######## block 1 ########
Block 1, M2 wires:
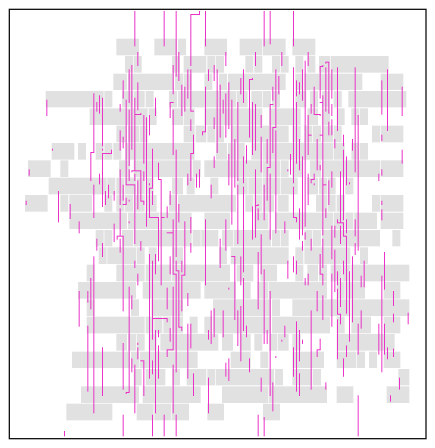

==> config.mk <==
export PLATFORM = sky130hd
export DESIGN_NAME = controlador_somador_serial
export DESIGN_NICKNAME = d
export VERILOG_FILES = /design/src/rtl/somador_pkg.sv /design/src/rtl/meio_somador.sv /design/src/rtl/somador_completo.sv /design/src/rtl/controlador_somador_serial.sv
export SDC_FILE = /design/constraint.sdc
export NUM_CORES = 1
export LEC_CHECK = 0
export ABC_AREA = 1
export CAP_MARGIN = 30
export CORE_AREA = 2 2 63 65
export DETAILED_ROUTE_END_ITERATION = 10
export DIE_AREA = 0 0 65 67
export PLACE_DENSITY = 0.75
export SLEW_MARGIN = 20
export SYNTH_ARGS = -nofsm -noshare
export SYNTH_HDL_FRONTEND = slang
export SYNTH_SLANG_ARGS = --single-unit
==> constraint.sdc <==
create_clock -name clk -period 1.6 [get_ports clk]
set_input_delay 0.32 -clock clk [delete_from_list [all_inputs] [get_ports clk]]
set_output_delay 0.32 -clock clk [all_outputs]
set_load 0.05 [all_outputs]
==> src/rtl/somador_pkg.sv <==
// rtl/somador_pkg.sv - shared FSM encoding and counter-width helper for the serial adder
package somador_pkg;

    typedef enum logic [1:0] {
        OCIOSO  = 2'd0,
        SOMANDO = 2'd1,
        FIM     = 2'd2
    } estado_t;

    // Bit counter needs clog2(n) bits, but never fewer than one.
    function automatic int largura_contador(input int n);
        return (n > 1) ? $clog2(n) : 1;
    endfunction

endpackage

==> src/rtl/meio_somador.sv <==
// rtl/meio_somador.sv - one-bit half adder
module meio_somador (
    input  logic a,
    input  logic b,
    output logic s,
    output logic c
);

    assign s = a ^ b;
    assign c = a & b;

endmodule

==> src/rtl/somador_completo.sv <==
// rtl/somador_completo.sv - one-bit full adder from two half adders and an OR of their carries
module somador_completo (
    input  logic a,
    input  logic b,
    input  logic c_in,
    output logic s,
    output logic c_out
);

    logic s_parcial;
    logic c_primeiro;
    logic c_segundo;

    meio_somador u_meio_a (
        .a (a),
        .b (b),
        .s (s_parcial),
        .c (c_primeiro)
    );

    meio_somador u_meio_b (
        .a (s_parcial),
        .b (c_in),
        .s (s),
        .c (c_segundo)
    );

    assign c_out = c_primeiro | c_segundo;

endmodule

==> src/rtl/controlador_somador_serial.sv <==
// rtl/controlador_somador_serial.sv - bit-serial N-bit adder, LSB first, one bit per clock
// Optional subtraction (A + ~B + 1) enabled by defining SOMADOR_SUBTRACAO_EN.
module controlador_somador_serial
    import somador_pkg::*;
#(
    parameter int N = 8
) (
    input  logic         clk,
    input  logic         rst_n,
    input  logic         inicio,
    input  logic [N-1:0] A,
    input  logic [N-1:0] B,
`ifdef SOMADOR_SUBTRACAO_EN
    input  logic         sub,
`endif
    output logic [N-1:0] S,
    output logic         C_out,
    output logic         ocupado,
    output logic         pronto
);

    localparam int CW = largura_contador(N);
    localparam logic [CW-1:0] ULTIMO = CW'(N - 1);

    estado_t       estado;
    estado_t       prox;
    logic [N-1:0]  ra;
    logic [N-1:0]  rb;
    logic [N-1:0]  rs;
    logic [N-1:0]  rs_prox;
    logic [N-1:0]  b_carga;
    logic          carry;
    logic          carry_ini;
    logic          carry_prox;
    logic          soma;
    logic [CW-1:0] cont;

`ifdef SOMADOR_SUBTRACAO_EN
    assign b_carga   = sub ? ~B : B;
    assign carry_ini = sub;
`else
    assign b_carga   = B;
    assign carry_ini = 1'b0;
`endif

    somador_completo u_somador (
        .a     (ra[0]),
        .b     (rb[0]),
        .c_in  (carry),
        .s     (soma),
        .c_out (carry_prox)
    );

    // New sum bit enters at the MSB so the result is aligned after N steps.
    always_comb begin
        rs_prox        = rs >> 1;
        rs_prox[N-1]   = soma;
    end

    always_ff @(posedge clk or negedge rst_n) begin
        if (!rst_n) begin
            estado <= OCIOSO;
        end else begin
            estado <= prox;
        end
    end

    always_comb begin
        prox = estado;
        case (estado)
            OCIOSO:  if (inicio) prox = SOMANDO;
            SOMANDO: if (cont == ULTIMO) prox = FIM;
            FIM:     prox = OCIOSO;
            default: prox = OCIOSO;
        endcase
    end

    always_ff @(posedge clk or negedge rst_n) begin
        if (!rst_n) begin
            ra    <= '0;
            rb    <= '0;
            rs    <= '0;
            carry <= 1'b0;
            cont  <= '0;
            S     <= '0;
            C_out <= 1'b0;
        end else begin
            case (estado)
                OCIOSO: begin
                    if (inicio) begin
                        ra    <= A;
                        rb    <= b_carga;
                        carry <= carry_ini;
                        cont  <= '0;
                    end
                end
                SOMANDO: begin
                    ra    <= ra >> 1;
                    rb    <= rb >> 1;
                    rs    <= rs_prox;
                    carry <= carry_prox;
                    cont  <= cont + CW'(1);
                    if (cont == ULTIMO) begin
                        S     <= rs_prox;
                        C_out <= carry_prox;
                    end
                end
                default: ;
            endcase
        end
    end

    assign ocupado = (estado == SOMANDO);
    assign pronto  = (estado == FIM);

endmodule

######## block 2 ########
$ cat src/rtl/led_pattern_gen.sv
// Status-LED effect generator (off/solid/blink/breathe) feeding the WS2812B serializer's GRB input.
// color_out is registered 1 cycle after level/base_color; no backpressure, the output may change any cycle.
module led_pattern_gen #(
    parameter int CLK_HZ      = 27000000,
    parameter int TICK_HZ     = 1000,
    parameter int BLINK_TICKS = 250,
    parameter int STEP        = 2
) (
    input  logic        clk,
    input  logic        rst,
    input  logic [1:0]  mode,
    input  logic [23:0] base_color,
    output logic [23:0] color_out,
    output logic [7:0]  level,
    output logic        tick
);

    localparam int         DIV    = CLK_HZ / TICK_HZ;
    localparam int         CNT_W  = $clog2(DIV);
    localparam int         BLK_W  = $clog2(BLINK_TICKS + 1);
    localparam logic [7:0] STEP_B = 8'(STEP);
    localparam logic [7:0] FULL   = 8'hFF;

    typedef enum logic [1:0] {
        MODE_OFF     = 2'd0,
        MODE_SOLID   = 2'd1,
        MODE_BLINK   = 2'd2,
        MODE_BREATHE = 2'd3
    } mode_e;

    mode_e             mode_q, mode_d;
    logic [CNT_W-1:0]  cnt_q, cnt_d;
    logic [BLK_W-1:0]  blk_q, blk_d;
    logic              phase_q, phase_d;   // 1 = ON
    logic              dir_q, dir_d;       // 1 = DOWN
    logic [7:0]        level_q, level_d;
    logic [23:0]       color_q, color_d;
    logic              change;
    logic              cnt_end;
    logic              tick_w;

    function automatic logic [7:0] scale(input logic [7:0] c, input logic [7:0] l);
        logic [15:0] prod;
        prod = c * l;
        return (l == FULL) ? c : prod[15:8];
    endfunction

    always_comb begin
        mode_d  = mode_e'(mode);
        change  = (mode_d != mode_q);
        cnt_end = (cnt_q == CNT_W'(DIV - 1));
        tick_w  = cnt_end && !change;

        cnt_d   = (change || cnt_end) ? '0 : cnt_q + CNT_W'(1);
        blk_d   = blk_q;
        phase_d = phase_q;
        dir_d   = dir_q;
        level_d = level_q;

        if (change) begin
            // A mode change overrides any tick landing in the same cycle.
            blk_d   = '0;
            phase_d = 1'b1;
            dir_d   = 1'b0;
            case (mode_d)
                MODE_OFF:     level_d = 8'd0;
                MODE_SOLID:   level_d = FULL;
                MODE_BLINK:   level_d = FULL;
                MODE_BREATHE: level_d = 8'd0;
            endcase
        end else begin
            case (mode_q)
                MODE_OFF:   level_d = 8'd0;
                MODE_SOLID: level_d = FULL;
                MODE_BLINK: begin
                    if (tick_w) begin
                        if (blk_q == BLK_W'(BLINK_TICKS - 1)) begin
                            blk_d   = '0;
                            phase_d = !phase_q;
                        end else begin
                            blk_d = blk_q + BLK_W'(1);
                        end
                    end
                    level_d = phase_d ? FULL : 8'd0;
                end
                MODE_BREATHE: begin
                    // Clamp at the ends so 255 and 0 are always hit exactly.
                    if (tick_w) begin
                        if (!dir_q) begin
                            if (level_q >= (FULL - STEP_B)) begin
                                level_d = FULL;
                                dir_d   = 1'b1;
                            end else begin
                                level_d = level_q + STEP_B;
                            end
                        end else begin
                            if (level_q <= STEP_B) begin
                                level_d = 8'd0;
                                dir_d   = 1'b0;
                            end else begin
                                level_d = level_q - STEP_B;
                            end
                        end
                    end
                end
            endcase
        end

        color_d = {scale(base_color[23:16], level_q),
                   scale(base_color[15:8],  level_q),
                   scale(base_color[7:0],   level_q)};
    end

    always_ff @(posedge clk or posedge rst) begin
        if (rst) begin
            mode_q  <= MODE_OFF;
            cnt_q   <= '0;
            blk_q   <= '0;
            phase_q <= 1'b0;
            dir_q   <= 1'b0;
            level_q <= 8'd0;
            color_q <= 24'd0;
        end else begin
            mode_q  <= mode_d;
            cnt_q   <= cnt_d;
            blk_q   <= blk_d;
            phase_q <= phase_d;
            dir_q   <= dir_d;
            level_q <= level_d;
            color_q <= color_d;
        end
    end

    assign color_out = color_q;
    assign level     = level_q;
    assign tick      = tick_w;

endmodule

$ cat config.mk
export PLATFORM = sky130hd
export DESIGN_NAME = led_pattern_gen
export DESIGN_NICKNAME = d
export VERILOG_FILES = /design/src/rtl/led_pattern_gen.sv
export SDC_FILE = /design/constraint.sdc
export NUM_CORES = 1
export LEC_CHECK = 0
export ABC_AREA = 1
export CORE_MARGIN = 1
export CORE_UTILIZATION = 45
export CTS_CLUSTER_SIZE = 14
export DETAILED_ROUTE_END_ITERATION = 8
export PLACE_DENSITY = 0.66
export SYNTH_ARGS = -nofsm -noshare
export SYNTH_HDL_FRONTEND = slang
export SYNTH_SLANG_ARGS = --single-unit
$ cat constraint.sdc
create_clock -name clk -period 4.05 [get_ports clk]
set_input_delay 0.81 -clock clk [delete_from_list [all_inputs] [get_ports clk]]
set_output_delay 0.81 -clock clk [all_outputs]
set_load 0.005 [all_outputs]
######## block 3 ########
### src/rtl/ifu_pkg.sv
// Shared types and constants for the instruction fetch unit and its prefetch buffer.
package ifu_pkg;

    localparam int INST_ADDR_BUS_W = 32;
    localparam int INST_BUS_W      = 32;

    typedef logic [INST_ADDR_BUS_W-1:0] inst_addr_bus_t;
    typedef logic [INST_BUS_W-1:0]      inst_bus_t;

    // addi x0, x0, 0 -- what the decoder sees whenever no real instruction is offered
    localparam inst_bus_t      INST_NOP       = 32'h0000_0013;
    localparam inst_addr_bus_t INST_ADDR_ZERO = '0;

    // Sequential fetch stride in bytes
    localparam inst_addr_bus_t PC_STEP = 32'd4;

    // One prefetch buffer entry: the word and the address it was fetched from
    typedef struct packed {
        inst_addr_bus_t addr;
        inst_bus_t      inst;
    } fetch_entry_t;

    localparam int FETCH_ENTRY_W = $bits(fetch_entry_t);

    // Redirect targets are forced onto a word boundary; the low two bits are don't-care
    function automatic inst_addr_bus_t word_align(input inst_addr_bus_t addr);
        return addr & ~inst_addr_bus_t'(3);
    endfunction

endpackage

### src/rtl/ifu_sync_fifo.sv
// Generic synchronous FIFO with registered storage, occupancy count and a one-cycle flush.
module sync_fifo #(
    parameter int WIDTH = 64,
    parameter int DEPTH = 4
) (
    input  logic                     clk,
    input  logic                     rst,
    input  logic                     flush,
    input  logic                     push,
    input  logic [WIDTH-1:0]         wdata,
    input  logic                     pop,
    output logic [WIDTH-1:0]         rdata,
    output logic                     full,
    output logic                     empty,
    output logic [$clog2(DEPTH):0]   count
);

    localparam int PTR_W = $clog2(DEPTH);
    localparam logic [PTR_W:0] DEPTH_CNT = (PTR_W + 1)'(DEPTH);

    logic [WIDTH-1:0] mem_q [DEPTH];
    logic [WIDTH-1:0] mem_d [DEPTH];
    logic [PTR_W-1:0] wr_ptr_q, wr_ptr_d;
    logic [PTR_W-1:0] rd_ptr_q, rd_ptr_d;
    logic [PTR_W:0]   count_q, count_d;

    logic do_push;
    logic do_pop;

    assign full  = (count_q == DEPTH_CNT);
    assign empty = (count_q == '0);
    assign count = count_q;
    assign rdata = mem_q[rd_ptr_q];

    // A push into a full FIFO is only legal when the head leaves in the same cycle
    assign do_push = push && (!full || pop);
    assign do_pop  = pop && !empty;

    // Pointer, occupancy and storage update; flush discards every entry at once
    always_comb begin
        mem_d    = mem_q;
        wr_ptr_d = wr_ptr_q;
        rd_ptr_d = rd_ptr_q;
        count_d  = count_q;
        if (flush) begin
            wr_ptr_d = '0;
            rd_ptr_d = '0;
            count_d  = '0;
        end else begin
            if (do_push) begin
                mem_d[wr_ptr_q] = wdata;
                wr_ptr_d        = wr_ptr_q + 1'b1;
            end
            if (do_pop) begin
                rd_ptr_d = rd_ptr_q + 1'b1;
            end
            case ({do_push, do_pop})
                2'b10:   count_d = count_q + 1'b1;
                2'b01:   count_d = count_q - 1'b1;
                default: count_d = count_q;
            endcase
        end
    end

    // State register with synchronous reset
    always_ff @(posedge clk) begin
        if (rst) begin
            mem_q    <= '{default: '0};
            wr_ptr_q <= '0;
            rd_ptr_q <= '0;
            count_q  <= '0;
        end else begin
            mem_q    <= mem_d;
            wr_ptr_q <= wr_ptr_d;
            rd_ptr_q <= rd_ptr_d;
            count_q  <= count_d;
        end
    end

endmodule

### src/rtl/ifu.sv
// Instruction fetch unit: owns the fetch PC, issues pipelined bus requests, buffers the
// in-order responses in a prefetch FIFO and flushes/redirects on a jump from execute.
module ifu
    import ifu_pkg::*;
#(
    parameter inst_addr_bus_t RESET_PC = 32'h0000_0000,
    parameter int             DEPTH    = 4
) (
    input  logic                       clk,
    input  logic                       rst,

    output logic                       ibus_req_o,
    output logic [INST_ADDR_BUS_W-1:0] ibus_addr_o,
    input  logic                       ibus_gnt_i,
    input  logic                       ibus_rvalid_i,
    input  logic [INST_BUS_W-1:0]      ibus_rdata_i,

    input  logic                       jump_flag_i,
    input  logic [INST_ADDR_BUS_W-1:0] jump_addr_i,

    output logic                       inst_valid_o,
    output logic [INST_BUS_W-1:0]      inst_o,
    output logic [INST_ADDR_BUS_W-1:0] inst_addr_o,
    input  logic                       inst_ready_i
);

    localparam int CNT_W = $clog2(DEPTH) + 1;
    localparam logic [CNT_W:0] DEPTH_OCC = (CNT_W + 1)'(DEPTH);

    inst_addr_bus_t fetch_pc_q, fetch_pc_d;
    inst_addr_bus_t resp_pc_q,  resp_pc_d;
    logic [CNT_W-1:0] pending_q, pending_d;
    logic [CNT_W-1:0] drop_q,    drop_d;

    logic             fifo_push;
    logic             fifo_pop;
    logic             fifo_flush;
    logic             fifo_full;
    logic             fifo_empty;
    logic [CNT_W-1:0] fifo_count;
    fetch_entry_t     fifo_wdata;
    fetch_entry_t     fifo_rdata;

    logic             head_pop;
    logic [CNT_W:0]   occupancy;
    logic             grant;
    logic             rsp_accept;
    logic             rsp_drop;
    logic             rsp_keep;
    inst_addr_bus_t   jump_target;

    sync_fifo #(
        .WIDTH (FETCH_ENTRY_W),
        .DEPTH (DEPTH)
    ) u_fifo (
        .clk   (clk),
        .rst   (rst),
        .flush (fifo_flush),
        .push  (fifo_push),
        .wdata (fifo_wdata),
        .pop   (fifo_pop),
        .rdata (fifo_rdata),
        .full  (fifo_full),
        .empty (fifo_empty),
        .count (fifo_count)
    );

    // Downstream view of the FIFO head; idle outputs show a NOP at address zero
    always_comb begin
        inst_valid_o = !fifo_empty;
        inst_o       = INST_NOP;
        inst_addr_o  = INST_ADDR_ZERO;
        if (!fifo_empty) begin
            inst_o      = fifo_rdata.inst;
            inst_addr_o = fifo_rdata.addr;
        end
    end

    // Bus handshake decode: request only while buffered plus in-flight words still fit
    always_comb begin
        head_pop    = inst_valid_o && inst_ready_i;
        occupancy   = {1'b0, fifo_count} + {1'b0, pending_q} - {{CNT_W{1'b0}}, head_pop};
        ibus_req_o  = !rst && !jump_flag_i && (occupancy < DEPTH_OCC);
        ibus_addr_o = fetch_pc_q;
        grant       = ibus_req_o && ibus_gnt_i;
        rsp_accept  = ibus_rvalid_i && (pending_q != '0);
        rsp_drop    = rsp_accept && (drop_q != '0);
        rsp_keep    = rsp_accept && (drop_q == '0) && !jump_flag_i;
        jump_target = word_align(jump_addr_i);
    end

    // FIFO control: a redirect empties the buffer and overrides any push or pop
    always_comb begin
        fifo_flush      = jump_flag_i;
        fifo_pop        = head_pop && !jump_flag_i;
        fifo_push       = rsp_keep && (!fifo_full || fifo_pop);
        fifo_wdata.addr = resp_pc_q;
        fifo_wdata.inst = ibus_rdata_i;
    end

    // PC, in-flight and discard bookkeeping; a redirect drops everything still outstanding
    always_comb begin
        fetch_pc_d = fetch_pc_q;
        resp_pc_d  = resp_pc_q;
        pending_d  = pending_q + CNT_W'(grant) - CNT_W'(rsp_accept);
        drop_d     = drop_q;
        if (grant) begin
            fetch_pc_d = fetch_pc_q + PC_STEP;
        end
        if (rsp_drop) begin
            drop_d = drop_q - 1'b1;
        end
        if (rsp_keep) begin
            resp_pc_d = resp_pc_q + PC_STEP;
        end
        if (jump_flag_i) begin
            fetch_pc_d = jump_target;
            resp_pc_d  = jump_target;
            drop_d     = pending_d;
        end
    end

    // State register with synchronous reset
    always_ff @(posedge clk) begin
        if (rst) begin
            fetch_pc_q <= RESET_PC;
            resp_pc_q  <= RESET_PC;
            pending_q  <= '0;
            drop_q     <= '0;
        end else begin
            fetch_pc_q <= fetch_pc_d;
            resp_pc_q  <= resp_pc_d;
            pending_q  <= pending_d;
            drop_q     <= drop_d;
        end
    end

endmodule
### config.mk
export PLATFORM = sky130hd
export DESIGN_NAME = ifu
export DESIGN_NICKNAME = d
export VERILOG_FILES = /design/src/rtl/ifu_pkg.sv /design/src/rtl/ifu_sync_fifo.sv /design/src/rtl/ifu.sv
export SDC_FILE = /design/constraint.sdc
export NUM_CORES = 1
export LEC_CHECK = 0
export ABC_CLOCK_PERIOD_IN_PS = 5500
export CORE_MARGIN = 1
export CORE_UTILIZATION = 41
export CTS_CLUSTER_DIAMETER = 200
export DETAILED_ROUTE_END_ITERATION = 6
export GPL_TIMING_DRIVEN = 1
export PLACE_DENSITY = 0.67
export SYNTH_ARGS = -nofsm -noshare
export SYNTH_HDL_FRONTEND = slang
export SYNTH_SLANG_ARGS = --single-unit
### constraint.sdc
create_clock -name clk -period 5.5 [get_ports clk]
set_input_delay 1.1 -clock clk [delete_from_list [all_inputs] [get_ports clk]]
set_output_delay 1.1 -clock clk [all_outputs]
set_load 0.01 [all_outputs]
######## block 4 ########
## src/rtl/button_event_gen.sv

```systemverilog
// rtl/button_event_gen.sv - turns a debounced button level into press/release/auto-repeat events
module button_event_gen #(
  parameter int HOLD_CYCLES   = 50000000,
  parameter int REPEAT_CYCLES = 10000000,
  parameter int TW            = 26,
  parameter int CNT_W         = 8
) (
  input  logic             clk,
  input  logic             n_reset,
  input  logic             db_in,
  input  logic             enable,
  input  logic             count_clr,
  output logic             press_pulse,
  output logic             release_pulse,
  output logic             repeat_pulse,
  output logic             long_press,
  output logic [CNT_W-1:0] event_count
);

  typedef enum logic [1:0] {IDLE, HOLD, REPEAT} state_t;

  localparam logic [TW-1:0] HOLD_LAST   = TW'(HOLD_CYCLES - 1);
  localparam logic [TW-1:0] REPEAT_LAST = TW'(REPEAT_CYCLES - 1);

  state_t        state;
  logic [TW-1:0] timer;
  logic          db_q;
  logic          rise;
  logic          fall;
  logic          press_ev;
  logic          repeat_ev;
  logic          release_ev;

  assign rise = db_in & ~db_q;
  assign fall = ~db_in & db_q;

  // A release always wins over a timer expiry landing on the same cycle.
  always_comb begin
    press_ev   = 1'b0;
    repeat_ev  = 1'b0;
    release_ev = 1'b0;
    if (enable) begin
      case (state)
        IDLE: press_ev = rise;
        HOLD: begin
          release_ev = fall;
          repeat_ev  = ~fall && (timer == HOLD_LAST);
        end
        REPEAT: begin
          release_ev = fall;
          repeat_ev  = ~fall && (timer == REPEAT_LAST);
        end
        default: ;
      endcase
    end
  end

  always_ff @(posedge clk or negedge n_reset) begin
    if (!n_reset) begin
      db_q          <= 1'b0;
      state         <= IDLE;
      timer         <= '0;
      press_pulse   <= 1'b0;
      release_pulse <= 1'b0;
      repeat_pulse  <= 1'b0;
      long_press    <= 1'b0;
      event_count   <= '0;
    end else begin
      db_q          <= db_in;
      press_pulse   <= press_ev;
      release_pulse <= release_ev;
      repeat_pulse  <= repeat_ev;

      if (!enable) begin
        state      <= IDLE;
        timer      <= '0;
        long_press <= 1'b0;
      end else begin
        case (state)
          IDLE: begin
            timer <= '0;
            if (press_ev) state <= HOLD;
          end
          HOLD: begin
            if (release_ev) begin
              state <= IDLE;
              timer <= '0;
            end else if (repeat_ev) begin
              state      <= REPEAT;
              long_press <= 1'b1;
              timer      <= '0;
            end else begin
              timer <= timer + TW'(1);
            end
          end
          REPEAT: begin
            if (release_ev) begin
              state      <= IDLE;
              long_press <= 1'b0;
              timer      <= '0;
            end else if (repeat_ev) begin
              timer <= '0;
            end else begin
              timer <= timer + TW'(1);
            end
          end
          default: begin
            state <= IDLE;
            timer <= '0;
          end
        endcase
      end

      if (count_clr)
        event_count <= '0;
      else if (press_ev || repeat_ev)
        event_count <= event_count + CNT_W'(1);
    end
  end

endmodule

```

## config.mk

```make
export PLATFORM = sky130hd
export DESIGN_NAME = button_event_gen
export DESIGN_NICKNAME = d
export VERILOG_FILES = /design/src/rtl/button_event_gen.sv
export SDC_FILE = /design/constraint.sdc
export NUM_CORES = 1
export LEC_CHECK = 0
export CAP_MARGIN = 0
export CORE_AREA = 2 2 76 78
export CTS_BUF_LIST = sky130_fd_sc_hd__clkbuf_16
export CTS_CLUSTER_DIAMETER = 200
export DETAILED_ROUTE_END_ITERATION = 10
export DIE_AREA = 0 0 78 80
export MAX_ROUTING_LAYER = met4
export PLACE_DENSITY = 0.57
export SLEW_MARGIN = 5
export SYNTH_ARGS = -nofsm -noshare
export SYNTH_HDL_FRONTEND = slang
export SYNTH_SLANG_ARGS = --single-unit
export TNS_END_PERCENT = 50
```

## constraint.sdc

```tcl
create_clock -name clk -period 2.3 [get_ports clk]
set_input_delay 0.575 -clock clk [delete_from_list [all_inputs] [get_ports clk]]
set_output_delay 0.575 -clock clk [all_outputs]
set_load 0.1 [all_outputs]
```

Block 1, met3 routing:
Bar = 20 µm.
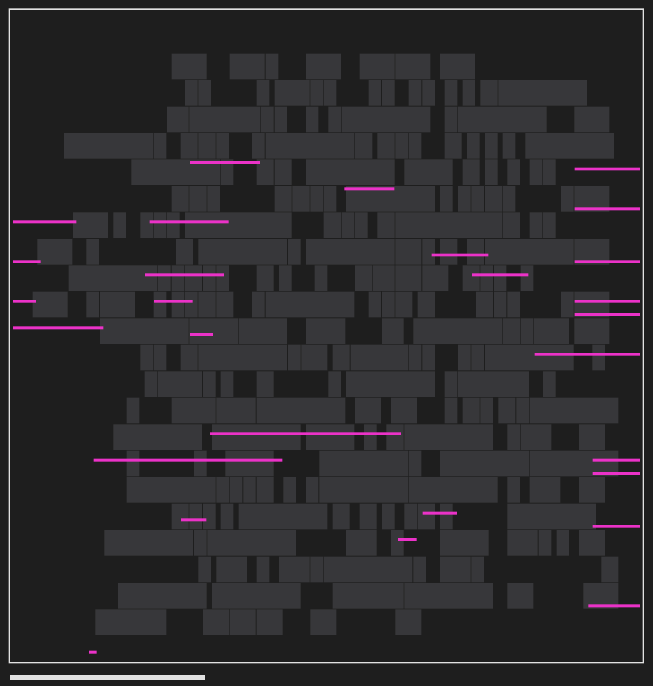
share of all routed wire: 5.0%
nets with wire on the layer: 24
main direction: horizontal
wire length on this layer: 171 µm
GR met3 Demand/Resource: 3.89%
final wirelength: 3410 µm
Via Count: 1422

## Picture notes: 'M2 wires' of block 1
nets with wire on the layer: 199
wire length on this layer: 1580 µm
grt met2 use: 28.6%

==> ci_impl_report.md, block 1 <==
### Yosys + OpenROAD results

| Metric | Value |
|---|---|
| Status | `completed` |
| CP max stage cell | `dfrtp_1` |
| Num rows | `22` |
| Clock buffer depth | `2` |
| Avg Cell Area, Syn | `around 8.4 µm²` |
| Yosys Instances | `217` |
| Ys flops | `38` |
| Die width | `65 µm` |
| Count of tool warnings | `26` |
| Sw Share | `roughly two fifths` |
| Logic pwr share | `45.6%` |
| CTS Buf Count | `5` |
| Final setup vio count | `0` |
| Antenna fix cells | `0` |
| Pre-Repair DR Iteration Count | `4` |
| Initial antenna violation count | `0` |
| Resized cells post-CTS | `0` |
| Leakage power | `1.24 nW` |
| Crit path cell chain | `buf_4 -> nor2_2 -> buf_12` |
| P_seq | `0.00166 W` |
| Worst Tran Pin Value | `428 ps` |
| CP Depth | `3` |
| Vias in the first global route | `approximately 1300` |
| Synth Area in Compound Gates | `7.55%` |
| Core ar. | `around 0.0036 mm²` |
| GPL Wtd Cong | `0.725` |
| Power Density | `about 2100 mW/mm²` |
| Worst IR Drop VDD | `approximately 0.0012 V` |
| Non-clock buffers, area share | `between 10% and 20%` |
| Worst skew pair latency | `between 200 and 300 ps` |
| Clock buf/inv share | `6.19%` |
| Post-Synthesis Cells | `~220` |
| Period utilization | `95.7%` |
| CP Launch Point | `estado[0]` |
| Worst path required time | `~1300 ps` |
| Worst R2R Setup Slack | `260 ps` |
| H-tree Lvls | `2` |
| Total power | `around 0.0049 W` |
| Max stage delay on crit path | `390 ps` |
| Gr ovfl total | `0` |
## block 1: cell usage after synthesis
master | instances | area [µm²]
a21oi_1 | 1 | 5.00
buf_2 | 1 | 5.00
buf_4 | 2 | 15.0
buf_6 | 5 | 56.3
clkbuf_1 | 1 | 3.75
dfrtp_1 | 38 | 951
fa_1 | 1 | 20.0
ha_1 | 2 | 25.0
inv_1 | 38 | 143
inv_2 | 2 | 7.51
nand2_1 | 72 | 270
nand2_2 | 2 | 12.5
nand2_4 | 1 | 11.3
nand3_1 | 29 | 145
nor2_1 | 2 | 7.51
nor2_4 | 1 | 11.3
o21ai_0 | 6 | 30.0
o21ai_1 | 5 | 25.0
o21ai_2 | 7 | 61.3
o21ai_4 | 1 | 16.3
## block 1: sequential cells by signal (all words and copies together), names as in the netlist
| register | count |
|---|---|
| rs | 7 |
| carry | 1 |
| rb | 8 |
| C_out | 1 |
| estado | 2 |
| ra | 8 |
| cont | 3 |
| S | 8 |
## block 1: layer usage
layer	global-route usage [%]	vias up	share of wire, %
met5	0	-	0
met4	8.78	0	1.9
met3	3.89	8	5.0
met2	28.6	39	46
met1	23.1	645	47
li1	-	730	-
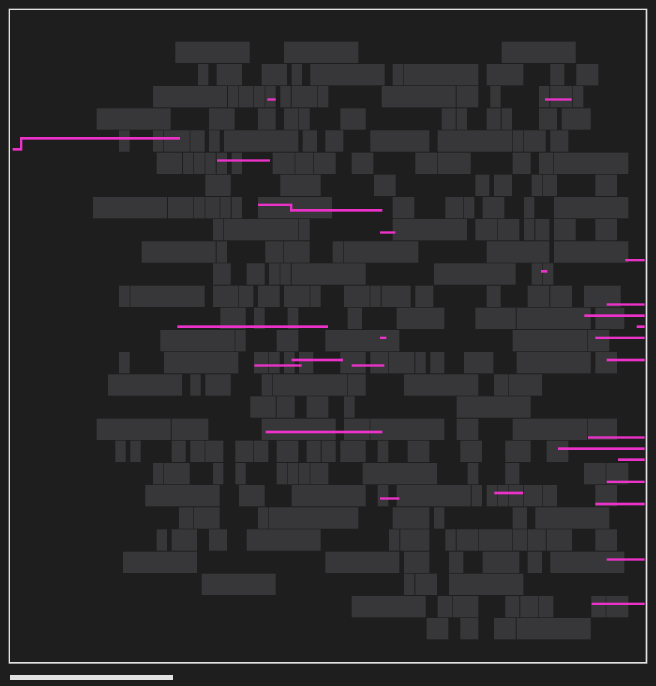
Block 4: met3 routing
Bar = 20 µm.
main direction: horizontal
nets with wire on the layer: 21
wire length on this layer: 167 µm
share of all routed wire: 3.8%
longest straight run: 19.3 µm
final wirelength: 4380 µm
Via Count: 1681
GR met3 Demand/Resource: 3.28%

==> ci_impl_report.md, block 4 <==
### Yosys + OpenROAD results

| Metric | Value |
|---|---|
| Status | `completed` |
| Ys async rst share | `100%` |
| Main area contributors | `dfrtp_1 (49%), nor2_1 (7.3%), xnor2_1 (6.2%)` |
| Antenna fix cells | `0` |
| Worst R2R Setup Slack | `120 ps` |
| F_max | `roughly 460 MHz` |
| Die area | `0.00624 mm²` |
| H-tree Lvls | `2` |
| Worst IR Drop VDD | `0.000302 V` |
| TritonCTS clock tree | `yes` |
| Core ar. | `0.00541 mm²` |
| Synth cell types | `35` |
| Initial antenna violation count | `0` |
| Worst Tran Pin Value | `521 ps` |
| Most numerous logic cells after layout | `nor2_1 (41), dfrtp_1 (41), buf_4 (28), nand2_1 (18), xnor2_1 (15)` |
| CP max stage cell | `or4b_4` |
| Synth top area share | `48.5%` |
| DR WL/cell | `13.0 µm` |
| Num rows | `27` |
| P_seq | `0.000733 W` |
| Vias in the first global route | `about 1700` |
| Power Clock | `0.000791 W` |
| Tmin final | `2180 ps` |
| Fin. max-slew vios | `0` |
| Inst Count DP | `~330` |
| Logic share of the area | `40.5%` |
| Post-Synthesis Cells | `228` |
| Final Hold Viols | `0` |
| Dominant cell type by area after synthesis | `dfrtp_1` |
| Register area | `0.00103 mm²` |
| Clock power share | `48.3%` |
| Ys Warns | `0` |
| Fp util | `roughly two fifths` |
| Psw | `0.000365 W` |
[block 4: kinds of logic (layout without fill, tap and decap cells)]
family                   after synthesis  in the layout  synth area share [%]
buffers and inverters                 18             54                  3.49
multiplexers                           2              2                 0.947
flip-flops                            41             41                  48.5
adder cells (fa/ha/maj)                5              5                  2.96
AND-OR/OR-AND                         25             25                  8.05
AND/OR/NAND/NOR                      113            113                  26.1
XOR/XNOR                              24             24                  9.95
[block 4: layer usage]
layer	part of all wire, %	GRT usage [%]	wire (µm)	vias up
li1	-	-	-	840
met1	46	19.1	2030	799
met2	48	26.8	2090	31
met3	3.8	3.28	166	11
met4	2.0	5.61	87	0
met5	0	-	0	-
[block 4: per-stage QoR]
| stage | TNS, ps | instance area [µm²] |
|---|---|---|
| detailed placement | -4680 | 2440 |
| floorplan | 0 | 2110 |
| CTS | 0 | 2610 |
| global route | -71.3 | 2700 |
| finish | 0 | 2700 |
| global placement | -4980 | 2440 |
[block 4: sequential cells by signal (all words and copies together) (netlist names)]
name	cells
long_press	1
state	2
press_pulse	1
repeat_pulse	1
db_q	1
release_pulse	1
event_count	8
timer	26
Block 2, met3 routing:
Bar = 50 µm.
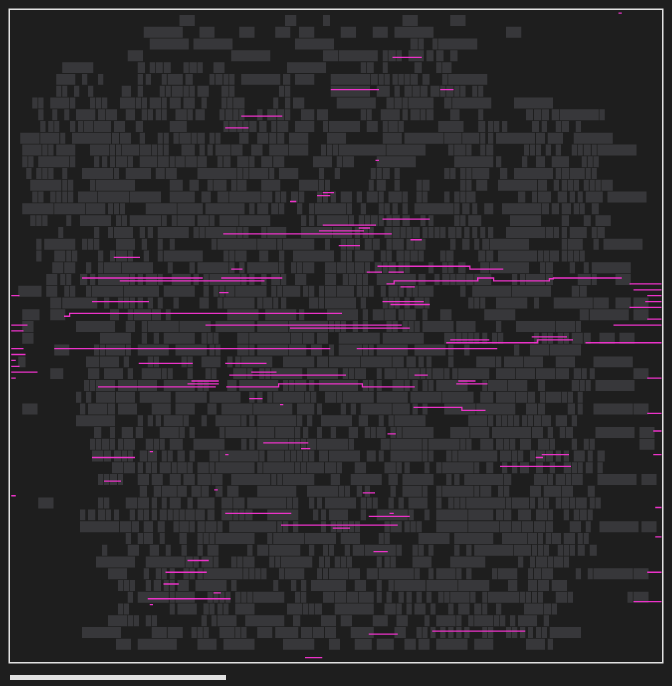
wire length on this layer: 1060 µm
main direction: horizontal
nets with wire on the layer: 78
longest straight run: 63.5 µm
share of all routed wire: 4.1%
GR met3 Demand/Resource: 2.67%
Via Count: 9255
final wirelength: 26100 µm

==> ci_impl_report.md, block 2 <==
### Yosys + OpenROAD results

| Metric | Value |
|---|---|
| Die area | `0.0227 mm²` |
| Core Util, Final | `about three fifths` |
| Status | `completed` |
| Highest Signal Layer | `met4` |
| Worst slack at placement | `-907 ps` |
| Post-synth seq share | `14.8%` |
| Unrepaired setup endpoints after global routing | `true` |
| Worst-path clk slew | `60 ps` |
| Yosys top cell by instances | `nand2_1` |
| Synth cell types | `38` |
| Worst hold start | `cnt_q[0]` |
| Post-Synthesis Cells | `about 1500` |
| CTS Buf Count | `9` |
| Synth cell count leaders | `nand2_1 (456), inv_1 (349), fa_1 (105), ha_1 (104), nor2_1 (90)` |
| CP Launch Point | `base_color[0]` |
| Logic pwr share | `85.2%` |
| Vias in the first global route | `9137` |
| Ys async rst share | `100%` |
| Layout area overhead | `28.2%` |
| Num Clock Sinks | `59` |
| Sw Share | `47.6%` |
| Syn Nets | `1703` |
| M1 wire length | `12000 µm` |
| Ys flops | `59` |
| Logic share of the area | `between 50% and 60%` |
==> block 2: sequential cells by signal (all words and copies together), names as in the netlist <==
name / flops
level: 8
phase_q: 1
blk_q: 8
mode_q: 2
color_out: 24
dir_q: 1
cnt_q: 15
==> block 2: power by group through the flow <==
stage	Combinational, W	Sequential [W]	Clock (W)
after floorplan	0.00581	0.000859	0
after detailed placement	0.00873	0.000849	0
after global routing	0.0110	0.000859	0.000899
final	0.00980	0.000843	0.000866
after global placement	0.00857	0.000849	0
after CTS	0.00915	0.000840	0.000883
==> block 2: per-stage QoR <==
stage	area, µm²	instances
global placement	11800	1862
floorplan	10400	1466
finish	12800	1909
global route	12800	1909
detailed placement	11800	1862
CTS	12200	1885
==> block 2: worst max-delay path, cell delays in order <==
cell and delay [ps]:
clkdlybuf4s15_1 210, nand2_1 90, fa_1 490, fa_1 540, inv_1 50, fa_1 460
fa_1 510, ha_4 330, nand2_2 80, inv_1 70, nand4_1 110, nor3_2 240
nor2_1 80, nand2_1 90, nand3_2 80, nand2_2 80
Block 3, met3 routing:
Bar = 50 µm.
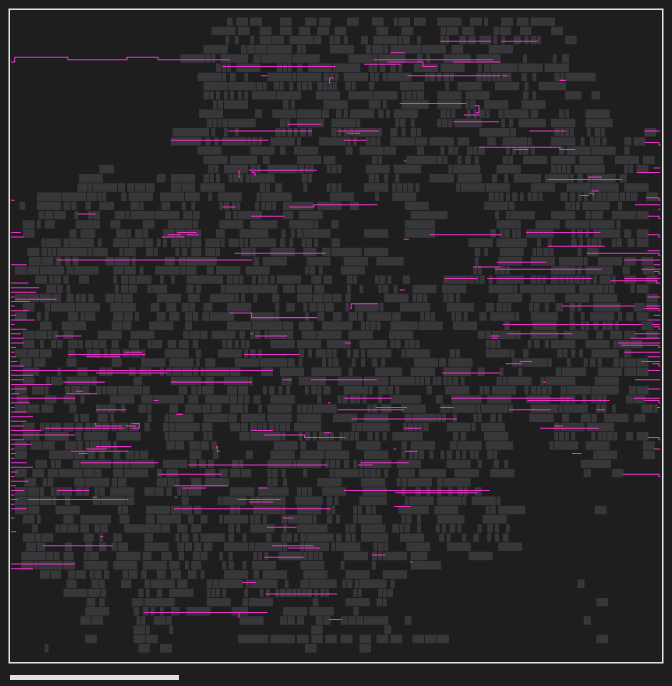
wire length on this layer: 2370 µm
share of all routed wire: 5.9%
longest straight run: 77.1 µm

==> ci_impl_report.md, block 3 <==
### Yosys + OpenROAD results

| Metric | Value |
|---|---|
| Status | `finished with violations` |
| Failing checks | `design-rule violations` |
| Relative slew slack | `35.1%` |
| Synth cell count leaders | `nand2_1 (533), dfxtp_1 (321), a21oi_1 (280), clkbuf_1 (101), nor2b_1 (68)` |
| Initial drt markers | `1006` |
| Worst R2R Setup Slack | `2050 ps` |
| Main area contributors | `dfxtp_1 (43%), nand2_1 (13%), a21oi_1 (9.4%)` |
| Most numerous logic cells after layout | `nand2_1 (529), dfxtp_1 (319), a21oi_1 (280), clkdlybuf4s50_1 (159), nor2b_1 (68)` |
| Clock Buffer Count | `roughly 46` |
| Setup_tns | `0 ps` |
| Yosys simple share | `22.5%` |
| Hold Crit Endpoint | `u_fifo.mem_q[113]` |
| Clock buf/inv share | `6.83%` |
| Die area | `0.0370 mm²` |
| Clock buffer depth | `3` |
| Worst Setup Start Kind | `input port` |
| Worst path required time | `4400 ps` |
| Port Buffers | `between 150 and 200` |
| Drc violations | `27` |
| Worst skew pair latency | `520 ps` |
| Finished Cell Area | `around 0.018 mm²` |
-- block 3: layer usage --
layer / track usage [%] / share of wire (%) / vias to the layer above
met3: 2.86 / 5.9 / 42
met2: 36.9 / 48 / 383
met5: 0 / 0 / -
met1: 29.1 / 45 / 6087
li1: - / - / 6183
met4: 4.63 / 1.4 / 0
-- block 3: stage by stage --
step                      setup WS, ps  cells
after detailed placement           898   2276
after global routing               681   2338
final                              839   2338
after floorplan                   1430   1781
after global placement             940   2276
after CTS                          868   2338
-- block 3: critical path: stages --
cell and delay [ps]:
clkdlybuf4s50_1 530, nor2b_1 170, ha_1 160, inv_1 40, ha_1 210, nor4bb_1 380, nand2_1 130, a31oi_1 260
clkdlybuf4s50_1 580
-- block 3: registers in the layout, summed over array words and instances, names as in the netlist --
| name | cells |
|---|---|
| u_fifo.rd_ptr_q | 2 |
| u_fifo.wr_ptr_q | 2 |
| u_fifo.mem_q | 248 |
| ibus_addr_o | 30 |
| u_fifo.count | 3 |
| pending_q | 3 |
| drop_q | 3 |
| resp_pc_q | 30 |

######## block 5 ########
Block 5, routing congestion map:
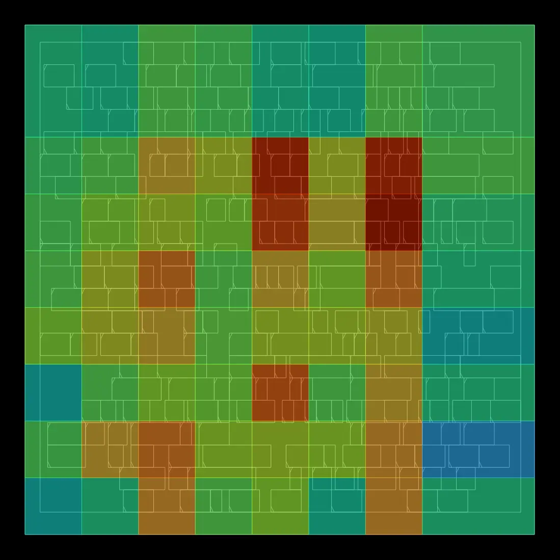

### config.mk
export PLATFORM = sky130hd
export DESIGN_NAME = countdown_sched_flat
export DESIGN_NICKNAME = d
export VERILOG_FILES = /design/src/rtl/countdown_sched_pkg.sv /design/src/rtl/countdown_sched_if.sv /design/src/rtl/countdown_sched_counter_load_down.sv /design/src/rtl/countdown_sched.sv /design/src/flat_wrapper.sv
export SDC_FILE = /design/constraint.sdc
export NUM_CORES = 1
export LEC_CHECK = 0
export CORE_MARGIN = 1.5
export CORE_UTILIZATION = 46
export CTS_CLUSTER_DIAMETER = 120
export DETAILED_ROUTE_END_ITERATION = 8
export MAX_ROUTING_LAYER = met4
export PLACE_DENSITY_LB_ADDON = 0.05
export SYNTH_ARGS = -nofsm -noshare
export SYNTH_HDL_FRONTEND = slang
export SYNTH_HIERARCHICAL = 1
export SYNTH_SLANG_ARGS = --single-unit
### constraint.sdc
create_clock -name clk -period 4.2 [get_ports clk]
set_input_delay 0.63 -clock clk [delete_from_list [all_inputs] [get_ports clk]]
set_output_delay 0.63 -clock clk [all_outputs]
set_load 0.005 [all_outputs]
### src/rtl/countdown_sched_pkg.sv
// Shared types and the round-robin pick function for the countdown scheduler.
package countdown_pkg;

  typedef enum logic [1:0] {
    IDLE = 2'd0,
    RUN  = 2'd1,
    DONE = 2'd2
  } sched_state_t;

  // Widest requester vector rr_pick accepts; the scheduler supports N <= MAX_N.
  localparam int MAX_N = 32;
  localparam int MAX_W = 5;

  // Returns the first index with req set, searching ptr, ptr+1, ... mod n.
  // Returns 0 when no request is set (caller only uses the result when |req).
  function automatic logic [MAX_W-1:0] rr_pick(
    input logic [MAX_N-1:0] req,
    input logic [MAX_W-1:0] ptr,
    input logic [MAX_W:0]   n
  );
    logic [MAX_W-1:0] win;
    logic [MAX_W:0]   sum;
    logic [MAX_W:0]   kk;
    logic             found;
    win   = '0;
    found = 1'b0;
    for (int k = 0; k < MAX_N; k++) begin
      kk  = (MAX_W + 1)'(k);
      sum = {1'b0, ptr} + kk;
      if (sum >= n) sum = sum - n;
      if (kk < n && !found && req[sum[MAX_W-1:0]]) begin
        win   = sum[MAX_W-1:0];
        found = 1'b1;
      end
    end
    return win;
  endfunction

endpackage

### src/rtl/countdown_sched_if.sv
// Requester-side bundle of the countdown scheduler.
interface countdown_sched_if #(
  parameter int N  = 4,
  parameter int dw = 8
);
  logic [N-1:0]    req;
  logic [N*dw-1:0] len;
  logic            pause;
  logic [N-1:0]    grant;
  logic            busy;
  logic [dw-1:0]   count;
  logic [N-1:0]    done;

  // Requester clients drive requests and observe the shared counter.
  modport master (
    output req, len, pause,
    input  grant, busy, count, done
  );

  // The scheduler consumes requests and reports ownership and status.
  modport slave (
    input  req, len, pause,
    output grant, busy, count, done
  );
endinterface

### src/rtl/countdown_sched_counter_load_down.sv
// Loadable down-counter: load has priority over enable; otherwise holds.
module counter_load_down #(
  parameter int dw = 8
) (
  input  logic          clk,
  input  logic          reset,
  input  logic          load,
  input  logic [dw-1:0] load_val,
  input  logic          ena,
  output logic [dw-1:0] result
);

  // Counter register: reset to 0, then load > decrement > hold.
  // NOTE: sequential state uses non-blocking assignment so every register
  // samples pre-edge values, independent of block evaluation order.
  always_ff @(posedge clk) begin
    if (!reset) begin
      result <= '0;
    end else if (load) begin
      result <= load_val;
    end else if (ena) begin
      result <= result - 1'b1;
    end
  end

endmodule

### src/rtl/countdown_sched.sv
// Round-robin scheduler sharing one loadable down-counter between N requesters.
module countdown_sched
  import countdown_pkg::*;
#(
  parameter int N  = 4,
  parameter int dw = 8
) (
  input logic               clk,
  input logic               reset,
  countdown_sched_if.slave  bus
);

  localparam int IW = (N > 1) ? $clog2(N) : 1;

  sched_state_t  state;
  logic [IW-1:0] owner;
  logic [IW-1:0] rr_ptr;
  logic [IW-1:0] win_idx;
  logic [IW-1:0] owner_next;
  logic [N-1:0]  owner_oh;
  logic [dw-1:0] win_len;
  logic [dw-1:0] count;
  logic          any_req;
  logic          owner_req;
  logic          count_zero;
  logic          cnt_load;
  logic          cnt_ena;

  assign any_req    = |bus.req;
  assign owner_req  = bus.req[owner];
  assign count_zero = (count == '0);
  assign owner_next = (owner == IW'(N - 1)) ? '0 : owner + 1'b1;

  // Arbitration and counter control, all from registered state plus inputs.
  // NOTE: every always_comb output gets a default first so no latch is inferred.
  always_comb begin
    win_idx  = IW'(rr_pick(MAX_N'(bus.req), MAX_W'(rr_ptr), (MAX_W + 1)'(N)));
    win_len  = bus.len[int'(win_idx)*dw +: dw];
    cnt_load = (state == IDLE) && any_req;
    // Decrement never fires at 0: count_zero moves the FSM to DONE instead.
    cnt_ena  = (state == RUN) && owner_req && !count_zero && !bus.pause;
    owner_oh = '0;
    owner_oh[owner] = 1'b1;
  end

  // Scheduler FSM, owner register and round-robin pointer.
  always_ff @(posedge clk) begin
    if (!reset) begin
      state  <= IDLE;
      owner  <= '0;
      rr_ptr <= '0;
    end else begin
      case (state)
        IDLE: begin
          if (any_req) begin
            state <= RUN;
            owner <= win_idx;
          end
        end
        RUN: begin
          if (!owner_req) begin
            state  <= IDLE;
            rr_ptr <= owner_next;
          end else if (count_zero) begin
            state <= DONE;
          end
        end
        DONE: begin
          state  <= IDLE;
          rr_ptr <= owner_next;
        end
        default: state <= IDLE;
      endcase
    end
  end

  counter_load_down #(.dw(dw)) u_counter (
    .clk      (clk),
    .reset    (reset),
    .load     (cnt_load),
    .load_val (win_len),
    .ena      (cnt_ena),
    .result   (count)
  );

  assign bus.grant = (state != IDLE) ? owner_oh : '0;
  assign bus.done  = (state == DONE) ? owner_oh : '0;
  assign bus.busy  = (state != IDLE);
  assign bus.count = count;

endmodule

### src/flat_wrapper.sv
// flat-port wrapper written by rule: the top's interface ports become plain ports
module countdown_sched_flat import countdown_pkg::*;
#(
  parameter int N  = 4,
  parameter int dw = 8
)
  (clk, reset, bus_req, bus_len, bus_pause, bus_grant, bus_busy, bus_count, bus_done);
  countdown_sched_if #(.N(N), .dw(dw)) bus_i ();
  input logic clk;
  input logic reset;
  input wire logic [$bits(bus_i.req)-1:0] bus_req;
  input wire logic [$bits(bus_i.len)-1:0] bus_len;
  input wire logic [$bits(bus_i.pause)-1:0] bus_pause;
  output wire logic [$bits(bus_i.grant)-1:0] bus_grant;
  output wire logic [$bits(bus_i.busy)-1:0] bus_busy;
  output wire logic [$bits(bus_i.count)-1:0] bus_count;
  output wire logic [$bits(bus_i.done)-1:0] bus_done;
  assign bus_i.req = bus_req;
  assign bus_i.len = bus_len;
  assign bus_i.pause = bus_pause;
  assign bus_grant = bus_i.grant;
  assign bus_busy = bus_i.busy;
  assign bus_count = bus_i.count;
  assign bus_done = bus_i.done;
  countdown_sched #(.N(N), .dw(dw)) u_core (.clk(clk), .reset(reset), .bus(bus_i));
endmodule
######## block 6 ########
**src/rtl/mealy_seq_pkg.sv**
```systemverilog
// mealy_seq_pkg: definitions shared by the sequence detector.
//   state_t   - detector FSM states (IDLE / FILL / HUNT)
//   clamp_len - maps a requested pattern length onto the range 1..max_len
package mealy_seq_pkg;

    typedef enum logic [1:0] {
        IDLE = 2'd0,  // detector disabled, history empty
        FILL = 2'd1,  // collecting the first len-1 bits
        HUNT = 2'd2   // history full, every valid bit is compared
    } state_t;

    // Zero becomes 1 and anything above max_len becomes max_len.
    function automatic int unsigned clamp_len(input int unsigned len,
                                              input int unsigned max_len);
        if (len == 0)
            return 1;
        else if (len > max_len)
            return max_len;
        else
            return len;
    endfunction

endpackage

```
**src/rtl/mealy_seq_detector_sat_counter.sv**
```systemverilog
// sat_counter: saturating event counter with a sticky overflow flag.
//   clk, rst_n - clock and asynchronous active-low reset
//   inc        - count one event this cycle
//   clr        - synchronous clear of cnt and sat; wins over inc
//   cnt        - event count, holds at all-ones
//   sat        - set by an event that arrives while cnt is all-ones
module sat_counter #(
    parameter int CNT_W = 8
) (
    input  logic             clk,
    input  logic             rst_n,
    input  logic             inc,
    input  logic             clr,
    output logic [CNT_W-1:0] cnt,
    output logic             sat
);

    always_ff @(posedge clk or negedge rst_n) begin
        if (!rst_n) begin
            cnt <= '0;
            sat <= 1'b0;
        end else if (clr) begin
            cnt <= '0;
            sat <= 1'b0;
        end else if (inc) begin
            if (&cnt)
                sat <= 1'b1;
            else
                cnt <= cnt + 1'b1;
        end
    end

endmodule

```
**src/rtl/mealy_seq_detector.sv**
```systemverilog
// mealy_seq_detector: configurable serial pattern detector with a Mealy
// match output and a saturating match counter.
//   clk, rst_n   - clock, asynchronous active-low reset
//   en           - enable; dropping it returns to IDLE and clears history
//   cfg_load     - latch cfg_pattern/cfg_len/cfg_overlap (only IDLE, en=0)
//   cfg_pattern  - pattern, bit [len-1] oldest, bit [0] newest
//   cfg_len      - pattern length, clamped to 1..MAX_LEN
//   cfg_overlap  - 1: overlapping matches, 0: restart after each match
//   in_valid     - in_bit is valid this cycle
//   in_bit       - serial input
//   cnt_clr      - clear match_cnt and cnt_sat
//   match        - combinational match for the current in_bit
//   match_cnt    - saturating match count
//   cnt_sat      - sticky saturation flag
module mealy_seq_detector
    import mealy_seq_pkg::*;
#(
    parameter int                 MAX_LEN = 8,
    parameter int                 CNT_W   = 8,
    parameter logic [MAX_LEN-1:0] PAT_RST = MAX_LEN'(8'b0000_0001)
) (
    input  logic                       clk,
    input  logic                       rst_n,
    input  logic                       en,
    input  logic                       cfg_load,
    input  logic [MAX_LEN-1:0]         cfg_pattern,
    input  logic [$clog2(MAX_LEN)+1-1:0] cfg_len,
    input  logic                       cfg_overlap,
    input  logic                       in_valid,
    input  logic                       in_bit,
    input  logic                       cnt_clr,
    output logic                       match,
    output logic [CNT_W-1:0]           match_cnt,
    output logic                       cnt_sat
);

    localparam int LEN_W = $clog2(MAX_LEN) + 1;

    state_t             state, state_nx;
    logic [MAX_LEN-1:0] hist, hist_nx;
    logic [LEN_W-1:0]   fill_cnt, fill_nx;

    logic [MAX_LEN-1:0] pattern;
    logic [LEN_W-1:0]   len;
    logic               overlap;

    logic [MAX_LEN-1:0] len_mask;
    logic [MAX_LEN-1:0] window;
    logic               len_one;
    logic               cfg_ok;

    // Only the low len bits of the window take part in the compare.
    always_comb begin
        len_mask = '0;
        for (int i = 0; i < MAX_LEN; i++)
            len_mask[i] = (i < int'(len));
    end

    assign window  = {hist[MAX_LEN-2:0], in_bit};
    assign len_one = (len == LEN_W'(1));
    assign cfg_ok  = cfg_load & ~en & (state == IDLE);

    always_comb begin
        state_nx = state;
        hist_nx  = hist;
        fill_nx  = fill_cnt;
        match    = 1'b0;
        case (state)
            IDLE: begin
                // A one-bit pattern needs no history, so compare at once.
                if (en)
                    state_nx = len_one ? HUNT : FILL;
            end
            FILL: begin
                if (in_valid) begin
                    hist_nx = window;
                    fill_nx = fill_cnt + 1'b1;
                    if (fill_nx == len - 1'b1)
                        state_nx = HUNT;
                end
            end
            HUNT: begin
                if (in_valid) begin
                    match   = ((window ^ pattern) & len_mask) == '0;
                    hist_nx = window;
                    if (match && !overlap) begin
                        hist_nx  = '0;
                        fill_nx  = '0;
                        state_nx = len_one ? HUNT : FILL;
                    end
                end
            end
            default: state_nx = IDLE;
        endcase
        // Disable overrides everything, including a same-cycle match.
        if (!en) begin
            state_nx = IDLE;
            hist_nx  = '0;
            fill_nx  = '0;
        end
    end

    always_ff @(posedge clk or negedge rst_n) begin
        if (!rst_n) begin
            state    <= IDLE;
            hist     <= '0;
            fill_cnt <= '0;
        end else begin
            state    <= state_nx;
            hist     <= hist_nx;
            fill_cnt <= fill_nx;
        end
    end

    always_ff @(posedge clk or negedge rst_n) begin
        if (!rst_n) begin
            pattern <= PAT_RST;
            len     <= LEN_W'(MAX_LEN);
            overlap <= 1'b1;
        end else if (cfg_ok) begin
            pattern <= cfg_pattern;
            len     <= LEN_W'(clamp_len(32'(cfg_len), MAX_LEN));
            overlap <= cfg_overlap;
        end
    end

    sat_counter #(.CNT_W(CNT_W)) u_cnt (
        .clk   (clk),
        .rst_n (rst_n),
        .inc   (match),
        .clr   (cnt_clr),
        .cnt   (match_cnt),
        .sat   (cnt_sat)
    );

endmodule

```
**config.mk**
```make
export PLATFORM = sky130hd
export DESIGN_NAME = mealy_seq_detector
export DESIGN_NICKNAME = d
export VERILOG_FILES = /design/src/rtl/mealy_seq_pkg.sv /design/src/rtl/mealy_seq_detector_sat_counter.sv /design/src/rtl/mealy_seq_detector.sv
export SDC_FILE = /design/constraint.sdc
export NUM_CORES = 1
export LEC_CHECK = 0
export ABC_AREA = 1
export CAP_MARGIN = 10
export CELL_PAD_IN_SITES_DETAIL_PLACEMENT = 0
export CELL_PAD_IN_SITES_GLOBAL_PLACEMENT = 1
export CORE_MARGIN = 3
export CORE_UTILIZATION = 39
export DETAILED_ROUTE_END_ITERATION = 7
export PLACE_DENSITY_LB_ADDON = 0.3
export SLEW_MARGIN = 20
export SYNTH_ARGS = -nofsm -noshare
export SYNTH_HDL_FRONTEND = slang
export SYNTH_SLANG_ARGS = --single-unit
```
**constraint.sdc**
```tcl
create_clock -name clk -period 1.8 [get_ports clk]
set_input_delay 0.36 -clock clk [delete_from_list [all_inputs] [get_ports clk]]
set_output_delay 0.36 -clock clk [all_outputs]
set_load 0.01 [all_outputs]
```

==> screenshots <==
M2 wires.
picture 1
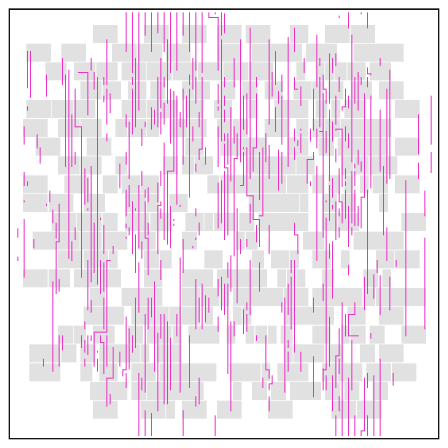
picture 2
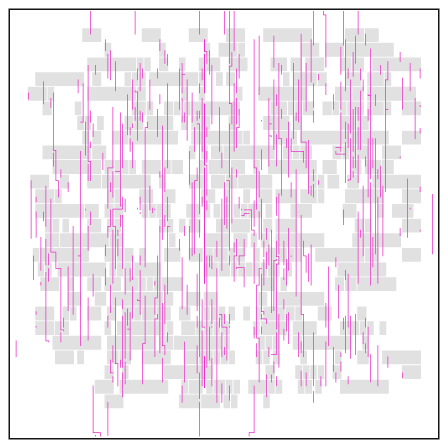
- picture 2 = block 6
- picture 1 = block 5

Key to picture 2:
main direction: vertical
longest straight run: 36.0 µm

Block 6, signal wires by layer:
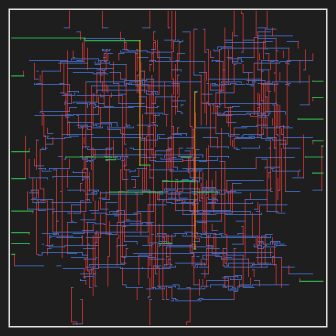
[orange] M4 | wire length: 70.7 µm
[green] M3 | wire length: 136 µm
[blue] M1 | wire length: 2090 µm
[red] M2 | wire length: 2350 µm
DR WL/cell: 10.7 µm
GRT Util Overall: 16.4%
final wirelength: 4640 µm

Block 6, clock wires, drivers and flops:
Bar = 20 µm.
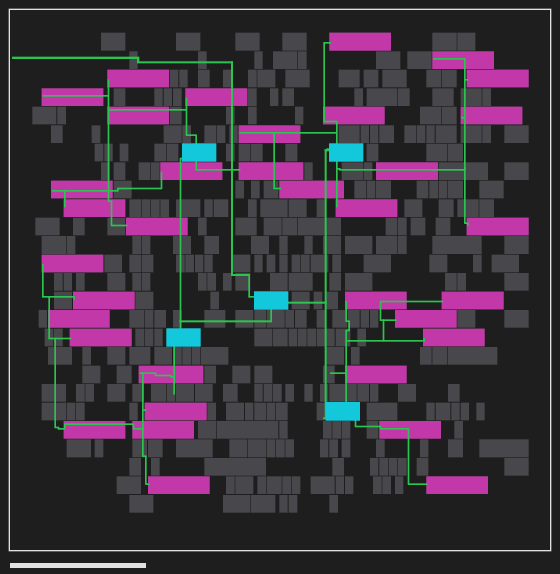
[magenta] flip-flops | count: 35
[cyan] clock-net drivers | count: 5
[green] clock wires | length: 509 µm
flops lie: all over the die
routed clock nets: 6
clock power share: 15.1%
clock skew: 3.67 ps

==> ci_impl_report.md, block 6 <==
### Yosys + OpenROAD results

| Metric | Value |
|---|---|
| Status | `finished with violations` |
| Failing checks | `negative setup slack` |
| Worst skew pair latency | `290 ps` |
| Num Clock Sinks | `35` |
| Final worst slack | `-95.8 ps` |
| Setup crit end kind | `primary output` |
| Worst slack at placement | `-486 ps` |
| Dominant class by area | `multi-input combinational cells` |
| Syn Nets | `approximately 310` |
| Via-per-instance ratio | `4.55` |
| P_seq | `roughly 0.0012 W` |
| Via Count | `1981` |
| Grt met2 use | `27.6%` |
| Gr busiest metal | `met2` |
| Initial drt markers | `63` |
| Post CTS Setup Buffer Count | `6` |
| Cts hold-fix bufs | `0` |
| Fin nets | `389` |
| Pre-Repair DR Iteration Count | `4` |
| Routed wire length on met3 | `between 100 and 150 µm` |
| Final setup vio count | `1` |
| Finished Cell Area | `0.00300 mm²` |
| P_comb | `0.00193 W` |
| Main area contributors | `dfrtp_1 (38%), nand2_1 (18%), inv_1 (6.8%)` |
| Yosys synthesis chip area | `between 0.002 and 0.0025 mm²` |
| Non-Filler Instances | `435` |
| Avg Cell Area, Syn | `7.31 µm²` |
| GPL Wtd Cong | `0.799` |
| Clk root buf | `clkbuf_8` |
| Fp util | `around two fifths` |
| Fill count | `roughly 510` |
| Setup_tns | `-95.8 ps` |
| Max Cap Viol | `0` |
| H-tree Lvls | `2` |
## block 6: flip-flops by register name, summed over array words and instances (netlist names)
register   count
state          2
u_cnt.cnt      8
len            4
u_cnt.sat      1
hist           7
overlap        1
pattern        8
fill_cnt       4
## block 6: cell usage in the layout, fill, tap and decap left out, types with 10 or more instances in the layout
cell type        Yosys  final
o21ai_0             16     14
buf_4                0     38
nor2_1              15     13
clkdlybuf4s50_1      0     28
o21ai_2              8     10
dfrtp_1             32     32
inv_1               38     34
nand2_1            102     98
nand3_1             23     22
## block 6: cell families after synthesis
group                      Yosys count  share of synthesized area (%)
adders and majority gates            5                           2.97
and+or+nand+nor                    168                           35.7
buffers and inverters               42                           8.08
xor gates and xnor gates             3                           1.25
AOI/OAI and AO/OA                   35                           10.2
DFF                                 35                           41.8
## block 6: worst reg2reg max path: stages (launching register included)
cell and delay (ps):
dfrtp_1 420, ha_2 210, inv_1 60, nand2_2 50, nand2_1 70, nand2_2 70, nor2_4 110, nand3_2 100
buf_4 170, nand2_8 90, nand2_8 80, nand2_1 80, o21ai_2 50
Block 5, met3 routing:
Bar = 20 µm.
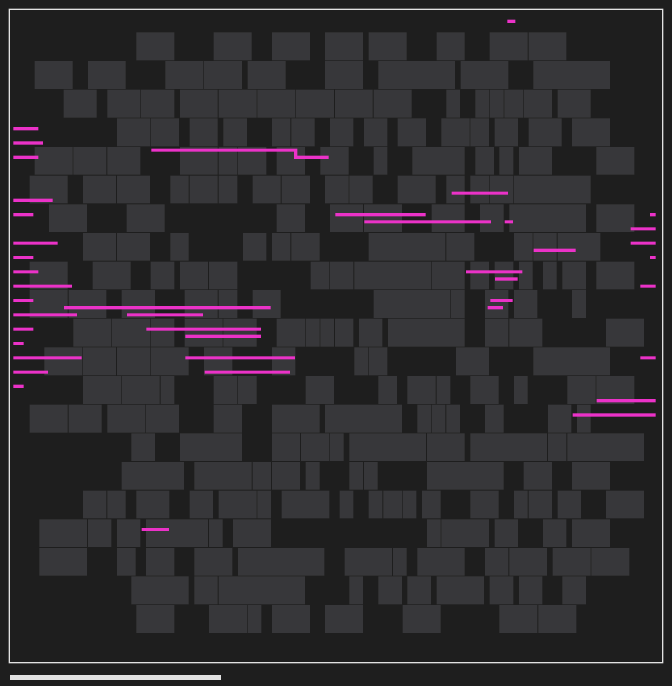
longest straight run: 19.3 µm
main direction: horizontal
wire length on this layer: 184 µm
share of all routed wire: 4.4%
final wirelength: 4190 µm
GR met3 Demand/Resource: 3.31%
Via Count: 1720

Block 5, clock wires, drivers and flops:
Bar = 20 µm.
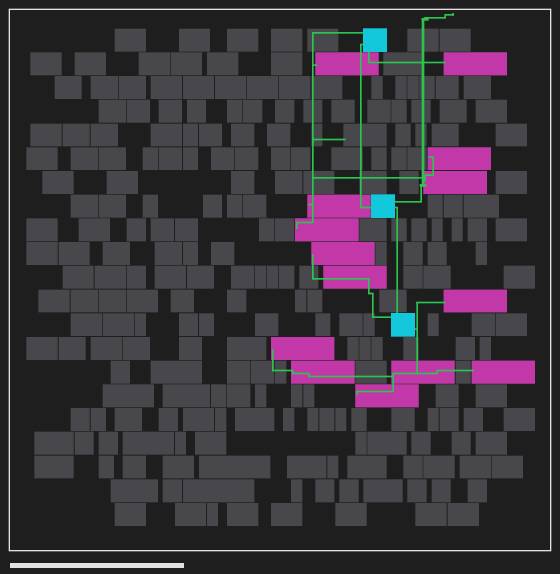
[cyan] clock-net drivers | count: 3
[green] clock wires | length: 195 µm
[magenta] flip-flops | count: 14
routed clock nets: 4
clock power share: 12.5%
clock skew: 4.45 ps
worst skew pair latency: 280 ps

## Picture notes: 'routing congestion map' of block 5
gr busiest metal: met2
Core Util, Final: 65.2%
DR WL/cell: 14.2 µm
GRT Util Overall: 22.2%
grt met2 use: 33.1%

==> ci_impl_report.md, block 5 <==
### Yosys + OpenROAD results

| Metric | Value |
|---|---|
| Layout cells sized above 1 | `8.03%` |
| Ys async rst share | `0%` |
| Fp util | `47.9%` |
| First-pass GRT wire length | `6290 µm` |
| Core ar. | `0.00334 mm²` |
| Yosys synthesis chip area | `0.00160 mm²` |
| Num Clock Sinks | `14` |
| Register area | `280 µm²` |
| Worst R2R Setup Slack | `980 ps` |
| Logic area | `roughly 0.0012 mm²` |
| Non-clk invs | `12` |
| CP Depth | `11` |
| Clock buffer depth | `2` |
| Finished Cell Area | `0.00218 mm²` |
| Post-route ant nets | `0` |
| Clk root buf | `clkbuf_4` |
| Layout area overhead | `36.3%` |
| Flip-flops | `14` |
| HP Class | `reg2reg` |
| Final worst slack | `985 ps` |
| Leakage power | `roughly 0.77 nW` |
| Fill count | `321` |
| Setup_tns | `0 ps` |
| Unrepaired setup endpoints after global routing | `false` |
| Met2 routed WL | `1920 µm` |
| Main area contributors | `dfxtp_1 (18%), a211oi_1 (7.0%), ha_1 (7.0%)` |
| Tap Cells | `between 40 and 50` |
| R2R cell count | `11` |
| Resized cells post-CTS | `0` |
| Logic pwr share | `~61%` |
| CP max stage cell | `dfxtp_1` |
| Ys Warns | `6` |
| Fin. max-slew vios | `0` |
| Highest Signal Layer | `met4` |
| TritonCTS clock tree | `yes` |
| Avg Cell Area, Syn | `between 7 and 8 µm²` |
| Die area | `0.00384 mm²` |
| Dominant class by area | `multi-input combinational cells` |
| Count of tool warnings | `32` |
| Post-synth EDFFs | `0` |
| Status | `completed` |
| Yosys Instances | `201` |
| CP Launch Point | `u_core/rr_ptr[1]` |
| Ys flops | `14` |
| Clock Buffer Count | `4` |
-- block 5: state kept, by name (all words and copies together), names as in the netlist --
register and count:
u_core/u_counter/result 8, u_core/owner 2, u_core/rr_ptr 2, u_core/state 2
-- block 5: cells in the final DEF (no fill, tap or decap), types with 2 or more instances in the layout --
cell type and n:
clkdlybuf4s50_1 55, a211o_1 2, o21ai_1 2, mux2i_1 2, nand2b_1 5, ha_1 9
nor2b_1 7, mux4_2 2, a21oi_4 2, dfxtp_1 14, a211oi_1 15, xnor2_1 3
nor3_1 5, inv_1 12, nand3_1 8, a21oi_1 4, o211a_1 2, or3_1 3
a311oi_1 7, and2_1 5, o21a_1 2, a31oi_1 5, o211ai_1 3, nor4_1 9
o21ai_0 8, nor2_1 12, buf_4 2, nand2_1 9, clkbuf_4 3, nor4b_1 9
-- block 5: power groups by stage --
stage	combinational, W	sequential (W)	clock (W)
after global routing	0.000528	0.000212	0.000109
final	0.000478	0.000207	0.0000980
after detailed placement	0.000473	0.000209	0
after global placement	0.000468	0.000209	0
after CTS	0.000475	0.000207	0.000101
after floorplan	0.000343	0.000202	0

######## block 7 ########
Block 7, clock wires, drivers and flops:
Bar = 20 µm.
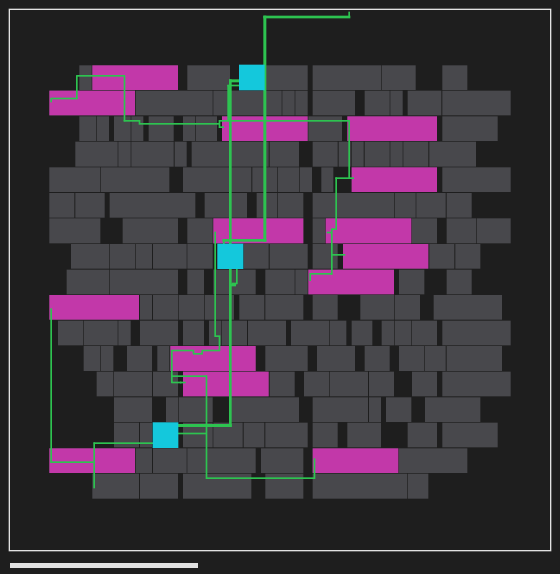

`src/rtl/encoder_serial_priority_if.sv`:
```
// encoder_serial_priority_if: request-vector input and encoded-index output handshakes.
interface encoder_serial_priority_if #(
   parameter int N_LINES = 8,
   parameter int OUT_W   = 3
);
   logic [N_LINES-1:0] in_lines;
   logic               in_valid;
   logic               in_ready;
   logic [OUT_W-1:0]   out_lines;
   logic               out_valid;
   logic               out_ready;
   logic               out_last;
   logic [OUT_W:0]     out_total;
   logic               err_zero;
   modport master (
      output in_lines, in_valid, out_ready,
      input  in_ready, out_lines, out_valid, out_last, out_total, err_zero
   );
   modport slave (
      input  in_lines, in_valid, out_ready,
      output in_ready, out_lines, out_valid, out_last, out_total, err_zero
   );
endinterface

```
`src/rtl/encoder_serial_priority.sv`:
```
// encoder_serial_priority: captures a multi-hot request vector and emits the index of
// each set line, one per output handshake, in fixed priority order.
module encoder_serial_priority #(
   parameter int N_LINES   = 8,
   parameter int OUT_W     = 3,
   parameter bit MSB_FIRST = 1'b0
) (
   input logic clk,
   input logic rst_n,
   encoder_serial_priority_if.slave bus
);
   if (OUT_W != $clog2(N_LINES) || N_LINES < 2 || N_LINES > 256) begin : g_bad_params
      $error("encoder_serial_priority: OUT_W must equal clog2(N_LINES), N_LINES in 2..256");
   end
   typedef enum logic {IDLE, EMIT} state_t;
   state_t             state, state_nx;
   logic [N_LINES-1:0] pending, pending_nx;
   logic [OUT_W:0]     total, total_nx;
   logic               err, err_nx;
   logic [OUT_W-1:0]   idx;
   logic               single;
   function automatic logic [OUT_W:0] popcount(input logic [N_LINES-1:0] v);
      popcount = '0;
      for (int i = 0; i < N_LINES; i++) popcount += (OUT_W+1)'(v[i]);
   endfunction
   // The last match in scan order wins, so scan away from the priority end.
   always_comb begin
      idx = '0;
      for (int i = 0; i < N_LINES; i++)
         if (pending[MSB_FIRST ? i : N_LINES-1-i]) idx = OUT_W'(MSB_FIRST ? i : N_LINES-1-i);
   end
   assign single = (pending & (pending - 1'b1)) == '0;
   always_comb begin
      state_nx   = state;
      pending_nx = pending;
      total_nx   = total;
      err_nx     = 1'b0;
      if (state == IDLE) begin
         if (bus.in_valid && |bus.in_lines) begin
            pending_nx = bus.in_lines;
            total_nx   = popcount(bus.in_lines);
            state_nx   = EMIT;
         end
         err_nx = bus.in_valid && bus.in_lines == '0;
      end else if (bus.out_ready) begin
         pending_nx[idx] = 1'b0;
         state_nx        = single ? IDLE : EMIT;
      end
   end
   always_ff @(posedge clk or negedge rst_n) begin
      if (!rst_n) begin
         state   <= IDLE;
         pending <= '0;
         total   <= '0;
         err     <= 1'b0;
      end else begin
         state   <= state_nx;
         pending <= pending_nx;
         total   <= total_nx;
         err     <= err_nx;
      end
   end
   assign bus.in_ready  = state == IDLE;
   assign bus.out_valid = state == EMIT;
   assign bus.out_lines = state == EMIT ? idx : '0;
   assign bus.out_last  = state == EMIT && single;
   assign bus.out_total = total;
   assign bus.err_zero  = err;
endmodule
```
`src/flat_wrapper.sv`:
```
// flat-port wrapper written by rule: the top's interface ports become plain ports
module encoder_serial_priority_flat 
#(
   parameter int N_LINES   = 8,
   parameter int OUT_W     = 3,
   parameter bit MSB_FIRST = 1'b0
)
  (clk, rst_n, bus_in_lines, bus_in_valid, bus_out_ready, bus_in_ready, bus_out_lines, bus_out_valid, bus_out_last, bus_out_total, bus_err_zero);
  encoder_serial_priority_if #(.N_LINES(N_LINES), .OUT_W(OUT_W)) bus_i ();
  input logic clk;
  input logic rst_n;
  input wire logic [$bits(bus_i.in_lines)-1:0] bus_in_lines;
  input wire logic [$bits(bus_i.in_valid)-1:0] bus_in_valid;
  input wire logic [$bits(bus_i.out_ready)-1:0] bus_out_ready;
  output wire logic [$bits(bus_i.in_ready)-1:0] bus_in_ready;
  output wire logic [$bits(bus_i.out_lines)-1:0] bus_out_lines;
  output wire logic [$bits(bus_i.out_valid)-1:0] bus_out_valid;
  output wire logic [$bits(bus_i.out_last)-1:0] bus_out_last;
  output wire logic [$bits(bus_i.out_total)-1:0] bus_out_total;
  output wire logic [$bits(bus_i.err_zero)-1:0] bus_err_zero;
  assign bus_i.in_lines = bus_in_lines;
  assign bus_i.in_valid = bus_in_valid;
  assign bus_i.out_ready = bus_out_ready;
  assign bus_in_ready = bus_i.in_ready;
  assign bus_out_lines = bus_i.out_lines;
  assign bus_out_valid = bus_i.out_valid;
  assign bus_out_last = bus_i.out_last;
  assign bus_out_total = bus_i.out_total;
  assign bus_err_zero = bus_i.err_zero;
  encoder_serial_priority #(.N_LINES(N_LINES), .OUT_W(OUT_W), .MSB_FIRST(MSB_FIRST)) u_core (.clk(clk), .rst_n(rst_n), .bus(bus_i));
endmodule
```
`config.mk`:
```
export PLATFORM = sky130hd
export DESIGN_NAME = encoder_serial_priority_flat
export DESIGN_NICKNAME = d
export VERILOG_FILES = /design/src/rtl/encoder_serial_priority_if.sv /design/src/rtl/encoder_serial_priority.sv /design/src/flat_wrapper.sv
export SDC_FILE = /design/constraint.sdc
export NUM_CORES = 1
export LEC_CHECK = 0
export CORE_MARGIN = 4
export CORE_UTILIZATION = 40
export DETAILED_ROUTE_END_ITERATION = 10
export PLACE_DENSITY = 0.73
export SKIP_CTS_REPAIR_TIMING = 1
export SLEW_MARGIN = 20
export SYNTH_ARGS = -nofsm -noshare
export SYNTH_HDL_FRONTEND = slang
export SYNTH_SLANG_ARGS = --single-unit
```
`constraint.sdc`:
```
create_clock -name clk -period 1.35 [get_ports clk]
set_input_delay 0.135 -clock clk [delete_from_list [all_inputs] [get_ports clk]]
set_output_delay 0.135 -clock clk [all_outputs]
set_load 0.05 [all_outputs]
```
######## block 8 ########
==> src/rtl/fp_pkg.sv <==
// fp_pkg: shared floating-point format types and helpers.
// Default widths, bias, operand/flag structs, INF/ZERO builders.
package fp_pkg;

   localparam int EXP_W_D  = 5;
   localparam int MAN_W_D  = 10;
   localparam int FP_MAX_W = 64;

   typedef struct packed {
      logic               sign;
      logic [EXP_W_D-1:0] exp;
      logic [MAN_W_D-1:0] man;
   } fp_unpacked_t;

   typedef struct packed {
      logic ovf;
      logic udf;
      logic inexact;
   } fp_flags_t;

   function automatic int fp_bias(input int exp_w);
      return (1 << (exp_w - 1)) - 1;
   endfunction

   // Builders return a FP_MAX_W-wide word; callers size-cast to FP_W.
   function automatic logic [FP_MAX_W-1:0] fp_zero(
      input int   exp_w,
      input int   man_w,
      input logic sign
   );
      return {{(FP_MAX_W-1){1'b0}}, sign} << (exp_w + man_w);
   endfunction

   function automatic logic [FP_MAX_W-1:0] fp_inf(
      input int   exp_w,
      input int   man_w,
      input logic sign
   );
      logic [FP_MAX_W-1:0] one;
      one = {{(FP_MAX_W-1){1'b0}}, 1'b1};
      return fp_zero(exp_w, man_w, sign)
           | (((one << exp_w) - one) << man_w);
   endfunction

endpackage

==> src/rtl/fp_round_pack.sv <==
// fp_round_pack: normalise, round, range-check and pack a raw product.
// In: sign, zero, exp_sum (signed), prod. Out: res word, flags. Macro FP_MUL_RNE_EN selects RNE.
module fp_round_pack
   import fp_pkg::*;
#(
   parameter int EXP_W = EXP_W_D,
   parameter int MAN_W = MAN_W_D
) (
   input  logic                      sign,
   input  logic                      zero,
   input  logic signed [EXP_W+1:0]   exp_sum,
   input  logic [2*MAN_W+1:0]        prod,
   output logic [EXP_W+MAN_W:0]      res,
   output fp_flags_t                 flags
);
   localparam int FP_W = 1 + EXP_W + MAN_W;
   localparam int E_W  = EXP_W + 2;
   localparam int P_W  = 2 * MAN_W + 2;
   localparam logic signed [E_W-1:0] EXP_MAX = E_W'((1 << EXP_W) - 1);

   logic [MAN_W-1:0]        man;
   logic [MAN_W:0]          rest;
   logic [MAN_W:0]          man_rnd;
   logic                    rnd_up;
   logic signed [E_W-1:0]   e_norm;
   logic signed [E_W-1:0]   e_fin;
   logic                    is_ovf;
   logic                    is_udf;

   always_comb begin
      // Product lies in [1,4): the MSB decides the one-bit normalise.
      man    = prod[P_W-1] ? prod[P_W-2 -: MAN_W]
                           : prod[P_W-3 -: MAN_W];
      rest   = prod[P_W-1] ? prod[MAN_W:0]
                           : {prod[MAN_W-1:0], 1'b0};
      e_norm = exp_sum + {{(E_W-1){1'b0}}, prod[P_W-1]};
`ifdef FP_MUL_RNE_EN
      // rest[MAN_W] is guard; lower bits fold into round/sticky.
      rnd_up = rest[MAN_W] & ((|rest[MAN_W-1:0]) | man[0]);
`else
      rnd_up = 1'b0;
`endif
      man_rnd = {1'b0, man} + {{MAN_W{1'b0}}, rnd_up};
      // Carry out means 10.00..0: mantissa field already 0.
      e_fin   = e_norm + {{(E_W-1){1'b0}}, man_rnd[MAN_W]};
      is_ovf  = !zero && (e_fin >= EXP_MAX);
      is_udf  = !zero && (e_fin[E_W-1] || (e_fin == '0));
   end

   always_comb begin
      flags = '0;
      res   = {sign, e_fin[EXP_W-1:0], man_rnd[MAN_W-1:0]};
      unique case (1'b1)
         zero: begin
            res = FP_W'(fp_zero(EXP_W, MAN_W, sign));
         end
         is_ovf: begin
            res           = FP_W'(fp_inf(EXP_W, MAN_W, sign));
            flags.ovf     = 1'b1;
            flags.inexact = 1'b1;
         end
         is_udf: begin
            res           = FP_W'(fp_zero(EXP_W, MAN_W, sign));
            flags.udf     = 1'b1;
            flags.inexact = 1'b1;
         end
         default: begin
            flags.inexact = |rest;
         end
      endcase
   end

endmodule

==> src/rtl/fp_mul_pipe.sv <==
// fp_mul_pipe: 3-stage valid/ready FP multiplier (unpack, multiply, round/pack).
// Ports: CLK/RST, IN_* operand handshake + TAG_i, OUT_* result handshake, MUL_o/TAG_o/flags. Macro FP_MUL_RNE_EN.
module fp_mul_pipe
   import fp_pkg::*;
#(
   parameter int EXP_W = EXP_W_D,
   parameter int MAN_W = MAN_W_D,
   parameter int TAG_W = 4
) (
   input  logic                 CLK,
   input  logic                 RST,
   input  logic                 IN_VALID_i,
   output logic                 IN_READY_o,
   input  logic [EXP_W+MAN_W:0] OP1_i,
   input  logic [EXP_W+MAN_W:0] OP2_i,
   input  logic [TAG_W-1:0]     TAG_i,
   output logic                 OUT_VALID_o,
   input  logic                 OUT_READY_i,
   output logic [EXP_W+MAN_W:0] MUL_o,
   output logic [TAG_W-1:0]     TAG_o,
   output logic                 OVF_o,
   output logic                 UDF_o,
   output logic                 INEXACT_o
);
   localparam int FP_W = 1 + EXP_W + MAN_W;
   localparam int E_W  = EXP_W + 2;
   localparam int P_W  = 2 * MAN_W + 2;
   localparam logic [E_W-1:0] BIAS_E = E_W'(fp_bias(EXP_W));

   typedef struct packed {
      logic             sign;
      logic             zero;
      logic [E_W-1:0]   exp;
      logic [MAN_W:0]   sig_a;
      logic [MAN_W:0]   sig_b;
      logic [TAG_W-1:0] tag;
   } s1_t;

   typedef struct packed {
      logic             sign;
      logic             zero;
      logic [E_W-1:0]   exp;
      logic [P_W-1:0]   prod;
      logic [TAG_W-1:0] tag;
   } s2_t;

   s1_t               s1_d;
   s1_t               s1_q;
   s2_t               s2_q;
   logic              v1;
   logic              v2;
   logic              v3;
   logic              adv1;
   logic              adv2;
   logic              adv3;
   logic [FP_W-1:0]   rp_res;
   fp_flags_t         rp_flags;
   logic [FP_W-1:0]   mul_q;
   logic [TAG_W-1:0]  tag_q;
   fp_flags_t         flags_q;

   assign adv3       = !v3 || OUT_READY_i;
   assign adv2       = !v2 || adv3;
   assign adv1       = !v1 || adv2;
   assign IN_READY_o = adv1;

   always_comb begin
      s1_d.sign  = OP1_i[FP_W-1] ^ OP2_i[FP_W-1];
      // No subnormals: a zero exponent field flushes the operand.
      s1_d.zero  = (OP1_i[FP_W-2 -: EXP_W] == '0)
                || (OP2_i[FP_W-2 -: EXP_W] == '0);
      s1_d.exp   = {2'b00, OP1_i[FP_W-2 -: EXP_W]}
                 + {2'b00, OP2_i[FP_W-2 -: EXP_W]}
                 - BIAS_E;
      s1_d.sig_a = {1'b1, OP1_i[MAN_W-1:0]};
      s1_d.sig_b = {1'b1, OP2_i[MAN_W-1:0]};
      s1_d.tag   = TAG_i;
   end

   fp_round_pack #(
      .EXP_W (EXP_W),
      .MAN_W (MAN_W)
   ) u_round_pack (
      .sign    (s2_q.sign),
      .zero    (s2_q.zero),
      .exp_sum (s2_q.exp),
      .prod    (s2_q.prod),
      .res     (rp_res),
      .flags   (rp_flags)
   );

   always_ff @(posedge CLK) begin
      if (RST) begin
         v1      <= 1'b0;
         v2      <= 1'b0;
         v3      <= 1'b0;
         s1_q    <= '0;
         s2_q    <= '0;
         mul_q   <= '0;
         tag_q   <= '0;
         flags_q <= '0;
      end else begin
         if (adv1) begin
            v1 <= IN_VALID_i;
            if (IN_VALID_i) s1_q <= s1_d;
         end
         if (adv2) begin
            v2 <= v1;
            if (v1) begin
               s2_q.sign <= s1_q.sign;
               s2_q.zero <= s1_q.zero;
               s2_q.exp  <= s1_q.exp;
               s2_q.tag  <= s1_q.tag;
               s2_q.prod <= {{(MAN_W+1){1'b0}}, s1_q.sig_a}
                          * {{(MAN_W+1){1'b0}}, s1_q.sig_b};
            end
         end
         if (adv3) begin
            v3 <= v2;
            if (v2) begin
               mul_q   <= rp_res;
               tag_q   <= s2_q.tag;
               flags_q <= rp_flags;
            end
         end
      end
   end

   assign OUT_VALID_o = v3;
   assign MUL_o       = mul_q;
   assign TAG_o       = tag_q;
   assign OVF_o       = flags_q.ovf;
   assign UDF_o       = flags_q.udf;
   assign INEXACT_o   = flags_q.inexact;

endmodule

==> config.mk <==
export PLATFORM = sky130hd
export DESIGN_NAME = fp_mul_pipe
export DESIGN_NICKNAME = d
export VERILOG_FILES = /design/src/rtl/fp_pkg.sv /design/src/rtl/fp_round_pack.sv /design/src/rtl/fp_mul_pipe.sv
export SDC_FILE = /design/constraint.sdc
export NUM_CORES = 1
export LEC_CHECK = 0
export CAP_MARGIN = 20
export CORE_MARGIN = 4
export CORE_UTILIZATION = 50
export CTS_CLUSTER_SIZE = 28
export DETAILED_ROUTE_END_ITERATION = 10
export MAX_ROUTING_LAYER = met4
export PLACE_DENSITY = 0.73
export SLEW_MARGIN = 20
export SYNTH_ARGS = -nofsm -noshare
export SYNTH_HDL_FRONTEND = slang
export SYNTH_HIERARCHICAL = 1
export SYNTH_SLANG_ARGS = --single-unit
==> constraint.sdc <==
create_clock -name CLK -period 4.8 [get_ports CLK]
set_input_delay 0.96 -clock CLK [delete_from_list [all_inputs] [get_ports CLK]]
set_output_delay 0.96 -clock CLK [all_outputs]
set_load 0.02 [all_outputs]

==> gallery <==
M2 wires.
panel A
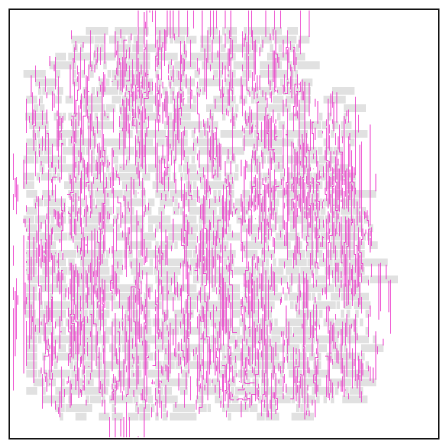
panel B
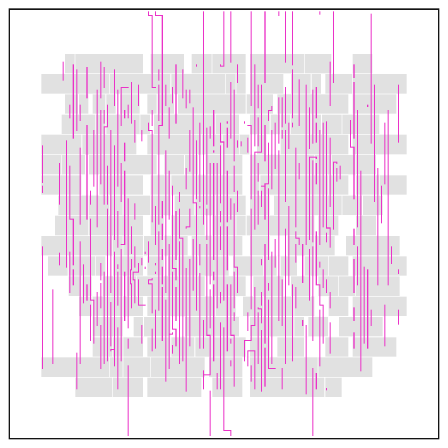
- block 7 = panel B
- block 8 = panel A

Block 8, clock wires, drivers and flops:
Bar = 50 µm.
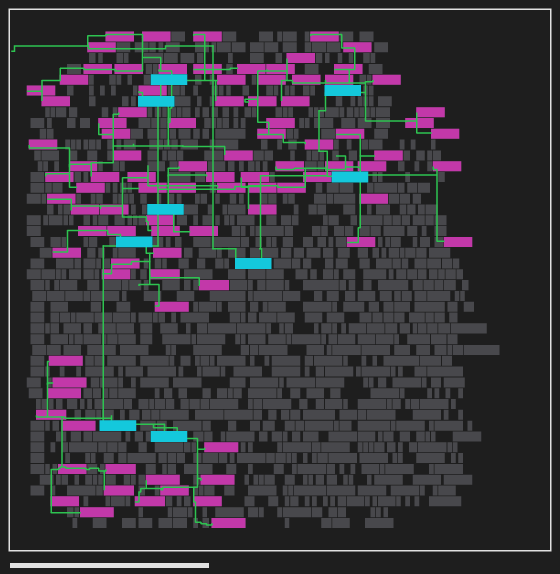
[magenta] flip-flops | count: 95
[green] clock wires | length: 1220 µm
[cyan] clock-net drivers | count: 9
routed clock nets: 10
worst skew pair latency: 350 ps
clock skew: 10.4 ps

Block 8, routing congestion map:
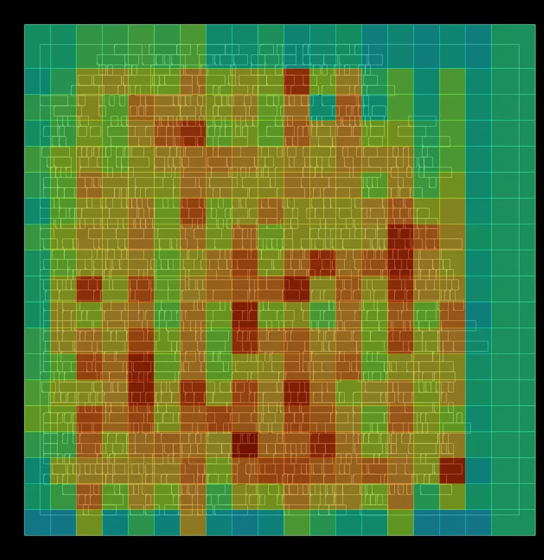
gr busiest metal: met2
DR WL/cell: 15.4 µm
GR met3 Demand/Resource: 3.63%

==> ci_impl_report.md, block 8 <==
### Yosys + OpenROAD results

| Metric | Value |
|---|---|
| Final worst slack | `0.381 ps` |
| Die area | `around 0.018 mm²` |
| Final wirelength | `20200 µm` |
| CP Max Fanout | `5` |
| Status | `completed` |
| Main synth FF type | `dfxtp_1` |
| Logic area | `0.00581 mm²` |
| Fin nets | `roughly 1300` |
| Vias in the first global route | `around 7100` |
| Die Y | `roughly 140 µm` |
| Leakage power | `4.56 nW` |
| Worst Hold Slack | `454 ps` |
| Flip-flops | `95` |
| Fp util | `51.3%` |
| CP arrival | `around 5000 ps` |
| Post-Synthesis Cells | `just under 1000` |
| Relative slew slack | `33.7%` |
| Core Util, Final | `~63%` |
| Area after DPL | `0.00943 mm²` |
| R2R cell count | `15` |
| Power Clock | `about 0.00070 W` |
| Layout cells sized above 1 | `between 10% and 20%` |
| Non-clock buffers, area share | `13.6%` |
| P_comb | `0.000501 W` |
| Synth top area share | `23.3%` |
| Sw Share | `30.5%` |
| Synth logic family | `adder cells` |
| Yosys synthesis chip area | `0.00817 mm²` |
| CP top delay family | `adder cells` |
| GR Util met1 | `a little under a third` |
| Post-synth seq share | `23.3%` |
| Sequential share of cell area | `19.3%` |
| Most numerous logic cells after layout | `nand2_1 (211), inv_1 (101), a21oi_1 (91), dfxtp_1 (79), buf_4 (79)` |
| Routed wire length on met3 | `about 1100 µm` |
| Gr ovfl total | `0` |
| Resized cells post-CTS | `39` |
| # IOs | `65` |
[block 8: Yosys cell counts, types with 2 or more instances]
master and instances:
o21ai_1 2, nor2b_1 3, and3_2 2, buf_1 7
buf_2 7, buf_4 5, a31oi_1 7, nand3b_1 2
nor2_1 28, nand4_1 3, nand4b_1 2, ha_1 71
fa_1 81, buf_6 3, and3_1 8, mux2i_1 11
xnor2_1 10, o211ai_1 2, o2111ai_1 3, a21oi_2 3
nand2b_1 3, o22ai_1 3, nor3_1 8, nand3_1 13
and2b_1 2, clkbuf_1 37, and2_1 75, a21oi_1 98
clkbuf_8 2, xor2_1 6, dfxtp_1 95, a211oi_1 6
nand2_1 217, nor4_1 5, nor4b_1 3, inv_1 106
o21ai_0 6, o21a_1 4, o31ai_1 2, or4_1 2
or3_1 4, a21o_1 7, a2111oi_0 2
[block 8: sequential cells by signal, indices dropped and copies added, names as in the netlist]
register and count:
s2_q 35, OUT_VALID_o 1, s1_q 34, TAG_o 4, v2 1, UDF_o 1, OVF_o 1, v1 1
MUL_o 16, INEXACT_o 1
Block 7, met3 routing:
Bar = 20 µm.
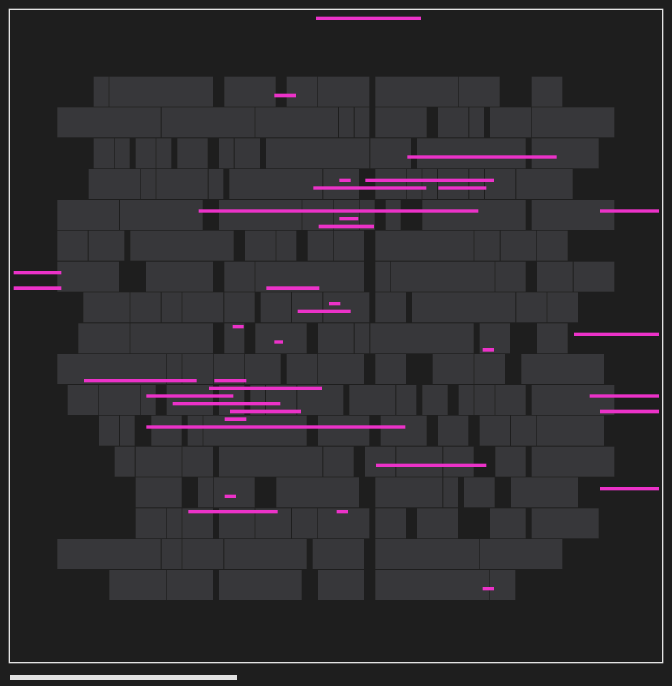
share of all routed wire: 5.6%
main direction: horizontal
wire length on this layer: 213 µm
longest straight run: 24.4 µm
nets with wire on the layer: 27
Via Count: 1149
final wirelength: 3790 µm
GR met3 Demand/Resource: 2.49%

## Picture notes: 'clock wires, drivers and flops' of block 7
[green] clock wires | length: 248 µm
[magenta] flip-flops | count: 14
[cyan] clock-net drivers | count: 3
routed clock nets: 4

==> ci_impl_report.md, block 7 <==
### Yosys + OpenROAD results

| Metric | Value |
|---|---|
| First-pass GRT wire length | `roughly 5000 µm` |
| Adder-cell area share of the yosys netlist | `13.3%` |
| Routed wire length on met3 | `213 µm` |
| Max Cap Viol | `0` |
| P_seq | `0.000863 W` |
| Status | `finished with violations` |
| Post-Syn Area | `981 µm²` |
| Most numerous logic cells after layout | `buf_4 (33), nand2_1 (13), buf_12 (11), dfrtp_1 (11)` |
| Unrepaired setup endpoints after global routing | `true` |
| Clock buffer depth | `2` |
| Logic pwr share | `75.1%` |
| Non-Filler Instances | `approximately 200` |
| Max stage delay on crit path | `about 540 ps` |
| Post-Synthesis Cells | `107` |
| Yosys synthesis chip area | `around 980 µm²` |
| Clock power share | `6.9%` |
| Non-clock buffers, area share | `between 30% and 40%` |
| Clock skew | `5.83 ps` |
| Worst Setup Start Kind | `input port` |
| Final worst slack | `-1080 ps` |
| F_max | `412 MHz` |
| Area fraction in mux cells | `1.02%` |
| Logic area | `756 µm²` |
| CP Max Fanout | `2` |
| Period utilization | `180%` |
| Antenna fix cells | `0` |
| Final setup vio count | `16` |
| Avg Cell Area, Syn | `9.17 µm²` |
| Worst path required time | `1540 ps` |
| Failing checks | `negative setup slack` |
-- block 7: path summary, 6_finish.rpt --
check,cells after the start,slack (ps),end
max,11,-1080,u_core.bus.out_total[2]
min,3,80,u_core.pending[0]
max reg2reg,6,-170,u_core.pending[5]
min reg2reg,2,570,u_core.bus.out_total[3]
max in group asynchronous,2,1020,u_core.bus.out_valid
min in group asynchronous,2,140,u_core.pending[6]
-- block 7: Yosys cell counts (all sizes together) --
library cell,n,share of area (%)
dfrtp,14,36
xnor2,1,0.89
inv,12,4.6
a21oi,4,2.4
a21o,5,3.8
a32oi,1,0.89
and2,1,0.64
nor4,1,0.64
nand2,17,6.8
nor2,8,4.1
nor3,4,2.0
fa,4,8.2
nand3,2,1.0
a2111oi,1,2.8
a22o,2,1.8
buf,1,0.51
o31ai,2,1.5
nand3b,1,0.77
ha,4,5.1
nor2b,2,1.3
a32o,1,1.0
nor4b,1,1.5
a221o,1,1.0
a31oi,1,0.64
o21ai,10,5.1
and4,1,0.89
a211oi,2,2.0
mux2i,1,1.0
nand2b,2,1.3

######## block 9 ########
Block 9, routing congestion map:
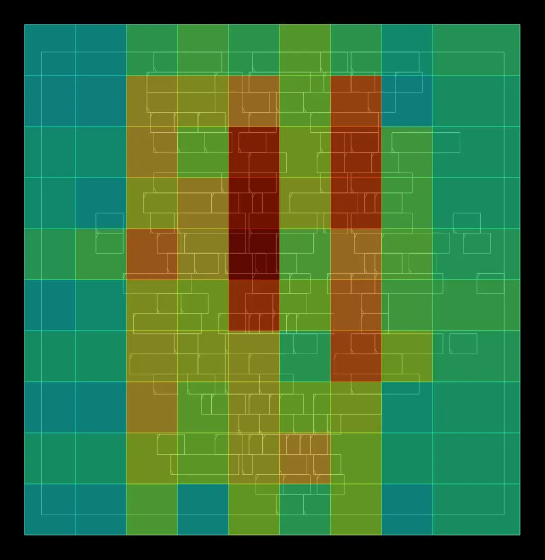

[config.mk]
export PLATFORM = sky130hd
export DESIGN_NAME = param_shift_register_flat
export DESIGN_NICKNAME = d
export VERILOG_FILES = /design/src/rtl/param_shift_register_pkg.sv /design/src/rtl/param_shift_register_if.sv /design/src/rtl/param_shift_register_shift_stage.sv /design/src/rtl/param_shift_register.sv /design/src/flat_wrapper.sv
export SDC_FILE = /design/constraint.sdc
export NUM_CORES = 1
export LEC_CHECK = 0
export ABC_AREA = 0
export CAP_MARGIN = 10
export CORE_AREA = 2 2 65 67
export DETAILED_ROUTE_END_ITERATION = 12
export DIE_AREA = 0 0 67 69
export MAX_ROUTING_LAYER = met4
export PLACE_DENSITY = 0.67
export SYNTH_ARGS = -nofsm -noshare
export SYNTH_HDL_FRONTEND = slang
export SYNTH_SLANG_ARGS = --single-unit
[constraint.sdc]
create_clock -name clock -period 5 [get_ports clock]
set_input_delay 1 -clock clock [delete_from_list [all_inputs] [get_ports clock]]
set_output_delay 1 -clock clock [all_outputs]
set_load 0.01 [all_outputs]
[src/rtl/param_shift_register_pkg.sv]
// Shared types and helpers for the parameterised shift register:
// the shift-mode encoding and a ceiling-log2 for sizing derived fields.
package param_shift_register_pkg;

  typedef enum logic [1:0] {
    SHIFT_FWD = 2'd0,
    SHIFT_REV = 2'd1,
    ROTATE    = 2'd2,
    RSVD      = 2'd3
  } mode_e;

  // Ceiling log2 with clog2(1) = 0, usable in constant expressions.
  function automatic int clog2(input int value);
    int result;
    int span;
    result = 0;
    span   = 1;
    while (span < value) begin
      span   = span * 2;
      result = result + 1;
    end
    return result;
  endfunction

endpackage

[src/rtl/param_shift_register_if.sv]
// Control, data and status bundle of the shift register; the master side
// drives shift/mode/data/clear/tap select, the slave side returns status.
interface param_shift_register_if
  import param_shift_register_pkg::*;
#(
  parameter int WIDTH = 4,
  parameter int DEPTH = 4
);

  localparam int TAPW = clog2(DEPTH);
  localparam int CNTW = clog2(DEPTH + 1);

  logic              io_shift;
  mode_e             io_mode;
  logic [WIDTH-1:0]  io_in;
  logic              io_in_valid;
  logic              io_clear;
  logic [TAPW-1:0]   io_tap_sel;
  logic [WIDTH-1:0]  io_out;
  logic              io_out_valid;
  logic [WIDTH-1:0]  io_tap_out;
  logic [CNTW-1:0]   io_count;
  logic              io_full;

  modport master (
    output io_shift, io_mode, io_in, io_in_valid, io_clear, io_tap_sel,
    input  io_out, io_out_valid, io_tap_out, io_count, io_full
  );

  modport slave (
    input  io_shift, io_mode, io_in, io_in_valid, io_clear, io_tap_sel,
    output io_out, io_out_valid, io_tap_out, io_count, io_full
  );

endinterface

[src/rtl/param_shift_register_shift_stage.sv]
// One storage stage: a data word plus its valid flag, with async active-low
// reset, synchronous clear (dominant) and a load enable.
module shift_stage #(
  parameter int WIDTH = 4
) (
  input  logic             clock,
  input  logic             reset,
  input  logic             load,
  input  logic             clear,
  input  logic [WIDTH-1:0] d_in,
  input  logic             v_in,
  output logic [WIDTH-1:0] d_out,
  output logic             v_out
);

  always_ff @(posedge clock or negedge reset) begin
    if (!reset) begin
      d_out <= '0;
      v_out <= 1'b0;
    end else if (clear) begin
      d_out <= '0;
      v_out <= 1'b0;
    end else if (load) begin
      d_out <= d_in;
      v_out <= v_in;
    end
  end

endmodule

[src/rtl/param_shift_register.sv]
// Bidirectional/rotating shift register of DEPTH stages with a running
// count of valid entries, a selectable combinational tap and a full flag.
module param_shift_register
  import param_shift_register_pkg::*;
#(
  parameter int WIDTH = 4,
  parameter int DEPTH = 4
) (
  input  logic                  clock,
  input  logic                  reset,
  param_shift_register_if.slave bus
);

  localparam int TAPW = clog2(DEPTH);
  localparam int CNTW = clog2(DEPTH + 1);

  logic [WIDTH-1:0] stage_d [DEPTH];
  logic             stage_v [DEPTH];
  logic             load;
  logic             rot;
  logic             rev;
  logic [CNTW-1:0]  count_q;
  logic [CNTW-1:0]  count_nxt;

  // Reserved mode is a full no-op, so it never enables the stages.
  assign load = bus.io_shift && (bus.io_mode != RSVD);
  assign rot  = (bus.io_mode == ROTATE);
  assign rev  = (bus.io_mode == SHIFT_REV);

  for (genvar i = 0; i < DEPTH; i++) begin : g_stage
    logic [WIDTH-1:0] fwd_d;
    logic             fwd_v;
    logic [WIDTH-1:0] rev_d;
    logic             rev_v;

    if (i == 0) begin : g_head
      assign fwd_d = rot ? stage_d[DEPTH-1] : bus.io_in;
      assign fwd_v = rot ? stage_v[DEPTH-1] : bus.io_in_valid;
    end else begin : g_body
      assign fwd_d = stage_d[i-1];
      assign fwd_v = stage_v[i-1];
    end

    if (i == DEPTH - 1) begin : g_tail
      assign rev_d = bus.io_in;
      assign rev_v = bus.io_in_valid;
    end else begin : g_inner
      assign rev_d = stage_d[i+1];
      assign rev_v = stage_v[i+1];
    end

    shift_stage #(
      .WIDTH (WIDTH)
    ) u_stage (
      .clock (clock),
      .reset (reset),
      .load  (load),
      .clear (bus.io_clear),
      .d_in  (rev ? rev_d : fwd_d),
      .v_in  (rev ? rev_v : fwd_v),
      .d_out (stage_d[i]),
      .v_out (stage_v[i])
    );
  end

  // Count tracks entries crossing the ends; rotation moves nothing in or out.
  always_comb begin
    count_nxt = count_q;
    if (bus.io_clear) begin
      count_nxt = '0;
    end else if (bus.io_shift) begin
      case (bus.io_mode)
        SHIFT_FWD: count_nxt = count_q + CNTW'(bus.io_in_valid) - CNTW'(stage_v[DEPTH-1]);
        SHIFT_REV: count_nxt = count_q + CNTW'(bus.io_in_valid) - CNTW'(stage_v[0]);
        default:   count_nxt = count_q;
      endcase
    end
  end

  always_ff @(posedge clock or negedge reset) begin
    if (!reset) begin
      count_q <= '0;
    end else begin
      count_q <= count_nxt;
    end
  end

  // Selects past the last stage (non-power-of-two DEPTH) read as zero.
  always_comb begin
    bus.io_tap_out = '0;
    if (int'(bus.io_tap_sel) < DEPTH) begin
      bus.io_tap_out = stage_d[bus.io_tap_sel];
    end
  end

  assign bus.io_out       = stage_d[DEPTH-1];
  assign bus.io_out_valid = stage_v[DEPTH-1];
  assign bus.io_count     = count_q;
  assign bus.io_full      = (count_q == CNTW'(DEPTH));

endmodule

[src/flat_wrapper.sv]
// flat-port wrapper written by rule: the top's interface ports become plain ports
module param_shift_register_flat import param_shift_register_pkg::*;
#(
  parameter int WIDTH = 4,
  parameter int DEPTH = 4
)
  (clock, reset, bus_io_shift, bus_io_mode, bus_io_in, bus_io_in_valid, bus_io_clear, bus_io_tap_sel, bus_io_out, bus_io_out_valid, bus_io_tap_out, bus_io_count, bus_io_full);
  param_shift_register_if #(.WIDTH(WIDTH), .DEPTH(DEPTH)) bus_i ();
  input  logic clock;
  input  logic reset;
  input wire logic [$bits(bus_i.io_shift)-1:0] bus_io_shift;
  input wire logic [$bits(bus_i.io_mode)-1:0] bus_io_mode;
  input wire logic [$bits(bus_i.io_in)-1:0] bus_io_in;
  input wire logic [$bits(bus_i.io_in_valid)-1:0] bus_io_in_valid;
  input wire logic [$bits(bus_i.io_clear)-1:0] bus_io_clear;
  input wire logic [$bits(bus_i.io_tap_sel)-1:0] bus_io_tap_sel;
  output wire logic [$bits(bus_i.io_out)-1:0] bus_io_out;
  output wire logic [$bits(bus_i.io_out_valid)-1:0] bus_io_out_valid;
  output wire logic [$bits(bus_i.io_tap_out)-1:0] bus_io_tap_out;
  output wire logic [$bits(bus_i.io_count)-1:0] bus_io_count;
  output wire logic [$bits(bus_i.io_full)-1:0] bus_io_full;
  assign bus_i.io_shift = bus_io_shift;
  assign bus_i.io_mode = bus_io_mode;
  assign bus_i.io_in = bus_io_in;
  assign bus_i.io_in_valid = bus_io_in_valid;
  assign bus_i.io_clear = bus_io_clear;
  assign bus_i.io_tap_sel = bus_io_tap_sel;
  assign bus_io_out = bus_i.io_out;
  assign bus_io_out_valid = bus_i.io_out_valid;
  assign bus_io_tap_out = bus_i.io_tap_out;
  assign bus_io_count = bus_i.io_count;
  assign bus_io_full = bus_i.io_full;
  param_shift_register #(.WIDTH(WIDTH), .DEPTH(DEPTH)) u_core (.clock(clock), .reset(reset), .bus(bus_i));
endmodule
######## block 10 ########
`config.mk`:
```
export PLATFORM = sky130hd
export DESIGN_NAME = reaction_game_ctrl
export DESIGN_NICKNAME = d
export VERILOG_FILES = /design/src/rtl/reaction_game_ctrl.sv
export SDC_FILE = /design/constraint.sdc
export NUM_CORES = 1
export LEC_CHECK = 0
export ABC_AREA = 1
export CORE_ASPECT_RATIO = 1.4
export CORE_MARGIN = 2
export CORE_UTILIZATION = 54
export DETAILED_ROUTE_END_ITERATION = 16
export PLACE_DENSITY = 0.77
export SLEW_MARGIN = 0
export SYNTH_ARGS = -nofsm -noshare
export SYNTH_HDL_FRONTEND = slang
export SYNTH_SLANG_ARGS = --single-unit
```
`constraint.sdc`:
```
create_clock -name clk -period 3.3 [get_ports clk]
set_input_delay 0.99 -clock clk [delete_from_list [all_inputs] [get_ports clk]]
set_output_delay 0.99 -clock clk [all_outputs]
set_load 0.03 [all_outputs]
```
`src/rtl/reaction_game_ctrl.sv`:
```
// reaction_game_ctrl: sequencer for the reaction-time mini-game.
// It latches a pseudo-random 4-bit delay code on start and waits
// BASE_MS + STEP_MS*code ms before lighting GO. It then measures the
// player's reaction in whole ms and ends in DONE (result or timeout), or
// in FOUL if react is pressed before GO.
//
// Ports:
//   clk          system clock, all state on rising edge
//   rst          asynchronous active-high reset
//   start_btn    start request level (synchronised, debounced)
//   react_btn    player reaction level (synchronised, debounced)
//   delay_sel    delay code latched for the current round
//   go_led       high while in GO
//   result_ms    measured reaction in ms, held until the next round starts
//   result_valid one-cycle pulse on entry to DONE
//   false_start  high while in FOUL
//   timeout      high in DONE when the result saturated at MAX_MS
//   state_o      IDLE=0, WAIT=1, GO=2, DONE=3, FOUL=4
module reaction_game_ctrl #(
  parameter int unsigned TICK_DIV = 50000,
  parameter int unsigned BASE_MS  = 1000,
  parameter int unsigned STEP_MS  = 125,
  parameter int unsigned MAX_MS   = 9999
) (
  input  logic        clk,
  input  logic        rst,
  input  logic        start_btn,
  input  logic        react_btn,
  output logic [3:0]  delay_sel,
  output logic        go_led,
  output logic [13:0] result_ms,
  output logic        result_valid,
  output logic        false_start,
  output logic        timeout,
  output logic [2:0]  state_o
);

  typedef enum logic [2:0] {
    S_IDLE = 3'd0,
    S_WAIT = 3'd1,
    S_GO   = 3'd2,
    S_DONE = 3'd3,
    S_FOUL = 3'd4
  } state_t;

  localparam int unsigned PW = (TICK_DIV > 1) ? $clog2(TICK_DIV) : 1;
  localparam logic [PW-1:0] PRESC_LAST = PW'(TICK_DIV - 1);
  localparam logic [13:0]   BASE14     = 14'(BASE_MS);
  localparam logic [13:0]   STEP14     = 14'(STEP_MS);
  localparam logic [13:0]   MAX14      = 14'(MAX_MS);

  state_t        state;
  logic [3:0]    lfsr;
  logic [PW-1:0] presc;
  logic [13:0]   ms;
  logic          start_q;
  logic          react_q;
  logic          start_e;
  logic          react_e;
  logic          tick;
  logic [13:0]   target;

  assign start_e = start_btn & ~start_q;
  assign react_e = react_btn & ~react_q;
  assign tick    = (presc == PRESC_LAST);
  assign target  = BASE14 + STEP14 * {10'd0, delay_sel};

  assign go_led  = (state == S_GO);
  assign state_o = state;

  always_ff @(posedge clk or posedge rst) begin
    if (rst) begin
      state        <= S_IDLE;
      lfsr         <= 4'b0001;
      presc        <= '0;
      ms           <= '0;
      start_q      <= 1'b1;
      react_q      <= 1'b1;
      delay_sel    <= '0;
      result_ms    <= '0;
      result_valid <= 1'b0;
      false_start  <= 1'b0;
      timeout      <= 1'b0;
    end else begin
      start_q      <= start_btn;
      react_q      <= react_btn;
      lfsr         <= {lfsr[2:0], lfsr[3] ^ lfsr[2]};
      result_valid <= 1'b0;

      // Timebase only runs in WAIT/GO; every transition below overrides it
      // with a clear so the first tick lands TICK_DIV cycles after entry.
      if (state == S_WAIT || state == S_GO) begin
        presc <= tick ? '0 : presc + PW'(1);
        if (tick) ms <= ms + 14'd1;
      end

      case (state)
        S_WAIT: begin
          if (react_e) begin
            state       <= S_FOUL;
            false_start <= 1'b1;
            presc       <= '0;
            ms          <= '0;
          end else if (tick && ms == target - 14'd1) begin
            state <= S_GO;
            presc <= '0;
            ms    <= '0;
          end
        end
        S_GO: begin
          // React reports completed ms only, even on a coinciding tick.
          if (react_e) begin
            result_ms    <= ms;
            result_valid <= 1'b1;
            state        <= S_DONE;
            presc        <= '0;
            ms           <= '0;
          end else if (tick && ms == MAX14 - 14'd1) begin
            result_ms    <= MAX14;
            timeout      <= 1'b1;
            result_valid <= 1'b1;
            state        <= S_DONE;
            presc        <= '0;
            ms           <= '0;
          end
        end
        S_IDLE, S_DONE, S_FOUL: begin
          if (start_e) begin
            delay_sel   <= lfsr;
            result_ms   <= '0;
            timeout     <= 1'b0;
            false_start <= 1'b0;
            state       <= S_WAIT;
            presc       <= '0;
            ms          <= '0;
          end
        end
        default: state <= S_IDLE;
      endcase
    end
  end

endmodule

```
######## block 11 ########
--- config.mk ---
export PLATFORM = sky130hd
export DESIGN_NAME = rca_wide_add_seq
export DESIGN_NICKNAME = d
export VERILOG_FILES = /design/src/rtl/rca_wide_add_seq.sv
export SDC_FILE = /design/constraint.sdc
export NUM_CORES = 1
export LEC_CHECK = 0
export CAP_MARGIN = 20
export CORE_UTILIZATION = 54
export DETAILED_ROUTE_END_ITERATION = 8
export PLACE_DENSITY = 0.84
export SLEW_MARGIN = 20
export SYNTH_ARGS = -nofsm -noshare
export SYNTH_HDL_FRONTEND = slang
export SYNTH_SLANG_ARGS = --single-unit
--- constraint.sdc ---
create_clock -name clk -period 5 [get_ports clk]
set_clock_uncertainty 0.05 [all_clocks]
set_input_delay 0.5 -clock clk [delete_from_list [all_inputs] [get_ports clk]]
set_output_delay 0.5 -clock clk [all_outputs]
set_load 0.03 [all_outputs]
--- src/rtl/rca_wide_add_seq.sv ---
// rca_wide_add_seq: WIDTH-bit adder that reuses one 4-bit ripple-carry slice, one nibble per clock
// Ports:
//   clk, rst_n            clock (rising edge) and synchronous active-low reset
//   in_valid / in_ready   operand handshake; in_ready is high only while idle
//   a, b, cin             operands, latched on accept
//   op                    present only with RCA_SEQ_SUB_EN defined: 1 = a - b, 0 = a + b + cin
//   out_valid / out_ready result handshake
//   s, cout               sum and final carry, held until the result is taken
// Optional feature macro: RCA_SEQ_SUB_EN
module rca_wide_add_seq #(
  parameter int WIDTH = 16
) (
  input  logic             clk,
  input  logic             rst_n,
  input  logic             in_valid,
  output logic             in_ready,
  input  logic [WIDTH-1:0] a,
  input  logic [WIDTH-1:0] b,
  input  logic             cin,
`ifdef RCA_SEQ_SUB_EN
  input  logic             op,
`endif
  output logic             out_valid,
  input  logic             out_ready,
  output logic [WIDTH-1:0] s,
  output logic             cout
);
  localparam int NSLICE = WIDTH / 4;
  localparam int IW = NSLICE > 1 ? $clog2(NSLICE) : 1;
  if (WIDTH % 4 != 0 || WIDTH < 4) begin : g_bad_width
    $error("rca_wide_add_seq: WIDTH must be a multiple of 4 and >= 4");
  end
  typedef enum logic [1:0] {IDLE, RUN, DONE} state_t;
  state_t state_q, state_d;
  logic [WIDTH-1:0] a_q, a_d, b_q, b_d, s_q, s_d;
  logic [IW-1:0] idx_q, idx_d;
  logic c_q, c_d, cout_q, cout_d, ov_q, ov_d;
  logic sub, last;
  logic [3:0] sl_a, sl_b, sl_s;
  logic c1, c2, c3, c4;
`ifdef RCA_SEQ_SUB_EN
  assign sub = op;
`else
  assign sub = 1'b0;
`endif
  // The single shared 4-bit ripple slice, fed from the nibble selected by idx_q.
  assign sl_a = a_q[{idx_q, 2'b00} +: 4];
  assign sl_b = b_q[{idx_q, 2'b00} +: 4];
  assign sl_s[0] = sl_a[0] ^ sl_b[0] ^ c_q;
  assign c1 = (sl_a[0] & sl_b[0]) | (c_q & (sl_a[0] ^ sl_b[0]));
  assign sl_s[1] = sl_a[1] ^ sl_b[1] ^ c1;
  assign c2 = (sl_a[1] & sl_b[1]) | (c1 & (sl_a[1] ^ sl_b[1]));
  assign sl_s[2] = sl_a[2] ^ sl_b[2] ^ c2;
  assign c3 = (sl_a[2] & sl_b[2]) | (c2 & (sl_a[2] ^ sl_b[2]));
  assign sl_s[3] = sl_a[3] ^ sl_b[3] ^ c3;
  assign c4 = (sl_a[3] & sl_b[3]) | (c3 & (sl_a[3] ^ sl_b[3]));
  assign last = idx_q == IW'(NSLICE - 1);
  assign in_ready = rst_n && state_q == IDLE;
  assign out_valid = ov_q;
  assign s = s_q;
  assign cout = cout_q;
  always_comb begin
    state_d = state_q;
    a_d = a_q;
    b_d = b_q;
    c_d = c_q;
    idx_d = idx_q;
    s_d = s_q;
    cout_d = cout_q;
    ov_d = ov_q;
    if (state_q == IDLE) begin
      if (in_valid) begin
        state_d = RUN;
        a_d = a;
        // Subtraction is a + ~b + 1, so the slice itself never changes.
        b_d = sub ? ~b : b;
        c_d = sub ? 1'b1 : cin;
        idx_d = '0;
        s_d = '0;
      end
    end else if (state_q == RUN) begin
      s_d[{idx_q, 2'b00} +: 4] = sl_s;
      c_d = c4;
      idx_d = last ? idx_q : idx_q + 1'b1;
      if (last) begin
        cout_d = c4;
        ov_d = 1'b1;
        state_d = DONE;
      end
    end else if (state_q == DONE && out_ready) begin
      ov_d = 1'b0;
      state_d = IDLE;
    end
  end
  always_ff @(posedge clk) begin
    if (!rst_n) begin
      state_q <= IDLE;
      a_q <= '0;
      b_q <= '0;
      c_q <= 1'b0;
      idx_q <= '0;
      s_q <= '0;
      cout_q <= 1'b0;
      ov_q <= 1'b0;
    end else begin
      state_q <= state_d;
      a_q <= a_d;
      b_q <= b_d;
      c_q <= c_d;
      idx_q <= idx_d;
      s_q <= s_d;
      cout_q <= cout_d;
      ov_q <= ov_d;
    end
  end
endmodule
######## block 12 ########
$ cat config.mk
export PLATFORM = sky130hd
export DESIGN_NAME = johnson_phase_decoder
export DESIGN_NICKNAME = d
export VERILOG_FILES = /design/src/rtl/johnson_phase_decoder.sv
export SDC_FILE = /design/constraint.sdc
export NUM_CORES = 1
export LEC_CHECK = 0
export CORE_MARGIN = 2
export CORE_UTILIZATION = 30
export CTS_CLUSTER_SIZE = 16
export DETAILED_ROUTE_END_ITERATION = 12
export GPL_ROUTABILITY_DRIVEN = 0
export PLACE_DENSITY = 0.5
export SLEW_MARGIN = 20
export SYNTH_ARGS = -nofsm -noshare
export SYNTH_HDL_FRONTEND = slang
export SYNTH_SLANG_ARGS = --single-unit
$ cat constraint.sdc
create_clock -name clk -period 2.5 [get_ports clk]
set_clock_uncertainty 0.1 [all_clocks]
set_input_delay 0.25 -clock clk [delete_from_list [all_inputs] [get_ports clk]]
set_output_delay 0.25 -clock clk [all_outputs]
set_load 0.02 [all_outputs]
$ cat src/rtl/johnson_phase_decoder.sv
// Decodes a Johnson counter code into a phase index, checks that it is legal and
// advances by at most one step, locks after a run of good steps, and counts rotations.
module johnson_phase_decoder #(
   parameter int WIDTH    = 8,
   parameter int PH_W     = 4,
   parameter int LOCK_CNT = 3,
   parameter int CYC_W    = 8
) (
   input  logic             clk,
   input  logic             rst,
   input  logic             en,
   input  logic [WIDTH-1:0] q_in,
   output logic [PH_W-1:0]  phase,
   output logic             phase_vld,
   output logic             illegal,
   output logic             step_err,
   output logic             wrap,
   output logic             locked,
   output logic [CYC_W-1:0] cycle_cnt
);

   typedef enum logic [0:0] {
      ST_UNLOCKED = 1'b0,
      ST_LOCKED   = 1'b1
   } state_t;

   localparam logic [PH_W-1:0] LAST_PH  = PH_W'(2 * WIDTH - 1);
   localparam logic [3:0]      LOCK_TGT = 4'(LOCK_CNT);

   // Returns {legal, index}; index is only meaningful when legal is set.
   function automatic logic [PH_W:0] decode_code(input logic [WIDTH-1:0] code);
      logic [WIDTH-1:0] ones;
      logic [WIDTH-1:0] cand;
      logic [PH_W:0]    res;
      ones = '1;
      res  = '0;
      for (int k = 0; k < 2 * WIDTH; k++) begin
         if (k <= WIDTH) begin
            cand = ~(ones << k);
         end else begin
            cand = ones << (k - WIDTH);
         end
         if (code == cand) begin
            res = {1'b1, PH_W'(k)};
         end else begin
            res = res;
         end
      end
      return res;
   endfunction

   state_t            state_r, state_nxt_s;
   logic [3:0]        good_cnt_r, good_cnt_nxt_s;
   logic              prev_vld_r, prev_vld_nxt_s;
   logic [PH_W-1:0]   phase_r, phase_nxt_s;
   logic              phase_vld_r, phase_vld_nxt_s;
   logic              illegal_r, illegal_nxt_s;
   logic              step_err_r, step_err_nxt_s;
   logic              wrap_r, wrap_nxt_s;
   logic              locked_r;
   logic [CYC_W-1:0]  cycle_cnt_r, cycle_cnt_nxt_s;
   logic [PH_W:0]     dec_s;
   logic              legal_s;
   logic [PH_W-1:0]   k_s;
   logic [PH_W-1:0]   succ_s;

   // State and output registers.
   always_ff @(posedge clk or negedge rst) begin
      if (!rst) begin
         state_r     <= ST_UNLOCKED;
         good_cnt_r  <= 4'd0;
         prev_vld_r  <= 1'b0;
         phase_r     <= '0;
         phase_vld_r <= 1'b0;
         illegal_r   <= 1'b0;
         step_err_r  <= 1'b0;
         wrap_r      <= 1'b0;
         locked_r    <= 1'b0;
         cycle_cnt_r <= '0;
      end else begin
         state_r     <= state_nxt_s;
         good_cnt_r  <= good_cnt_nxt_s;
         prev_vld_r  <= prev_vld_nxt_s;
         phase_r     <= phase_nxt_s;
         phase_vld_r <= phase_vld_nxt_s;
         illegal_r   <= illegal_nxt_s;
         step_err_r  <= step_err_nxt_s;
         wrap_r      <= wrap_nxt_s;
         locked_r    <= (state_nxt_s == ST_LOCKED);
         cycle_cnt_r <= cycle_cnt_nxt_s;
      end
   end

   // Next-state logic: code classification, step check, lock FSM and rotation count.
   always_comb begin
      state_nxt_s     = state_r;
      good_cnt_nxt_s  = good_cnt_r;
      prev_vld_nxt_s  = prev_vld_r;
      phase_nxt_s     = phase_r;
      phase_vld_nxt_s = phase_vld_r;
      illegal_nxt_s   = 1'b0;
      step_err_nxt_s  = 1'b0;
      wrap_nxt_s      = 1'b0;
      cycle_cnt_nxt_s = cycle_cnt_r;
      dec_s           = decode_code(q_in);
      legal_s         = dec_s[PH_W];
      k_s             = dec_s[PH_W-1:0];
      // phase_r doubles as the step reference; it is only trusted while prev_vld_r is set
      succ_s          = (phase_r == LAST_PH) ? '0 : phase_r + {{(PH_W-1){1'b0}}, 1'b1};

      if (en) begin
         if (!legal_s) begin
            illegal_nxt_s   = 1'b1;
            phase_vld_nxt_s = 1'b0;
            prev_vld_nxt_s  = 1'b0;
            good_cnt_nxt_s  = 4'd0;
            state_nxt_s     = ST_UNLOCKED;
         end else if (!prev_vld_r) begin
            phase_nxt_s     = k_s;
            phase_vld_nxt_s = 1'b1;
            prev_vld_nxt_s  = 1'b1;
            good_cnt_nxt_s  = 4'd0;
         end else if (k_s == phase_r) begin
            phase_vld_nxt_s = 1'b1;
         end else if (k_s == succ_s) begin
            phase_nxt_s     = k_s;
            phase_vld_nxt_s = 1'b1;
            good_cnt_nxt_s  = (good_cnt_r >= LOCK_TGT) ? LOCK_TGT : good_cnt_r + 4'd1;
            if ((state_r == ST_LOCKED) && (phase_r == LAST_PH)) begin
               wrap_nxt_s      = 1'b1;
               cycle_cnt_nxt_s = cycle_cnt_r + {{(CYC_W-1){1'b0}}, 1'b1};
            end else begin
               wrap_nxt_s      = 1'b0;
            end
            case (state_r)
               ST_UNLOCKED: state_nxt_s = (good_cnt_nxt_s == LOCK_TGT) ? ST_LOCKED : ST_UNLOCKED;
               ST_LOCKED:   state_nxt_s = ST_LOCKED;
               default:     state_nxt_s = ST_UNLOCKED;
            endcase
         end else begin
            step_err_nxt_s  = 1'b1;
            phase_nxt_s     = k_s;
            phase_vld_nxt_s = 1'b1;
            good_cnt_nxt_s  = 4'd0;
            state_nxt_s     = ST_UNLOCKED;
         end
      end else begin
         state_nxt_s = state_r;
      end
   end

   assign phase     = phase_r;
   assign phase_vld = phase_vld_r;
   assign illegal   = illegal_r;
   assign step_err  = step_err_r;
   assign wrap      = wrap_r;
   assign locked    = locked_r;
   assign cycle_cnt = cycle_cnt_r;

endmodule

Block 11, clock wires, drivers and flops:
Bar = 20 µm.
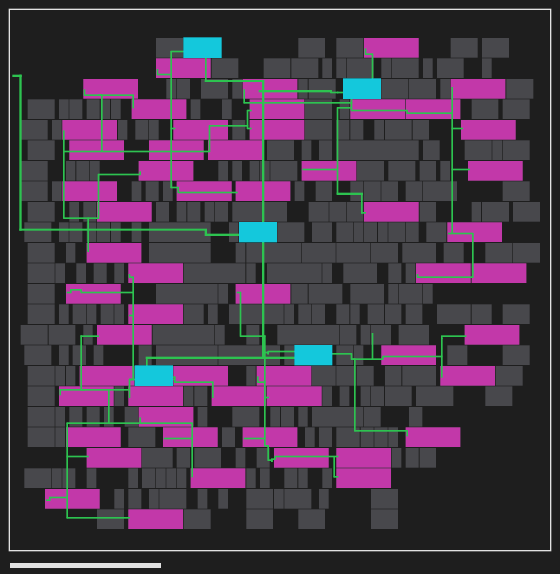
[magenta] flip-flops | count: 55
[green] clock wires | length: 589 µm
[cyan] clock-net drivers | count: 5
routed clock nets: 6
clock power share: 31.6%
worst skew pair latency: 310 ps
Power Clock: 0.000289 W

==> ci_impl_report.md, block 11 <==
### Yosys + OpenROAD results

| Metric | Value |
|---|---|
| Yosys simple share | `20.9%` |
| Num rows | `24` |
| GRT Util Overall | `23.5%` |
| Period utilization | `61.5%` |
| Finished Cell Area | `0.00324 mm²` |
| Inst Count DP | `382` |
| Yosys Instances | `295` |
| CP bufs+invs | `3` |
| Worst path required time | `5190 ps` |
| Ys flops | `55` |
| First-pass GRT wire length | `9510 µm` |
| Yosys synthesis chip area | `0.00262 mm²` |
| Area fraction in xor and xnor cells | `0%` |
| Via Count | `2148` |
| Layout cells sized above 1 | `7.99%` |
| Status | `completed` |
| Adder-cell area share of the yosys netlist | `4.97%` |
| Fill count | `around 360` |
| Ys async rst share | `0%` |
| Final worst slack | `1920 ps` |
| Setup CP Type | `reg2reg` |
| Relative slew slack | `30.6%` |
| Buffers, non-clock | `58` |
| Max stage delay on crit path | `540 ps` |
| Worst Hold Slack | `around 400 ps` |
| F_max | `325 MHz` |
| GR Util met1 | `29.3%` |
| Worst IR Drop VDD | `~0.00025 V` |
| Clock Buffer Count | `5` |
| CP max stage cell | `mux4_2` |
| Post-synth EDFFs | `0` |
| TritonCTS clock tree | `yes` |
| CP top delay family | `adder cells` |
| Main synth FF type | `dfxtp_1` |
| Psw | `0.000236 W` |
| Crit path cell chain | `buf_4 -> mux4_2 -> fa_1 -> inv_1 -> fa_1 -> inv_1 -> fa_1 -> and2_1 -> nand4_1 -> mux2i_1` |
| Fin nets | `383` |
| Area after DPL | `0.00312 mm²` |
| Ys Warns | `0` |
| Pre-Repair DR Iteration Count | `4` |
| H-tree Lvls | `2` |
-- block 11: power groups by stage --
| stage | combinational (W) | sequential (W) | clock [W] |
|---|---|---|---|
| finish | 0.000151 | 0.000474 | 0.000289 |
| global route | 0.000167 | 0.000476 | 0.000305 |
| CTS | 0.000149 | 0.000473 | 0.000292 |
| detailed placement | 0.000148 | 0.000484 | 0 |
| global placement | 0.000145 | 0.000483 | 0 |
| floorplan | 0.000106 | 0.000477 | 0 |
-- block 11: worst reg2reg max path: stages, from the launching register on --
cell	delay, ps
dfxtp_1	480
buf_4	270
mux4_2	540
fa_1	430
inv_1	80
fa_1	160
inv_1	50
fa_1	490
and2_1	170
nand4_1	120
mux2i_1	160
-- block 11: state kept, by name, indices dropped and copies added (netlist names) --
name       cells
cout           1
a_q           16
state_q        2
out_valid      1
idx_q          2
b_q           16
c_q            1
s             16
-- block 11: path summary, 6_finish.rpt --
check / startpoint / endpoint / slack, ps / depth (start not counted)
max: idx_q[0] / s[7] / 1920 / 10
min: b_q[10] / b_q[10] / 410 / 2
max reg2reg: idx_q[0] / s[7] / 1920 / 10
min reg2reg: b_q[10] / b_q[10] / 410 / 2
Block 10, M2 wires:
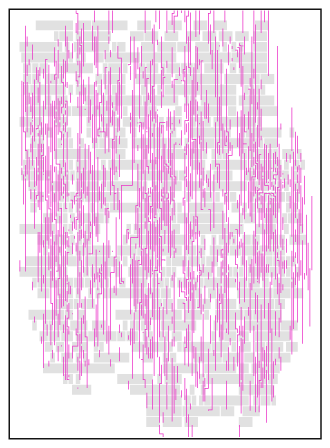
longest straight run: 36.4 µm
nets with wire on the layer: 539
final wirelength: 10900 µm
grt met2 use: 49.4%
Via Count: 3901

Block 10, clock wires, drivers and flops:
Bar = 20 µm.
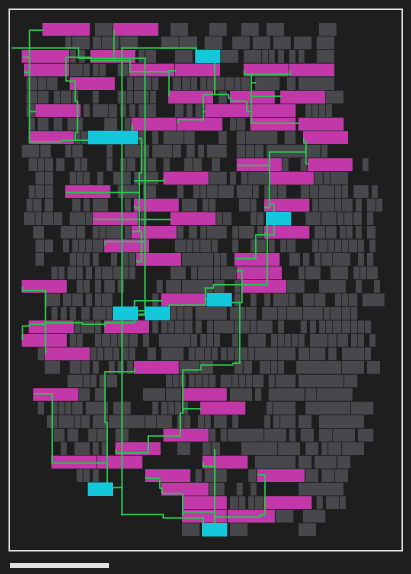
[cyan] clock-net drivers | count: 9
[green] clock wires | length: 831 µm
[magenta] flip-flops | count: 60
routed clock nets: 10

==> ci_impl_report.md, block 10 <==
### Yosys + OpenROAD results

| Metric | Value |
|---|---|
| Core ar. | `0.00765 mm²` |
| Non-Filler Instances | `727` |
| Final worst slack | `-168 ps` |
| Syn Nets | `between 600 and 700` |
| Routed wire length on met3 | `395 µm` |
| Drc violations | `0` |
| Met2 routed WL | `5820 µm` |
| R2R Path End | `presc[14]` |
| DP Wirelength | `7500 µm` |
| Max stage delay on crit path | `530 ps` |
| Final setup vio count | `26` |
| Worst-path clk slew | `around 70 ps` |
| Synth Area in Compound Gates | `5.87%` |
| Post-route ant nets | `0` |
| Tmin final | `3470 ps` |
| Post-synth EDFFs | `0` |
| Pre-Repair DR Iteration Count | `4` |
| Worst Setup Start Kind | `flip-flop` |
| Failing checks | `negative setup slack` |
| Setup CP Type | `reg2reg` |
| CP max stage cell | `fa_1` |
| Synth top area share | `33.8%` |
| Inst Count DP | `704` |
| Hold Crit Endpoint | `lfsr[2]` |
| Die Y | `about 110 µm` |
| Ys Warns | `0` |
| Die area | `0.00855 mm²` |
| Setup_tns | `-3010 ps` |
| CP Launch Point | `delay_sel[2]` |
| Main area contributors | `dfrtp_1 (34%), nand2_1 (13%), inv_1 (8.3%)` |
| Status | `finished with violations` |
| Clock skew | `about 12 ps` |
| Yosys simple share | `a little under a third` |
| Gr busiest metal | `met2` |
| Fill count | `631` |
| Ys flops | `60` |
| Fin. max-slew vios | `0` |
| Worst hold start | `lfsr[1]` |
## block 10: sequential cells by signal (all words and copies together) (netlist names), 3 cells and up
signal     flops
result_ms     14
state_o        3
lfsr           4
ms            14
delay_sel      4
presc         16
## block 10: layout by cell type, fill, tap and decap left out, drive strengths merged, types with 9 or more instances in the layout
master           n
nand3           56
inv             98
xor2            25
xnor2            9
nor2            55
clkdlybuf4s50   28
ha              23
clkbuf          11
buf             21
o21ai           30
a21oi           11
dfrtp           57
nand2          152
nand4           18
## block 10: power by group
| part | internal [W] | leakage (nW) | total (W) | switching [W] |
|---|---|---|---|---|
| clock | 0.000391 | 0.102 | 0.000695 | 0.000304 |
| combinational | 0.000396 | 1.76 | 0.00128 | 0.000884 |
| sequential | 0.000828 | 0.800 | 0.000899 | 0.0000718 |
## block 10: final cells by class
class                           count  area [µm²]  area share (%)
Clock buffer                       11         151            2.92
Clock inverter                      5        58.8            1.13
Inverter                           99         374            7.21
Multi-Input combinational cell    403        2510            48.3
Sequential cell                    60        1510            29.1
Tap cell                          100         125            2.41
Timing Repair Buffer               49         462            8.90
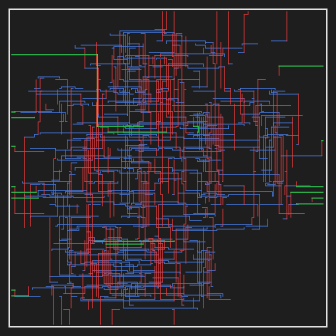
Block 12: signal wires by layer
[blue] M1 | wire length: 2250 µm
[red] M2 | wire length: 2230 µm
[green] M3 | wire length: 132 µm
[orange] M4 | wire length: 17.0 µm
final wirelength: 4630 µm
GRT Util Overall: 18.6%
Via Count: 1565
DR WL/cell: 14.9 µm

Block 12, M2 wires:
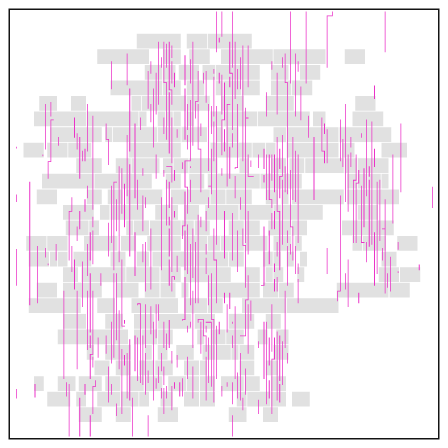
longest straight run: 24.1 µm
share of all routed wire: 48%

==> ci_impl_report.md, block 12 <==
### Yosys + OpenROAD results

| Metric | Value |
|---|---|
| Pre-Repair DR Iteration Count | `4` |
| Ys flops | `21` |
| Cts hold-fix bufs | `0` |
| Setup_tns | `-2750 ps` |
| Final setup vio count | `16` |
| Main synth FF type | `dfrtp_1` |
| Tap Cells | `67` |
| Post-synth seq share | `34.9%` |
| Gr ovfl total | `0` |
| Area fraction in mux cells | `5.07%` |
| Ys Warns | `0` |
| Failing checks | `negative setup slack` |
| Period utilization | `110%` |
| Layout cells sized above 1 | `47.1%` |
| Ys async rst share | `100%` |
| Unrepaired setup endpoints after global routing | `true` |
| Non-clock buffers, area share | `29.0%` |
| Finished Cell Area | `roughly 0.0027 mm²` |
| HP Class | `in2async` |
| Yosys synthesis chip area | `0.00150 mm²` |
| Vias in the first global route | `1679` |
| Resized cells post-CTS | `54` |
| Worst Setup Start Kind | `input port` |
| Clock buf/inv share | `around 1.7%` |
| Drc violations | `0` |
| Final worst slack | `-249 ps` |
| H-tree Lvls | `1` |
| F_max | `between 300 and 400 MHz` |
| Yosys simple share | `29.5%` |
| Clock buffer depth | `2` |
| Status | `finished with violations` |
| Worst slack at placement | `-982 ps` |
[block 12: final timing paths]
path                                   start            to  slack (ps)
worst max-delay path                 q_in[0]  cycle_cnt[1]        -250
worst min-delay path                     rst       illegal         240
worst max register to register      phase[0]  cycle_cnt[1]        -110
worst min register to register  cycle_cnt[7]  cycle_cnt[7]         370
max in group asynchronous                rst  cycle_cnt[4]        1830
min in group clk                cycle_cnt[7]  cycle_cnt[7]         370
[block 12: per-layer routing]
metal | track usage (%) | vias to the layer above | routed length [µm]
met5 | 0 | - | 0
met4 | 2.98 | 0 | 17
met3 | 2.81 | 2 | 132
met2 | 30.6 | 23 | 2230
met1 | 26.4 | 773 | 2250
li1 | - | 767 | -
[block 12: power by group]
part	internal, W	total (W)	switching, W
sequential	0.000354	0.000375	0.0000210
clock	0.000111	0.000223	0.000112
combinational	0.000247	0.000470	0.000223
[block 12: worst max-delay path, cell delays in order]
cell and delay [ps]:
buf_6 90, or4_4 540, or3b_4 400, o32a_4 220
mux2i_4 150, a2bb2oi_2 80, or4_4 540, nor4_4 190
mux2_1 340
Block 9, signal wires by layer:
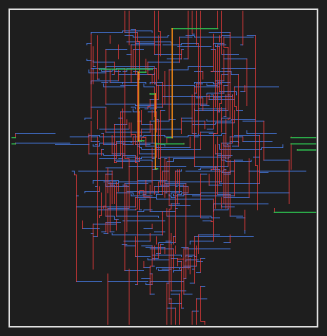
[red] M2 | wire length: 1390 µm
[orange] M4 | wire length: 55.1 µm
[green] M3 | wire length: 57.7 µm
[blue] M1 | wire length: 1280 µm

About 'routing congestion map' of block 9:
Core Util, Final: 41.5%
grt met2 use: 21.8%
GRT Util Overall: 13.9%
GR met3 Demand/Resource: 1.47%
gr busiest metal: met2

==> ci_impl_report.md, block 9 <==
### Yosys + OpenROAD results

| Metric | Value |
|---|---|
| Post-Synthesis Cells | `~100` |
| Fill count | `369` |
| Die area | `0.00462 mm²` |
| Worst hold start | `u_core.g_stage[1].u_stage.v_out` |
| Layout area overhead | `23.5%` |
| Max stage delay on crit path | `640 ps` |
| R2R cell count | `7` |
| Status | `completed` |
| Max Cap Viol | `0` |
| Power Density | `222 mW/mm²` |
| Hold Path Depth | `1` |
| Die Y | `69 µm` |
| DR WL/cell | `about 16 µm` |
| Layout cells sized above 1 | `approximately a tenth` |
| Worst Tran Pin Value | `1030 ps` |
| Sw Share | `about a quarter` |
| Worst-path clk slew | `about 80 ps` |
| Clock skew | `0.559 ps` |
| Initial drt markers | `41` |
| Buffers, non-clock | `26` |
-- block 9: power groups by stage --
stage	sequential, W	combinational (W)	clock, W
2_1_floorplan	0.000197	0.0000298	0
3_3_place_gp	0.000197	0.0000530	0
3_5_place_dp	0.000197	0.0000541	0
4_1_cts	0.000193	0.0000542	0.000120
5_1_grt	0.000194	0.0000585	0.000127
6_report	0.000193	0.0000535	0.000114
-- block 9: routing by layer --
metal / routed length [µm] / up-vias / track usage, %
met4: 55 / 0 / 5.44
met5: 0 / - / -
met3: 57 / 7 / 1.47
li1: - / 450 / -
met2: 1390 / 15 / 21.8
met1: 1270 / 494 / 18.4
-- block 9: stage by stage --
stage	total power (W)	worst slack, ps	util, %	instance area, µm²
after CTS	0.000367	1280	41.5	1620
after detailed placement	0.000251	1230	40.3	1580
final	0.000361	1300	41.5	1620
after global placement	0.000250	1290	40.3	1580
after floorplan	0.000226	2310	-	1320
after global routing	0.000379	1240	41.5	1620
-- block 9: worst max-delay path, delay by kind of cell --
kind     cells  cell delay, ps
buf+inv      2            1140
mux          1             560
-- block 9: registers in the layout, summed over array words and instances (netlist names) --
name	flops
u_core.bus.io_count	3
u_core.g_stage.u_stage.d_out	16
u_core.g_stage.u_stage.v_out	4

==> layout pictures side by side <==
Routing congestion map.
Plate I
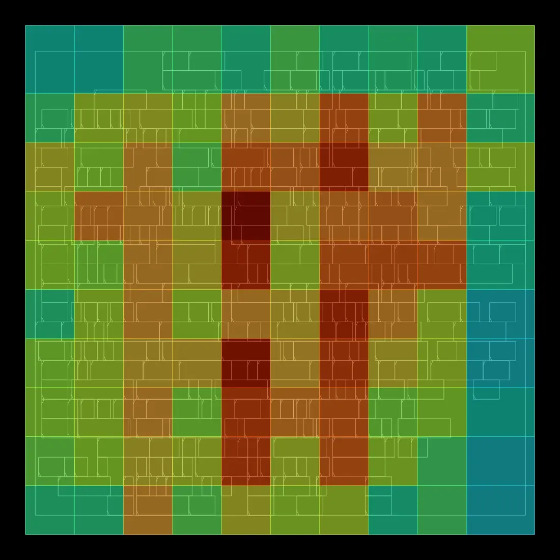
Plate II
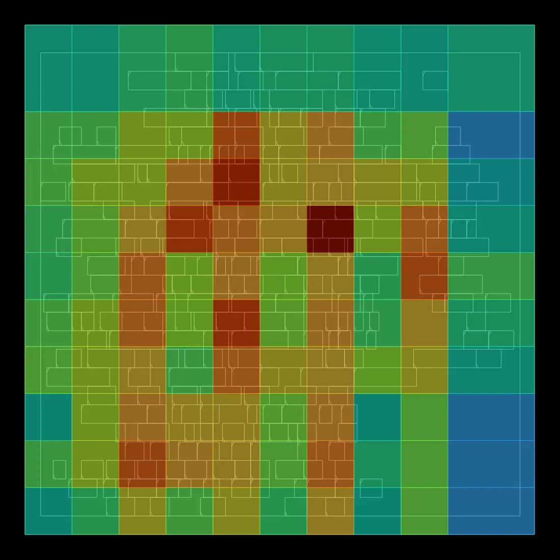
Plate III
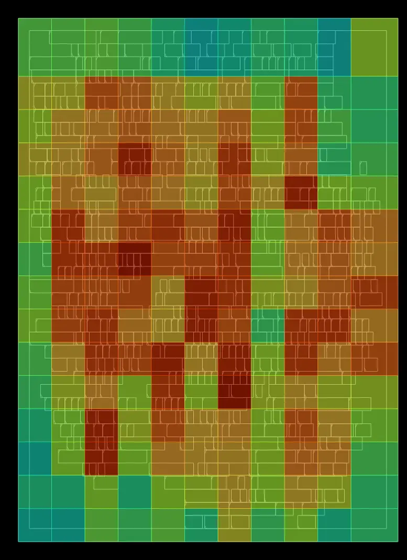
Plate I: block 11
Plate III: block 10
Plate II: block 12
The one with the highest track usage is Plate III.
The one with the lowest track usage is Plate II.


######## block 13 ########
Block 13, M2 wires:
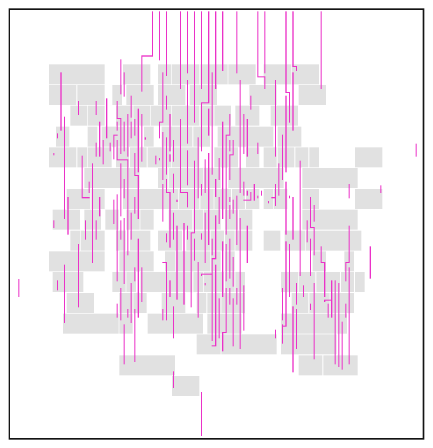

### src/rtl/pc_seq_unit.sv
// Registered fetch-stage program counter with redirect, timed flush window, stall hold and sticky halt.
// pc_plus is the only combinational output.
module pc_seq_unit #(
    parameter int                ADDR_W    = 6,
    parameter logic [ADDR_W-1:0] RESET_VEC = '0,
    parameter int                PC_INC    = 1,
    parameter int                FLUSH_CYC = 2
) (
    input  logic              clk,
    input  logic              rst_n,
    input  logic              stall_in,
    input  logic              redirect_in,
    input  logic [ADDR_W-1:0] redir_addr,
    input  logic              halt_in,
    output logic [ADDR_W-1:0] pc_out,
    output logic [ADDR_W-1:0] pc_plus,
    output logic              fetch_valid,
    output logic              flush_out,
    output logic              halted
);

    localparam int                CNT_W        = 4;
    localparam logic [ADDR_W-1:0] INC          = ADDR_W'(PC_INC);
    localparam logic [CNT_W-1:0]  FLUSH_RELOAD = CNT_W'(FLUSH_CYC - 1);

    typedef enum logic [1:0] {
        ST_BOOT  = 2'd0,
        ST_RUN   = 2'd1,
        ST_FLUSH = 2'd2,
        ST_HALT  = 2'd3
    } state_t;

    state_t            state_q, state_d;
    logic [ADDR_W-1:0] pc_q, pc_d;
    logic [CNT_W-1:0]  cnt_q, cnt_d;
    logic              fetch_valid_q, fetch_valid_d;
    logic              flush_q, flush_d;
    logic              halted_q, halted_d;

    always_ff @(posedge clk) begin
        if (!rst_n) begin
            state_q       <= ST_BOOT;
            pc_q          <= RESET_VEC;
            cnt_q         <= '0;
            fetch_valid_q <= 1'b0;
            flush_q       <= 1'b0;
            halted_q      <= 1'b0;
        end else begin
            state_q       <= state_d;
            pc_q          <= pc_d;
            cnt_q         <= cnt_d;
            fetch_valid_q <= fetch_valid_d;
            flush_q       <= flush_d;
            halted_q      <= halted_d;
        end
    end

    always_comb begin
        state_d       = state_q;
        pc_d          = pc_q;
        cnt_d         = cnt_q;
        fetch_valid_d = fetch_valid_q;
        flush_d       = 1'b0;
        halted_d      = halted_q;

        unique case (state_q)
            ST_BOOT: begin
                state_d       = ST_RUN;
                pc_d          = RESET_VEC;
                cnt_d         = '0;
                fetch_valid_d = 1'b1;
                halted_d      = 1'b0;
            end
            ST_RUN, ST_FLUSH: begin
                fetch_valid_d = 1'b1;
                halted_d      = 1'b0;
                if (halt_in) begin
                    state_d       = ST_HALT;
                    cnt_d         = '0;
                    fetch_valid_d = 1'b0;
                    halted_d      = 1'b1;
                end else if (redirect_in) begin
                    // Reloading here restarts an in-progress window with no gap in flush_out.
                    pc_d    = redir_addr;
                    flush_d = 1'b1;
                    cnt_d   = FLUSH_RELOAD;
                    state_d = (FLUSH_CYC > 1) ? ST_FLUSH : ST_RUN;
                end else begin
                    if (!stall_in) begin
                        pc_d = pc_q + INC;
                    end
                    if (state_q == ST_FLUSH && cnt_q != '0) begin
                        flush_d = 1'b1;
                        cnt_d   = cnt_q - 1'b1;
                    end else begin
                        cnt_d   = '0;
                        state_d = ST_RUN;
                    end
                end
            end
            ST_HALT: begin
                cnt_d         = '0;
                fetch_valid_d = 1'b0;
                halted_d      = 1'b1;
            end
            default: begin
                state_d       = ST_BOOT;
                pc_d          = RESET_VEC;
                cnt_d         = '0;
                fetch_valid_d = 1'b0;
                halted_d      = 1'b0;
            end
        endcase
    end

    assign pc_out      = pc_q;
    assign pc_plus     = pc_q + INC;
    assign fetch_valid = fetch_valid_q;
    assign flush_out   = flush_q;
    assign halted      = halted_q;

endmodule

### config.mk
export PLATFORM = sky130hd
export DESIGN_NAME = pc_seq_unit
export DESIGN_NICKNAME = d
export VERILOG_FILES = /design/src/rtl/pc_seq_unit.sv
export SDC_FILE = /design/constraint.sdc
export NUM_CORES = 1
export LEC_CHECK = 0
export CORE_AREA = 5 5 49 51
export DETAILED_ROUTE_END_ITERATION = 10
export DIE_AREA = 0 0 54 56
export GPL_TIMING_DRIVEN = 0
export PLACE_DENSITY = 0.86
export SYNTH_ARGS = -nofsm -noshare
export SYNTH_HDL_FRONTEND = slang
export SYNTH_SLANG_ARGS = --single-unit
export TNS_END_PERCENT = 50
### constraint.sdc
create_clock -name clk -period 5.1 [get_ports clk]
set_clock_uncertainty 0.2 [all_clocks]
set_input_delay 1.02 -clock clk [delete_from_list [all_inputs] [get_ports clk]]
set_output_delay 1.02 -clock clk [all_outputs]
set_load 0.01 [all_outputs]
######## block 14 ########
--- config.mk ---
export PLATFORM = sky130hd
export DESIGN_NAME = bitop_stream_fifo_flat
export DESIGN_NICKNAME = d
export VERILOG_FILES = /design/src/rtl/bitop_pkg.sv /design/src/rtl/bitop_if.sv /design/src/rtl/bitop_fifo_mem.sv /design/src/rtl/bitop_stream_fifo.sv /design/src/flat_wrapper.sv
export SDC_FILE = /design/constraint.sdc
export NUM_CORES = 1
export LEC_CHECK = 0
export CAP_MARGIN = 5
export CELL_PAD_IN_SITES_DETAIL_PLACEMENT = 0
export CELL_PAD_IN_SITES_GLOBAL_PLACEMENT = 1
export CORE_MARGIN = 2
export CORE_UTILIZATION = 46
export DETAILED_ROUTE_END_ITERATION = 10
export GPL_TIMING_DRIVEN = 0
export MAX_ROUTING_LAYER = met4
export PLACE_DENSITY_LB_ADDON = 0.1
export SKIP_CTS_REPAIR_TIMING = 1
export SYNTH_ARGS = -nofsm -noshare
export SYNTH_HDL_FRONTEND = slang
export SYNTH_HIERARCHICAL = 1
export SYNTH_SLANG_ARGS = --single-unit
export TNS_END_PERCENT = 10
--- constraint.sdc ---
create_clock -name i_clk -period 2.8 [get_ports i_clk]
set_input_delay 0.7 -clock i_clk [delete_from_list [all_inputs] [get_ports i_clk]]
set_output_delay 0.7 -clock i_clk [all_outputs]
set_load 0.005 [all_outputs]
--- src/rtl/bitop_pkg.sv ---
// Shared types and helpers for the bit-operation stream FIFO.
//   zop_t          : selectable z operation (AND / OR / NAND; code 3 behaves as AND)
//   bitop_apply    : single-bit evaluation of a z operation
//   bitop_count_w  : width of an occupancy counter able to hold 0..depth
package bitop_pkg;

  typedef enum logic [1:0] {
    ZOP_AND  = 2'd0,
    ZOP_OR   = 2'd1,
    ZOP_NAND = 2'd2,
    ZOP_RSVD = 2'd3
  } zop_t;

  // Per-bit so callers of any width can loop over it without width adapters.
  function automatic logic bitop_apply(zop_t op, logic y, logic x);
    case (op)
      ZOP_OR:   return y | x;
      ZOP_NAND: return ~(y & x);
      default:  return y & x;  // AND, and the reserved code
    endcase
  endfunction

  function automatic int bitop_count_w(int depth);
    return $clog2(depth + 1);
  endfunction

endpackage

--- src/rtl/bitop_if.sv ---
// Valid/ready stream bundle shared by one producer/consumer pair.
//   valid, ready : handshake; a beat transfers on a rising edge where both are 1.
//                  The sender holds its payload and valid stable while valid & ~ready.
//   y, x         : operand payload (producer -> block)
//   z, w         : result payload (block -> consumer)
// Modports are written from the block's point of view:
//   SRC : block receives operands (valid/y/x in, ready out)
//   SNK : block sends results     (valid/z/w out, ready in)
interface bitop_if #(
  parameter int WIDTH = 8
);
  logic             valid;
  logic             ready;
  logic [WIDTH-1:0] y;
  logic [WIDTH-1:0] x;
  logic [WIDTH-1:0] z;
  logic [WIDTH-1:0] w;

  modport SRC (input valid, input y, input x, output ready);
  modport SNK (output valid, output z, output w, input ready);
endinterface

--- src/rtl/bitop_fifo_mem.sv ---
// Storage array for the stream FIFO: one synchronous write port, one
// asynchronous read port, no reset (contents are only ever read from
// slots the control logic knows to be valid).
//   i_clk   : write clock
//   i_we    : write enable
//   i_waddr : write slot
//   i_wdata : write data
//   i_raddr : read slot
//   o_rdata : read data (combinational from i_raddr)
module bitop_fifo_mem #(
  parameter int DW    = 16,
  parameter int DEPTH = 4,
  parameter int AW    = (DEPTH > 1) ? $clog2(DEPTH) : 1
) (
  input  logic          i_clk,
  input  logic          i_we,
  input  logic [AW-1:0] i_waddr,
  input  logic [DW-1:0] i_wdata,
  input  logic [AW-1:0] i_raddr,
  output logic [DW-1:0] o_rdata
);

  logic [DW-1:0] mem_q [DEPTH];

  always_ff @(posedge i_clk) begin
    if (i_we) begin
      mem_q[i_waddr] <= i_wdata;
    end
  end

  assign o_rdata = mem_q[i_raddr];

endmodule

--- src/rtl/bitop_stream_fifo.sv ---
// Operand stream in, result stream out: each accepted (y,x) pair is turned
// into z = zop(y,x) and w = y ^ x at enqueue time and buffered in a
// DEPTH-entry FIFO (DEPTH must be a power of two, >= 2).
//   i_clk, i_arst_n : clock, asynchronous active-low reset
//   p_src           : operand stream (valid/ready, y, x)
//   p_snk           : result stream (valid/ready, z, w), show-ahead
//   i_zop_wr/i_zop  : load the z-operation register; applies to a push in the same cycle
//   i_flush         : drop all buffered entries; wins over push and pop
//   o_count         : occupancy
//   o_overflow      : sticky, producer offered data while full
module bitop_stream_fifo
  import bitop_pkg::*;
#(
  parameter int   WIDTH = 8,
  parameter int   DEPTH = 4,
  parameter zop_t ZOP   = ZOP_AND
) (
  input  logic                             i_clk,
  input  logic                             i_arst_n,
  bitop_if.SRC                             p_src,
  bitop_if.SNK                             p_snk,
  input  logic                             i_zop_wr,
  input  zop_t                             i_zop,
  input  logic                             i_flush,
  output logic [bitop_count_w(DEPTH)-1:0]  o_count,
  output logic                             o_overflow
);

  localparam int            CW       = bitop_count_w(DEPTH);
  localparam int            PW       = (DEPTH > 1) ? $clog2(DEPTH) : 1;
  localparam logic [CW-1:0] FULL_CNT = CW'(DEPTH);

  logic [PW-1:0]      wr_ptr_q, wr_ptr_d;
  logic [PW-1:0]      rd_ptr_q, rd_ptr_d;
  logic [CW-1:0]      count_q, count_d;
  logic               ovf_q, ovf_d;
  zop_t               zop_q, zop_d;

  logic               full, not_empty, push, pop;
  zop_t               zop_eff;
  logic [WIDTH-1:0]   z_c, w_c;
  logic [2*WIDTH-1:0] rdata;

  // Handshake sides depend only on registered state (plus flush for ready),
  // so there is no combinational path from p_snk.ready to p_src.ready.
  assign full        = (count_q == FULL_CNT);
  assign not_empty   = (count_q != '0);
  assign p_src.ready = ~full & ~i_flush;
  assign p_snk.valid = not_empty;
  assign push        = p_src.valid & p_src.ready;
  assign pop         = not_empty & p_snk.ready;

  // A z-op write takes effect for a push in the same cycle.
  always_comb begin
    zop_eff = i_zop_wr ? i_zop : zop_q;
    z_c     = '0;
    for (int i = 0; i < WIDTH; i++) begin
      z_c[i] = bitop_apply(zop_eff, p_src.y[i], p_src.x[i]);
    end
    w_c = p_src.y ^ p_src.x;
  end

  always_comb begin
    wr_ptr_d = wr_ptr_q;
    rd_ptr_d = rd_ptr_q;
    count_d  = count_q;
    ovf_d    = ovf_q;
    zop_d    = i_zop_wr ? i_zop : zop_q;
    if (i_flush) begin
      wr_ptr_d = '0;
      rd_ptr_d = '0;
      count_d  = '0;
      ovf_d    = 1'b0;
    end else begin
      // Pointers wrap naturally because DEPTH is a power of two.
      if (push) wr_ptr_d = wr_ptr_q + 1'b1;
      if (pop)  rd_ptr_d = rd_ptr_q + 1'b1;
      case ({push, pop})
        2'b10:   count_d = count_q + CW'(1);
        2'b01:   count_d = count_q - CW'(1);
        default: count_d = count_q;
      endcase
      if (p_src.valid && full) ovf_d = 1'b1;
    end
  end

  always_ff @(posedge i_clk or negedge i_arst_n) begin
    if (!i_arst_n) begin
      wr_ptr_q <= '0;
      rd_ptr_q <= '0;
      count_q  <= '0;
      ovf_q    <= 1'b0;
      zop_q    <= ZOP;
    end else begin
      wr_ptr_q <= wr_ptr_d;
      rd_ptr_q <= rd_ptr_d;
      count_q  <= count_d;
      ovf_q    <= ovf_d;
      zop_q    <= zop_d;
    end
  end

  bitop_fifo_mem #(
    .DW    (2 * WIDTH),
    .DEPTH (DEPTH),
    .AW    (PW)
  ) u_mem (
    .i_clk   (i_clk),
    .i_we    (push),
    .i_waddr (wr_ptr_q),
    .i_wdata ({z_c, w_c}),
    .i_raddr (rd_ptr_q),
    .o_rdata (rdata)
  );

  // Stale memory is never exposed: outputs are zero whenever nothing is buffered.
  assign p_snk.z    = not_empty ? rdata[2*WIDTH-1:WIDTH] : '0;
  assign p_snk.w    = not_empty ? rdata[WIDTH-1:0]       : '0;
  assign o_count    = count_q;
  assign o_overflow = ovf_q;

endmodule
--- src/flat_wrapper.sv ---
// flat-port wrapper written by rule: the top's interface ports become plain ports
module bitop_stream_fifo_flat import bitop_pkg::*;
#(
  parameter int   WIDTH = 8,
  parameter int   DEPTH = 4,
  parameter zop_t ZOP   = ZOP_AND
)
  (i_clk, i_arst_n, i_zop_wr, i_zop, i_flush, o_count, o_overflow, p_src_valid, p_src_y, p_src_x, p_src_ready, p_snk_valid, p_snk_z, p_snk_w, p_snk_ready);
  bitop_if #(.WIDTH(WIDTH)) p_src_i ();
  bitop_if #(.WIDTH(WIDTH)) p_snk_i ();
  input  logic i_clk;
  input  logic i_arst_n;
  input  logic i_zop_wr;
  input  zop_t i_zop;
  input  logic i_flush;
  output logic [bitop_count_w(DEPTH)-1:0] o_count;
  output logic o_overflow;
  input wire logic [$bits(p_src_i.valid)-1:0] p_src_valid;
  input wire logic [$bits(p_src_i.y)-1:0] p_src_y;
  input wire logic [$bits(p_src_i.x)-1:0] p_src_x;
  output wire logic [$bits(p_src_i.ready)-1:0] p_src_ready;
  output wire logic [$bits(p_snk_i.valid)-1:0] p_snk_valid;
  output wire logic [$bits(p_snk_i.z)-1:0] p_snk_z;
  output wire logic [$bits(p_snk_i.w)-1:0] p_snk_w;
  input wire logic [$bits(p_snk_i.ready)-1:0] p_snk_ready;
  assign p_src_i.valid = p_src_valid;
  assign p_src_i.y = p_src_y;
  assign p_src_i.x = p_src_x;
  assign p_src_ready = p_src_i.ready;
  assign p_snk_valid = p_snk_i.valid;
  assign p_snk_z = p_snk_i.z;
  assign p_snk_w = p_snk_i.w;
  assign p_snk_i.ready = p_snk_ready;
  bitop_stream_fifo #(.WIDTH(WIDTH), .DEPTH(DEPTH), .ZOP(ZOP)) u_core (.i_clk(i_clk), .i_arst_n(i_arst_n), .p_src(p_src_i), .p_snk(p_snk_i), .i_zop_wr(i_zop_wr), .i_zop(i_zop), .i_flush(i_flush), .o_count(o_count), .o_overflow(o_overflow));
endmodule
######## block 15 ########
--- src/rtl/bfly22_sched.sv ---
// Frame scheduler for the 16-lane radix-2 butterfly stage: credit-gated block issue,
// in-flight tracking and start/end-of-frame tagging of the butterfly outputs.
module bfly22_sched #(
    parameter int NUM           = 16,
    parameter int BLK_PER_FRAME = 32,
    parameter int LAT           = 2,
    parameter int CREDITS       = 4
) (
    input  logic                               clk,
    input  logic                               rstn,
    input  logic                               start,
    input  logic                               abort,
    input  logic                               s_valid,
    output logic                               s_ready,
    output logic                               bf_valid_in,
    input  logic                               bf_valid_out,
    input  logic                               credit_ret,
    output logic                               out_sof,
    output logic                               out_eof,
    output logic [$clog2(BLK_PER_FRAME+1)-1:0] blk_cnt,
    output logic                               busy,
    output logic                               done,
    output logic                               err
);

    localparam int CW  = $clog2(BLK_PER_FRAME + 1);
    localparam int CRW = $clog2(CREDITS + 1);
    localparam int IW  = $clog2(LAT + 1);
    localparam logic [CW-1:0]  LAST_BLK   = CW'(BLK_PER_FRAME - 1);
    localparam logic [CRW-1:0] CREDIT_MAX = CRW'(CREDITS);

    if (NUM < 1 || BLK_PER_FRAME < 2 || LAT < 1 || CREDITS < 1) begin : g_param_check
        $error("bfly22_sched: illegal parameter set");
    end

    typedef enum logic [1:0] {IDLE, RUN, DRAIN, DONE} state_t;

    state_t          state_reg;
    logic [CW-1:0]   blk_cnt_reg;
    logic            busy_reg;
    logic            done_reg;
    logic            err_reg;
    logic [CRW-1:0]  credit_reg;
    logic [CRW-1:0]  credit_next;
    logic [IW-1:0]   inflight_reg;
    logic [IW-1:0]   inflight_next;
    logic            err_next;
    logic            issue;
    logic            sof_in;
    logic            eof_in;
    logic [1:0]      tag_last;

    assign s_ready     = (state_reg == RUN) && (credit_reg != '0) && !abort;
    assign issue       = s_valid && s_ready;
    assign bf_valid_in = issue;
    assign sof_in      = issue && (blk_cnt_reg == '0);
    assign eof_in      = issue && (blk_cnt_reg == LAST_BLK);

    always_comb begin
        credit_next = credit_reg;
        if (issue && !credit_ret)
            credit_next = credit_reg - CRW'(1);
        else if (!issue && credit_ret && credit_reg != CREDIT_MAX)
            credit_next = credit_reg + CRW'(1);
    end

    // An output with nothing in flight is spurious; the counter saturates at zero.
    always_comb begin
        inflight_next = inflight_reg;
        if (issue && !bf_valid_out)
            inflight_next = inflight_reg + IW'(1);
        else if (!issue && bf_valid_out && inflight_reg != '0)
            inflight_next = inflight_reg - IW'(1);
    end

    assign err_next = err_reg
                    || (!issue && credit_ret && credit_reg == CREDIT_MAX)
                    || (bf_valid_out && inflight_reg == '0);

    always_ff @(posedge clk or negedge rstn) begin
        if (!rstn) begin
            credit_reg   <= CREDIT_MAX;
            inflight_reg <= '0;
            err_reg      <= 1'b0;
        end else begin
            credit_reg   <= credit_next;
            inflight_reg <= inflight_next;
            err_reg      <= err_next;
        end
    end

    // DRAIN leaves as soon as the counter will reach zero, so done lands one cycle
    // after the final butterfly output.
    always_ff @(posedge clk or negedge rstn) begin
        if (!rstn) begin
            state_reg   <= IDLE;
            blk_cnt_reg <= '0;
            busy_reg    <= 1'b0;
            done_reg    <= 1'b0;
        end else begin
            done_reg <= 1'b0;
            case (state_reg)
                IDLE: begin
                    if (start) begin
                        blk_cnt_reg <= '0;
                        busy_reg    <= 1'b1;
                        state_reg   <= RUN;
                    end
                end
                RUN: begin
                    if (issue)
                        blk_cnt_reg <= blk_cnt_reg + CW'(1);
                    if (abort || (issue && blk_cnt_reg == LAST_BLK))
                        state_reg <= DRAIN;
                end
                DRAIN: begin
                    if (inflight_next == '0) begin
                        busy_reg  <= 1'b0;
                        done_reg  <= 1'b1;
                        state_reg <= DONE;
                    end
                end
                DONE: begin
                    state_reg <= IDLE;
                end
                default: begin
                    busy_reg  <= 1'b0;
                    state_reg <= IDLE;
                end
            endcase
        end
    end

    // Tag delay line matching the butterfly latency; free-running, no enable.
    for (genvar gi = 0; gi < LAT; gi++) begin : g_tag
        logic [1:0] stage_in;
        logic [1:0] stage_reg;
        if (gi == 0) begin : g_first
            assign stage_in = {sof_in, eof_in};
        end else begin : g_next
            assign stage_in = g_tag[gi-1].stage_reg;
        end
        always_ff @(posedge clk or negedge rstn) begin
            if (!rstn)
                stage_reg <= '0;
            else
                stage_reg <= stage_in;
        end
    end

    assign tag_last = g_tag[LAT-1].stage_reg;
    assign out_sof  = tag_last[1] && bf_valid_out;
    assign out_eof  = tag_last[0] && bf_valid_out;
    assign blk_cnt  = blk_cnt_reg;
    assign busy     = busy_reg;
    assign done     = done_reg;
    assign err      = err_reg;

endmodule

--- config.mk ---
export PLATFORM = sky130hd
export DESIGN_NAME = bfly22_sched
export DESIGN_NICKNAME = d
export VERILOG_FILES = /design/src/rtl/bfly22_sched.sv
export SDC_FILE = /design/constraint.sdc
export NUM_CORES = 1
export LEC_CHECK = 0
export CAP_MARGIN = 20
export CORE_MARGIN = 2
export CORE_UTILIZATION = 40
export DETAILED_ROUTE_END_ITERATION = 12
export PLACE_DENSITY = 0.68
export SLEW_MARGIN = 20
export SYNTH_ARGS = -nofsm -noshare
export SYNTH_HDL_FRONTEND = slang
export SYNTH_SLANG_ARGS = --single-unit
--- constraint.sdc ---
create_clock -name clk -period 2.3 [get_ports clk]
set_input_delay 0.345 -clock clk [delete_from_list [all_inputs] [get_ports clk]]
set_output_delay 0.345 -clock clk [all_outputs]
set_load 0.02 [all_outputs]
######## block 16 ########
## src/rtl/usb_fs_tx_serializer.sv

```systemverilog
// USB full-speed bit-serial transmitter: byte stream in, NRZI D+/D- out with
// SYNC, bit stuffing and EOP. Line outputs only change on bit-tick wrap.
module usb_fs_tx_serializer #(
  parameter int CLKS_PER_BIT = 4,
  parameter int SYNC_BITS    = 8,
  parameter int STUFF_LEN    = 6,
  parameter int EOP_SE0_BITS = 2,
  parameter int EOP_J_BITS   = 1
) (
  input  logic       clk,
  input  logic       rst,
  input  logic [7:0] in_data,
  input  logic       in_valid,
  input  logic       in_last,
  output logic       in_ready,
  output logic       dp_out,
  output logic       dn_out,
  output logic       oe,
  output logic       busy,
  output logic       underrun
);

  localparam int TW = (CLKS_PER_BIT > 1) ? $clog2(CLKS_PER_BIT) : 1;

  localparam logic [2:0] ST_IDLE    = 3'd0;
  localparam logic [2:0] ST_SYNC    = 3'd1;
  localparam logic [2:0] ST_DATA    = 3'd2;
  localparam logic [2:0] ST_EOP_SE0 = 3'd3;
  localparam logic [2:0] ST_EOP_J   = 3'd4;

  logic [2:0]    state_q, state_d;
  logic [TW-1:0] tick_q, tick_d;
  logic [5:0]    cnt_q, cnt_d;
  logic [3:0]    ones_q, ones_d;
  logic [7:0]    shift_q, shift_d;
  logic          shift_last_q, shift_last_d;
  logic [7:0]    hold_q, hold_d;
  logic          hold_last_q, hold_last_d;
  logic          hold_full_q, hold_full_d;
  logic          last_acc_q, last_acc_d;
  logic          dp_q, dp_d;
  logic          dn_q, dn_d;
  logic          underrun_q, underrun_d;

  logic accept, bit_end, emit, emit_bit, reload, to_eop;

  assign in_ready = !rst && !hold_full_q && !last_acc_q &&
                    ((state_q == ST_IDLE) || (state_q == ST_DATA));
  assign accept   = in_valid && in_ready;
  assign bit_end  = (tick_q == TW'(CLKS_PER_BIT - 1));

  assign dp_out   = dp_q;
  assign dn_out   = dn_q;
  assign oe       = (state_q != ST_IDLE);
  assign busy     = (state_q != ST_IDLE);
  assign underrun = underrun_q;

  always_comb begin
    state_d      = state_q;
    cnt_d        = cnt_q;
    ones_d       = ones_q;
    shift_d      = shift_q;
    shift_last_d = shift_last_q;
    hold_d       = hold_q;
    hold_last_d  = hold_last_q;
    hold_full_d  = hold_full_q;
    last_acc_d   = last_acc_q;
    dp_d         = dp_q;
    dn_d         = dn_q;
    underrun_d   = 1'b0;
    emit         = 1'b0;
    emit_bit     = 1'b0;
    reload       = 1'b0;
    to_eop       = 1'b0;

    if (state_q == ST_IDLE || bit_end) tick_d = '0;
    else                               tick_d = tick_q + TW'(1);

    case (state_q)
      ST_IDLE: begin
        if (accept) begin
          state_d = ST_SYNC;
          cnt_d   = '0;
          emit    = 1'b1;
        end
      end
      ST_SYNC: begin
        if (bit_end) begin
          if (int'(cnt_q) < SYNC_BITS - 1) begin
            cnt_d    = cnt_q + 6'd1;
            emit     = 1'b1;
            emit_bit = (int'(cnt_q) == SYNC_BITS - 2);
          end else begin
            state_d = ST_DATA;
            reload  = 1'b1;
          end
        end
      end
      ST_DATA: begin
        // A stuffed bit is just an emitted 0 that leaves the shifter alone
        if (bit_end) begin
          if (int'(ones_q) >= STUFF_LEN) begin
            emit = 1'b1;
          end else if (cnt_q != 6'd7) begin
            cnt_d    = cnt_q + 6'd1;
            shift_d  = {1'b0, shift_q[7:1]};
            emit     = 1'b1;
            emit_bit = shift_q[1];
          end else if (shift_last_q) begin
            to_eop = 1'b1;
          end else if (hold_full_q) begin
            reload = 1'b1;
          end else begin
            to_eop     = 1'b1;
            underrun_d = 1'b1;
          end
        end
      end
      ST_EOP_SE0: begin
        if (bit_end) begin
          if (int'(cnt_q) == EOP_SE0_BITS - 1) begin
            state_d = ST_EOP_J;
            cnt_d   = '0;
            dp_d    = 1'b1;
            dn_d    = 1'b0;
          end else begin
            cnt_d = cnt_q + 6'd1;
          end
        end
      end
      ST_EOP_J: begin
        if (bit_end) begin
          if (int'(cnt_q) == EOP_J_BITS - 1) begin
            state_d    = ST_IDLE;
            last_acc_d = 1'b0;
          end else begin
            cnt_d = cnt_q + 6'd1;
          end
        end
      end
      default: state_d = ST_IDLE;
    endcase

    if (reload) begin
      cnt_d        = '0;
      shift_d      = hold_q;
      shift_last_d = hold_last_q;
      hold_full_d  = 1'b0;
      emit         = 1'b1;
      emit_bit     = hold_q[0];
    end
    if (to_eop) begin
      state_d = ST_EOP_SE0;
      cnt_d   = '0;
      dp_d    = 1'b0;
      dn_d    = 1'b0;
    end
    if (emit) begin
      if (!emit_bit) begin
        dp_d = ~dp_q;
        dn_d = ~dn_q;
      end
      ones_d = emit_bit ? ones_q + 4'd1 : '0;
    end
    // Accept after reload so a same-cycle reload sees the old holding byte
    if (accept) begin
      hold_d      = in_data;
      hold_last_d = in_last;
      hold_full_d = 1'b1;
      if (in_last) last_acc_d = 1'b1;
    end
  end

  always_ff @(posedge clk) begin
    if (rst) begin
      state_q      <= ST_IDLE;
      tick_q       <= '0;
      cnt_q        <= '0;
      ones_q       <= '0;
      shift_q      <= '0;
      shift_last_q <= 1'b0;
      hold_q       <= '0;
      hold_last_q  <= 1'b0;
      hold_full_q  <= 1'b0;
      last_acc_q   <= 1'b0;
      dp_q         <= 1'b1;
      dn_q         <= 1'b0;
      underrun_q   <= 1'b0;
    end else begin
      state_q      <= state_d;
      tick_q       <= tick_d;
      cnt_q        <= cnt_d;
      ones_q       <= ones_d;
      shift_q      <= shift_d;
      shift_last_q <= shift_last_d;
      hold_q       <= hold_d;
      hold_last_q  <= hold_last_d;
      hold_full_q  <= hold_full_d;
      last_acc_q   <= last_acc_d;
      dp_q         <= dp_d;
      dn_q         <= dn_d;
      underrun_q   <= underrun_d;
    end
  end

endmodule

```

## config.mk

```make
export PLATFORM = sky130hd
export DESIGN_NAME = usb_fs_tx_serializer
export DESIGN_NICKNAME = d
export VERILOG_FILES = /design/src/rtl/usb_fs_tx_serializer.sv
export SDC_FILE = /design/constraint.sdc
export NUM_CORES = 1
export LEC_CHECK = 0
export CORE_MARGIN = 10
export CORE_UTILIZATION = 45
export CTS_CLUSTER_DIAMETER = 40
export CTS_CLUSTER_SIZE = 16
export DETAILED_ROUTE_END_ITERATION = 16
export GPL_TIMING_DRIVEN = 0
export PLACE_DENSITY = 0.73
export SYNTH_ARGS = -nofsm -noshare
export SYNTH_HDL_FRONTEND = slang
export SYNTH_SLANG_ARGS = --single-unit
```

## constraint.sdc

```tcl
create_clock -name clk -period 2.85 [get_ports clk]
set_clock_uncertainty 0.2 [all_clocks]
set_input_delay 0.285 -clock clk [delete_from_list [all_inputs] [get_ports clk]]
set_output_delay 0.285 -clock clk [all_outputs]
set_load 0.03 [all_outputs]
```

Block 14, signal wires by layer:
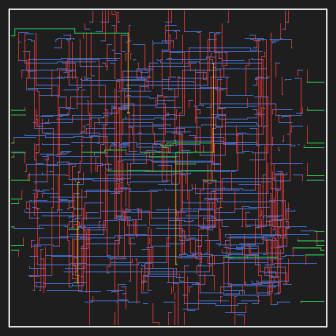
[green] M3 | wire length: 252 µm
[red] M2 | wire length: 3260 µm
[orange] M4 | wire length: 110 µm
[blue] M1 | wire length: 3120 µm

==> ci_impl_report.md, block 14 <==
### Yosys + OpenROAD results

| Metric | Value |
|---|---|
| Final Hold Viols | `0` |
| CP bufs+invs | `3` |
| Failing checks | `negative setup slack` |
| Post-Syn Area | `approximately 0.0036 mm²` |
| Unrepaired setup endpoints after global routing | `true` |
| Clock Buffer Count | `9` |
| DR WL/cell | `~16 µm` |
| Total power | `0.00304 W` |
| GPL Wtd Cong | `roughly 0.80` |
| Final worst slack | `-11.1 ps` |
| Tmin final | `2810 ps` |
| CP Depth | `5` |
| Core Util, Final | `58.5%` |
| Area fraction in mux cells | `11.3%` |
| Drc violations | `0` |
| Dominant cell type by area after synthesis | `edfxtp_1` |
| Ys flops | `around 74` |
| Via-per-instance ratio | `just over 5` |
| Final setup vio count | `2` |
| Status | `finished with violations` |
| R2R cell count | `6` |
| Hold Path Depth | `2` |
## block 14: sequential cells by signal, indices dropped and copies added (netlist names)
name and count:
u_core/o_count 3, u_core/o_overflow 1, u_core/rd_ptr_q 2, u_core/u_mem/mem_q 64, u_core/wr_ptr_q 2, u_core/zop_q 2
## block 14: cell usage in the layout (no fill, tap or decap), types with 2 or more instances in the layout
master	netlist	routed
nand3_1	2	2
clkbuf_8	0	9
buf_2	4	3
or3_1	2	2
edfxtp_1	64	64
mux4_1	6	3
nor2_1	9	9
xnor2_1	2	2
clkinvlp_4	0	2
buf_4	0	5
buf_12	1	2
a31oi_1	2	2
a221oi_1	8	8
inv_6	0	3
nand2b_1	2	2
buf_6	4	5
inv_1	36	36
a21oi_1	12	12
mux2i_1	2	2
o21ai_0	2	2
xor2_1	4	4
clkbuf_1	5	4
ha_1	18	18
mux4_2	10	13
dlymetal6s2s_1	0	15
and3b_1	2	2
clkdlybuf4s50_1	0	30
and2_1	16	16
dfrtp_1	10	10
## block 14: report_power, final
part	internal [W]	leakage [nW]	total, W	switching, W
logic	0.000518	1.09	0.000917	0.000400
registers	0.00131	0.714	0.00135	0.0000386
clock network	0.000338	0.0888	0.000769	0.000431
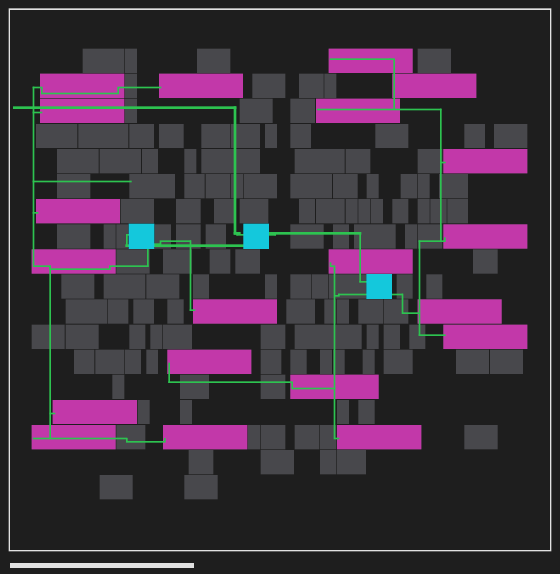
Block 15: clock wires, drivers and flops
Bar = 20 µm.
[magenta] flip-flops | count: 20
[green] clock wires | length: 293 µm
[cyan] clock-net drivers | count: 3
routed clock nets: 4
clock skew: 1.17 ps
Power Clock: 0.000213 W

==> ci_impl_report.md, block 15 <==
### Yosys + OpenROAD results

| Metric | Value |
|---|---|
| Worst slack at placement | `6.90 ps` |
| Synth cell types | `43` |
| CP Depth | `7` |
| Cts hold-fix bufs | `0` |
| Ys Warns | `0` |
| Avg Cell Area, Syn | `just under 10 µm²` |
| Clock buffer depth | `2` |
| Initial antenna violation count | `0` |
| Max stage delay on crit path | `~420 ps` |
| R2R cell count | `7` |
| Area fraction in mux cells | `under 10%` |
| Post-Synthesis Cells | `123` |
| Fin nets | `171` |
| Num rows | `19` |
| GPL Wtd Cong | `roughly 0.78` |
| Main area contributors | `dfrtp_1 (40%), ha_1 (7.4%), a21oi_1 (3.8%)` |
| Post CTS Setup Buffer Count | `0` |
| Period utilization | `95.7%` |
| Status | `completed` |
| Buffers, non-clock | `30` |
| Power Density | `1050 mW/mm²` |
| Worst path required time | `2530 ps` |
| Initial drt markers | `20` |
| Via Count | `between 1000 and 1500` |
| Tmin final | `2200 ps` |
| Sequential share of cell area | `32.8%` |
| GRT Util Overall | `17.9%` |
-- block 15: Yosys cell counts --
cell and instances:
a21oi_1 9, nand4b_1 1, and2b_2 1, fa_1 1
o2bb2ai_1 1, nor3b_1 1, a22oi_1 1, or3_4 1
xor2_1 4, o21ai_0 5, o311ai_0 1, or3_1 1
a211o_1 2, nor2b_1 1, o22ai_1 1, dfrtp_1 19
nand3_1 4, and2_1 2, inv_1 12, nand4_1 1
o21a_1 2, nand2_1 8, nand3b_1 2, o211ai_1 3
a21boi_0 1, xnor2_1 1, and3_1 2, o211ai_2 1
a41o_1 2, nor2_1 10, nor4_1 1, buf_1 1
o2111ai_2 1, nor3_1 2, mux2_4 1, o211a_1 1
or4b_2 1, ha_1 7, nand2b_1 3, dfstp_2 1
and3b_1 1, buf_2 1, mux2i_1 1
-- block 15: timing repair --
item                                    CTS  global route
endpoints found under the setup margin    2             1
gates resized                             2             1
hold endpoints to repair                  0             0
-- block 15: layer usage --
layer | wire length [µm] | vias up | part of all wire, %
met2 | 1220 | 20 | 47
li1 | - | 500 | -
met1 | 1250 | 486 | 48
met5 | 0 | - | 0
met3 | 105 | 4 | 4.0
met4 | 28 | 0 | 1.1
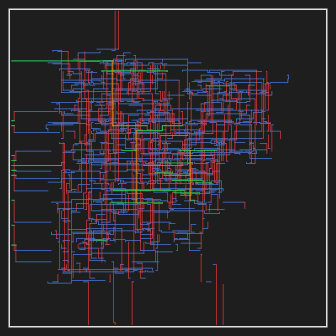
Block 16: signal wires by layer
[green] M3 | wire length: 217 µm
[red] M2 | wire length: 2220 µm
[orange] M4 | wire length: 51.0 µm
[blue] M1 | wire length: 2410 µm

==> ci_impl_report.md, block 16 <==
### Yosys + OpenROAD results

| Metric | Value |
|---|---|
| Status | `completed` |
| Final wirelength | `4900 µm` |
| Inst Count DP | `315` |
| Ys async rst share | `0%` |
| Flip-flops | `37` |
| Adder-cell area share of the yosys netlist | `4.42%` |
| Seq pwr share | `43.5%` |
| Worst-path clk slew | `70 ps` |
| Worst hold start | `tick_q[0]` |
| R2R Path End | `state_q[1]` |
| Buffers, non-clock | `31` |
| Worst R2R Setup Slack | `260 ps` |
| Clock power share | `between 40% and 50%` |
| Unrepaired setup endpoints after global routing | `false` |
| Most numerous logic cells after layout | `nand2_1 (38), dfxtp_1 (37), a21oi_1 (25), nand3_1 (17), clkdlybuf4s50_1 (16)` |
block 16: state kept, by name (all words and copies together), names as in the netlist:
name,count
tick_q,2
hold_q,8
dn_out,1
last_acc_q,1
state_q,3
hold_last_q,1
shift_last_q,1
dp_out,1
ones_q,4
hold_full_q,1
cnt_q,6
underrun,1
shift_q,7
block 16: critical path: stages, from the launching register on:
cell and delay, ps:
dfxtp_1 300, clkbuf_1 190, nor3_1 560, inv_1 120, buf_4 150, clkdlybuf4s50_1 580
block 16: Yosys cell counts (2+ instances only):
library cell,count
nand2_1,38
dfxtp_1,37
a21oi_1,25
nand3_1,17
clkbuf_1,12
nor2_1,12
inv_1,9
ha_1,7
nand2b_1,5
o31ai_1,5
a22oi_1,4
a311oi_1,4
a31oi_1,4
nand3b_1,4
nand4_1,4
o21ai_0,4
or4_1,4
nand4b_1,3
nor2b_1,3
nor4_1,3
nor4b_1,3
and3_1,2
buf_2,2
mux2i_1,2
nor3_1,2
o21a_1,2
o21ai_1,2
o221ai_1,2
or3_1,2
block 16: metrics by stage:
stage	TNS [ps]	instance area, µm²
final	0	2360
after CTS	0	2340
after global placement	-441	2200
after floorplan	0	1980
after detailed placement	-505	2200
after global routing	0	2360
Block 13, signal wires by layer:
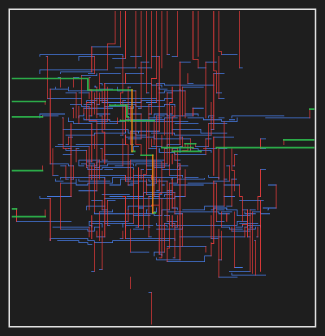
[green] M3 | wire length: 95.4 µm
[red] M2 | wire length: 1020 µm
[orange] M4 | wire length: 21.1 µm
[blue] M1 | wire length: 957 µm

Notes on 'M2 wires' of block 13 above:
wire length on this layer: 1020 µm
main direction: vertical

==> ci_impl_report.md, block 13 <==
### Yosys + OpenROAD results

| Metric | Value |
|---|---|
| Status | `completed` |
| GR met3 Demand/Resource | `3.49%` |
| Non-clk invs | `11` |
| Largest net degree at the start of global routing | `11` |
| Synth logic family | `simple AND/OR/NAND/NOR gates` |
| Core ar. | `0.00190 mm²` |
| Post CTS Setup Buffer Count | `0` |
| Post-synth seq share | `33.5%` |
| Flip-flops | `15` |
| Max stage delay on crit path | `580 ps` |
| Final wirelength | `2090 µm` |
| First-pass GRT wire length | `about 3500 µm` |
| Logic share of the area | `44.2%` |
| Worst-path clk slew | `90 ps` |
| Worst path required time | `3880 ps` |
| Crit path cell chain | `ha_1 -> nand3_1 -> xnor2_1 -> clkdlybuf4s50_1` |
==> block 13: per-stage QoR <==
stage	area, µm²	utilization [%]	cells	setup slack [ps]
floorplan	896	-	108	2790
global placement	1150	60.5	157	2260
detailed placement	1150	60.5	157	2270
CTS	1180	61.9	161	1940
global route	1180	61.9	161	1820
finish	1180	61.9	161	1940
==> block 13: worst paths after layout <==
check,start,end,slack [ps],cells after the start
hold / removal,pc_out[5],pc_out[5],320,2
hold reg to reg,pc_out[5],pc_out[5],320,2
setup reg to reg,state_q[1],pc_out[3],3220,6
setup / recovery,pc_out[0],pc_plus[4],1940,4
==> block 13: cell usage after synthesis, drive strengths merged <==
library cell,instances
a211o,1
a21oi,9
a221oi,1
a311oi,1
a31o,1
a31oi,1
and2,1
and2b,1
and3,3
buf,5
clkbuf,1
dfxtp,15
ha,5
inv,11
mux2,1
nand2,7
nand2b,2
nand3,3
nand4b,1
nor2,3
nor2b,5
nor3,4
nor3b,1
nor4,3
o21a,2
o21ai,6
o221ai,1
o2bb2ai,1
o31a,1
o31ai,1
o32ai,3
or2,2
xnor2,4
xor2,1

==> screenshots <==
M2 wires.
image #1
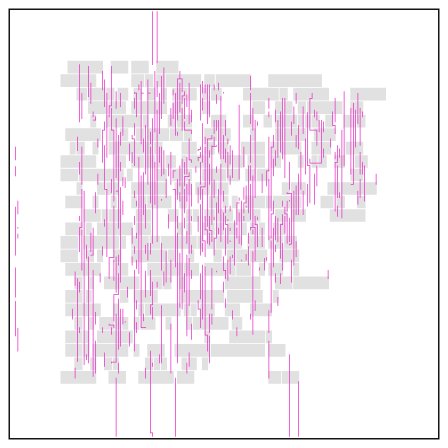
image #2
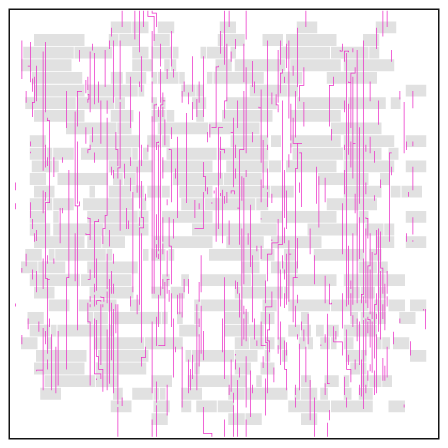
image #3
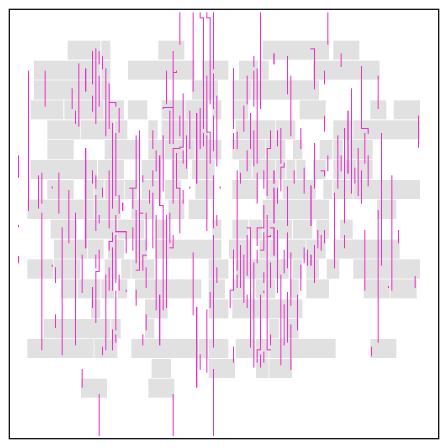
block 14: image #2
block 16: image #1
block 15: image #3

Key to image #2:
main direction: vertical
share of all routed wire: 48%


######## block 17 ########
Block 17, routing congestion map:
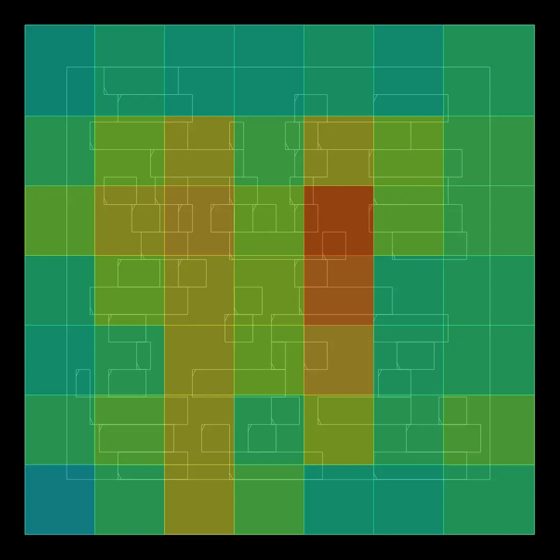

$ cat src/rtl/button_event.sv
// button_event: turns a debounced button level into one-cycle press/release/auto-repeat events
// plus an 8-bit event count. Define BUTTON_EVENT_REPEAT_EN to build the auto-repeat path.
module button_event #(
    parameter int unsigned Speed    = 50000000,
    parameter int unsigned HoldMs   = 500,
    parameter int unsigned RepeatMs = 100,
    parameter int unsigned CW       = 26
) (
    input  logic       Clock,
    input  logic       nReset,
    input  logic       in,
    output logic       press,
    output logic       release_evt,
    output logic       rpt,
    output logic       held,
    output logic [7:0] count
);

    localparam int unsigned CycMs   = Speed / 1000;
    localparam int unsigned HoldCyc = CycMs * HoldMs;
    localparam int unsigned RptCyc  = CycMs * RepeatMs;
    localparam int unsigned SpanCyc = (HoldCyc > RptCyc) ? HoldCyc : RptCyc;

    localparam logic [CW-1:0] HoldLast = CW'(HoldCyc - 1);

    localparam logic [1:0] StIdle = 2'd0;
    localparam logic [1:0] StHold = 2'd1;
`ifdef BUTTON_EVENT_REPEAT_EN
    localparam logic [1:0] StRpt  = 2'd2;
    localparam logic [CW-1:0] RptLast = CW'(RptCyc - 1);
`endif

    // Timer must be able to reach the longer of the two intervals.
    if (64'(SpanCyc) > (64'd1 << CW)) begin : g_cw_too_small
        $error("button_event: CW too narrow for hold/repeat interval");
    end

    logic          in_q;
    logic          rise, fall;
    logic [1:0]    state_q, state_d;
    logic [CW-1:0] timer_q, timer_d;
    logic          press_q, press_d;
    logic          release_q, release_d;
    logic          held_q, held_d;
    logic [7:0]    count_q, count_d;
`ifdef BUTTON_EVENT_REPEAT_EN
    logic          rpt_q, rpt_d;
`endif

    assign rise = in & ~in_q;
    assign fall = ~in & in_q;

    always_comb begin
        state_d   = state_q;
        timer_d   = timer_q;
        press_d   = 1'b0;
        release_d = 1'b0;
        held_d    = held_q;
        count_d   = count_q;
`ifdef BUTTON_EVENT_REPEAT_EN
        rpt_d     = 1'b0;
`endif
        case (state_q)
            StIdle: begin
                timer_d = '0;
                if (rise) begin
                    press_d = 1'b1;
                    held_d  = 1'b1;
                    count_d = count_q + 8'd1;
                    state_d = StHold;
                end
            end
            StHold: begin
                timer_d = timer_q + CW'(1);
                // A fall always beats a timeout landing on the same cycle.
                if (fall) begin
                    release_d = 1'b1;
                    held_d    = 1'b0;
                    timer_d   = '0;
                    state_d   = StIdle;
                end else if (timer_q == HoldLast) begin
`ifdef BUTTON_EVENT_REPEAT_EN
                    rpt_d   = 1'b1;
                    count_d = count_q + 8'd1;
                    timer_d = '0;
                    state_d = StRpt;
`else
                    timer_d = timer_q;
`endif
                end
            end
`ifdef BUTTON_EVENT_REPEAT_EN
            StRpt: begin
                timer_d = timer_q + CW'(1);
                if (fall) begin
                    release_d = 1'b1;
                    held_d    = 1'b0;
                    timer_d   = '0;
                    state_d   = StIdle;
                end else if (timer_q == RptLast) begin
                    rpt_d   = 1'b1;
                    count_d = count_q + 8'd1;
                    timer_d = '0;
                end
            end
`endif
            default: begin
                timer_d = '0;
                held_d  = 1'b0;
                state_d = StIdle;
            end
        endcase
    end

    always_ff @(posedge Clock or negedge nReset) begin
        if (!nReset) begin
            in_q      <= 1'b0;
            state_q   <= StIdle;
            timer_q   <= '0;
            press_q   <= 1'b0;
            release_q <= 1'b0;
            held_q    <= 1'b0;
            count_q   <= 8'd0;
        end else begin
            in_q      <= in;
            state_q   <= state_d;
            timer_q   <= timer_d;
            press_q   <= press_d;
            release_q <= release_d;
            held_q    <= held_d;
            count_q   <= count_d;
        end
    end

`ifdef BUTTON_EVENT_REPEAT_EN
    always_ff @(posedge Clock or negedge nReset) begin
        if (!nReset) begin
            rpt_q <= 1'b0;
        end else begin
            rpt_q <= rpt_d;
        end
    end

    assign rpt = rpt_q;
`else
    assign rpt = 1'b0;
`endif

    assign press       = press_q;
    assign release_evt = release_q;
    assign held        = held_q;
    assign count       = count_q;

endmodule

$ cat config.mk
export PLATFORM = sky130hd
export DESIGN_NAME = button_event
export DESIGN_NICKNAME = d
export VERILOG_FILES = /design/src/rtl/button_event.sv
export SDC_FILE = /design/constraint.sdc
export NUM_CORES = 1
export LEC_CHECK = 0
export CELL_PAD_IN_SITES_DETAIL_PLACEMENT = 2
export CELL_PAD_IN_SITES_GLOBAL_PLACEMENT = 2
export CORE_MARGIN = 4
export CORE_UTILIZATION = 27
export CTS_CLUSTER_SIZE = 24
export DETAILED_ROUTE_END_ITERATION = 7
export PLACE_DENSITY_LB_ADDON = 0.12
export SYNTH_ARGS = -nofsm -noshare
export SYNTH_HDL_FRONTEND = slang
export SYNTH_SLANG_ARGS = --single-unit
$ cat constraint.sdc
create_clock -name Clock -period 1.4 [get_ports Clock]
set_input_delay 0.14 -clock Clock [delete_from_list [all_inputs] [get_ports Clock]]
set_output_delay 0.14 -clock Clock [all_outputs]
set_load 0.05 [all_outputs]
######## block 18 ########
## src/rtl/spi_pkg.sv

```systemverilog
// Shared definitions for the SPI master arbiter: field widths and FSM state encoding.
package spi_pkg;

    localparam int SPI_NBITS_W = 5;
    localparam int SPI_DATA_W  = 32;
    localparam int SPI_DIV_W   = 16;
    localparam int WDOG_W      = 24;

    typedef enum logic [2:0] {
        ST_IDLE,
        ST_ISSUE,
        ST_WAIT,
        ST_CFG,
        ST_CFG_REL,
        ST_ABORT
    } arb_state_t;

endpackage

```

## src/rtl/spi_rr_pick.sv

```systemverilog
// Combinational round-robin picker: first asserted request at or above ptr, wrapping.
module spi_rr_pick #(
    parameter int N     = 2,
    parameter int IDX_W = $clog2(N)
) (
    input  logic [N-1:0]     req,
    input  logic [IDX_W-1:0] ptr,
    output logic [N-1:0]     onehot,
    output logic [IDX_W-1:0] idx,
    output logic             valid
);

    // Scan downward from the farthest candidate so the nearest one to ptr is written last and wins.
    always_comb begin
        // NOTE: every output gets a default before the loop; otherwise a path that assigns nothing infers a latch.
        onehot = '0;
        idx    = '0;
        valid  = 1'b0;
        for (int k = N - 1; k >= 0; k--) begin
            if (req[(int'(ptr) + k) % N]) begin
                onehot                        = '0;
                onehot[(int'(ptr) + k) % N]   = 1'b1;
                idx                           = IDX_W'((int'(ptr) + k) % N);
                valid                         = 1'b1;
            end
        end
    end

endmodule

```

## src/rtl/spi_master_arbiter.sv

```systemverilog
// Round-robin sharing of one spi_master among NCLIENTS requesters, with divider reload
// sequencing (reset-time reload of the master) and a watchdog that aborts hung transfers.
module spi_master_arbiter
    import spi_pkg::*;
#(
    parameter int NCLIENTS = 2,
    parameter int TIMEOUT  = 8000000
) (
    input  logic                            clk_in,
    input  logic                            nrst,
    input  logic [NCLIENTS-1:0]             c_req,
    input  logic [SPI_NBITS_W*NCLIENTS-1:0] c_nbits,
    input  logic [SPI_DATA_W*NCLIENTS-1:0]  c_mosi,
    input  logic [NCLIENTS-1:0]             c_spi3w,
    output logic [NCLIENTS-1:0]             c_gnt,
    output logic [NCLIENTS-1:0]             c_done,
    output logic [NCLIENTS-1:0]             c_err,
    output logic [SPI_DATA_W-1:0]           rd_data,
    input  logic                            cfg_div_we,
    input  logic [SPI_DIV_W-1:0]            cfg_div,
    output logic                            cfg_busy,
    output logic                            m_nrst,
    output logic                            m_request,
    output logic [SPI_NBITS_W-1:0]          m_nbits,
    output logic [SPI_DATA_W-1:0]           m_mosi_data,
    output logic                            m_spi3w,
    input  logic [SPI_DATA_W-1:0]           m_miso_data,
    input  logic                            m_ready
);

    localparam int                IDX_W     = $clog2(NCLIENTS);
    localparam logic [WDOG_W-1:0] TIMEOUT_C = WDOG_W'(TIMEOUT);

    arb_state_t           state, state_n;
    logic                 sub, sub_n;            // second-cycle marker for CFG and ABORT
    logic [IDX_W-1:0]     ptr, ptr_n;
    logic [IDX_W-1:0]     gidx, gidx_n;
    logic                 pending, pending_n;
    logic [SPI_DIV_W-1:0] div_lat, div_lat_n;
    logic [WDOG_W-1:0]    wdog, wdog_n;

    logic [NCLIENTS-1:0]    gnt_n, done_n, err_n;
    logic [SPI_DATA_W-1:0]  rd_n, mosi_n;
    logic [SPI_NBITS_W-1:0] nbits_n;
    logic                   mnrst_n, mreq_n, spi3w_n, busy_n;

    logic [NCLIENTS-1:0] pick_onehot;
    logic [IDX_W-1:0]    pick_idx;
    logic                pick_valid;
    logic [IDX_W-1:0]    gidx_inc;

    spi_rr_pick #(.N(NCLIENTS), .IDX_W(IDX_W)) u_pick (
        .req    (c_req),
        .ptr    (ptr),
        .onehot (pick_onehot),
        .idx    (pick_idx),
        .valid  (pick_valid)
    );

    assign gidx_inc = (gidx == IDX_W'(NCLIENTS - 1)) ? '0 : gidx + 1'b1;

    // Next-state and next-output logic; every output is registered from these values.
    always_comb begin
        state_n   = state;
        sub_n     = sub;
        ptr_n     = ptr;
        gidx_n    = gidx;
        pending_n = pending;
        div_lat_n = div_lat;
        wdog_n    = wdog;
        gnt_n     = c_gnt;
        done_n    = '0;
        err_n     = '0;
        rd_n      = rd_data;
        mnrst_n   = m_nrst;
        mreq_n    = m_request;
        nbits_n   = m_nbits;
        mosi_n    = m_mosi_data;
        spi3w_n   = m_spi3w;

        unique case (state)
            ST_IDLE: begin
                mnrst_n = 1'b1;
                mreq_n  = 1'b0;
                gnt_n   = '0;
                if (pending) begin
                    // The master loads its divider while held in reset with request high.
                    state_n   = ST_CFG;
                    pending_n = 1'b0;
                    sub_n     = 1'b0;
                    mnrst_n   = 1'b0;
                    mreq_n    = 1'b1;
                    nbits_n   = '0;
                    mosi_n    = {{(SPI_DATA_W - SPI_DIV_W){1'b0}}, div_lat};
                end else if (pick_valid) begin
                    state_n = ST_ISSUE;
                    gidx_n  = pick_idx;
                    gnt_n   = pick_onehot;
                    mreq_n  = 1'b1;
                    nbits_n = c_nbits[int'(pick_idx)*SPI_NBITS_W +: SPI_NBITS_W];
                    mosi_n  = c_mosi[int'(pick_idx)*SPI_DATA_W +: SPI_DATA_W];
                    spi3w_n = c_spi3w[pick_idx];
                end
            end
            ST_ISSUE: begin
                // Request is a single-cycle pulse so the master cannot re-trigger from Idle.
                mreq_n  = 1'b0;
                wdog_n  = '0;
                state_n = ST_WAIT;
            end
            ST_WAIT: begin
                if (m_ready) begin
                    rd_n         = m_miso_data;
                    done_n[gidx] = 1'b1;
                    ptr_n        = gidx_inc;
                    state_n      = ST_IDLE;
                end else if ((TIMEOUT != 0) && (wdog + 1'b1 == TIMEOUT_C)) begin
                    err_n[gidx] = 1'b1;
                    ptr_n       = gidx_inc;
                    mnrst_n     = 1'b0;
                    mreq_n      = 1'b0;
                    sub_n       = 1'b0;
                    state_n     = ST_ABORT;
                end else begin
                    wdog_n = wdog + 1'b1;
                end
            end
            ST_ABORT: begin
                gnt_n = '0;
                if (!sub) begin
                    sub_n = 1'b1;
                end else begin
                    mnrst_n = 1'b1;
                    state_n = ST_IDLE;
                end
            end
            ST_CFG: begin
                if (!sub) begin
                    sub_n = 1'b1;
                end else begin
                    mreq_n  = 1'b0;
                    state_n = ST_CFG_REL;
                end
            end
            ST_CFG_REL: begin
                mnrst_n = 1'b1;
                state_n = ST_IDLE;
            end
            default: state_n = ST_IDLE;
        endcase

        // A reload request is accepted in any state; a later write before service replaces the value.
        if (cfg_div_we) begin
            pending_n = 1'b1;
            div_lat_n = cfg_div;
        end
        busy_n = pending_n || (state_n == ST_CFG) || (state_n == ST_CFG_REL);
    end

    // State and registered outputs; async reset holds the master in reset too.
    always_ff @(posedge clk_in or negedge nrst) begin
        if (!nrst) begin
            state       <= ST_IDLE;
            sub         <= 1'b0;
            ptr         <= '0;
            gidx        <= '0;
            pending     <= 1'b0;
            div_lat     <= '0;
            wdog        <= '0;
            c_gnt       <= '0;
            c_done      <= '0;
            c_err       <= '0;
            rd_data     <= '0;
            cfg_busy    <= 1'b0;
            m_nrst      <= 1'b0;
            m_request   <= 1'b0;
            m_nbits     <= '0;
            m_mosi_data <= '0;
            m_spi3w     <= 1'b0;
        end else begin
            // NOTE: non-blocking assignments so every register samples the pre-edge values of the others.
            state       <= state_n;
            sub         <= sub_n;
            ptr         <= ptr_n;
            gidx        <= gidx_n;
            pending     <= pending_n;
            div_lat     <= div_lat_n;
            wdog        <= wdog_n;
            c_gnt       <= gnt_n;
            c_done      <= done_n;
            c_err       <= err_n;
            rd_data     <= rd_n;
            cfg_busy    <= busy_n;
            m_nrst      <= mnrst_n;
            m_request   <= mreq_n;
            m_nbits     <= nbits_n;
            m_mosi_data <= mosi_n;
            m_spi3w     <= spi3w_n;
        end
    end

endmodule

```

## config.mk

```make
export PLATFORM = sky130hd
export DESIGN_NAME = spi_master_arbiter
export DESIGN_NICKNAME = d
export VERILOG_FILES = /design/src/rtl/spi_pkg.sv /design/src/rtl/spi_rr_pick.sv /design/src/rtl/spi_master_arbiter.sv
export SDC_FILE = /design/constraint.sdc
export NUM_CORES = 1
export LEC_CHECK = 0
export CORE_MARGIN = 8
export CORE_UTILIZATION = 46
export DETAILED_ROUTE_END_ITERATION = 8
export PLACE_DENSITY = 0.79
export SYNTH_ARGS = -nofsm -noshare
export SYNTH_HDL_FRONTEND = slang
export SYNTH_HIERARCHICAL = 1
export SYNTH_SLANG_ARGS = --single-unit
export TNS_END_PERCENT = 100
```

## constraint.sdc

```tcl
create_clock -name clk_in -period 3.3 [get_ports clk_in]
set_clock_uncertainty 0.2 [all_clocks]
set_input_delay 0.66 -clock clk_in [delete_from_list [all_inputs] [get_ports clk_in]]
set_output_delay 0.66 -clock clk_in [all_outputs]
set_load 0.03 [all_outputs]
```

######## block 19 ########
File: config.mk
export PLATFORM = sky130hd
export DESIGN_NAME = fsm_reach_monitor
export DESIGN_NICKNAME = d
export VERILOG_FILES = /design/src/rtl/fsm_reach_monitor.sv
export SDC_FILE = /design/constraint.sdc
export NUM_CORES = 1
export LEC_CHECK = 0
export CAP_MARGIN = 20
export CORE_MARGIN = 4
export CORE_UTILIZATION = 50
export DETAILED_ROUTE_END_ITERATION = 12
export PLACE_DENSITY = 0.87
export SLEW_MARGIN = 30
export SYNTH_ARGS = -nofsm -noshare
export SYNTH_HDL_FRONTEND = slang
export SYNTH_SLANG_ARGS = --single-unit
File: constraint.sdc
create_clock -name clock -period 2.6 [get_ports clock]
set_clock_uncertainty 0.1 [all_clocks]
set_input_delay 0.39 -clock clock [delete_from_list [all_inputs] [get_ports clock]]
set_output_delay 0.39 -clock clock [all_outputs]
set_load 0.01 [all_outputs]
File: src/rtl/fsm_reach_monitor.sv
// Parametrised gated-toggle/counter/shift state machine with target reachability tracking:
// a combinational hit flag, sticky reached flag, first-hit cycle stamp and saturating counters.
module fsm_reach_monitor #(
   parameter int unsigned      WIDTH      = 2,
   parameter int unsigned      MODE       = 0,
   parameter int unsigned      CW         = 16,
   parameter logic [WIDTH-1:0] INIT_STATE = '0
) (
   input  logic             clock,
   input  logic             reset,
   input  logic             en,
   input  logic             a,
   input  logic             load,
   input  logic [WIDTH-1:0] load_state,
   input  logic [WIDTH-1:0] target,
   output logic [WIDTH-1:0] state,
   output logic             hit,
   output logic             reached,
   output logic [CW-1:0]    first_hit_cycles,
   output logic [CW-1:0]    hit_count,
   output logic [CW-1:0]    cycle_count
);

   localparam int unsigned UW = WIDTH - 1;

   if (WIDTH < 2) begin : g_bad_width
      $error("fsm_reach_monitor: WIDTH must be >= 2");
   end
   if (MODE > 2) begin : g_bad_mode
      $error("fsm_reach_monitor: MODE must be 0, 1 or 2");
   end

   logic [WIDTH-1:0] state_q, state_d;
   logic [WIDTH-1:0] next_state;
   logic             bit0_next;
   logic             reached_q, reached_d;
   logic [CW-1:0]    cycle_count_q, cycle_count_d;
   logic [CW-1:0]    hit_count_q, hit_count_d;
   logic [CW-1:0]    first_hit_q, first_hit_d;

   assign bit0_next = ~(a & state_q[0]);

   // Upper-bit rule is fixed at elaboration; bit 0 is common to every mode.
   if (MODE == 0) begin : g_toggle
      assign next_state = {~state_q[WIDTH-1:1], bit0_next};
   end else if (MODE == 1) begin : g_counter
      assign next_state = {state_q[WIDTH-1:1] + UW'(1), bit0_next};
   end else begin : g_shift
      assign next_state = {state_q[WIDTH-2:0], bit0_next};
   end

   assign hit = (state_q == target);

   always_comb begin
      state_d       = state_q;
      reached_d     = reached_q;
      cycle_count_d = cycle_count_q;
      hit_count_d   = hit_count_q;
      first_hit_d   = first_hit_q;
      if (load) begin
         state_d       = load_state;
         reached_d     = 1'b0;
         cycle_count_d = '0;
         hit_count_d   = '0;
         first_hit_d   = '0;
      end else if (en) begin
         state_d = next_state;
         if (cycle_count_q != '1) begin
            cycle_count_d = cycle_count_q + CW'(1);
         end
         // Hit is judged on the pre-edge state; the stamp is the pre-edge cycle count.
         if (hit) begin
            if (hit_count_q != '1) begin
               hit_count_d = hit_count_q + CW'(1);
            end
            if (!reached_q) begin
               first_hit_d = cycle_count_q;
               reached_d   = 1'b1;
            end
         end
      end
   end

   always_ff @(posedge clock or posedge reset) begin
      if (reset) begin
         state_q       <= INIT_STATE;
         reached_q     <= 1'b0;
         cycle_count_q <= '0;
         hit_count_q   <= '0;
         first_hit_q   <= '0;
      end else begin
         state_q       <= state_d;
         reached_q     <= reached_d;
         cycle_count_q <= cycle_count_d;
         hit_count_q   <= hit_count_d;
         first_hit_q   <= first_hit_d;
      end
   end

   assign state            = state_q;
   assign reached          = reached_q;
   assign first_hit_cycles = first_hit_q;
   assign hit_count        = hit_count_q;
   assign cycle_count      = cycle_count_q;

endmodule

######## block 20 ########
File: config.mk
export PLATFORM = sky130hd
export DESIGN_NAME = window_scan_ctrl
export DESIGN_NICKNAME = d
export VERILOG_FILES = /design/src/rtl/window_scan_ctrl.sv
export SDC_FILE = /design/constraint.sdc
export NUM_CORES = 1
export LEC_CHECK = 0
export CAP_MARGIN = 10
export CORE_MARGIN = 4
export CORE_UTILIZATION = 47
export DETAILED_ROUTE_END_ITERATION = 12
export GPL_ROUTABILITY_DRIVEN = 0
export HOLD_SLACK_MARGIN = 0.02
export PLACE_DENSITY = 0.89
export SETUP_SLACK_MARGIN = 0.02
export SLEW_MARGIN = 20
export SYNTH_ARGS = -nofsm -noshare
export SYNTH_HDL_FRONTEND = slang
export SYNTH_SLANG_ARGS = --single-unit
File: constraint.sdc
create_clock -name clk_i -period 3.2 [get_ports clk_i]
set_input_delay 0.48 -clock clk_i [delete_from_list [all_inputs] [get_ports clk_i]]
set_output_delay 0.48 -clock clk_i [all_outputs]
set_load 0.05 [all_outputs]
File: src/rtl/window_scan_ctrl.sv
`default_nettype none
// +----------------------------------------------------------------------------+
// | window_scan_ctrl: raster-order 3x3 window read sequencer with valid/ready  |
// | hand-off. Optional macro WIN_STRIDE2_EN selects a stride-2 centre scan.    |
// | Revision: 1.0                                                              |
// +----------------------------------------------------------------------------+
module window_scan_ctrl #(
  parameter int DW       = 8,
  parameter int OUT_DW   = 3*DW,
  parameter int MEM_ADDR = 5,
  parameter int IMG_SIZE = 28,
  parameter int CNT_W    = 10
) (
  input  logic                clk_i,
  input  logic                rst_ni,
  input  logic                start_i,
  output logic                busy_o,
  output logic                rd_en_o,
  output logic [MEM_ADDR-1:0] a_add_row_o,
  output logic [MEM_ADDR-1:0] a_add_col_o,
  input  logic [OUT_DW-1:0]   mem_out_a_i,
  input  logic [OUT_DW-1:0]   mem_out_b_i,
  input  logic [OUT_DW-1:0]   mem_out_c_i,
  output logic                win_valid_o,
  input  logic                win_ready_i,
  output logic [OUT_DW-1:0]   win_a_o,
  output logic [OUT_DW-1:0]   win_b_o,
  output logic [OUT_DW-1:0]   win_c_o,
  output logic [MEM_ADDR-1:0] win_row_o,
  output logic [MEM_ADDR-1:0] win_col_o,
  output logic [CNT_W-1:0]    win_count_o,
  output logic                done_o
);

`ifdef WIN_STRIDE2_EN
  localparam int c_STEP_I = 2;
  localparam int c_LAST_I = ((IMG_SIZE % 2) == 1) ? IMG_SIZE : IMG_SIZE - 1;
`else
  localparam int c_STEP_I = 1;
  localparam int c_LAST_I = IMG_SIZE;
`endif

  localparam logic [MEM_ADDR-1:0] c_STEP  = MEM_ADDR'(c_STEP_I);
  localparam logic [MEM_ADDR-1:0] c_LAST  = MEM_ADDR'(c_LAST_I);
  localparam logic [MEM_ADDR-1:0] c_FIRST = MEM_ADDR'(1);

  typedef enum logic [1:0] {
    S_IDLE  = 2'd0,
    S_SCAN  = 2'd1,
    S_DRAIN = 2'd2,
    S_DONE  = 2'd3
  } state_t;

  state_t              state_q;
  logic                busy_q;
  logic                rd_en_q;
  logic [MEM_ADDR-1:0] row_q;
  logic [MEM_ADDR-1:0] col_q;
  logic                win_valid_q;
  logic [OUT_DW-1:0]   win_a_q;
  logic [OUT_DW-1:0]   win_b_q;
  logic [OUT_DW-1:0]   win_c_q;
  logic [MEM_ADDR-1:0] win_row_q;
  logic [MEM_ADDR-1:0] win_col_q;
  logic [CNT_W-1:0]    win_count_q;
  logic                done_q;

  logic                w_load;
  logic                w_xfer;
  logic                w_last;
  logic [MEM_ADDR-1:0] row_d;
  logic [MEM_ADDR-1:0] col_d;

  always_comb begin
    w_load = !win_valid_q || win_ready_i;
    w_xfer = win_valid_q && win_ready_i;
    w_last = (row_q == c_LAST) && (col_q == c_LAST);
    row_d  = row_q;
    col_d  = col_q + c_STEP;
    if (col_q == c_LAST) begin
      col_d = c_FIRST;
      row_d = row_q + c_STEP;
    end
  end

  always_ff @(posedge clk_i or negedge rst_ni) begin
    if (!rst_ni) begin
      state_q     <= S_IDLE;
      busy_q      <= 1'b0;
      rd_en_q     <= 1'b0;
      row_q       <= '0;
      col_q       <= '0;
      win_valid_q <= 1'b0;
      win_a_q     <= '0;
      win_b_q     <= '0;
      win_c_q     <= '0;
      win_row_q   <= '0;
      win_col_q   <= '0;
      win_count_q <= '0;
      done_q      <= 1'b0;
    end else begin
      case (state_q)
        S_IDLE: begin
          if (start_i) begin
            state_q     <= S_SCAN;
            busy_q      <= 1'b1;
            rd_en_q     <= 1'b1;
            row_q       <= c_FIRST;
            col_q       <= c_FIRST;
            win_count_q <= '0;
          end
        end
        S_SCAN: begin
          if (w_xfer) begin
            win_count_q <= win_count_q + CNT_W'(1);
          end
          // Capture may overlap a transfer, giving one window per clock.
          if (w_load) begin
            win_a_q     <= mem_out_a_i;
            win_b_q     <= mem_out_b_i;
            win_c_q     <= mem_out_c_i;
            win_row_q   <= row_q;
            win_col_q   <= col_q;
            win_valid_q <= 1'b1;
            if (w_last) begin
              state_q <= S_DRAIN;
              rd_en_q <= 1'b0;
              row_q   <= '0;
              col_q   <= '0;
            end else begin
              row_q <= row_d;
              col_q <= col_d;
            end
          end
        end
        S_DRAIN: begin
          if (w_xfer) begin
            win_count_q <= win_count_q + CNT_W'(1);
            win_valid_q <= 1'b0;
            state_q     <= S_DONE;
            done_q      <= 1'b1;
          end
        end
        S_DONE: begin
          done_q  <= 1'b0;
          busy_q  <= 1'b0;
          state_q <= S_IDLE;
        end
        default: begin
          state_q <= S_IDLE;
        end
      endcase
    end
  end

  assign busy_o      = busy_q;
  assign rd_en_o     = rd_en_q;
  assign a_add_row_o = row_q;
  assign a_add_col_o = col_q;
  assign win_valid_o = win_valid_q;
  assign win_a_o     = win_a_q;
  assign win_b_o     = win_b_q;
  assign win_c_o     = win_c_q;
  assign win_row_o   = win_row_q;
  assign win_col_o   = win_col_q;
  assign win_count_o = win_count_q;
  assign done_o      = done_q;

endmodule
`default_nettype wire

Block 20, M2 wires:
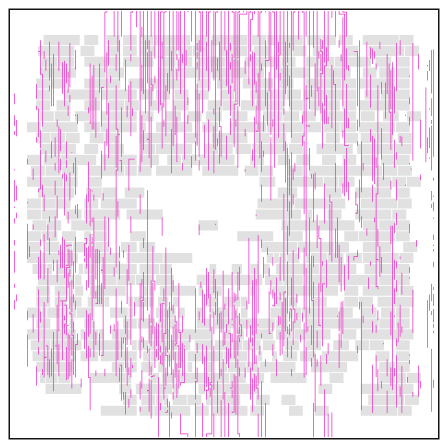
wire length on this layer: 5750 µm
nets with wire on the layer: 566
share of all routed wire: 52%
longest straight run: 42.5 µm
main direction: vertical

==> ci_impl_report.md, block 20 <==
### Yosys + OpenROAD results

| Metric | Value |
|---|---|
| H-tree Lvls | `3` |
| Synth top area share | `roughly 60%` |
| TritonCTS clock tree | `yes` |
| Sequential share of cell area | `40.1%` |
| Status | `completed` |
| Clk root buf | `clkbuf_8` |
| Setup crit end kind | `flip-flop` |
| Yosys synthesis chip area | `0.00458 mm²` |
| Total power | `0.00809 W` |
| Setup CP Type | `reg2reg` |
| DP Wirelength | `around 8400 µm` |
| Worst setup endpoint | `a_add_row_o[3]` |
| Worst slack at placement | `between 700 and 800 ps` |
| Gr busiest metal | `met2` |
| Dominant class by area | `sequential cells` |
| Initial antenna violation count | `0` |
| Post-synth seq share | `59.0%` |
| Antenna fix cells | `0` |
| Clock buf/inv share | `roughly 3%` |
| Met2 routed WL | `around 5700 µm` |
| Fin nets | `607` |
| Core Util, Final | `71.9%` |
| Die width | `107 µm` |
| Worst path required time | `~3400 ps` |
| Routed wire length on met3 | `673 µm` |
| Via-per-instance ratio | `about 5.1` |
-- block 20: state kept, by name, summed over array words and instances, names as in the netlist, 5 cells and up --
name and cells:
win_col_o 5, a_add_col_o 5, win_b_o 24, a_add_row_o 5, win_c_o 24, win_row_o 5
win_count_o 10, win_a_o 24
-- block 20: synthesized netlist by cell type (2+ instances only) --
cell type and count:
dfrtp_1 108, buf_4 3, nor4b_1 2, ha_1 10, xor2_1 2, o21ai_0 15
inv_1 11, nor2b_1 3, nor3_1 4, nand4_1 3, nand3_1 10, nor4_1 2
a31oi_1 2, mux2_2 81, nand2_1 13, xnor2_1 7, mux2i_1 4, a21oi_1 6
and3_1 3, nor2_1 17, buf_2 9
-- block 20: report_power, final --
group / leakage [nW] / total [W] / internal (W) / switching [W]
combinational: 1.44 / 0.00491 / 0.00181 / 0.00309
clock: 0.106 / 0.000848 / 0.000375 / 0.000473
sequential: 1.32 / 0.00234 / 0.00197 / 0.000369
-- block 20: cells by family after synthesis --
group	synth area share, %
AOI/OAI and AO/OA	5.13
xor gates and xnor gates	1.72
adders and majority gates	2.73
buffers and inverters	2.48
DFF	59.0
muxes	21.1
and+or+nand+nor	7.89
Block 19, met3 routing:
Bar = 20 µm.
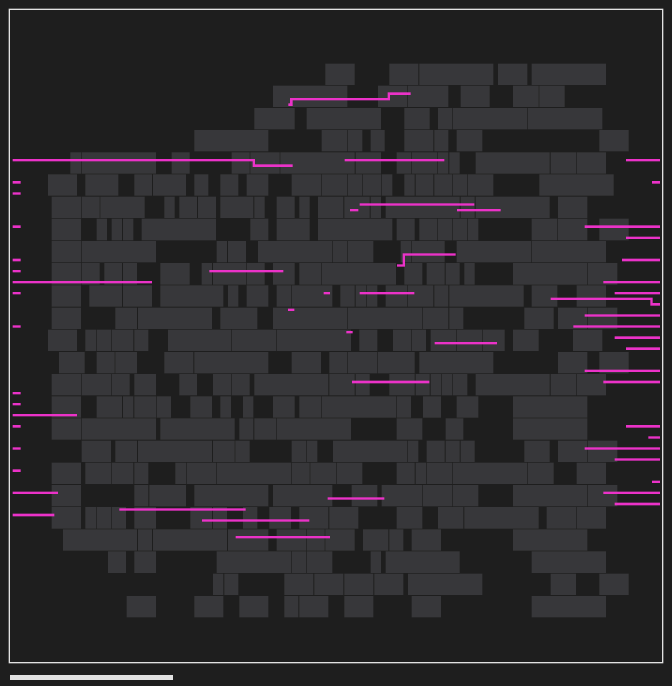
longest straight run: 29.4 µm
nets with wire on the layer: 49
GR met3 Demand/Resource: 4.18%
final wirelength: 5960 µm

Block 19, M2 wires:
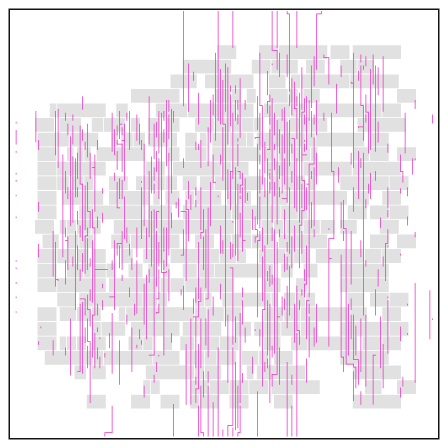
main direction: vertical
share of all routed wire: 49%
wire length on this layer: 2950 µm

==> ci_impl_report.md, block 19 <==
### Yosys + OpenROAD results

| Metric | Value |
|---|---|
| Status | `completed` |
| Power Density | `417 mW/mm²` |
| Flip-flops | `51` |
| Synth cell count leaders | `dfrtp_1 (51), a22o_1 (17), nor2_1 (15)` |
| Worst path required time | `2110 ps` |
| Core ar. | `0.00488 mm²` |
| Logic pwr share | `between 10% and 20%` |
| Most numerous logic cells after layout | `clkdlybuf4s50_1 (60), dfrtp_1 (51), a22o_1 (17), nor2_1 (15)` |
| Post-route ant nets | `0` |
| Initial drt markers | `229` |
| Pre-Repair DR Iteration Count | `4` |
| Worst R2R Setup Slack | `500 ps` |
| Crit path cell chain | `clkdlybuf4s50_1 -> xnor2_1 -> and2_1 -> clkdlybuf4s50_1` |
| Worst IR Drop VDD | `0.000330 V` |
| DP Wirelength | `between 4000 and 5000 µm` |
| First-pass GRT wire length | `10400 µm` |
| DR WL/cell | `15.8 µm` |
| Syn Nets | `around 260` |
| Layout cells sized above 1 | `9.35%` |
| Post CTS Setup Buffer Count | `0` |
| Avg Cell Area, Syn | `10.6 µm²` |
| Cts hold-fix bufs | `0` |
| R2R Path End | `hit_count[14]` |
| Worst Setup Start Kind | `input port` |
| CTS Buf Count | `5` |
| Leakage power | `1.35 nW` |
| Unrepaired setup endpoints after global routing | `false` |
| # IOs | `61` |
| CP top delay family | `buffers and inverters` |
| Ys async rst share | `100%` |
| Die Y | `~80 µm` |
| Fin nets | `approximately 320` |
| Die width | `about 80 µm` |
| Fp util | `53.1%` |
| Setup CP Type | `in2out` |
-- block 19: through the flow --
stage | setup WS [ps] | std cells | util (%) | hold WS (ps) | cell area (µm²)
2_1_floorplan | 728 | 245 | - | 411 | 2590
3_3_place_gp | 178 | 369 | 67.4 | 387 | 3290
3_5_place_dp | 102 | 369 | 67.4 | 390 | 3290
4_1_cts | 307 | 377 | 69.2 | 311 | 3380
5_1_grt | 227 | 377 | 69.2 | 336 | 3380
6_report | 325 | 377 | 69.2 | 302 | 3380
-- block 19: sequential cells by signal, summed over array words and instances, names as in the netlist --
| signal | flops |
|---|---|
| first_hit_cycles | 16 |
| state | 2 |
| hit_count | 16 |
| reached | 1 |
| cycle_count | 16 |
-- block 19: per-layer routing --
metal	part of all wire, %	track usage [%]	routed length (µm)
met1	43	28.7	2590
met2	49	32.5	2950
met3	5.6	4.18	335
met4	1.4	6.08	86
met5	0	0	0
-- block 19: cell families after synthesis --
family	Yosys count	synth area share, %
AND/OR/NAND/NOR	94	23.0
AND-OR/OR-AND	58	15.2
flip-flops	51	49.3
buffers and inverters	18	3.29
XOR/XNOR	15	5.07
multiplexers	7	3.19
adder cells (fa/ha/maj)	2	0.966
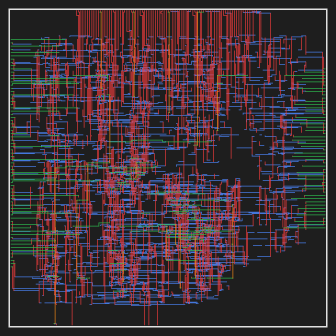
Block 18: signal wires by layer
[green] M3 | wire length: 1640 µm
[orange] M4 | wire length: 445 µm
[red] M2 | wire length: 9000 µm
[blue] M1 | wire length: 7000 µm

==> ci_impl_report.md, block 18 <==
### Yosys + OpenROAD results

| Metric | Value |
|---|---|
| Status | `completed` |
| Worst skew pair latency | `420 ps` |
| Sw Share | `39.9%` |
| GR met3 Demand/Resource | `a little over 8%` |
| Tmin final | `3090 ps` |
| Top Registers | `m_mosi_data x32, rd_data x32, wdog x24` |
| Layout cells sized above 1 | `15.5%` |
| Setup CP Type | `reg2reg` |
| Fp util | `between 40% and 50%` |
| Final Hold Viols | `0` |
| Num Clock Sinks | `roughly 130` |
| HP Class | `in2async` |
| Area after DPL | `0.00861 mm²` |
| Highest Signal Layer | `met4` |
| Max Cap Viol | `0` |
| Post-Synthesis Cells | `603` |
| Grt met2 use | `35.2%` |
| Setup crit end kind | `flip-flop` |
| Ys Warns | `6` |
| Logic pwr share | `46.7%` |
| Core Util, Final | `between 60% and 70%` |
| Post-route ant nets | `0` |
| Via Count | `5524` |
| F_max | `around 320 MHz` |
| Resized cells post-CTS | `0` |
| Post-synth EDFFs | `0` |
| Post CTS Setup Buffer Count | `0` |
| P_comb | `approximately 0.0037 W` |
| Post-synth seq share | `50.6%` |
| Count of tool warnings | `27` |
| Power Clock | `0.00184 W` |
## block 18: Yosys cell counts (3+ instances only)
master    number  area (µm²)
nand4_1        8        50.1
dfrtp_1      126        3150
o21ai_0       60         300
a21boi_1       3        22.5
o21ai_1        6        30.0
nand3_1       16        80.1
inv_1          7        26.3
nor3_1         6        30.0
buf_2          7        35.0
a31oi_1       12        75.1
nor2_1        37         139
mux2_2        49         552
clkbuf_1      25        93.8
nand2_1       71         267
buf_6          3        33.8
a21oi_1       32         160
and4_1         4        35.0
and2_1         4        25.0
o31ai_1        9        67.6
xor2_1         3        26.3
buf_1          5        18.8
and3_1         6        37.5
nor4_1         3        18.8
nor3_2         3        30.0
mux2i_1       39         390
nor3b_1        3        22.5
## block 18: final cells by class
| type | instances | area, µm² | share of cell area (%) |
|---|---|---|---|
| flip-flops and latches | 126 | 3150 | 34.2 |
| multi-input cells | 427 | 2900 | 31.5 |
| repair buffers | 234 | 2320 | 25.2 |
| clock buffers | 18 | 429 | 4.66 |
| well taps | 176 | 220 | 2.39 |
| clock inverters | 14 | 156 | 1.70 |
| inverters | 7 | 26.3 | 0.285 |
Block 17, signal wires by layer:
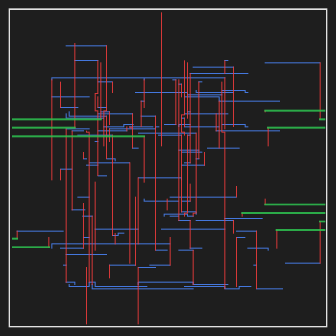
[blue] M1 | wire length: 455 µm
[green] M3 | wire length: 101 µm
[red] M2 | wire length: 577 µm

Block 17, clock wires, drivers and flops:
Bar = 20 µm.
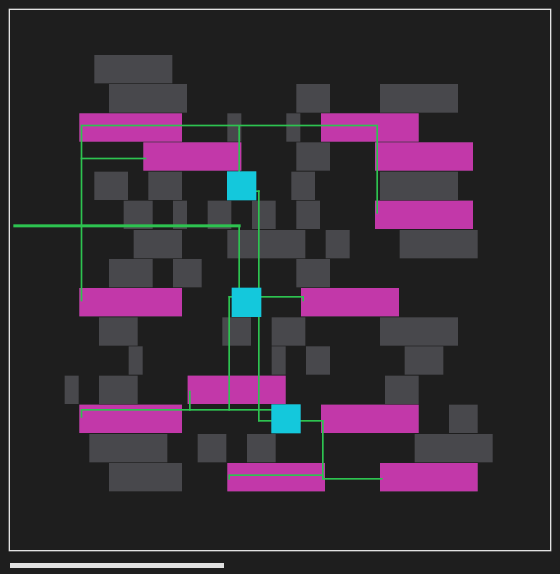
[magenta] flip-flops | count: 12
[cyan] clock-net drivers | count: 3
[green] clock wires | length: 178 µm
routed clock nets: 4

About 'routing congestion map' of block 17:
gr busiest metal: met2
Core Util, Final: 45.5%

==> ci_impl_report.md, block 17 <==
### Yosys + OpenROAD results

| Metric | Value |
|---|---|
| Synth top area share | `61.9%` |
| HP Class | `in2async` |
| Logic share of the area | `22.4%` |
| Layout cells sized above 1 | `40.0%` |
| F_max | `804 MHz` |
| Clock power share | `14.8%` |
| Worst Tran Pin Value | `560 ps` |
| Status | `completed` |
| Cts hold-fix bufs | `0` |
| Buffers, non-clock | `16` |
| Via-per-instance ratio | `a little over 4` |
| Power Density | `1920 mW/mm²` |
| Port Buffers | `13` |
| CP Max Fanout | `4` |
| Sw Share | `40.6%` |
| Ys async rst share | `100%` |
| Grt met2 use | `between 10% and 20%` |
==> block 17: state kept, by name (all words and copies together), names as in the netlist <==
register / count
count: 8
held: 1
in_q: 1
press: 1
release_evt: 1
==> block 17: kinds of logic after synthesis <==
family                   share of synthesized area (%)
adder cells (fa/ha/maj)                           4.64
multiplexers                                      2.32
flip-flops                                        61.9
buffers and inverters                             2.32
XOR/XNOR                                          12.6
AND/OR/NAND/NOR                                   15.5
other                                            0.772
==> block 17: power by group through the flow <==
stage          Combinational (W)  Sequential, W  Clock [W]
6_report                0.000712       0.000561   0.000222
5_1_grt                 0.000751       0.000581   0.000263
4_1_cts                 0.000720       0.000565   0.000235
3_5_place_dp            0.000718       0.000569          0
3_3_place_gp            0.000710       0.000562          0
2_1_floorplan           0.000109       0.000773          0
==> block 17: stage by stage <==
step	TNS [ps]	std cells	setup WS [ps]	instance area (µm²)
after CTS	0	79	119	769
final	0	80	157	777
after detailed placement	-736	75	-171	743
after floorplan	0	36	50.6	489
after global routing	0	80	41.7	777
after global placement	-94.1	75	-39.1	743
==> block 17: critical path: stages, from the launching register on <==
cell     delay [ps]
dfrtp_2         460
nor3b_4         220
buf_4           140
mux2_2          310

==> gallery <==
Routing congestion map.
shot_01.png
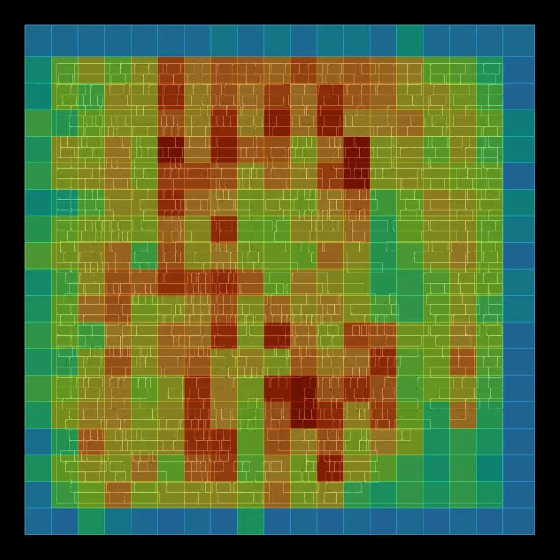
shot_02.png
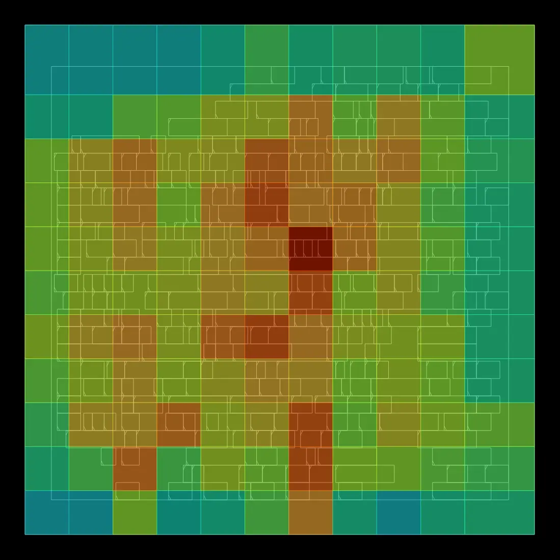
shot_03.png
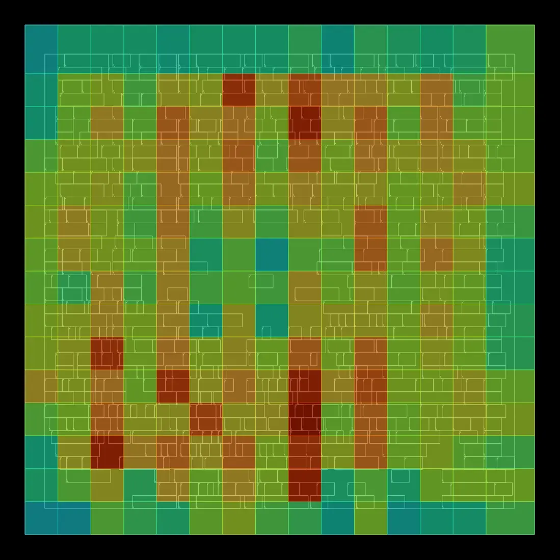
For block 20, see shot_03.png.
For block 19, see shot_02.png.
For block 18, see shot_01.png.


######## block 21 ########
Block 21, met3 routing:
Bar = 50 µm.
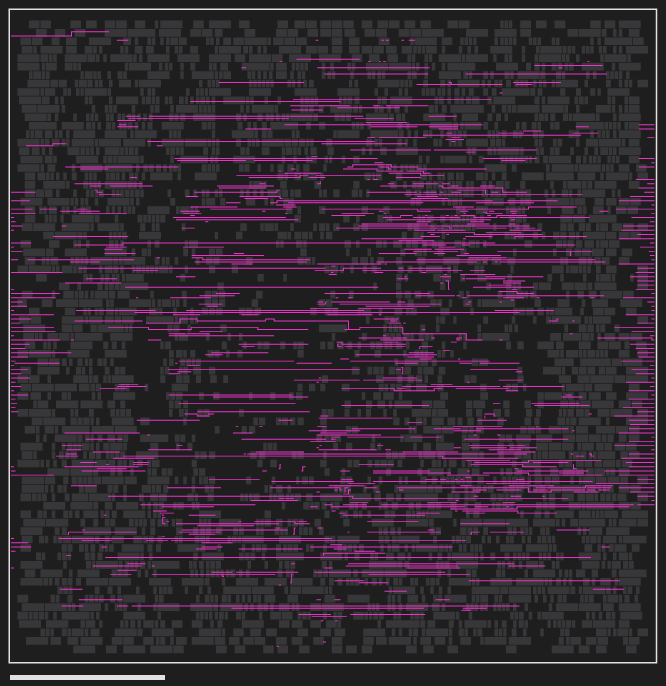

$ cat src/rtl/crossbar_output_stage.sv
// crossbar_output_stage: steers reserved inputs onto granted outputs through 2-entry skid buffers
// Define CROSSBAR_STATS_EN to add per-output pushed-flit counters on flit_count_bus.
module crossbar_output_stage #(
  parameter int INPUTS = 4,
  parameter int OUTPUTS = 4,
  parameter int DATA_WIDTH = 32,
  parameter int REQUEST_WIDTH = $clog2(INPUTS),
  parameter int CNT_WIDTH = 16
) (
  input  logic                             clk,
  input  logic                             rst,
  input  logic [INPUTS*DATA_WIDTH-1:0]     data_in_bus,
  input  logic [INPUTS-1:0]                valid_in_bus,
  output logic [INPUTS-1:0]                ready_in_bus,
  input  logic [OUTPUTS*REQUEST_WIDTH-1:0] routeSelect,
  input  logic [OUTPUTS-1:0]               outputBusy,
  output logic [OUTPUTS*DATA_WIDTH-1:0]    data_out_bus,
  output logic [OUTPUTS-1:0]               valid_out_bus,
  input  logic [OUTPUTS-1:0]               ready_out_bus,
  output logic                             conflict_err
`ifdef CROSSBAR_STATS_EN
  ,
  output logic [OUTPUTS*CNT_WIDTH-1:0]     flit_count_bus
`endif
);
  logic [REQUEST_WIDTH-1:0] sel [OUTPUTS];
  logic [DATA_WIDTH-1:0] pdata [OUTPUTS];
  logic [OUTPUTS-1:0] win, push, full;
  logic conflict;
  // a busy output loses its grant when a lower-index busy output already claims the same input
  always_comb begin
    win = outputBusy;
    push = '0;
    ready_in_bus = '0;
    conflict = 1'b0;
    for (int o = 0; o < OUTPUTS; o++) begin
      sel[o] = routeSelect[o*REQUEST_WIDTH +: REQUEST_WIDTH];
      pdata[o] = '0;
    end
    for (int o = 0; o < OUTPUTS; o++)
      for (int p = 0; p < o; p++)
        if (outputBusy[p] && outputBusy[o] && sel[p] == sel[o]) begin
          win[o] = 1'b0;
          conflict = 1'b1;
        end
    for (int o = 0; o < OUTPUTS; o++)
      for (int i = 0; i < INPUTS; i++)
        if (win[o] && sel[o] == REQUEST_WIDTH'(i)) begin
          push[o] = valid_in_bus[i] & ~full[o];
          pdata[o] = data_in_bus[i*DATA_WIDTH +: DATA_WIDTH];
          ready_in_bus[i] = ~full[o];
        end
  end
  always_ff @(posedge clk)
    conflict_err <= rst & (conflict_err | conflict);
  for (genvar k = 0; k < OUTPUTS; k++) begin : g_out
    logic [1:0] cnt;
    logic [DATA_WIDTH-1:0] head, tail;
    logic pop;
    assign pop = (cnt != 2'd0) & ready_out_bus[k];
    assign full[k] = cnt == 2'd2;
    assign valid_out_bus[k] = cnt != 2'd0;
    assign data_out_bus[k*DATA_WIDTH +: DATA_WIDTH] = head;
    // push is never asserted when full, so push+pop only occurs at count 1
    always_ff @(posedge clk)
      if (!rst) begin
        cnt <= '0;
        head <= '0;
        tail <= '0;
      end else begin
        cnt <= cnt + {1'b0, push[k]} - {1'b0, pop};
        head <= (pop && cnt == 2'd2) ? tail : (push[k] && (cnt == 2'd0 || pop)) ? pdata[k] : head;
        tail <= (push[k] && !pop && cnt == 2'd1) ? pdata[k] : tail;
      end
`ifdef CROSSBAR_STATS_EN
    logic [CNT_WIDTH-1:0] flits;
    always_ff @(posedge clk)
      flits <= !rst ? '0 : flits + CNT_WIDTH'(push[k]);
    assign flit_count_bus[k*CNT_WIDTH +: CNT_WIDTH] = flits;
`else
    if (CNT_WIDTH < 1) begin : g_bad_cnt_width
    end
`endif
  end
endmodule
$ cat config.mk
export PLATFORM = sky130hd
export DESIGN_NAME = crossbar_output_stage
export DESIGN_NICKNAME = d
export VERILOG_FILES = /design/src/rtl/crossbar_output_stage.sv
export SDC_FILE = /design/constraint.sdc
export NUM_CORES = 1
export LEC_CHECK = 0
export ABC_AREA = 1
export CORE_AREA = 2 2 206 208
export CTS_CLUSTER_SIZE = 20
export DETAILED_ROUTE_END_ITERATION = 7
export DIE_AREA = 0 0 208 210
export GPL_TIMING_DRIVEN = 0
export PLACE_DENSITY_LB_ADDON = 0.1
export SETUP_SLACK_MARGIN = 0.5
export SKIP_LAST_GASP = 1
export SYNTH_ARGS = -nofsm -noshare
export SYNTH_HDL_FRONTEND = slang
export SYNTH_SLANG_ARGS = --single-unit
$ cat constraint.sdc
create_clock -name clk -period 2.55 [get_ports clk]
set_input_delay 0.51 -clock clk [delete_from_list [all_inputs] [get_ports clk]]
set_output_delay 0.51 -clock clk [all_outputs]
set_load 0.005 [all_outputs]
######## block 22 ########
## config.mk

```make
export PLATFORM = sky130hd
export DESIGN_NAME = keypad_scanner
export DESIGN_NICKNAME = d
export VERILOG_FILES = /design/src/rtl/keypad_scanner.sv
export SDC_FILE = /design/constraint.sdc
export NUM_CORES = 1
export LEC_CHECK = 0
export CORE_AREA = 5 5 67 69
export CTS_BUF_LIST = sky130_fd_sc_hd__clkbuf_16
export CTS_CLUSTER_DIAMETER = 150
export DETAILED_ROUTE_END_ITERATION = 10
export DIE_AREA = 0 0 72 74
export PLACE_DENSITY = 0.72
export REMOVE_ABC_BUFFERS = 1
export SYNTH_ARGS = -nofsm -noshare
export SYNTH_HDL_FRONTEND = slang
export SYNTH_SLANG_ARGS = --single-unit
```

## constraint.sdc

```tcl
create_clock -name clock -period 2.6 [get_ports clock]
set_clock_uncertainty 0.2 [all_clocks]
set_input_delay 0.78 -clock clock [delete_from_list [all_inputs] [get_ports clock]]
set_output_delay 0.78 -clock clock [all_outputs]
set_load 0.01 [all_outputs]
```

## src/rtl/keypad_scanner.sv

```systemverilog
// 4x4 active-low matrix keypad scanner: row drive, column synchroniser,
// press/release debounce and one-cycle key / clear strobes.
module keypad_scanner #(
  parameter int SCAN_DIVIDE    = 1000,
  parameter int DEBOUNCE_COUNT = 4,
  parameter int DIV_WIDTH      = $clog2(SCAN_DIVIDE),
  parameter int DEB_WIDTH      = $clog2(DEBOUNCE_COUNT + 1)
) (
  input  logic       clock,
  input  logic       reset,
  input  logic [3:0] col_n,
  output logic [3:0] row_n,
  output logic [3:0] key,
  output logic       key_clear,
  output logic       key_held
);

  typedef enum logic [1:0] {
    SCAN     = 2'd0,
    DEBOUNCE = 2'd1,
    EMIT     = 2'd2,
    RELEASE  = 2'd3
  } state_t;

  localparam logic [DIV_WIDTH-1:0] DIV_LAST   = DIV_WIDTH'(SCAN_DIVIDE - 1);
  localparam logic [DEB_WIDTH-1:0] DEB_TARGET = DEB_WIDTH'(DEBOUNCE_COUNT);
  localparam logic [DEB_WIDTH-1:0] DEB_ONE    = DEB_WIDTH'(1);

  function automatic logic is_single(input logic [3:0] c);
    logic [3:0] low;
    low = ~c;
    return (low != 4'd0) && ((low & (low - 4'd1)) == 4'd0);
  endfunction

  function automatic logic [1:0] col_index(input logic [3:0] c);
    case (c)
      4'b1110: return 2'd0;
      4'b1101: return 2'd1;
      4'b1011: return 2'd2;
      4'b0111: return 2'd3;
      default: return 2'd0;
    endcase
  endfunction

  function automatic logic [3:0] row_drive(input logic [1:0] r);
    return ~(4'b0001 << r);
  endfunction

  state_t               state;
  logic [3:0]           meta;
  logic [3:0]           cs;
  logic [1:0]           row;
  logic [1:0]           cap_col;
  logic [DIV_WIDTH-1:0] div;
  logic [DEB_WIDTH-1:0] deb;

  logic                 sample;
  logic                 single;
  logic                 none;
  logic [1:0]           col;
  logic [1:0]           next_row;
  logic [DEB_WIDTH-1:0] deb_inc;
  logic                 emit_clear;
  logic [3:0]           emit_code;

  assign sample   = (div == DIV_LAST);
  assign single   = is_single(cs);
  assign none     = (cs == 4'b1111);
  assign col      = col_index(cs);
  assign next_row = row + 2'd1;
  assign deb_inc  = deb + DEB_ONE;
  // The row is held while debouncing, so the live row/column is the captured key.
  assign emit_clear = (row == 2'd3) && (col == 2'd3);
  assign emit_code  = {row, col} + 4'd1;

  // Two-flop synchroniser for the asynchronous column inputs.
  always_ff @(posedge clock or negedge reset) begin
    if (!reset) begin
      meta <= 4'b1111;
      cs   <= 4'b1111;
    end else begin
      meta <= col_n;
      cs   <= meta;
    end
  end

  // Scan / debounce / emit / release state machine with registered outputs.
  always_ff @(posedge clock or negedge reset) begin
    if (!reset) begin
      state     <= SCAN;
      row       <= 2'd0;
      row_n     <= 4'b1110;
      div       <= '0;
      deb       <= '0;
      cap_col   <= 2'd0;
      key       <= 4'd0;
      key_clear <= 1'b0;
      key_held  <= 1'b0;
    end else begin
      key       <= 4'd0;
      key_clear <= 1'b0;
      div       <= sample ? '0 : div + DIV_WIDTH'(1);
      case (state)
        SCAN: begin
          if (sample) begin
            if (single) begin
              cap_col <= col;
              deb     <= DEB_ONE;
              if (DEB_TARGET == DEB_ONE) begin
                state     <= EMIT;
                key       <= emit_clear ? 4'd0 : emit_code;
                key_clear <= emit_clear;
                key_held  <= 1'b1;
              end else begin
                state <= DEBOUNCE;
              end
            end else begin
              row   <= next_row;
              row_n <= row_drive(next_row);
            end
          end
        end
        DEBOUNCE: begin
          if (sample) begin
            if (single && (col == cap_col)) begin
              deb <= deb_inc;
              if (deb_inc == DEB_TARGET) begin
                state     <= EMIT;
                key       <= emit_clear ? 4'd0 : emit_code;
                key_clear <= emit_clear;
                key_held  <= 1'b1;
              end
            end else begin
              state <= SCAN;
              deb   <= '0;
              row   <= next_row;
              row_n <= row_drive(next_row);
            end
          end
        end
        EMIT: begin
          state <= RELEASE;
          deb   <= '0;
        end
        RELEASE: begin
          if (sample) begin
            if (none) begin
              deb <= deb_inc;
              if (deb_inc == DEB_TARGET) begin
                state    <= SCAN;
                deb      <= '0;
                key_held <= 1'b0;
                row      <= next_row;
                row_n    <= row_drive(next_row);
              end
            end else begin
              deb <= '0;
            end
          end
        end
        default: begin
          state <= SCAN;
        end
      endcase
    end
  end

endmodule

```

Block 21, signal wires by layer:
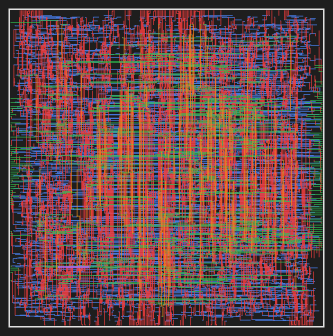
[orange] M4 | wire length: 5360 µm
[red] M2 | wire length: 37.6 mm
[green] M3 | wire length: 9310 µm
[purple] M5 | wire length: 19.3 µm
[blue] M1 | wire length: 35.9 mm

## Picture notes: 'met3 routing' of block 21
longest straight run: 156 µm
nets with wire on the layer: 495
wire length on this layer: 9310 µm
main direction: horizontal
share of all routed wire: 11%
GR met3 Demand/Resource: 9.09%
final wirelength: 88200 µm
Via Count: 21423

==> ci_impl_report.md, block 21 <==
### Yosys + OpenROAD results

| Metric | Value |
|---|---|
| Port Buffers | `277` |
| Status | `completed` |
| HP Class | `reg2reg` |
| Count of tool warnings | `29` |
| Synth Area in Compound Gates | `14.4%` |
| Dominant cell type by area after synthesis | `dfxtp_1` |
| Worst Setup Start Kind | `input port` |
| Period utilization | `a little over nine tenths` |
| DR WL/cell | `23.9 µm` |
| Max stage delay on crit path | `150 ps` |
| Unrepaired setup endpoints after global routing | `true` |
| Clk root buf | `clkbuf_16` |
| Die area | `0.0437 mm²` |
| Clock skew | `approximately 14 ps` |
| Synth top area share | `approximately 32%` |
| Setup CP Type | `in2out` |
| Hold Crit Endpoint | `g_out[3].tail[2]` |
| Post-route ant nets | `0` |
| Die Y | `210 µm` |
| R2R cell count | `10` |
| Flip-flops | `265` |
| Fin nets | `3279` |
| Post-synth seq share | `32.2%` |
| Worst hold start | `g_out[3].tail[2]` |
| Worst slack at placement | `-1080 ps` |
| Resized cells post-CTS | `208` |
| CP Max Fanout | `6` |
| Worst Tran Pin Value | `just over 1000 ps` |
| Final Hold Viols | `0` |
| F_max | `418 MHz` |
-- block 21: layer usage --
metal  track usage (%)  vias up  wire length (µm)
met3              9.09      278              9310
met4              19.3        2              5360
li1                  -     9811                 -
met5                 0        -                19
met1              51.6    10133             35900
met2              58.3     1199             37600
-- block 21: synth_stat cells --
cell type	count
o2111ai_1	14
nand2_1	677
o21ai_2	1
o221ai_2	1
buf_1	23
ha_1	8
a221oi_1	5
nor3_1	34
nand3b_1	33
nand2_2	4
a21oi_1	125
nand3_1	105
o21ai_1	20
buf_2	81
dfxtp_1	265
o211ai_2	1
nor2_4	2
clkinv_1	2
o211ai_1	6
nor2_2	7
buf_4	3
inv_1	218
o21a_1	1
nor2_1	420
o221ai_1	3
xor2_1	4
nand4_1	252
o21ai_0	254
o22ai_1	13
a32oi_1	1
inv_2	12
xnor2_1	3
or2_2	13
clkbuf_1	108
nand3_2	2
-- block 21: registers in the layout (all words and copies together) (netlist names) --
| signal | count |
|---|---|
| conflict_err | 1 |
| g_out.cnt | 8 |
| g_out.head | 128 |
| g_out.tail | 128 |
Block 22, met3 routing:
Bar = 20 µm.
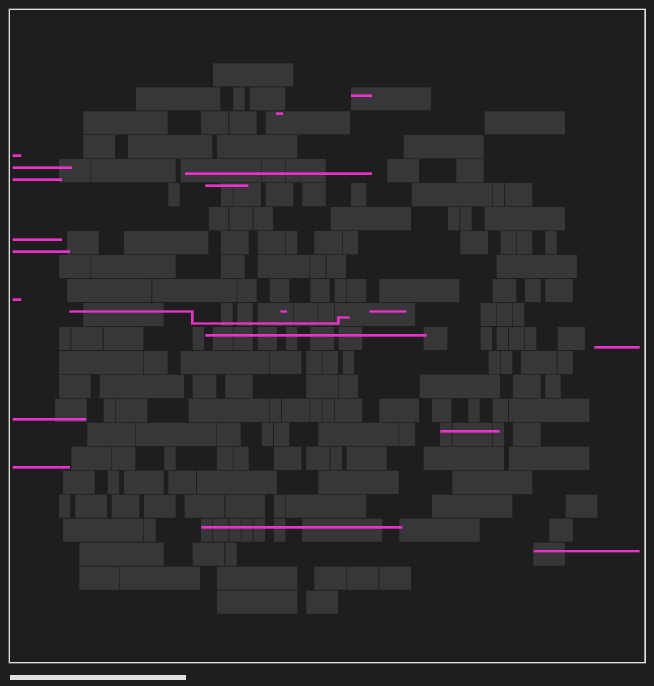
wire length on this layer: 175 µm
main direction: horizontal
share of all routed wire: 5.3%
longest straight run: 24.8 µm
nets with wire on the layer: 15

==> ci_impl_report.md, block 22 <==
### Yosys + OpenROAD results

| Metric | Value |
|---|---|
| Status | `completed` |
| Dominant class by area | `sequential cells` |
| Flip-flops | `37` |
| Pre-Repair DR Iteration Count | `4` |
| Num rows | `23` |
| Worst path required time | `around 2600 ps` |
| Comb gates | `~110` |
| Worst Setup Start Kind | `flip-flop` |
| Crit path cell chain | `ha_1 -> nand2_1 -> nor3_1 -> inv_1 -> a2111oi_4 -> buf_4 -> mux2i_1` |
| Worst slack at placement | `93.2 ps` |
| Area after DPL | `0.00205 mm²` |
| Inst Count DP | `~230` |
| Synth cell types | `45` |
| Num Clock Sinks | `37` |
| CTS Buf Count | `5` |
| F_max | `420 MHz` |
| Non-clock buffers, area share | `8.87%` |
| CP bufs+invs | `2` |
| Initial drt markers | `36` |
| GR Util met1 | `17.3%` |
| Clock buffer depth | `2` |
| Max stage delay on crit path | `between 400 and 500 ps` |
| CP Depth | `7` |
| Worst hold start | `meta[3]` |
| Main area contributors | `dfrtp_1 (35%), dfstp_2 (16%), ha_1 (6.1%)` |
| Worst Tran Pin Value | `454 ps` |
| Ys Warns | `0` |
| Highest Signal Layer | `met4` |
| Worst R2R Setup Slack | `220 ps` |
| Setup_tns | `0 ps` |
| CP top delay family | `simple AND/OR/NAND/NOR gates` |
| Total power | `0.00120 W` |
| Buffers, non-clock | `21` |
| Sequential share of cell area | `42.7%` |
| Post-synth EDFFs | `0` |
| Finished Cell Area | `0.00220 mm²` |
| HP Class | `reg2reg` |
| Ys flops | `37` |
| Logic share of the area | `37.5%` |
==> block 22: registers in the layout, indices dropped and copies added, names as in the netlist, named ones only <==
register,count
div,10
cs,4
key,4
meta,4
row_n,4
deb,3
cap_col,2
row,2
key_clear,1
key_held,1
state,1
==> block 22: power by group <==
part / internal (W) / leakage, nW / switching (W)
registers: 0.000588 / 0.464 / 0.00000815
clock network: 0.000347 / 0.0748 / 0.000214
logic: 0.0000168 / 0.387 / 0.0000225
total: 0.000952 / 0.926 / 0.000244
==> block 22: timing repair <==
action | 4_1_cts | 5_1_grt
setup endpoints to repair | 0 | 1
setup buffers | 0 | 2
hold endpoints to repair | 0 | 0
==> block 22: logic make-up (layout without fill, tap and decap cells) <==
| family | count (synthesis) | count (layout) | share of synthesized area, % |
|---|---|---|---|
| multiplexers | 8 | 8 | 4.76 |
| adder cells (fa/ha/maj) | 9 | 9 | 6.13 |
| XOR/XNOR | 11 | 11 | 5.24 |
| flip-flops | 37 | 37 | 51.1 |
| AND-OR/OR-AND | 27 | 27 | 12.7 |
| buffers and inverters | 16 | 39 | 3.95 |
| AND/OR/NAND/NOR | 57 | 57 | 16.1 |

## Gallery

Routing congestion map.
(a)
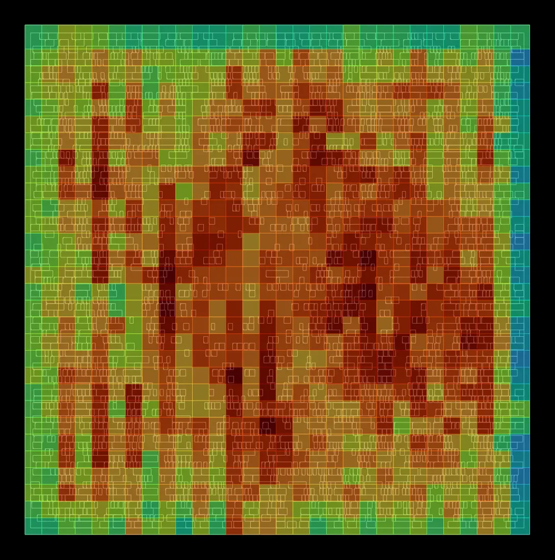
(b)
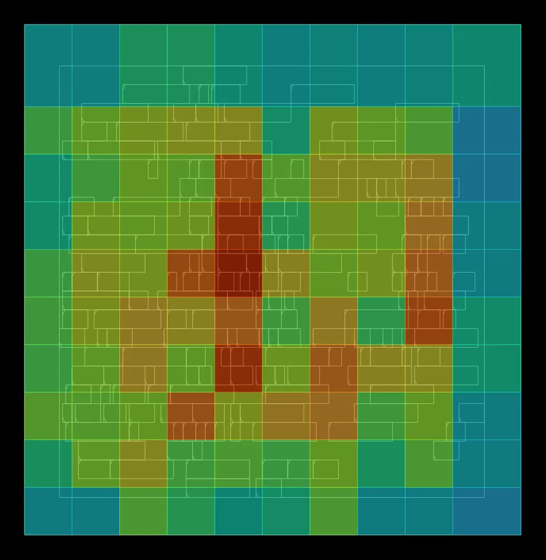
| from | picture |
|---|---|
| block 22 | (b) |
| block 21 | (a) |
- most wire per cell: (a)
- highest track usage: (a)


######## block 23 ########
Block 23, signal wires by layer:
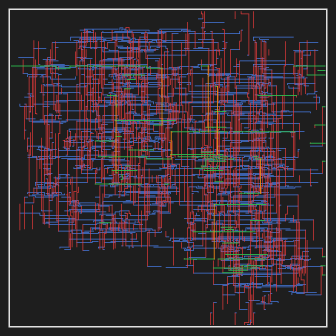

**config.mk**
```make
export PLATFORM = sky130hd
export DESIGN_NAME = ribbon_note_tracker
export DESIGN_NICKNAME = d
export VERILOG_FILES = /design/src/rtl/ribbon_note_tracker.sv
export SDC_FILE = /design/constraint.sdc
export NUM_CORES = 1
export LEC_CHECK = 0
export CAP_MARGIN = 15
export CORE_MARGIN = 2
export CORE_UTILIZATION = 45
export CTS_CLUSTER_SIZE = 20
export DETAILED_ROUTE_END_ITERATION = 10
export PLACE_DENSITY = 0.69
export SLEW_MARGIN = 25
export SYNTH_ARGS = -nofsm -noshare
export SYNTH_HDL_FRONTEND = slang
export SYNTH_SLANG_ARGS = --single-unit
export TNS_END_PERCENT = 5
```
**constraint.sdc**
```tcl
create_clock -name clk -period 4.3 [get_ports clk]
set_clock_uncertainty 0.15 [all_clocks]
set_input_delay 0.86 -clock clk [delete_from_list [all_inputs] [get_ports clk]]
set_output_delay 0.86 -clock clk [all_outputs]
set_load 0.1 [all_outputs]
```
**src/rtl/ribbon_note_tracker.sv**
```systemverilog
// Debounces ribbon zone samples into a committed note, queues note_on/note_off
// events in a 2-deep FIFO and drives a square-wave tone for the held note.
module ribbon_note_tracker #(
    parameter int CLK_HZ   = 100_000_000,
    parameter int STABLE_N = 3,
    parameter int BASE_MHZ = 261_626
) (
    input  logic       clk,
    input  logic       rst,
    input  logic       sample_stb,
    input  logic [7:0] zone_in,
    output logic       ev_valid,
    input  logic       ev_ready,
    output logic       ev_on,
    output logic [3:0] ev_note,
    output logic [3:0] cur_note,
    output logic       tone_out
);

    // Half period in clk cycles for key zone k (equal temperament above BASE_MHZ).
    function automatic int hp_calc(input int k);
        real f;
        f = 2.0 * real'(BASE_MHZ) * (2.0 ** (real'(k - 1) / 12.0));
        return $rtoi(real'(CLK_HZ) * 1000.0 / f + 0.5);
    endfunction

    localparam int HP1 = hp_calc(1);
    localparam int TW  = (HP1 > 2) ? $clog2(HP1) : 1;
    localparam int CW  = $clog2(STABLE_N + 1);

    logic [TW-1:0] hp_tab [16];
    for (genvar g = 0; g < 16; g++) begin : g_hp
        if (g >= 1 && g <= 11) begin : g_key
            assign hp_tab[g] = TW'(hp_calc(g));
        end else begin : g_none
            assign hp_tab[g] = '0;
        end
    end

    // Events are {on, note[3:0]}; fifo slot 0 is the head.
    // Handshake: an event transfers on a cycle where ev_valid && ev_ready; while
    // ev_valid is high and ev_ready is low, ev_on/ev_note do not change.
    logic [3:0]    cand_q, cand_d;
    logic [CW-1:0] cnt_q, cnt_d;
    logic [3:0]    cur_note_q, cur_note_d;
    logic [4:0]    fifo_q [2];
    logic [4:0]    fifo_d [2];
    logic [1:0]    count_q, count_d;
    logic [TW-1:0] tcnt_q, tcnt_d;
    logic          tone_q, tone_d;

    logic [3:0] z;
    logic       pop;
    logic       commit;
    logic [1:0] need;
    logic [1:0] free;

    always_comb begin
        z          = (zone_in > 8'd11) ? 4'd11 : zone_in[3:0];
        cand_d     = cand_q;
        cnt_d      = cnt_q;
        fifo_d     = fifo_q;
        count_d    = count_q;
        cur_note_d = cur_note_q;
        tcnt_d     = tcnt_q;
        tone_d     = tone_q;

        if (sample_stb) begin
            if (z == cand_q) begin
                if (cnt_q != CW'(STABLE_N)) cnt_d = cnt_q + 1'b1;
            end else begin
                cand_d = z;
                cnt_d  = CW'(1);
            end
        end

        pop = (count_q != 2'd0) && ev_ready;
        if (pop) begin
            fifo_d[0] = fifo_q[1];
            count_d   = count_q - 2'd1;
        end

        // A note change needs off(old) and on(new); the slot freed by a pop counts.
        need   = ((cur_note_q != 4'd0) && (cand_d != 4'd0)) ? 2'd2 : 2'd1;
        free   = 2'd2 - count_d;
        commit = (cnt_d == CW'(STABLE_N)) && (cand_d != cur_note_q) && (free >= need);

        if (commit) begin
            cur_note_d = cand_d;
            if (cur_note_q != 4'd0) begin
                fifo_d[count_d[0]] = {1'b0, cur_note_q};
                count_d            = count_d + 2'd1;
            end
            if (cand_d != 4'd0) begin
                fifo_d[count_d[0]] = {1'b1, cand_d};
                count_d            = count_d + 2'd1;
            end
        end

        if ((cur_note_d != cur_note_q) || (cur_note_q == 4'd0)) begin
            tcnt_d = '0;
            tone_d = 1'b0;
        end else if (tcnt_q == hp_tab[cur_note_q] - 1'b1) begin
            tcnt_d = '0;
            tone_d = ~tone_q;
        end else begin
            tcnt_d = tcnt_q + 1'b1;
        end
    end

    always_ff @(posedge clk or negedge rst) begin
        if (!rst) begin
            cand_q     <= '0;
            cnt_q      <= '0;
            cur_note_q <= '0;
            fifo_q[0]  <= '0;
            fifo_q[1]  <= '0;
            count_q    <= '0;
            tcnt_q     <= '0;
            tone_q     <= 1'b0;
        end else begin
            cand_q     <= cand_d;
            cnt_q      <= cnt_d;
            cur_note_q <= cur_note_d;
            fifo_q     <= fifo_d;
            count_q    <= count_d;
            tcnt_q     <= tcnt_d;
            tone_q     <= tone_d;
        end
    end

    assign ev_valid = (count_q != 2'd0);
    assign ev_on    = fifo_q[0][4];
    assign ev_note  = fifo_q[0][3:0];
    assign cur_note = cur_note_q;
    assign tone_out = tone_q;

endmodule

```
######## block 24 ########
--- src/rtl/threshold_frame_ctrl.sv ---
// threshold_frame_ctrl: frame-level control for Canny double thresholding.
// Holds the host-programmed thresholds in shadow registers and commits them
// to the datapath only at start of frame. Gates NMS pixel validity while a
// frame is active, and counts classified pixels and strong/weak edges.
// At the end of each frame it reports the totals with a one-cycle done pulse.
//
// Ports:
//   clk, rst_n                   clock, asynchronous active-low reset
//   cfg_wr, cfg_t_low/high       threshold write strobe and values
//   cfg_err                      pulse: rejected write (low > high)
//   sof, sof_err                 start of frame; pulse when sof arrives while busy
//   nms_valid, pix_valid         NMS pixel valid in; gated valid out (combinational)
//   t_low, t_high                active thresholds to the thresholder
//   strength, strength_valid     classification result from the thresholder
//   busy, frame_done             frame in progress; end-of-frame pulse
//   strong_count, weak_count     edge totals of the last completed frame
module threshold_frame_ctrl #(
    parameter int unsigned IMG_W      = 640,
    parameter int unsigned IMG_H      = 480,
    parameter int unsigned DEF_T_HIGH = 40,
    parameter int unsigned DEF_T_LOW  = 20,
    parameter int unsigned CNT_W      = 20
) (
    input  logic             clk,
    input  logic             rst_n,
    input  logic             cfg_wr,
    input  logic [10:0]      cfg_t_low,
    input  logic [10:0]      cfg_t_high,
    output logic             cfg_err,
    input  logic             sof,
    output logic             sof_err,
    input  logic             nms_valid,
    output logic             pix_valid,
    output logic [10:0]      t_low,
    output logic [10:0]      t_high,
    input  logic [1:0]       strength,
    input  logic             strength_valid,
    output logic             busy,
    output logic             frame_done,
    output logic [CNT_W-1:0] strong_count,
    output logic [CNT_W-1:0] weak_count
);

    localparam int unsigned TH_W      = 11;
    localparam int unsigned FRAME_PIX = IMG_W * IMG_H;
    localparam logic [CNT_W-1:0] LAST_PIX = CNT_W'(FRAME_PIX - 1);
    localparam logic [TH_W-1:0]  RST_HIGH = TH_W'(DEF_T_HIGH);
    localparam logic [TH_W-1:0]  RST_LOW  = TH_W'(DEF_T_LOW);

    typedef enum logic [1:0] {
        IDLE   = 2'd0,
        ACTIVE = 2'd1,
        DONE   = 2'd2
    } state_t;

    state_t            state_q, state_d;
    logic [TH_W-1:0]   shadow_low_q, shadow_low_d;
    logic [TH_W-1:0]   shadow_high_q, shadow_high_d;
    logic [TH_W-1:0]   t_low_d, t_high_d;
    logic [CNT_W-1:0]  pix_cnt_q, pix_cnt_d;
    logic [CNT_W-1:0]  strong_cnt_q, strong_cnt_d;
    logic [CNT_W-1:0]  weak_cnt_q, weak_cnt_d;
    logic [CNT_W-1:0]  strong_count_d, weak_count_d;
    logic              cfg_err_d, sof_err_d, busy_d, frame_done_d;
    logic              cfg_ok;

    // State register
    always_ff @(posedge clk or negedge rst_n) begin
        if (!rst_n) begin
            state_q <= IDLE;
        end else begin
            state_q <= state_d;
        end
    end

    // Next-state, counter and output decode
    always_comb begin
        state_d        = state_q;
        shadow_low_d   = shadow_low_q;
        shadow_high_d  = shadow_high_q;
        t_low_d        = t_low;
        t_high_d       = t_high;
        pix_cnt_d      = pix_cnt_q;
        strong_cnt_d   = strong_cnt_q;
        weak_cnt_d     = weak_cnt_q;
        strong_count_d = strong_count;
        weak_count_d   = weak_count;
        sof_err_d      = 1'b0;

        // Host writes land in the shadow in any state; equal values are legal
        cfg_ok    = cfg_wr && (cfg_t_low <= cfg_t_high);
        cfg_err_d = cfg_wr && !cfg_ok;
        if (cfg_ok) begin
            shadow_low_d  = cfg_t_low;
            shadow_high_d = cfg_t_high;
        end

        case (state_q)
            IDLE: begin
                if (sof) begin
                    // Commit the pre-write shadow so a same-cycle write waits a frame
                    t_low_d      = shadow_low_q;
                    t_high_d     = shadow_high_q;
                    pix_cnt_d    = '0;
                    strong_cnt_d = '0;
                    weak_cnt_d   = '0;
                    state_d      = ACTIVE;
                end
            end
            ACTIVE: begin
                sof_err_d = sof;
                if (strength_valid) begin
                    pix_cnt_d = pix_cnt_q + CNT_W'(1);
                    if (strength == 2'b01) begin
                        strong_cnt_d = strong_cnt_q + CNT_W'(1);
                    end
                    if (strength == 2'b10) begin
                        weak_cnt_d = weak_cnt_q + CNT_W'(1);
                    end
                    if (pix_cnt_q == LAST_PIX) begin
                        // Totals include the final pixel and are visible with frame_done
                        strong_count_d = strong_cnt_d;
                        weak_count_d   = weak_cnt_d;
                        state_d        = DONE;
                    end
                end
            end
            DONE: begin
                sof_err_d = sof;
                state_d   = IDLE;
            end
            default: begin
                state_d = IDLE;
            end
        endcase

        busy_d       = (state_d != IDLE);
        frame_done_d = (state_d == DONE);
    end

    // Datapath and registered outputs
    always_ff @(posedge clk or negedge rst_n) begin
        if (!rst_n) begin
            shadow_low_q  <= RST_LOW;
            shadow_high_q <= RST_HIGH;
            t_low         <= RST_LOW;
            t_high        <= RST_HIGH;
            pix_cnt_q     <= '0;
            strong_cnt_q  <= '0;
            weak_cnt_q    <= '0;
            strong_count  <= '0;
            weak_count    <= '0;
            cfg_err       <= 1'b0;
            sof_err       <= 1'b0;
            busy          <= 1'b0;
            frame_done    <= 1'b0;
        end else begin
            shadow_low_q  <= shadow_low_d;
            shadow_high_q <= shadow_high_d;
            t_low         <= t_low_d;
            t_high        <= t_high_d;
            pix_cnt_q     <= pix_cnt_d;
            strong_cnt_q  <= strong_cnt_d;
            weak_cnt_q    <= weak_cnt_d;
            strong_count  <= strong_count_d;
            weak_count    <= weak_count_d;
            cfg_err       <= cfg_err_d;
            sof_err       <= sof_err_d;
            busy          <= busy_d;
            frame_done    <= frame_done_d;
        end
    end

    // Thresholder sees pixels only inside a frame
    assign pix_valid = nms_valid && (state_q == ACTIVE);

endmodule

--- config.mk ---
export PLATFORM = sky130hd
export DESIGN_NAME = threshold_frame_ctrl
export DESIGN_NICKNAME = d
export VERILOG_FILES = /design/src/rtl/threshold_frame_ctrl.sv
export SDC_FILE = /design/constraint.sdc
export NUM_CORES = 1
export LEC_CHECK = 0
export CORE_ASPECT_RATIO = 2
export CORE_MARGIN = 2
export CORE_UTILIZATION = 55
export DETAILED_ROUTE_END_ITERATION = 12
export PLACE_DENSITY_LB_ADDON = 0.08
export SYNTH_ARGS = -nofsm -noshare
export SYNTH_HDL_FRONTEND = slang
export SYNTH_SLANG_ARGS = --single-unit
--- constraint.sdc ---
create_clock -name clk -period 3.8 [get_ports clk]
set_input_delay 0.76 -clock clk [delete_from_list [all_inputs] [get_ports clk]]
set_output_delay 0.76 -clock clk [all_outputs]
set_load 0.02 [all_outputs]
Block 23, clock wires, drivers and flops:
Bar = 20 µm.
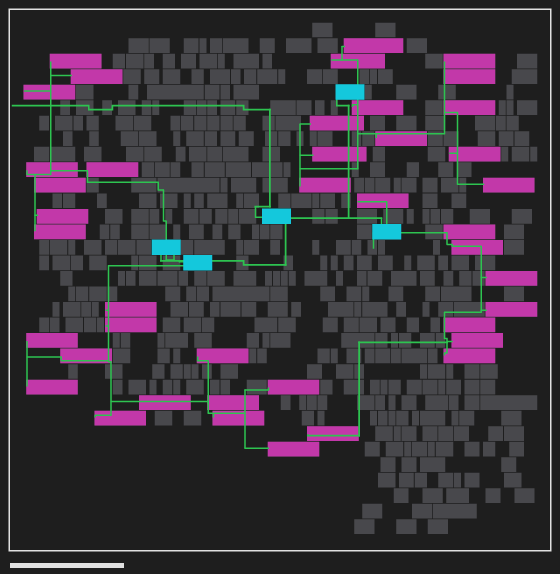
[cyan] clock-net drivers | count: 5
[magenta] flip-flops | count: 41
[green] clock wires | length: 563 µm
flops lie: all over the die
routed clock nets: 6
worst skew pair latency: 300 ps
Power Clock: 0.000311 W
clock power share: 8.3%

## Picture notes: 'signal wires by layer' of block 23
[orange] M4 | wire length: 115 µm
[red] M2 | wire length: 4960 µm
[blue] M1 | wire length: 4340 µm
[green] M3 | wire length: 423 µm
Via Count: 3506
GRT Util Overall: 22.5%
DR WL/cell: 16.7 µm

==> ci_impl_report.md, block 23 <==
### Yosys + OpenROAD results

| Metric | Value |
|---|---|
| F_max | `238 MHz` |
| Most numerous logic cells after layout | `dfrtp_1 (37), buf_4 (37), nand2_1 (31), xnor2_1 (28), nor2_1 (26)` |
| Worst Hold Slack | `352 ps` |
| Worst hold start | `cnt_q[0]` |
| CP Depth | `14` |
| Max stage delay on crit path | `570 ps` |
| DP Wirelength | `7180 µm` |
| Critical R2R Launch | `cur_note[1]` |
| Setup crit end kind | `flip-flop` |
| Seq pwr share | `16.0%` |
| Clock buf/inv share | `2.44%` |
| TritonCTS clock tree | `yes` |
| Post-synth EDFFs | `0` |
| Final setup vio count | `0` |
| Tmin final | `4210 ps` |
| Final Hold Viols | `0` |
| GPL Wtd Cong | `between 0.9 and 1` |
| Comb gates | `roughly 360` |
| Port Buffers | `22` |
| Non-clock buffers, area share | `11.9%` |
| Worst R2R Setup Slack | `270 ps` |
| Final wirelength | `9830 µm` |
| Status | `completed` |
| Area after DPL | `0.00418 mm²` |
| Gr ovfl total | `0` |
| Largest net degree at the start of global routing | `42` |
| Layout area overhead | `19.3%` |
| Leakage power | `roughly 1.8 nW` |
| Die Y | `94.6 µm` |
| Final worst slack | `between 90 and 100 ps` |
| Synth cell types | `66` |
| Power Density | `about 850 mW/mm²` |
| Period utilization | `97.9%` |
| CP bufs+invs | `1` |
| Core ar. | `0.00809 mm²` |
| Vias in the first global route | `3349` |
| Worst setup endpoint | `ev_on` |
| Dominant class by area | `multi-input combinational cells` |
| Highest Signal Layer | `met4` |
| Sequential share of cell area | `23.4%` |
| Crit path cell chain | `clkdlybuf4s50_1 -> or4_4 -> o211ai_1 -> o21ai_1 -> a31oi_2 -> a2bb2oi_2 -> nand2_2 -> ha_1 -> nand2b_1 -> a21oi_1 -> nor3b_2 -> nand2_1 -> or4_1 -> a32oi_1` |
| Yosys simple share | `between 20% and 30%` |
## block 23: power groups by stage
stage / Combinational (W) / Clock (W) / Sequential (W)
after floorplan: 0.00191 / 0 / 0.000755
after global placement: 0.00265 / 0 / 0.000603
after detailed placement: 0.00270 / 0 / 0.000604
after CTS: 0.00272 / 0.000317 / 0.000598
after global routing: 0.00309 / 0.000335 / 0.000613
final: 0.00283 / 0.000311 / 0.000597
## block 23: per-stage QoR
step | total power, W | utilization (%)
finish | 0.00374 | 54.5
CTS | 0.00364 | 53.2
floorplan | 0.00266 | -
global placement | 0.00326 | 51.6
global route | 0.00404 | 54.5
detailed placement | 0.00330 | 51.6
## block 23: state kept, by name, summed over array words and instances, names as in the netlist
name / flops
ev_on: 1
fifo_q: 5
cand_q: 4
tone_out: 1
cur_note: 4
count_q: 2
tcnt_q: 18
cnt_q: 2
ev_note: 4
## block 23: timing repair
action	in CTS	in global routing
pin swaps	2	6
setup endpoints to repair	31	35
gates resized	4	18
hold buffers	0	0
cloned	0	1
buffers inserted	0	3
Block 24, clock wires, drivers and flops:
Bar = 20 µm.
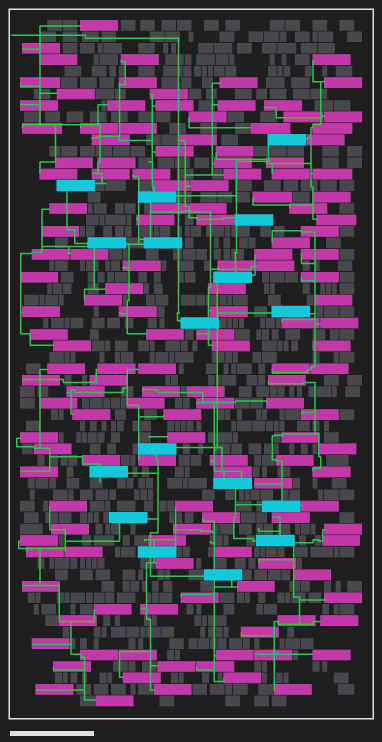
[magenta] flip-flops | count: 150
[cyan] clock-net drivers | count: 17
[green] clock wires | length: 1800 µm
flops lie: all over the die
routed clock nets: 18
Power Clock: 0.00159 W
clock power share: 31.1%
worst skew pair latency: 420 ps
clock skew: 12.5 ps

Block 24, M2 wires:
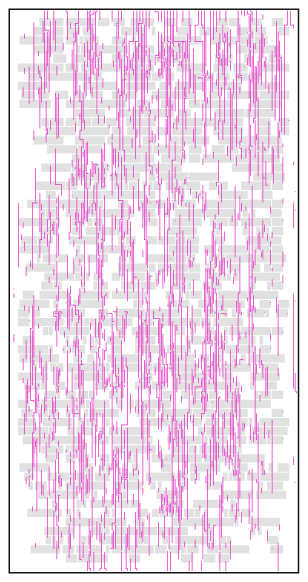
share of all routed wire: 51%
main direction: vertical
grt met2 use: 34.3%
Via Count: 5405
final wirelength: 14600 µm

==> ci_impl_report.md, block 24 <==
### Yosys + OpenROAD results

| Metric | Value |
|---|---|
| Post-synth EDFFs | `0` |
| Worst path required time | `just over 3000 ps` |
| Synth logic family | `simple AND/OR/NAND/NOR gates` |
| Crit path cell chain | `inv_1 -> ha_1 -> and2_1 -> clkdlybuf4s50_1` |
| Power Density | `566 mW/mm²` |
| Core Util, Final | `approximately 68%` |
| Vias in the first global route | `5095` |
| DR WL/cell | `14.8 µm` |
| Yosys synthesis chip area | `0.00741 mm²` |
| CP arrival | `2170 ps` |
| Port Buffers | `96` |
| Finished Cell Area | `slightly above 0.009 mm²` |
| Via-per-instance ratio | `5.47` |
| Status | `completed` |
| Worst IR Drop VDD | `0.000456 V` |
| Fp util | `55.8%` |
| Area after DPL | `0.00849 mm²` |
| Post-route ant nets | `0` |
| R2R Path End | `strong_cnt_q[8]` |
| Antenna fix cells | `0` |
## block 24: per-layer routing
layer  vias to the layer above  share of wire [%]  global-route usage, %
met5                         -                  0                      0
met2                        85                 51                   34.3
met3                        18                2.5                   3.63
met4                         0                1.6                   7.80
li1                       2713                  -                      -
met1                      2589                 45                   28.9
## block 24: worst min path at each step
stage,startpoint,to,slack [ps],cells past startpoint
floorplan,rst_n,busy,460,0
global placement,strong_count[14],strong_count[14],460,2
detailed placement,weak_count[6],weak_count[6],470,1
CTS,rst_n,strong_count[5],420,1
global route,rst_n,weak_count[13],460,1
finish,rst_n,strong_count[2],390,1
## block 24: synthesized netlist by cell type, drive strengths merged, types with 5 or more instances
cell      n
inv      20
nand2   100
o21ai    76
a22o      6
and4      6
xnor2    17
nand3    21
nand4    13
dfrtp   142
a21oi    16
clkbuf   23
nor2b     5
xor2     32
dfstp     8
nor2     58
nor4      7
a21o      5
nor3     19
mux2     47
ha       16
and3     11
mux2i    25
buf      16
## block 24: final cells by class
cell class | instances | area [µm²]
clock buffers | 19 | 453
clock inverters | 13 | 111
fillers | 1048 | 4230
inverters | 20 | 75.1
multi-input cells | 521 | 3390
flip-flops and latches | 150 | 3760
well taps | 155 | 194
repair buffers | 110 | 1070

## Gallery

Routing congestion map.
Plate I
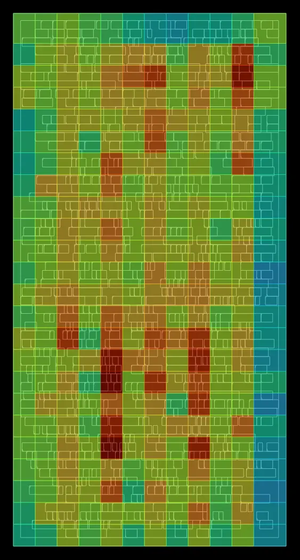
Plate II
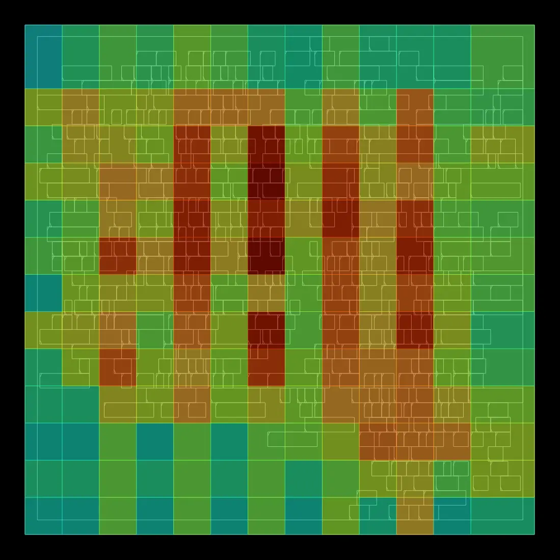
- highest utilization: Plate I
- block 24 = Plate I
- block 23 = Plate II



==> layout pictures side by side <==
Clock wires, drivers and flops.
panel A
Bar = 20 µm.
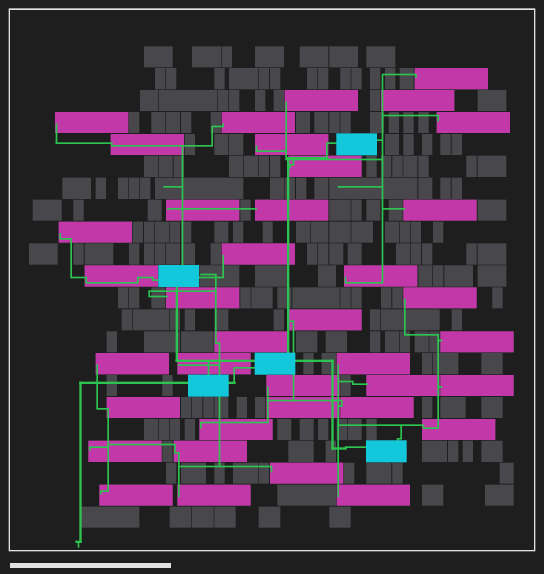
panel B
Bar = 20 µm.
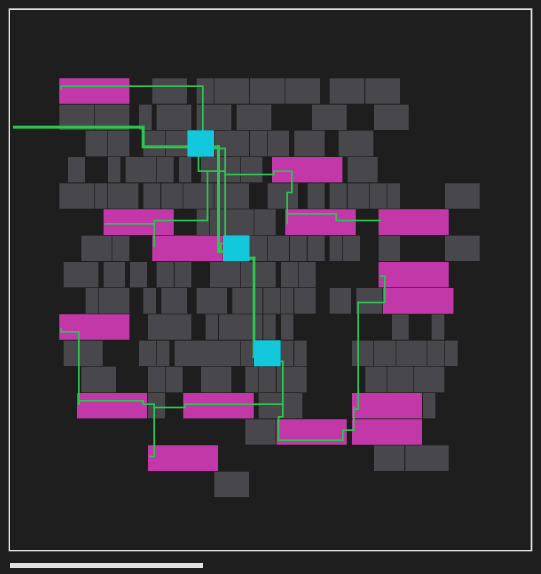
panel C
Bar = 20 µm.
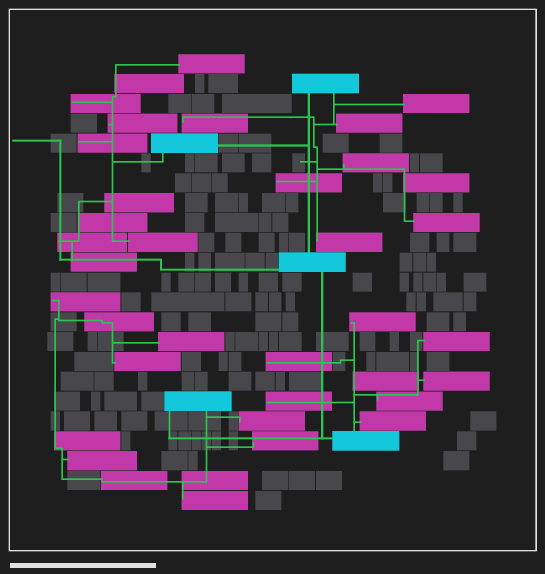
panel D
Bar = 20 µm.
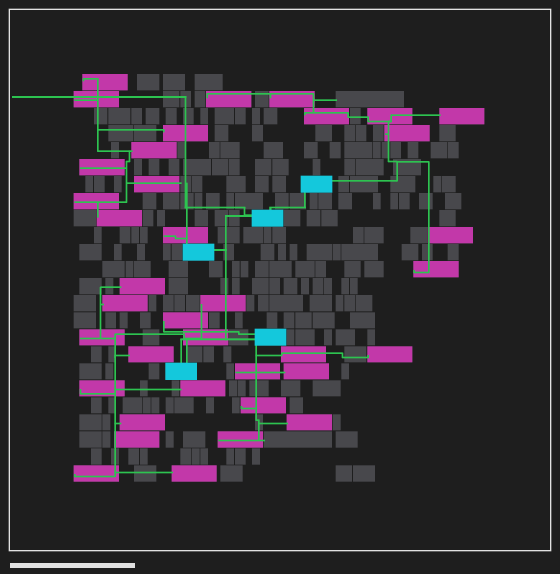
panel E
Bar = 20 µm.
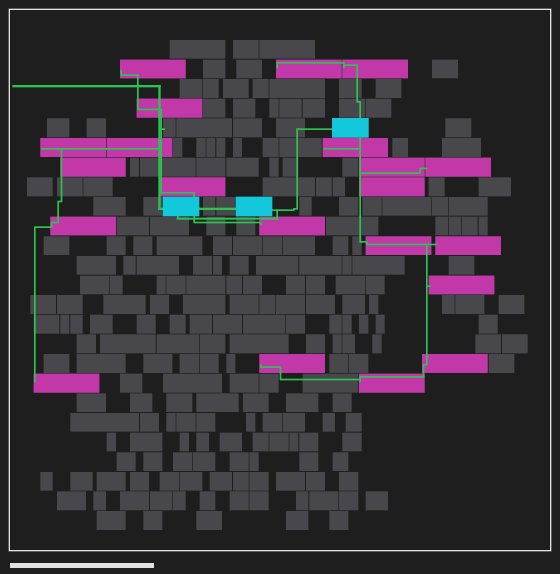
panel F
Bar = 50 µm.
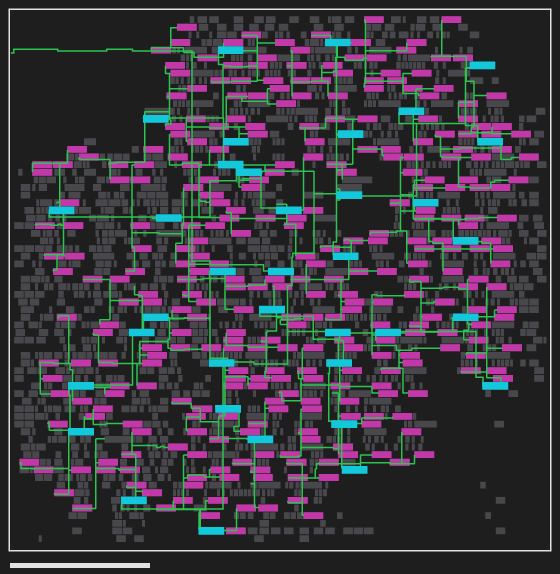
Panel B is block 13.
Panel A is block 1.
Panel F is block 3.
Panel E is block 12.
Panel D is block 16.
Panel C is block 22.
- largest die: panel F


## Gallery

Signal wires by layer.
picture 1
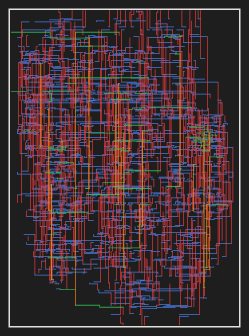
picture 2
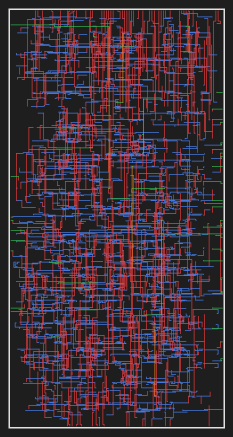
picture 3
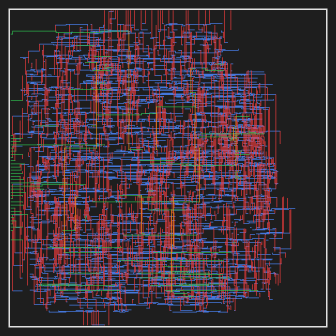
picture 4
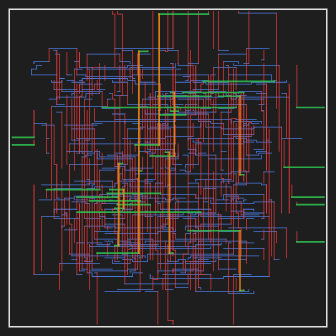
picture 5
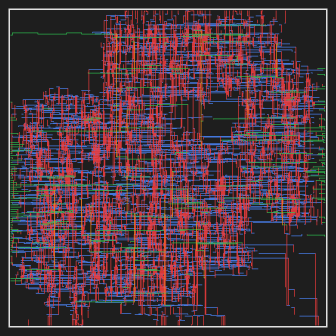
picture 6
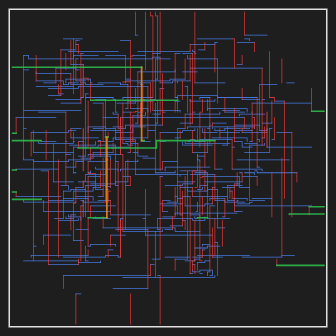
- block 10 = picture 1
- block 24 = picture 2
- block 8 = picture 3
- block 15 = picture 6
- block 3 = picture 5
- block 7 = picture 4
The one with the most wire is picture 5.
The one with the least wire is picture 6.

Power and IR drop assume default switching activity.
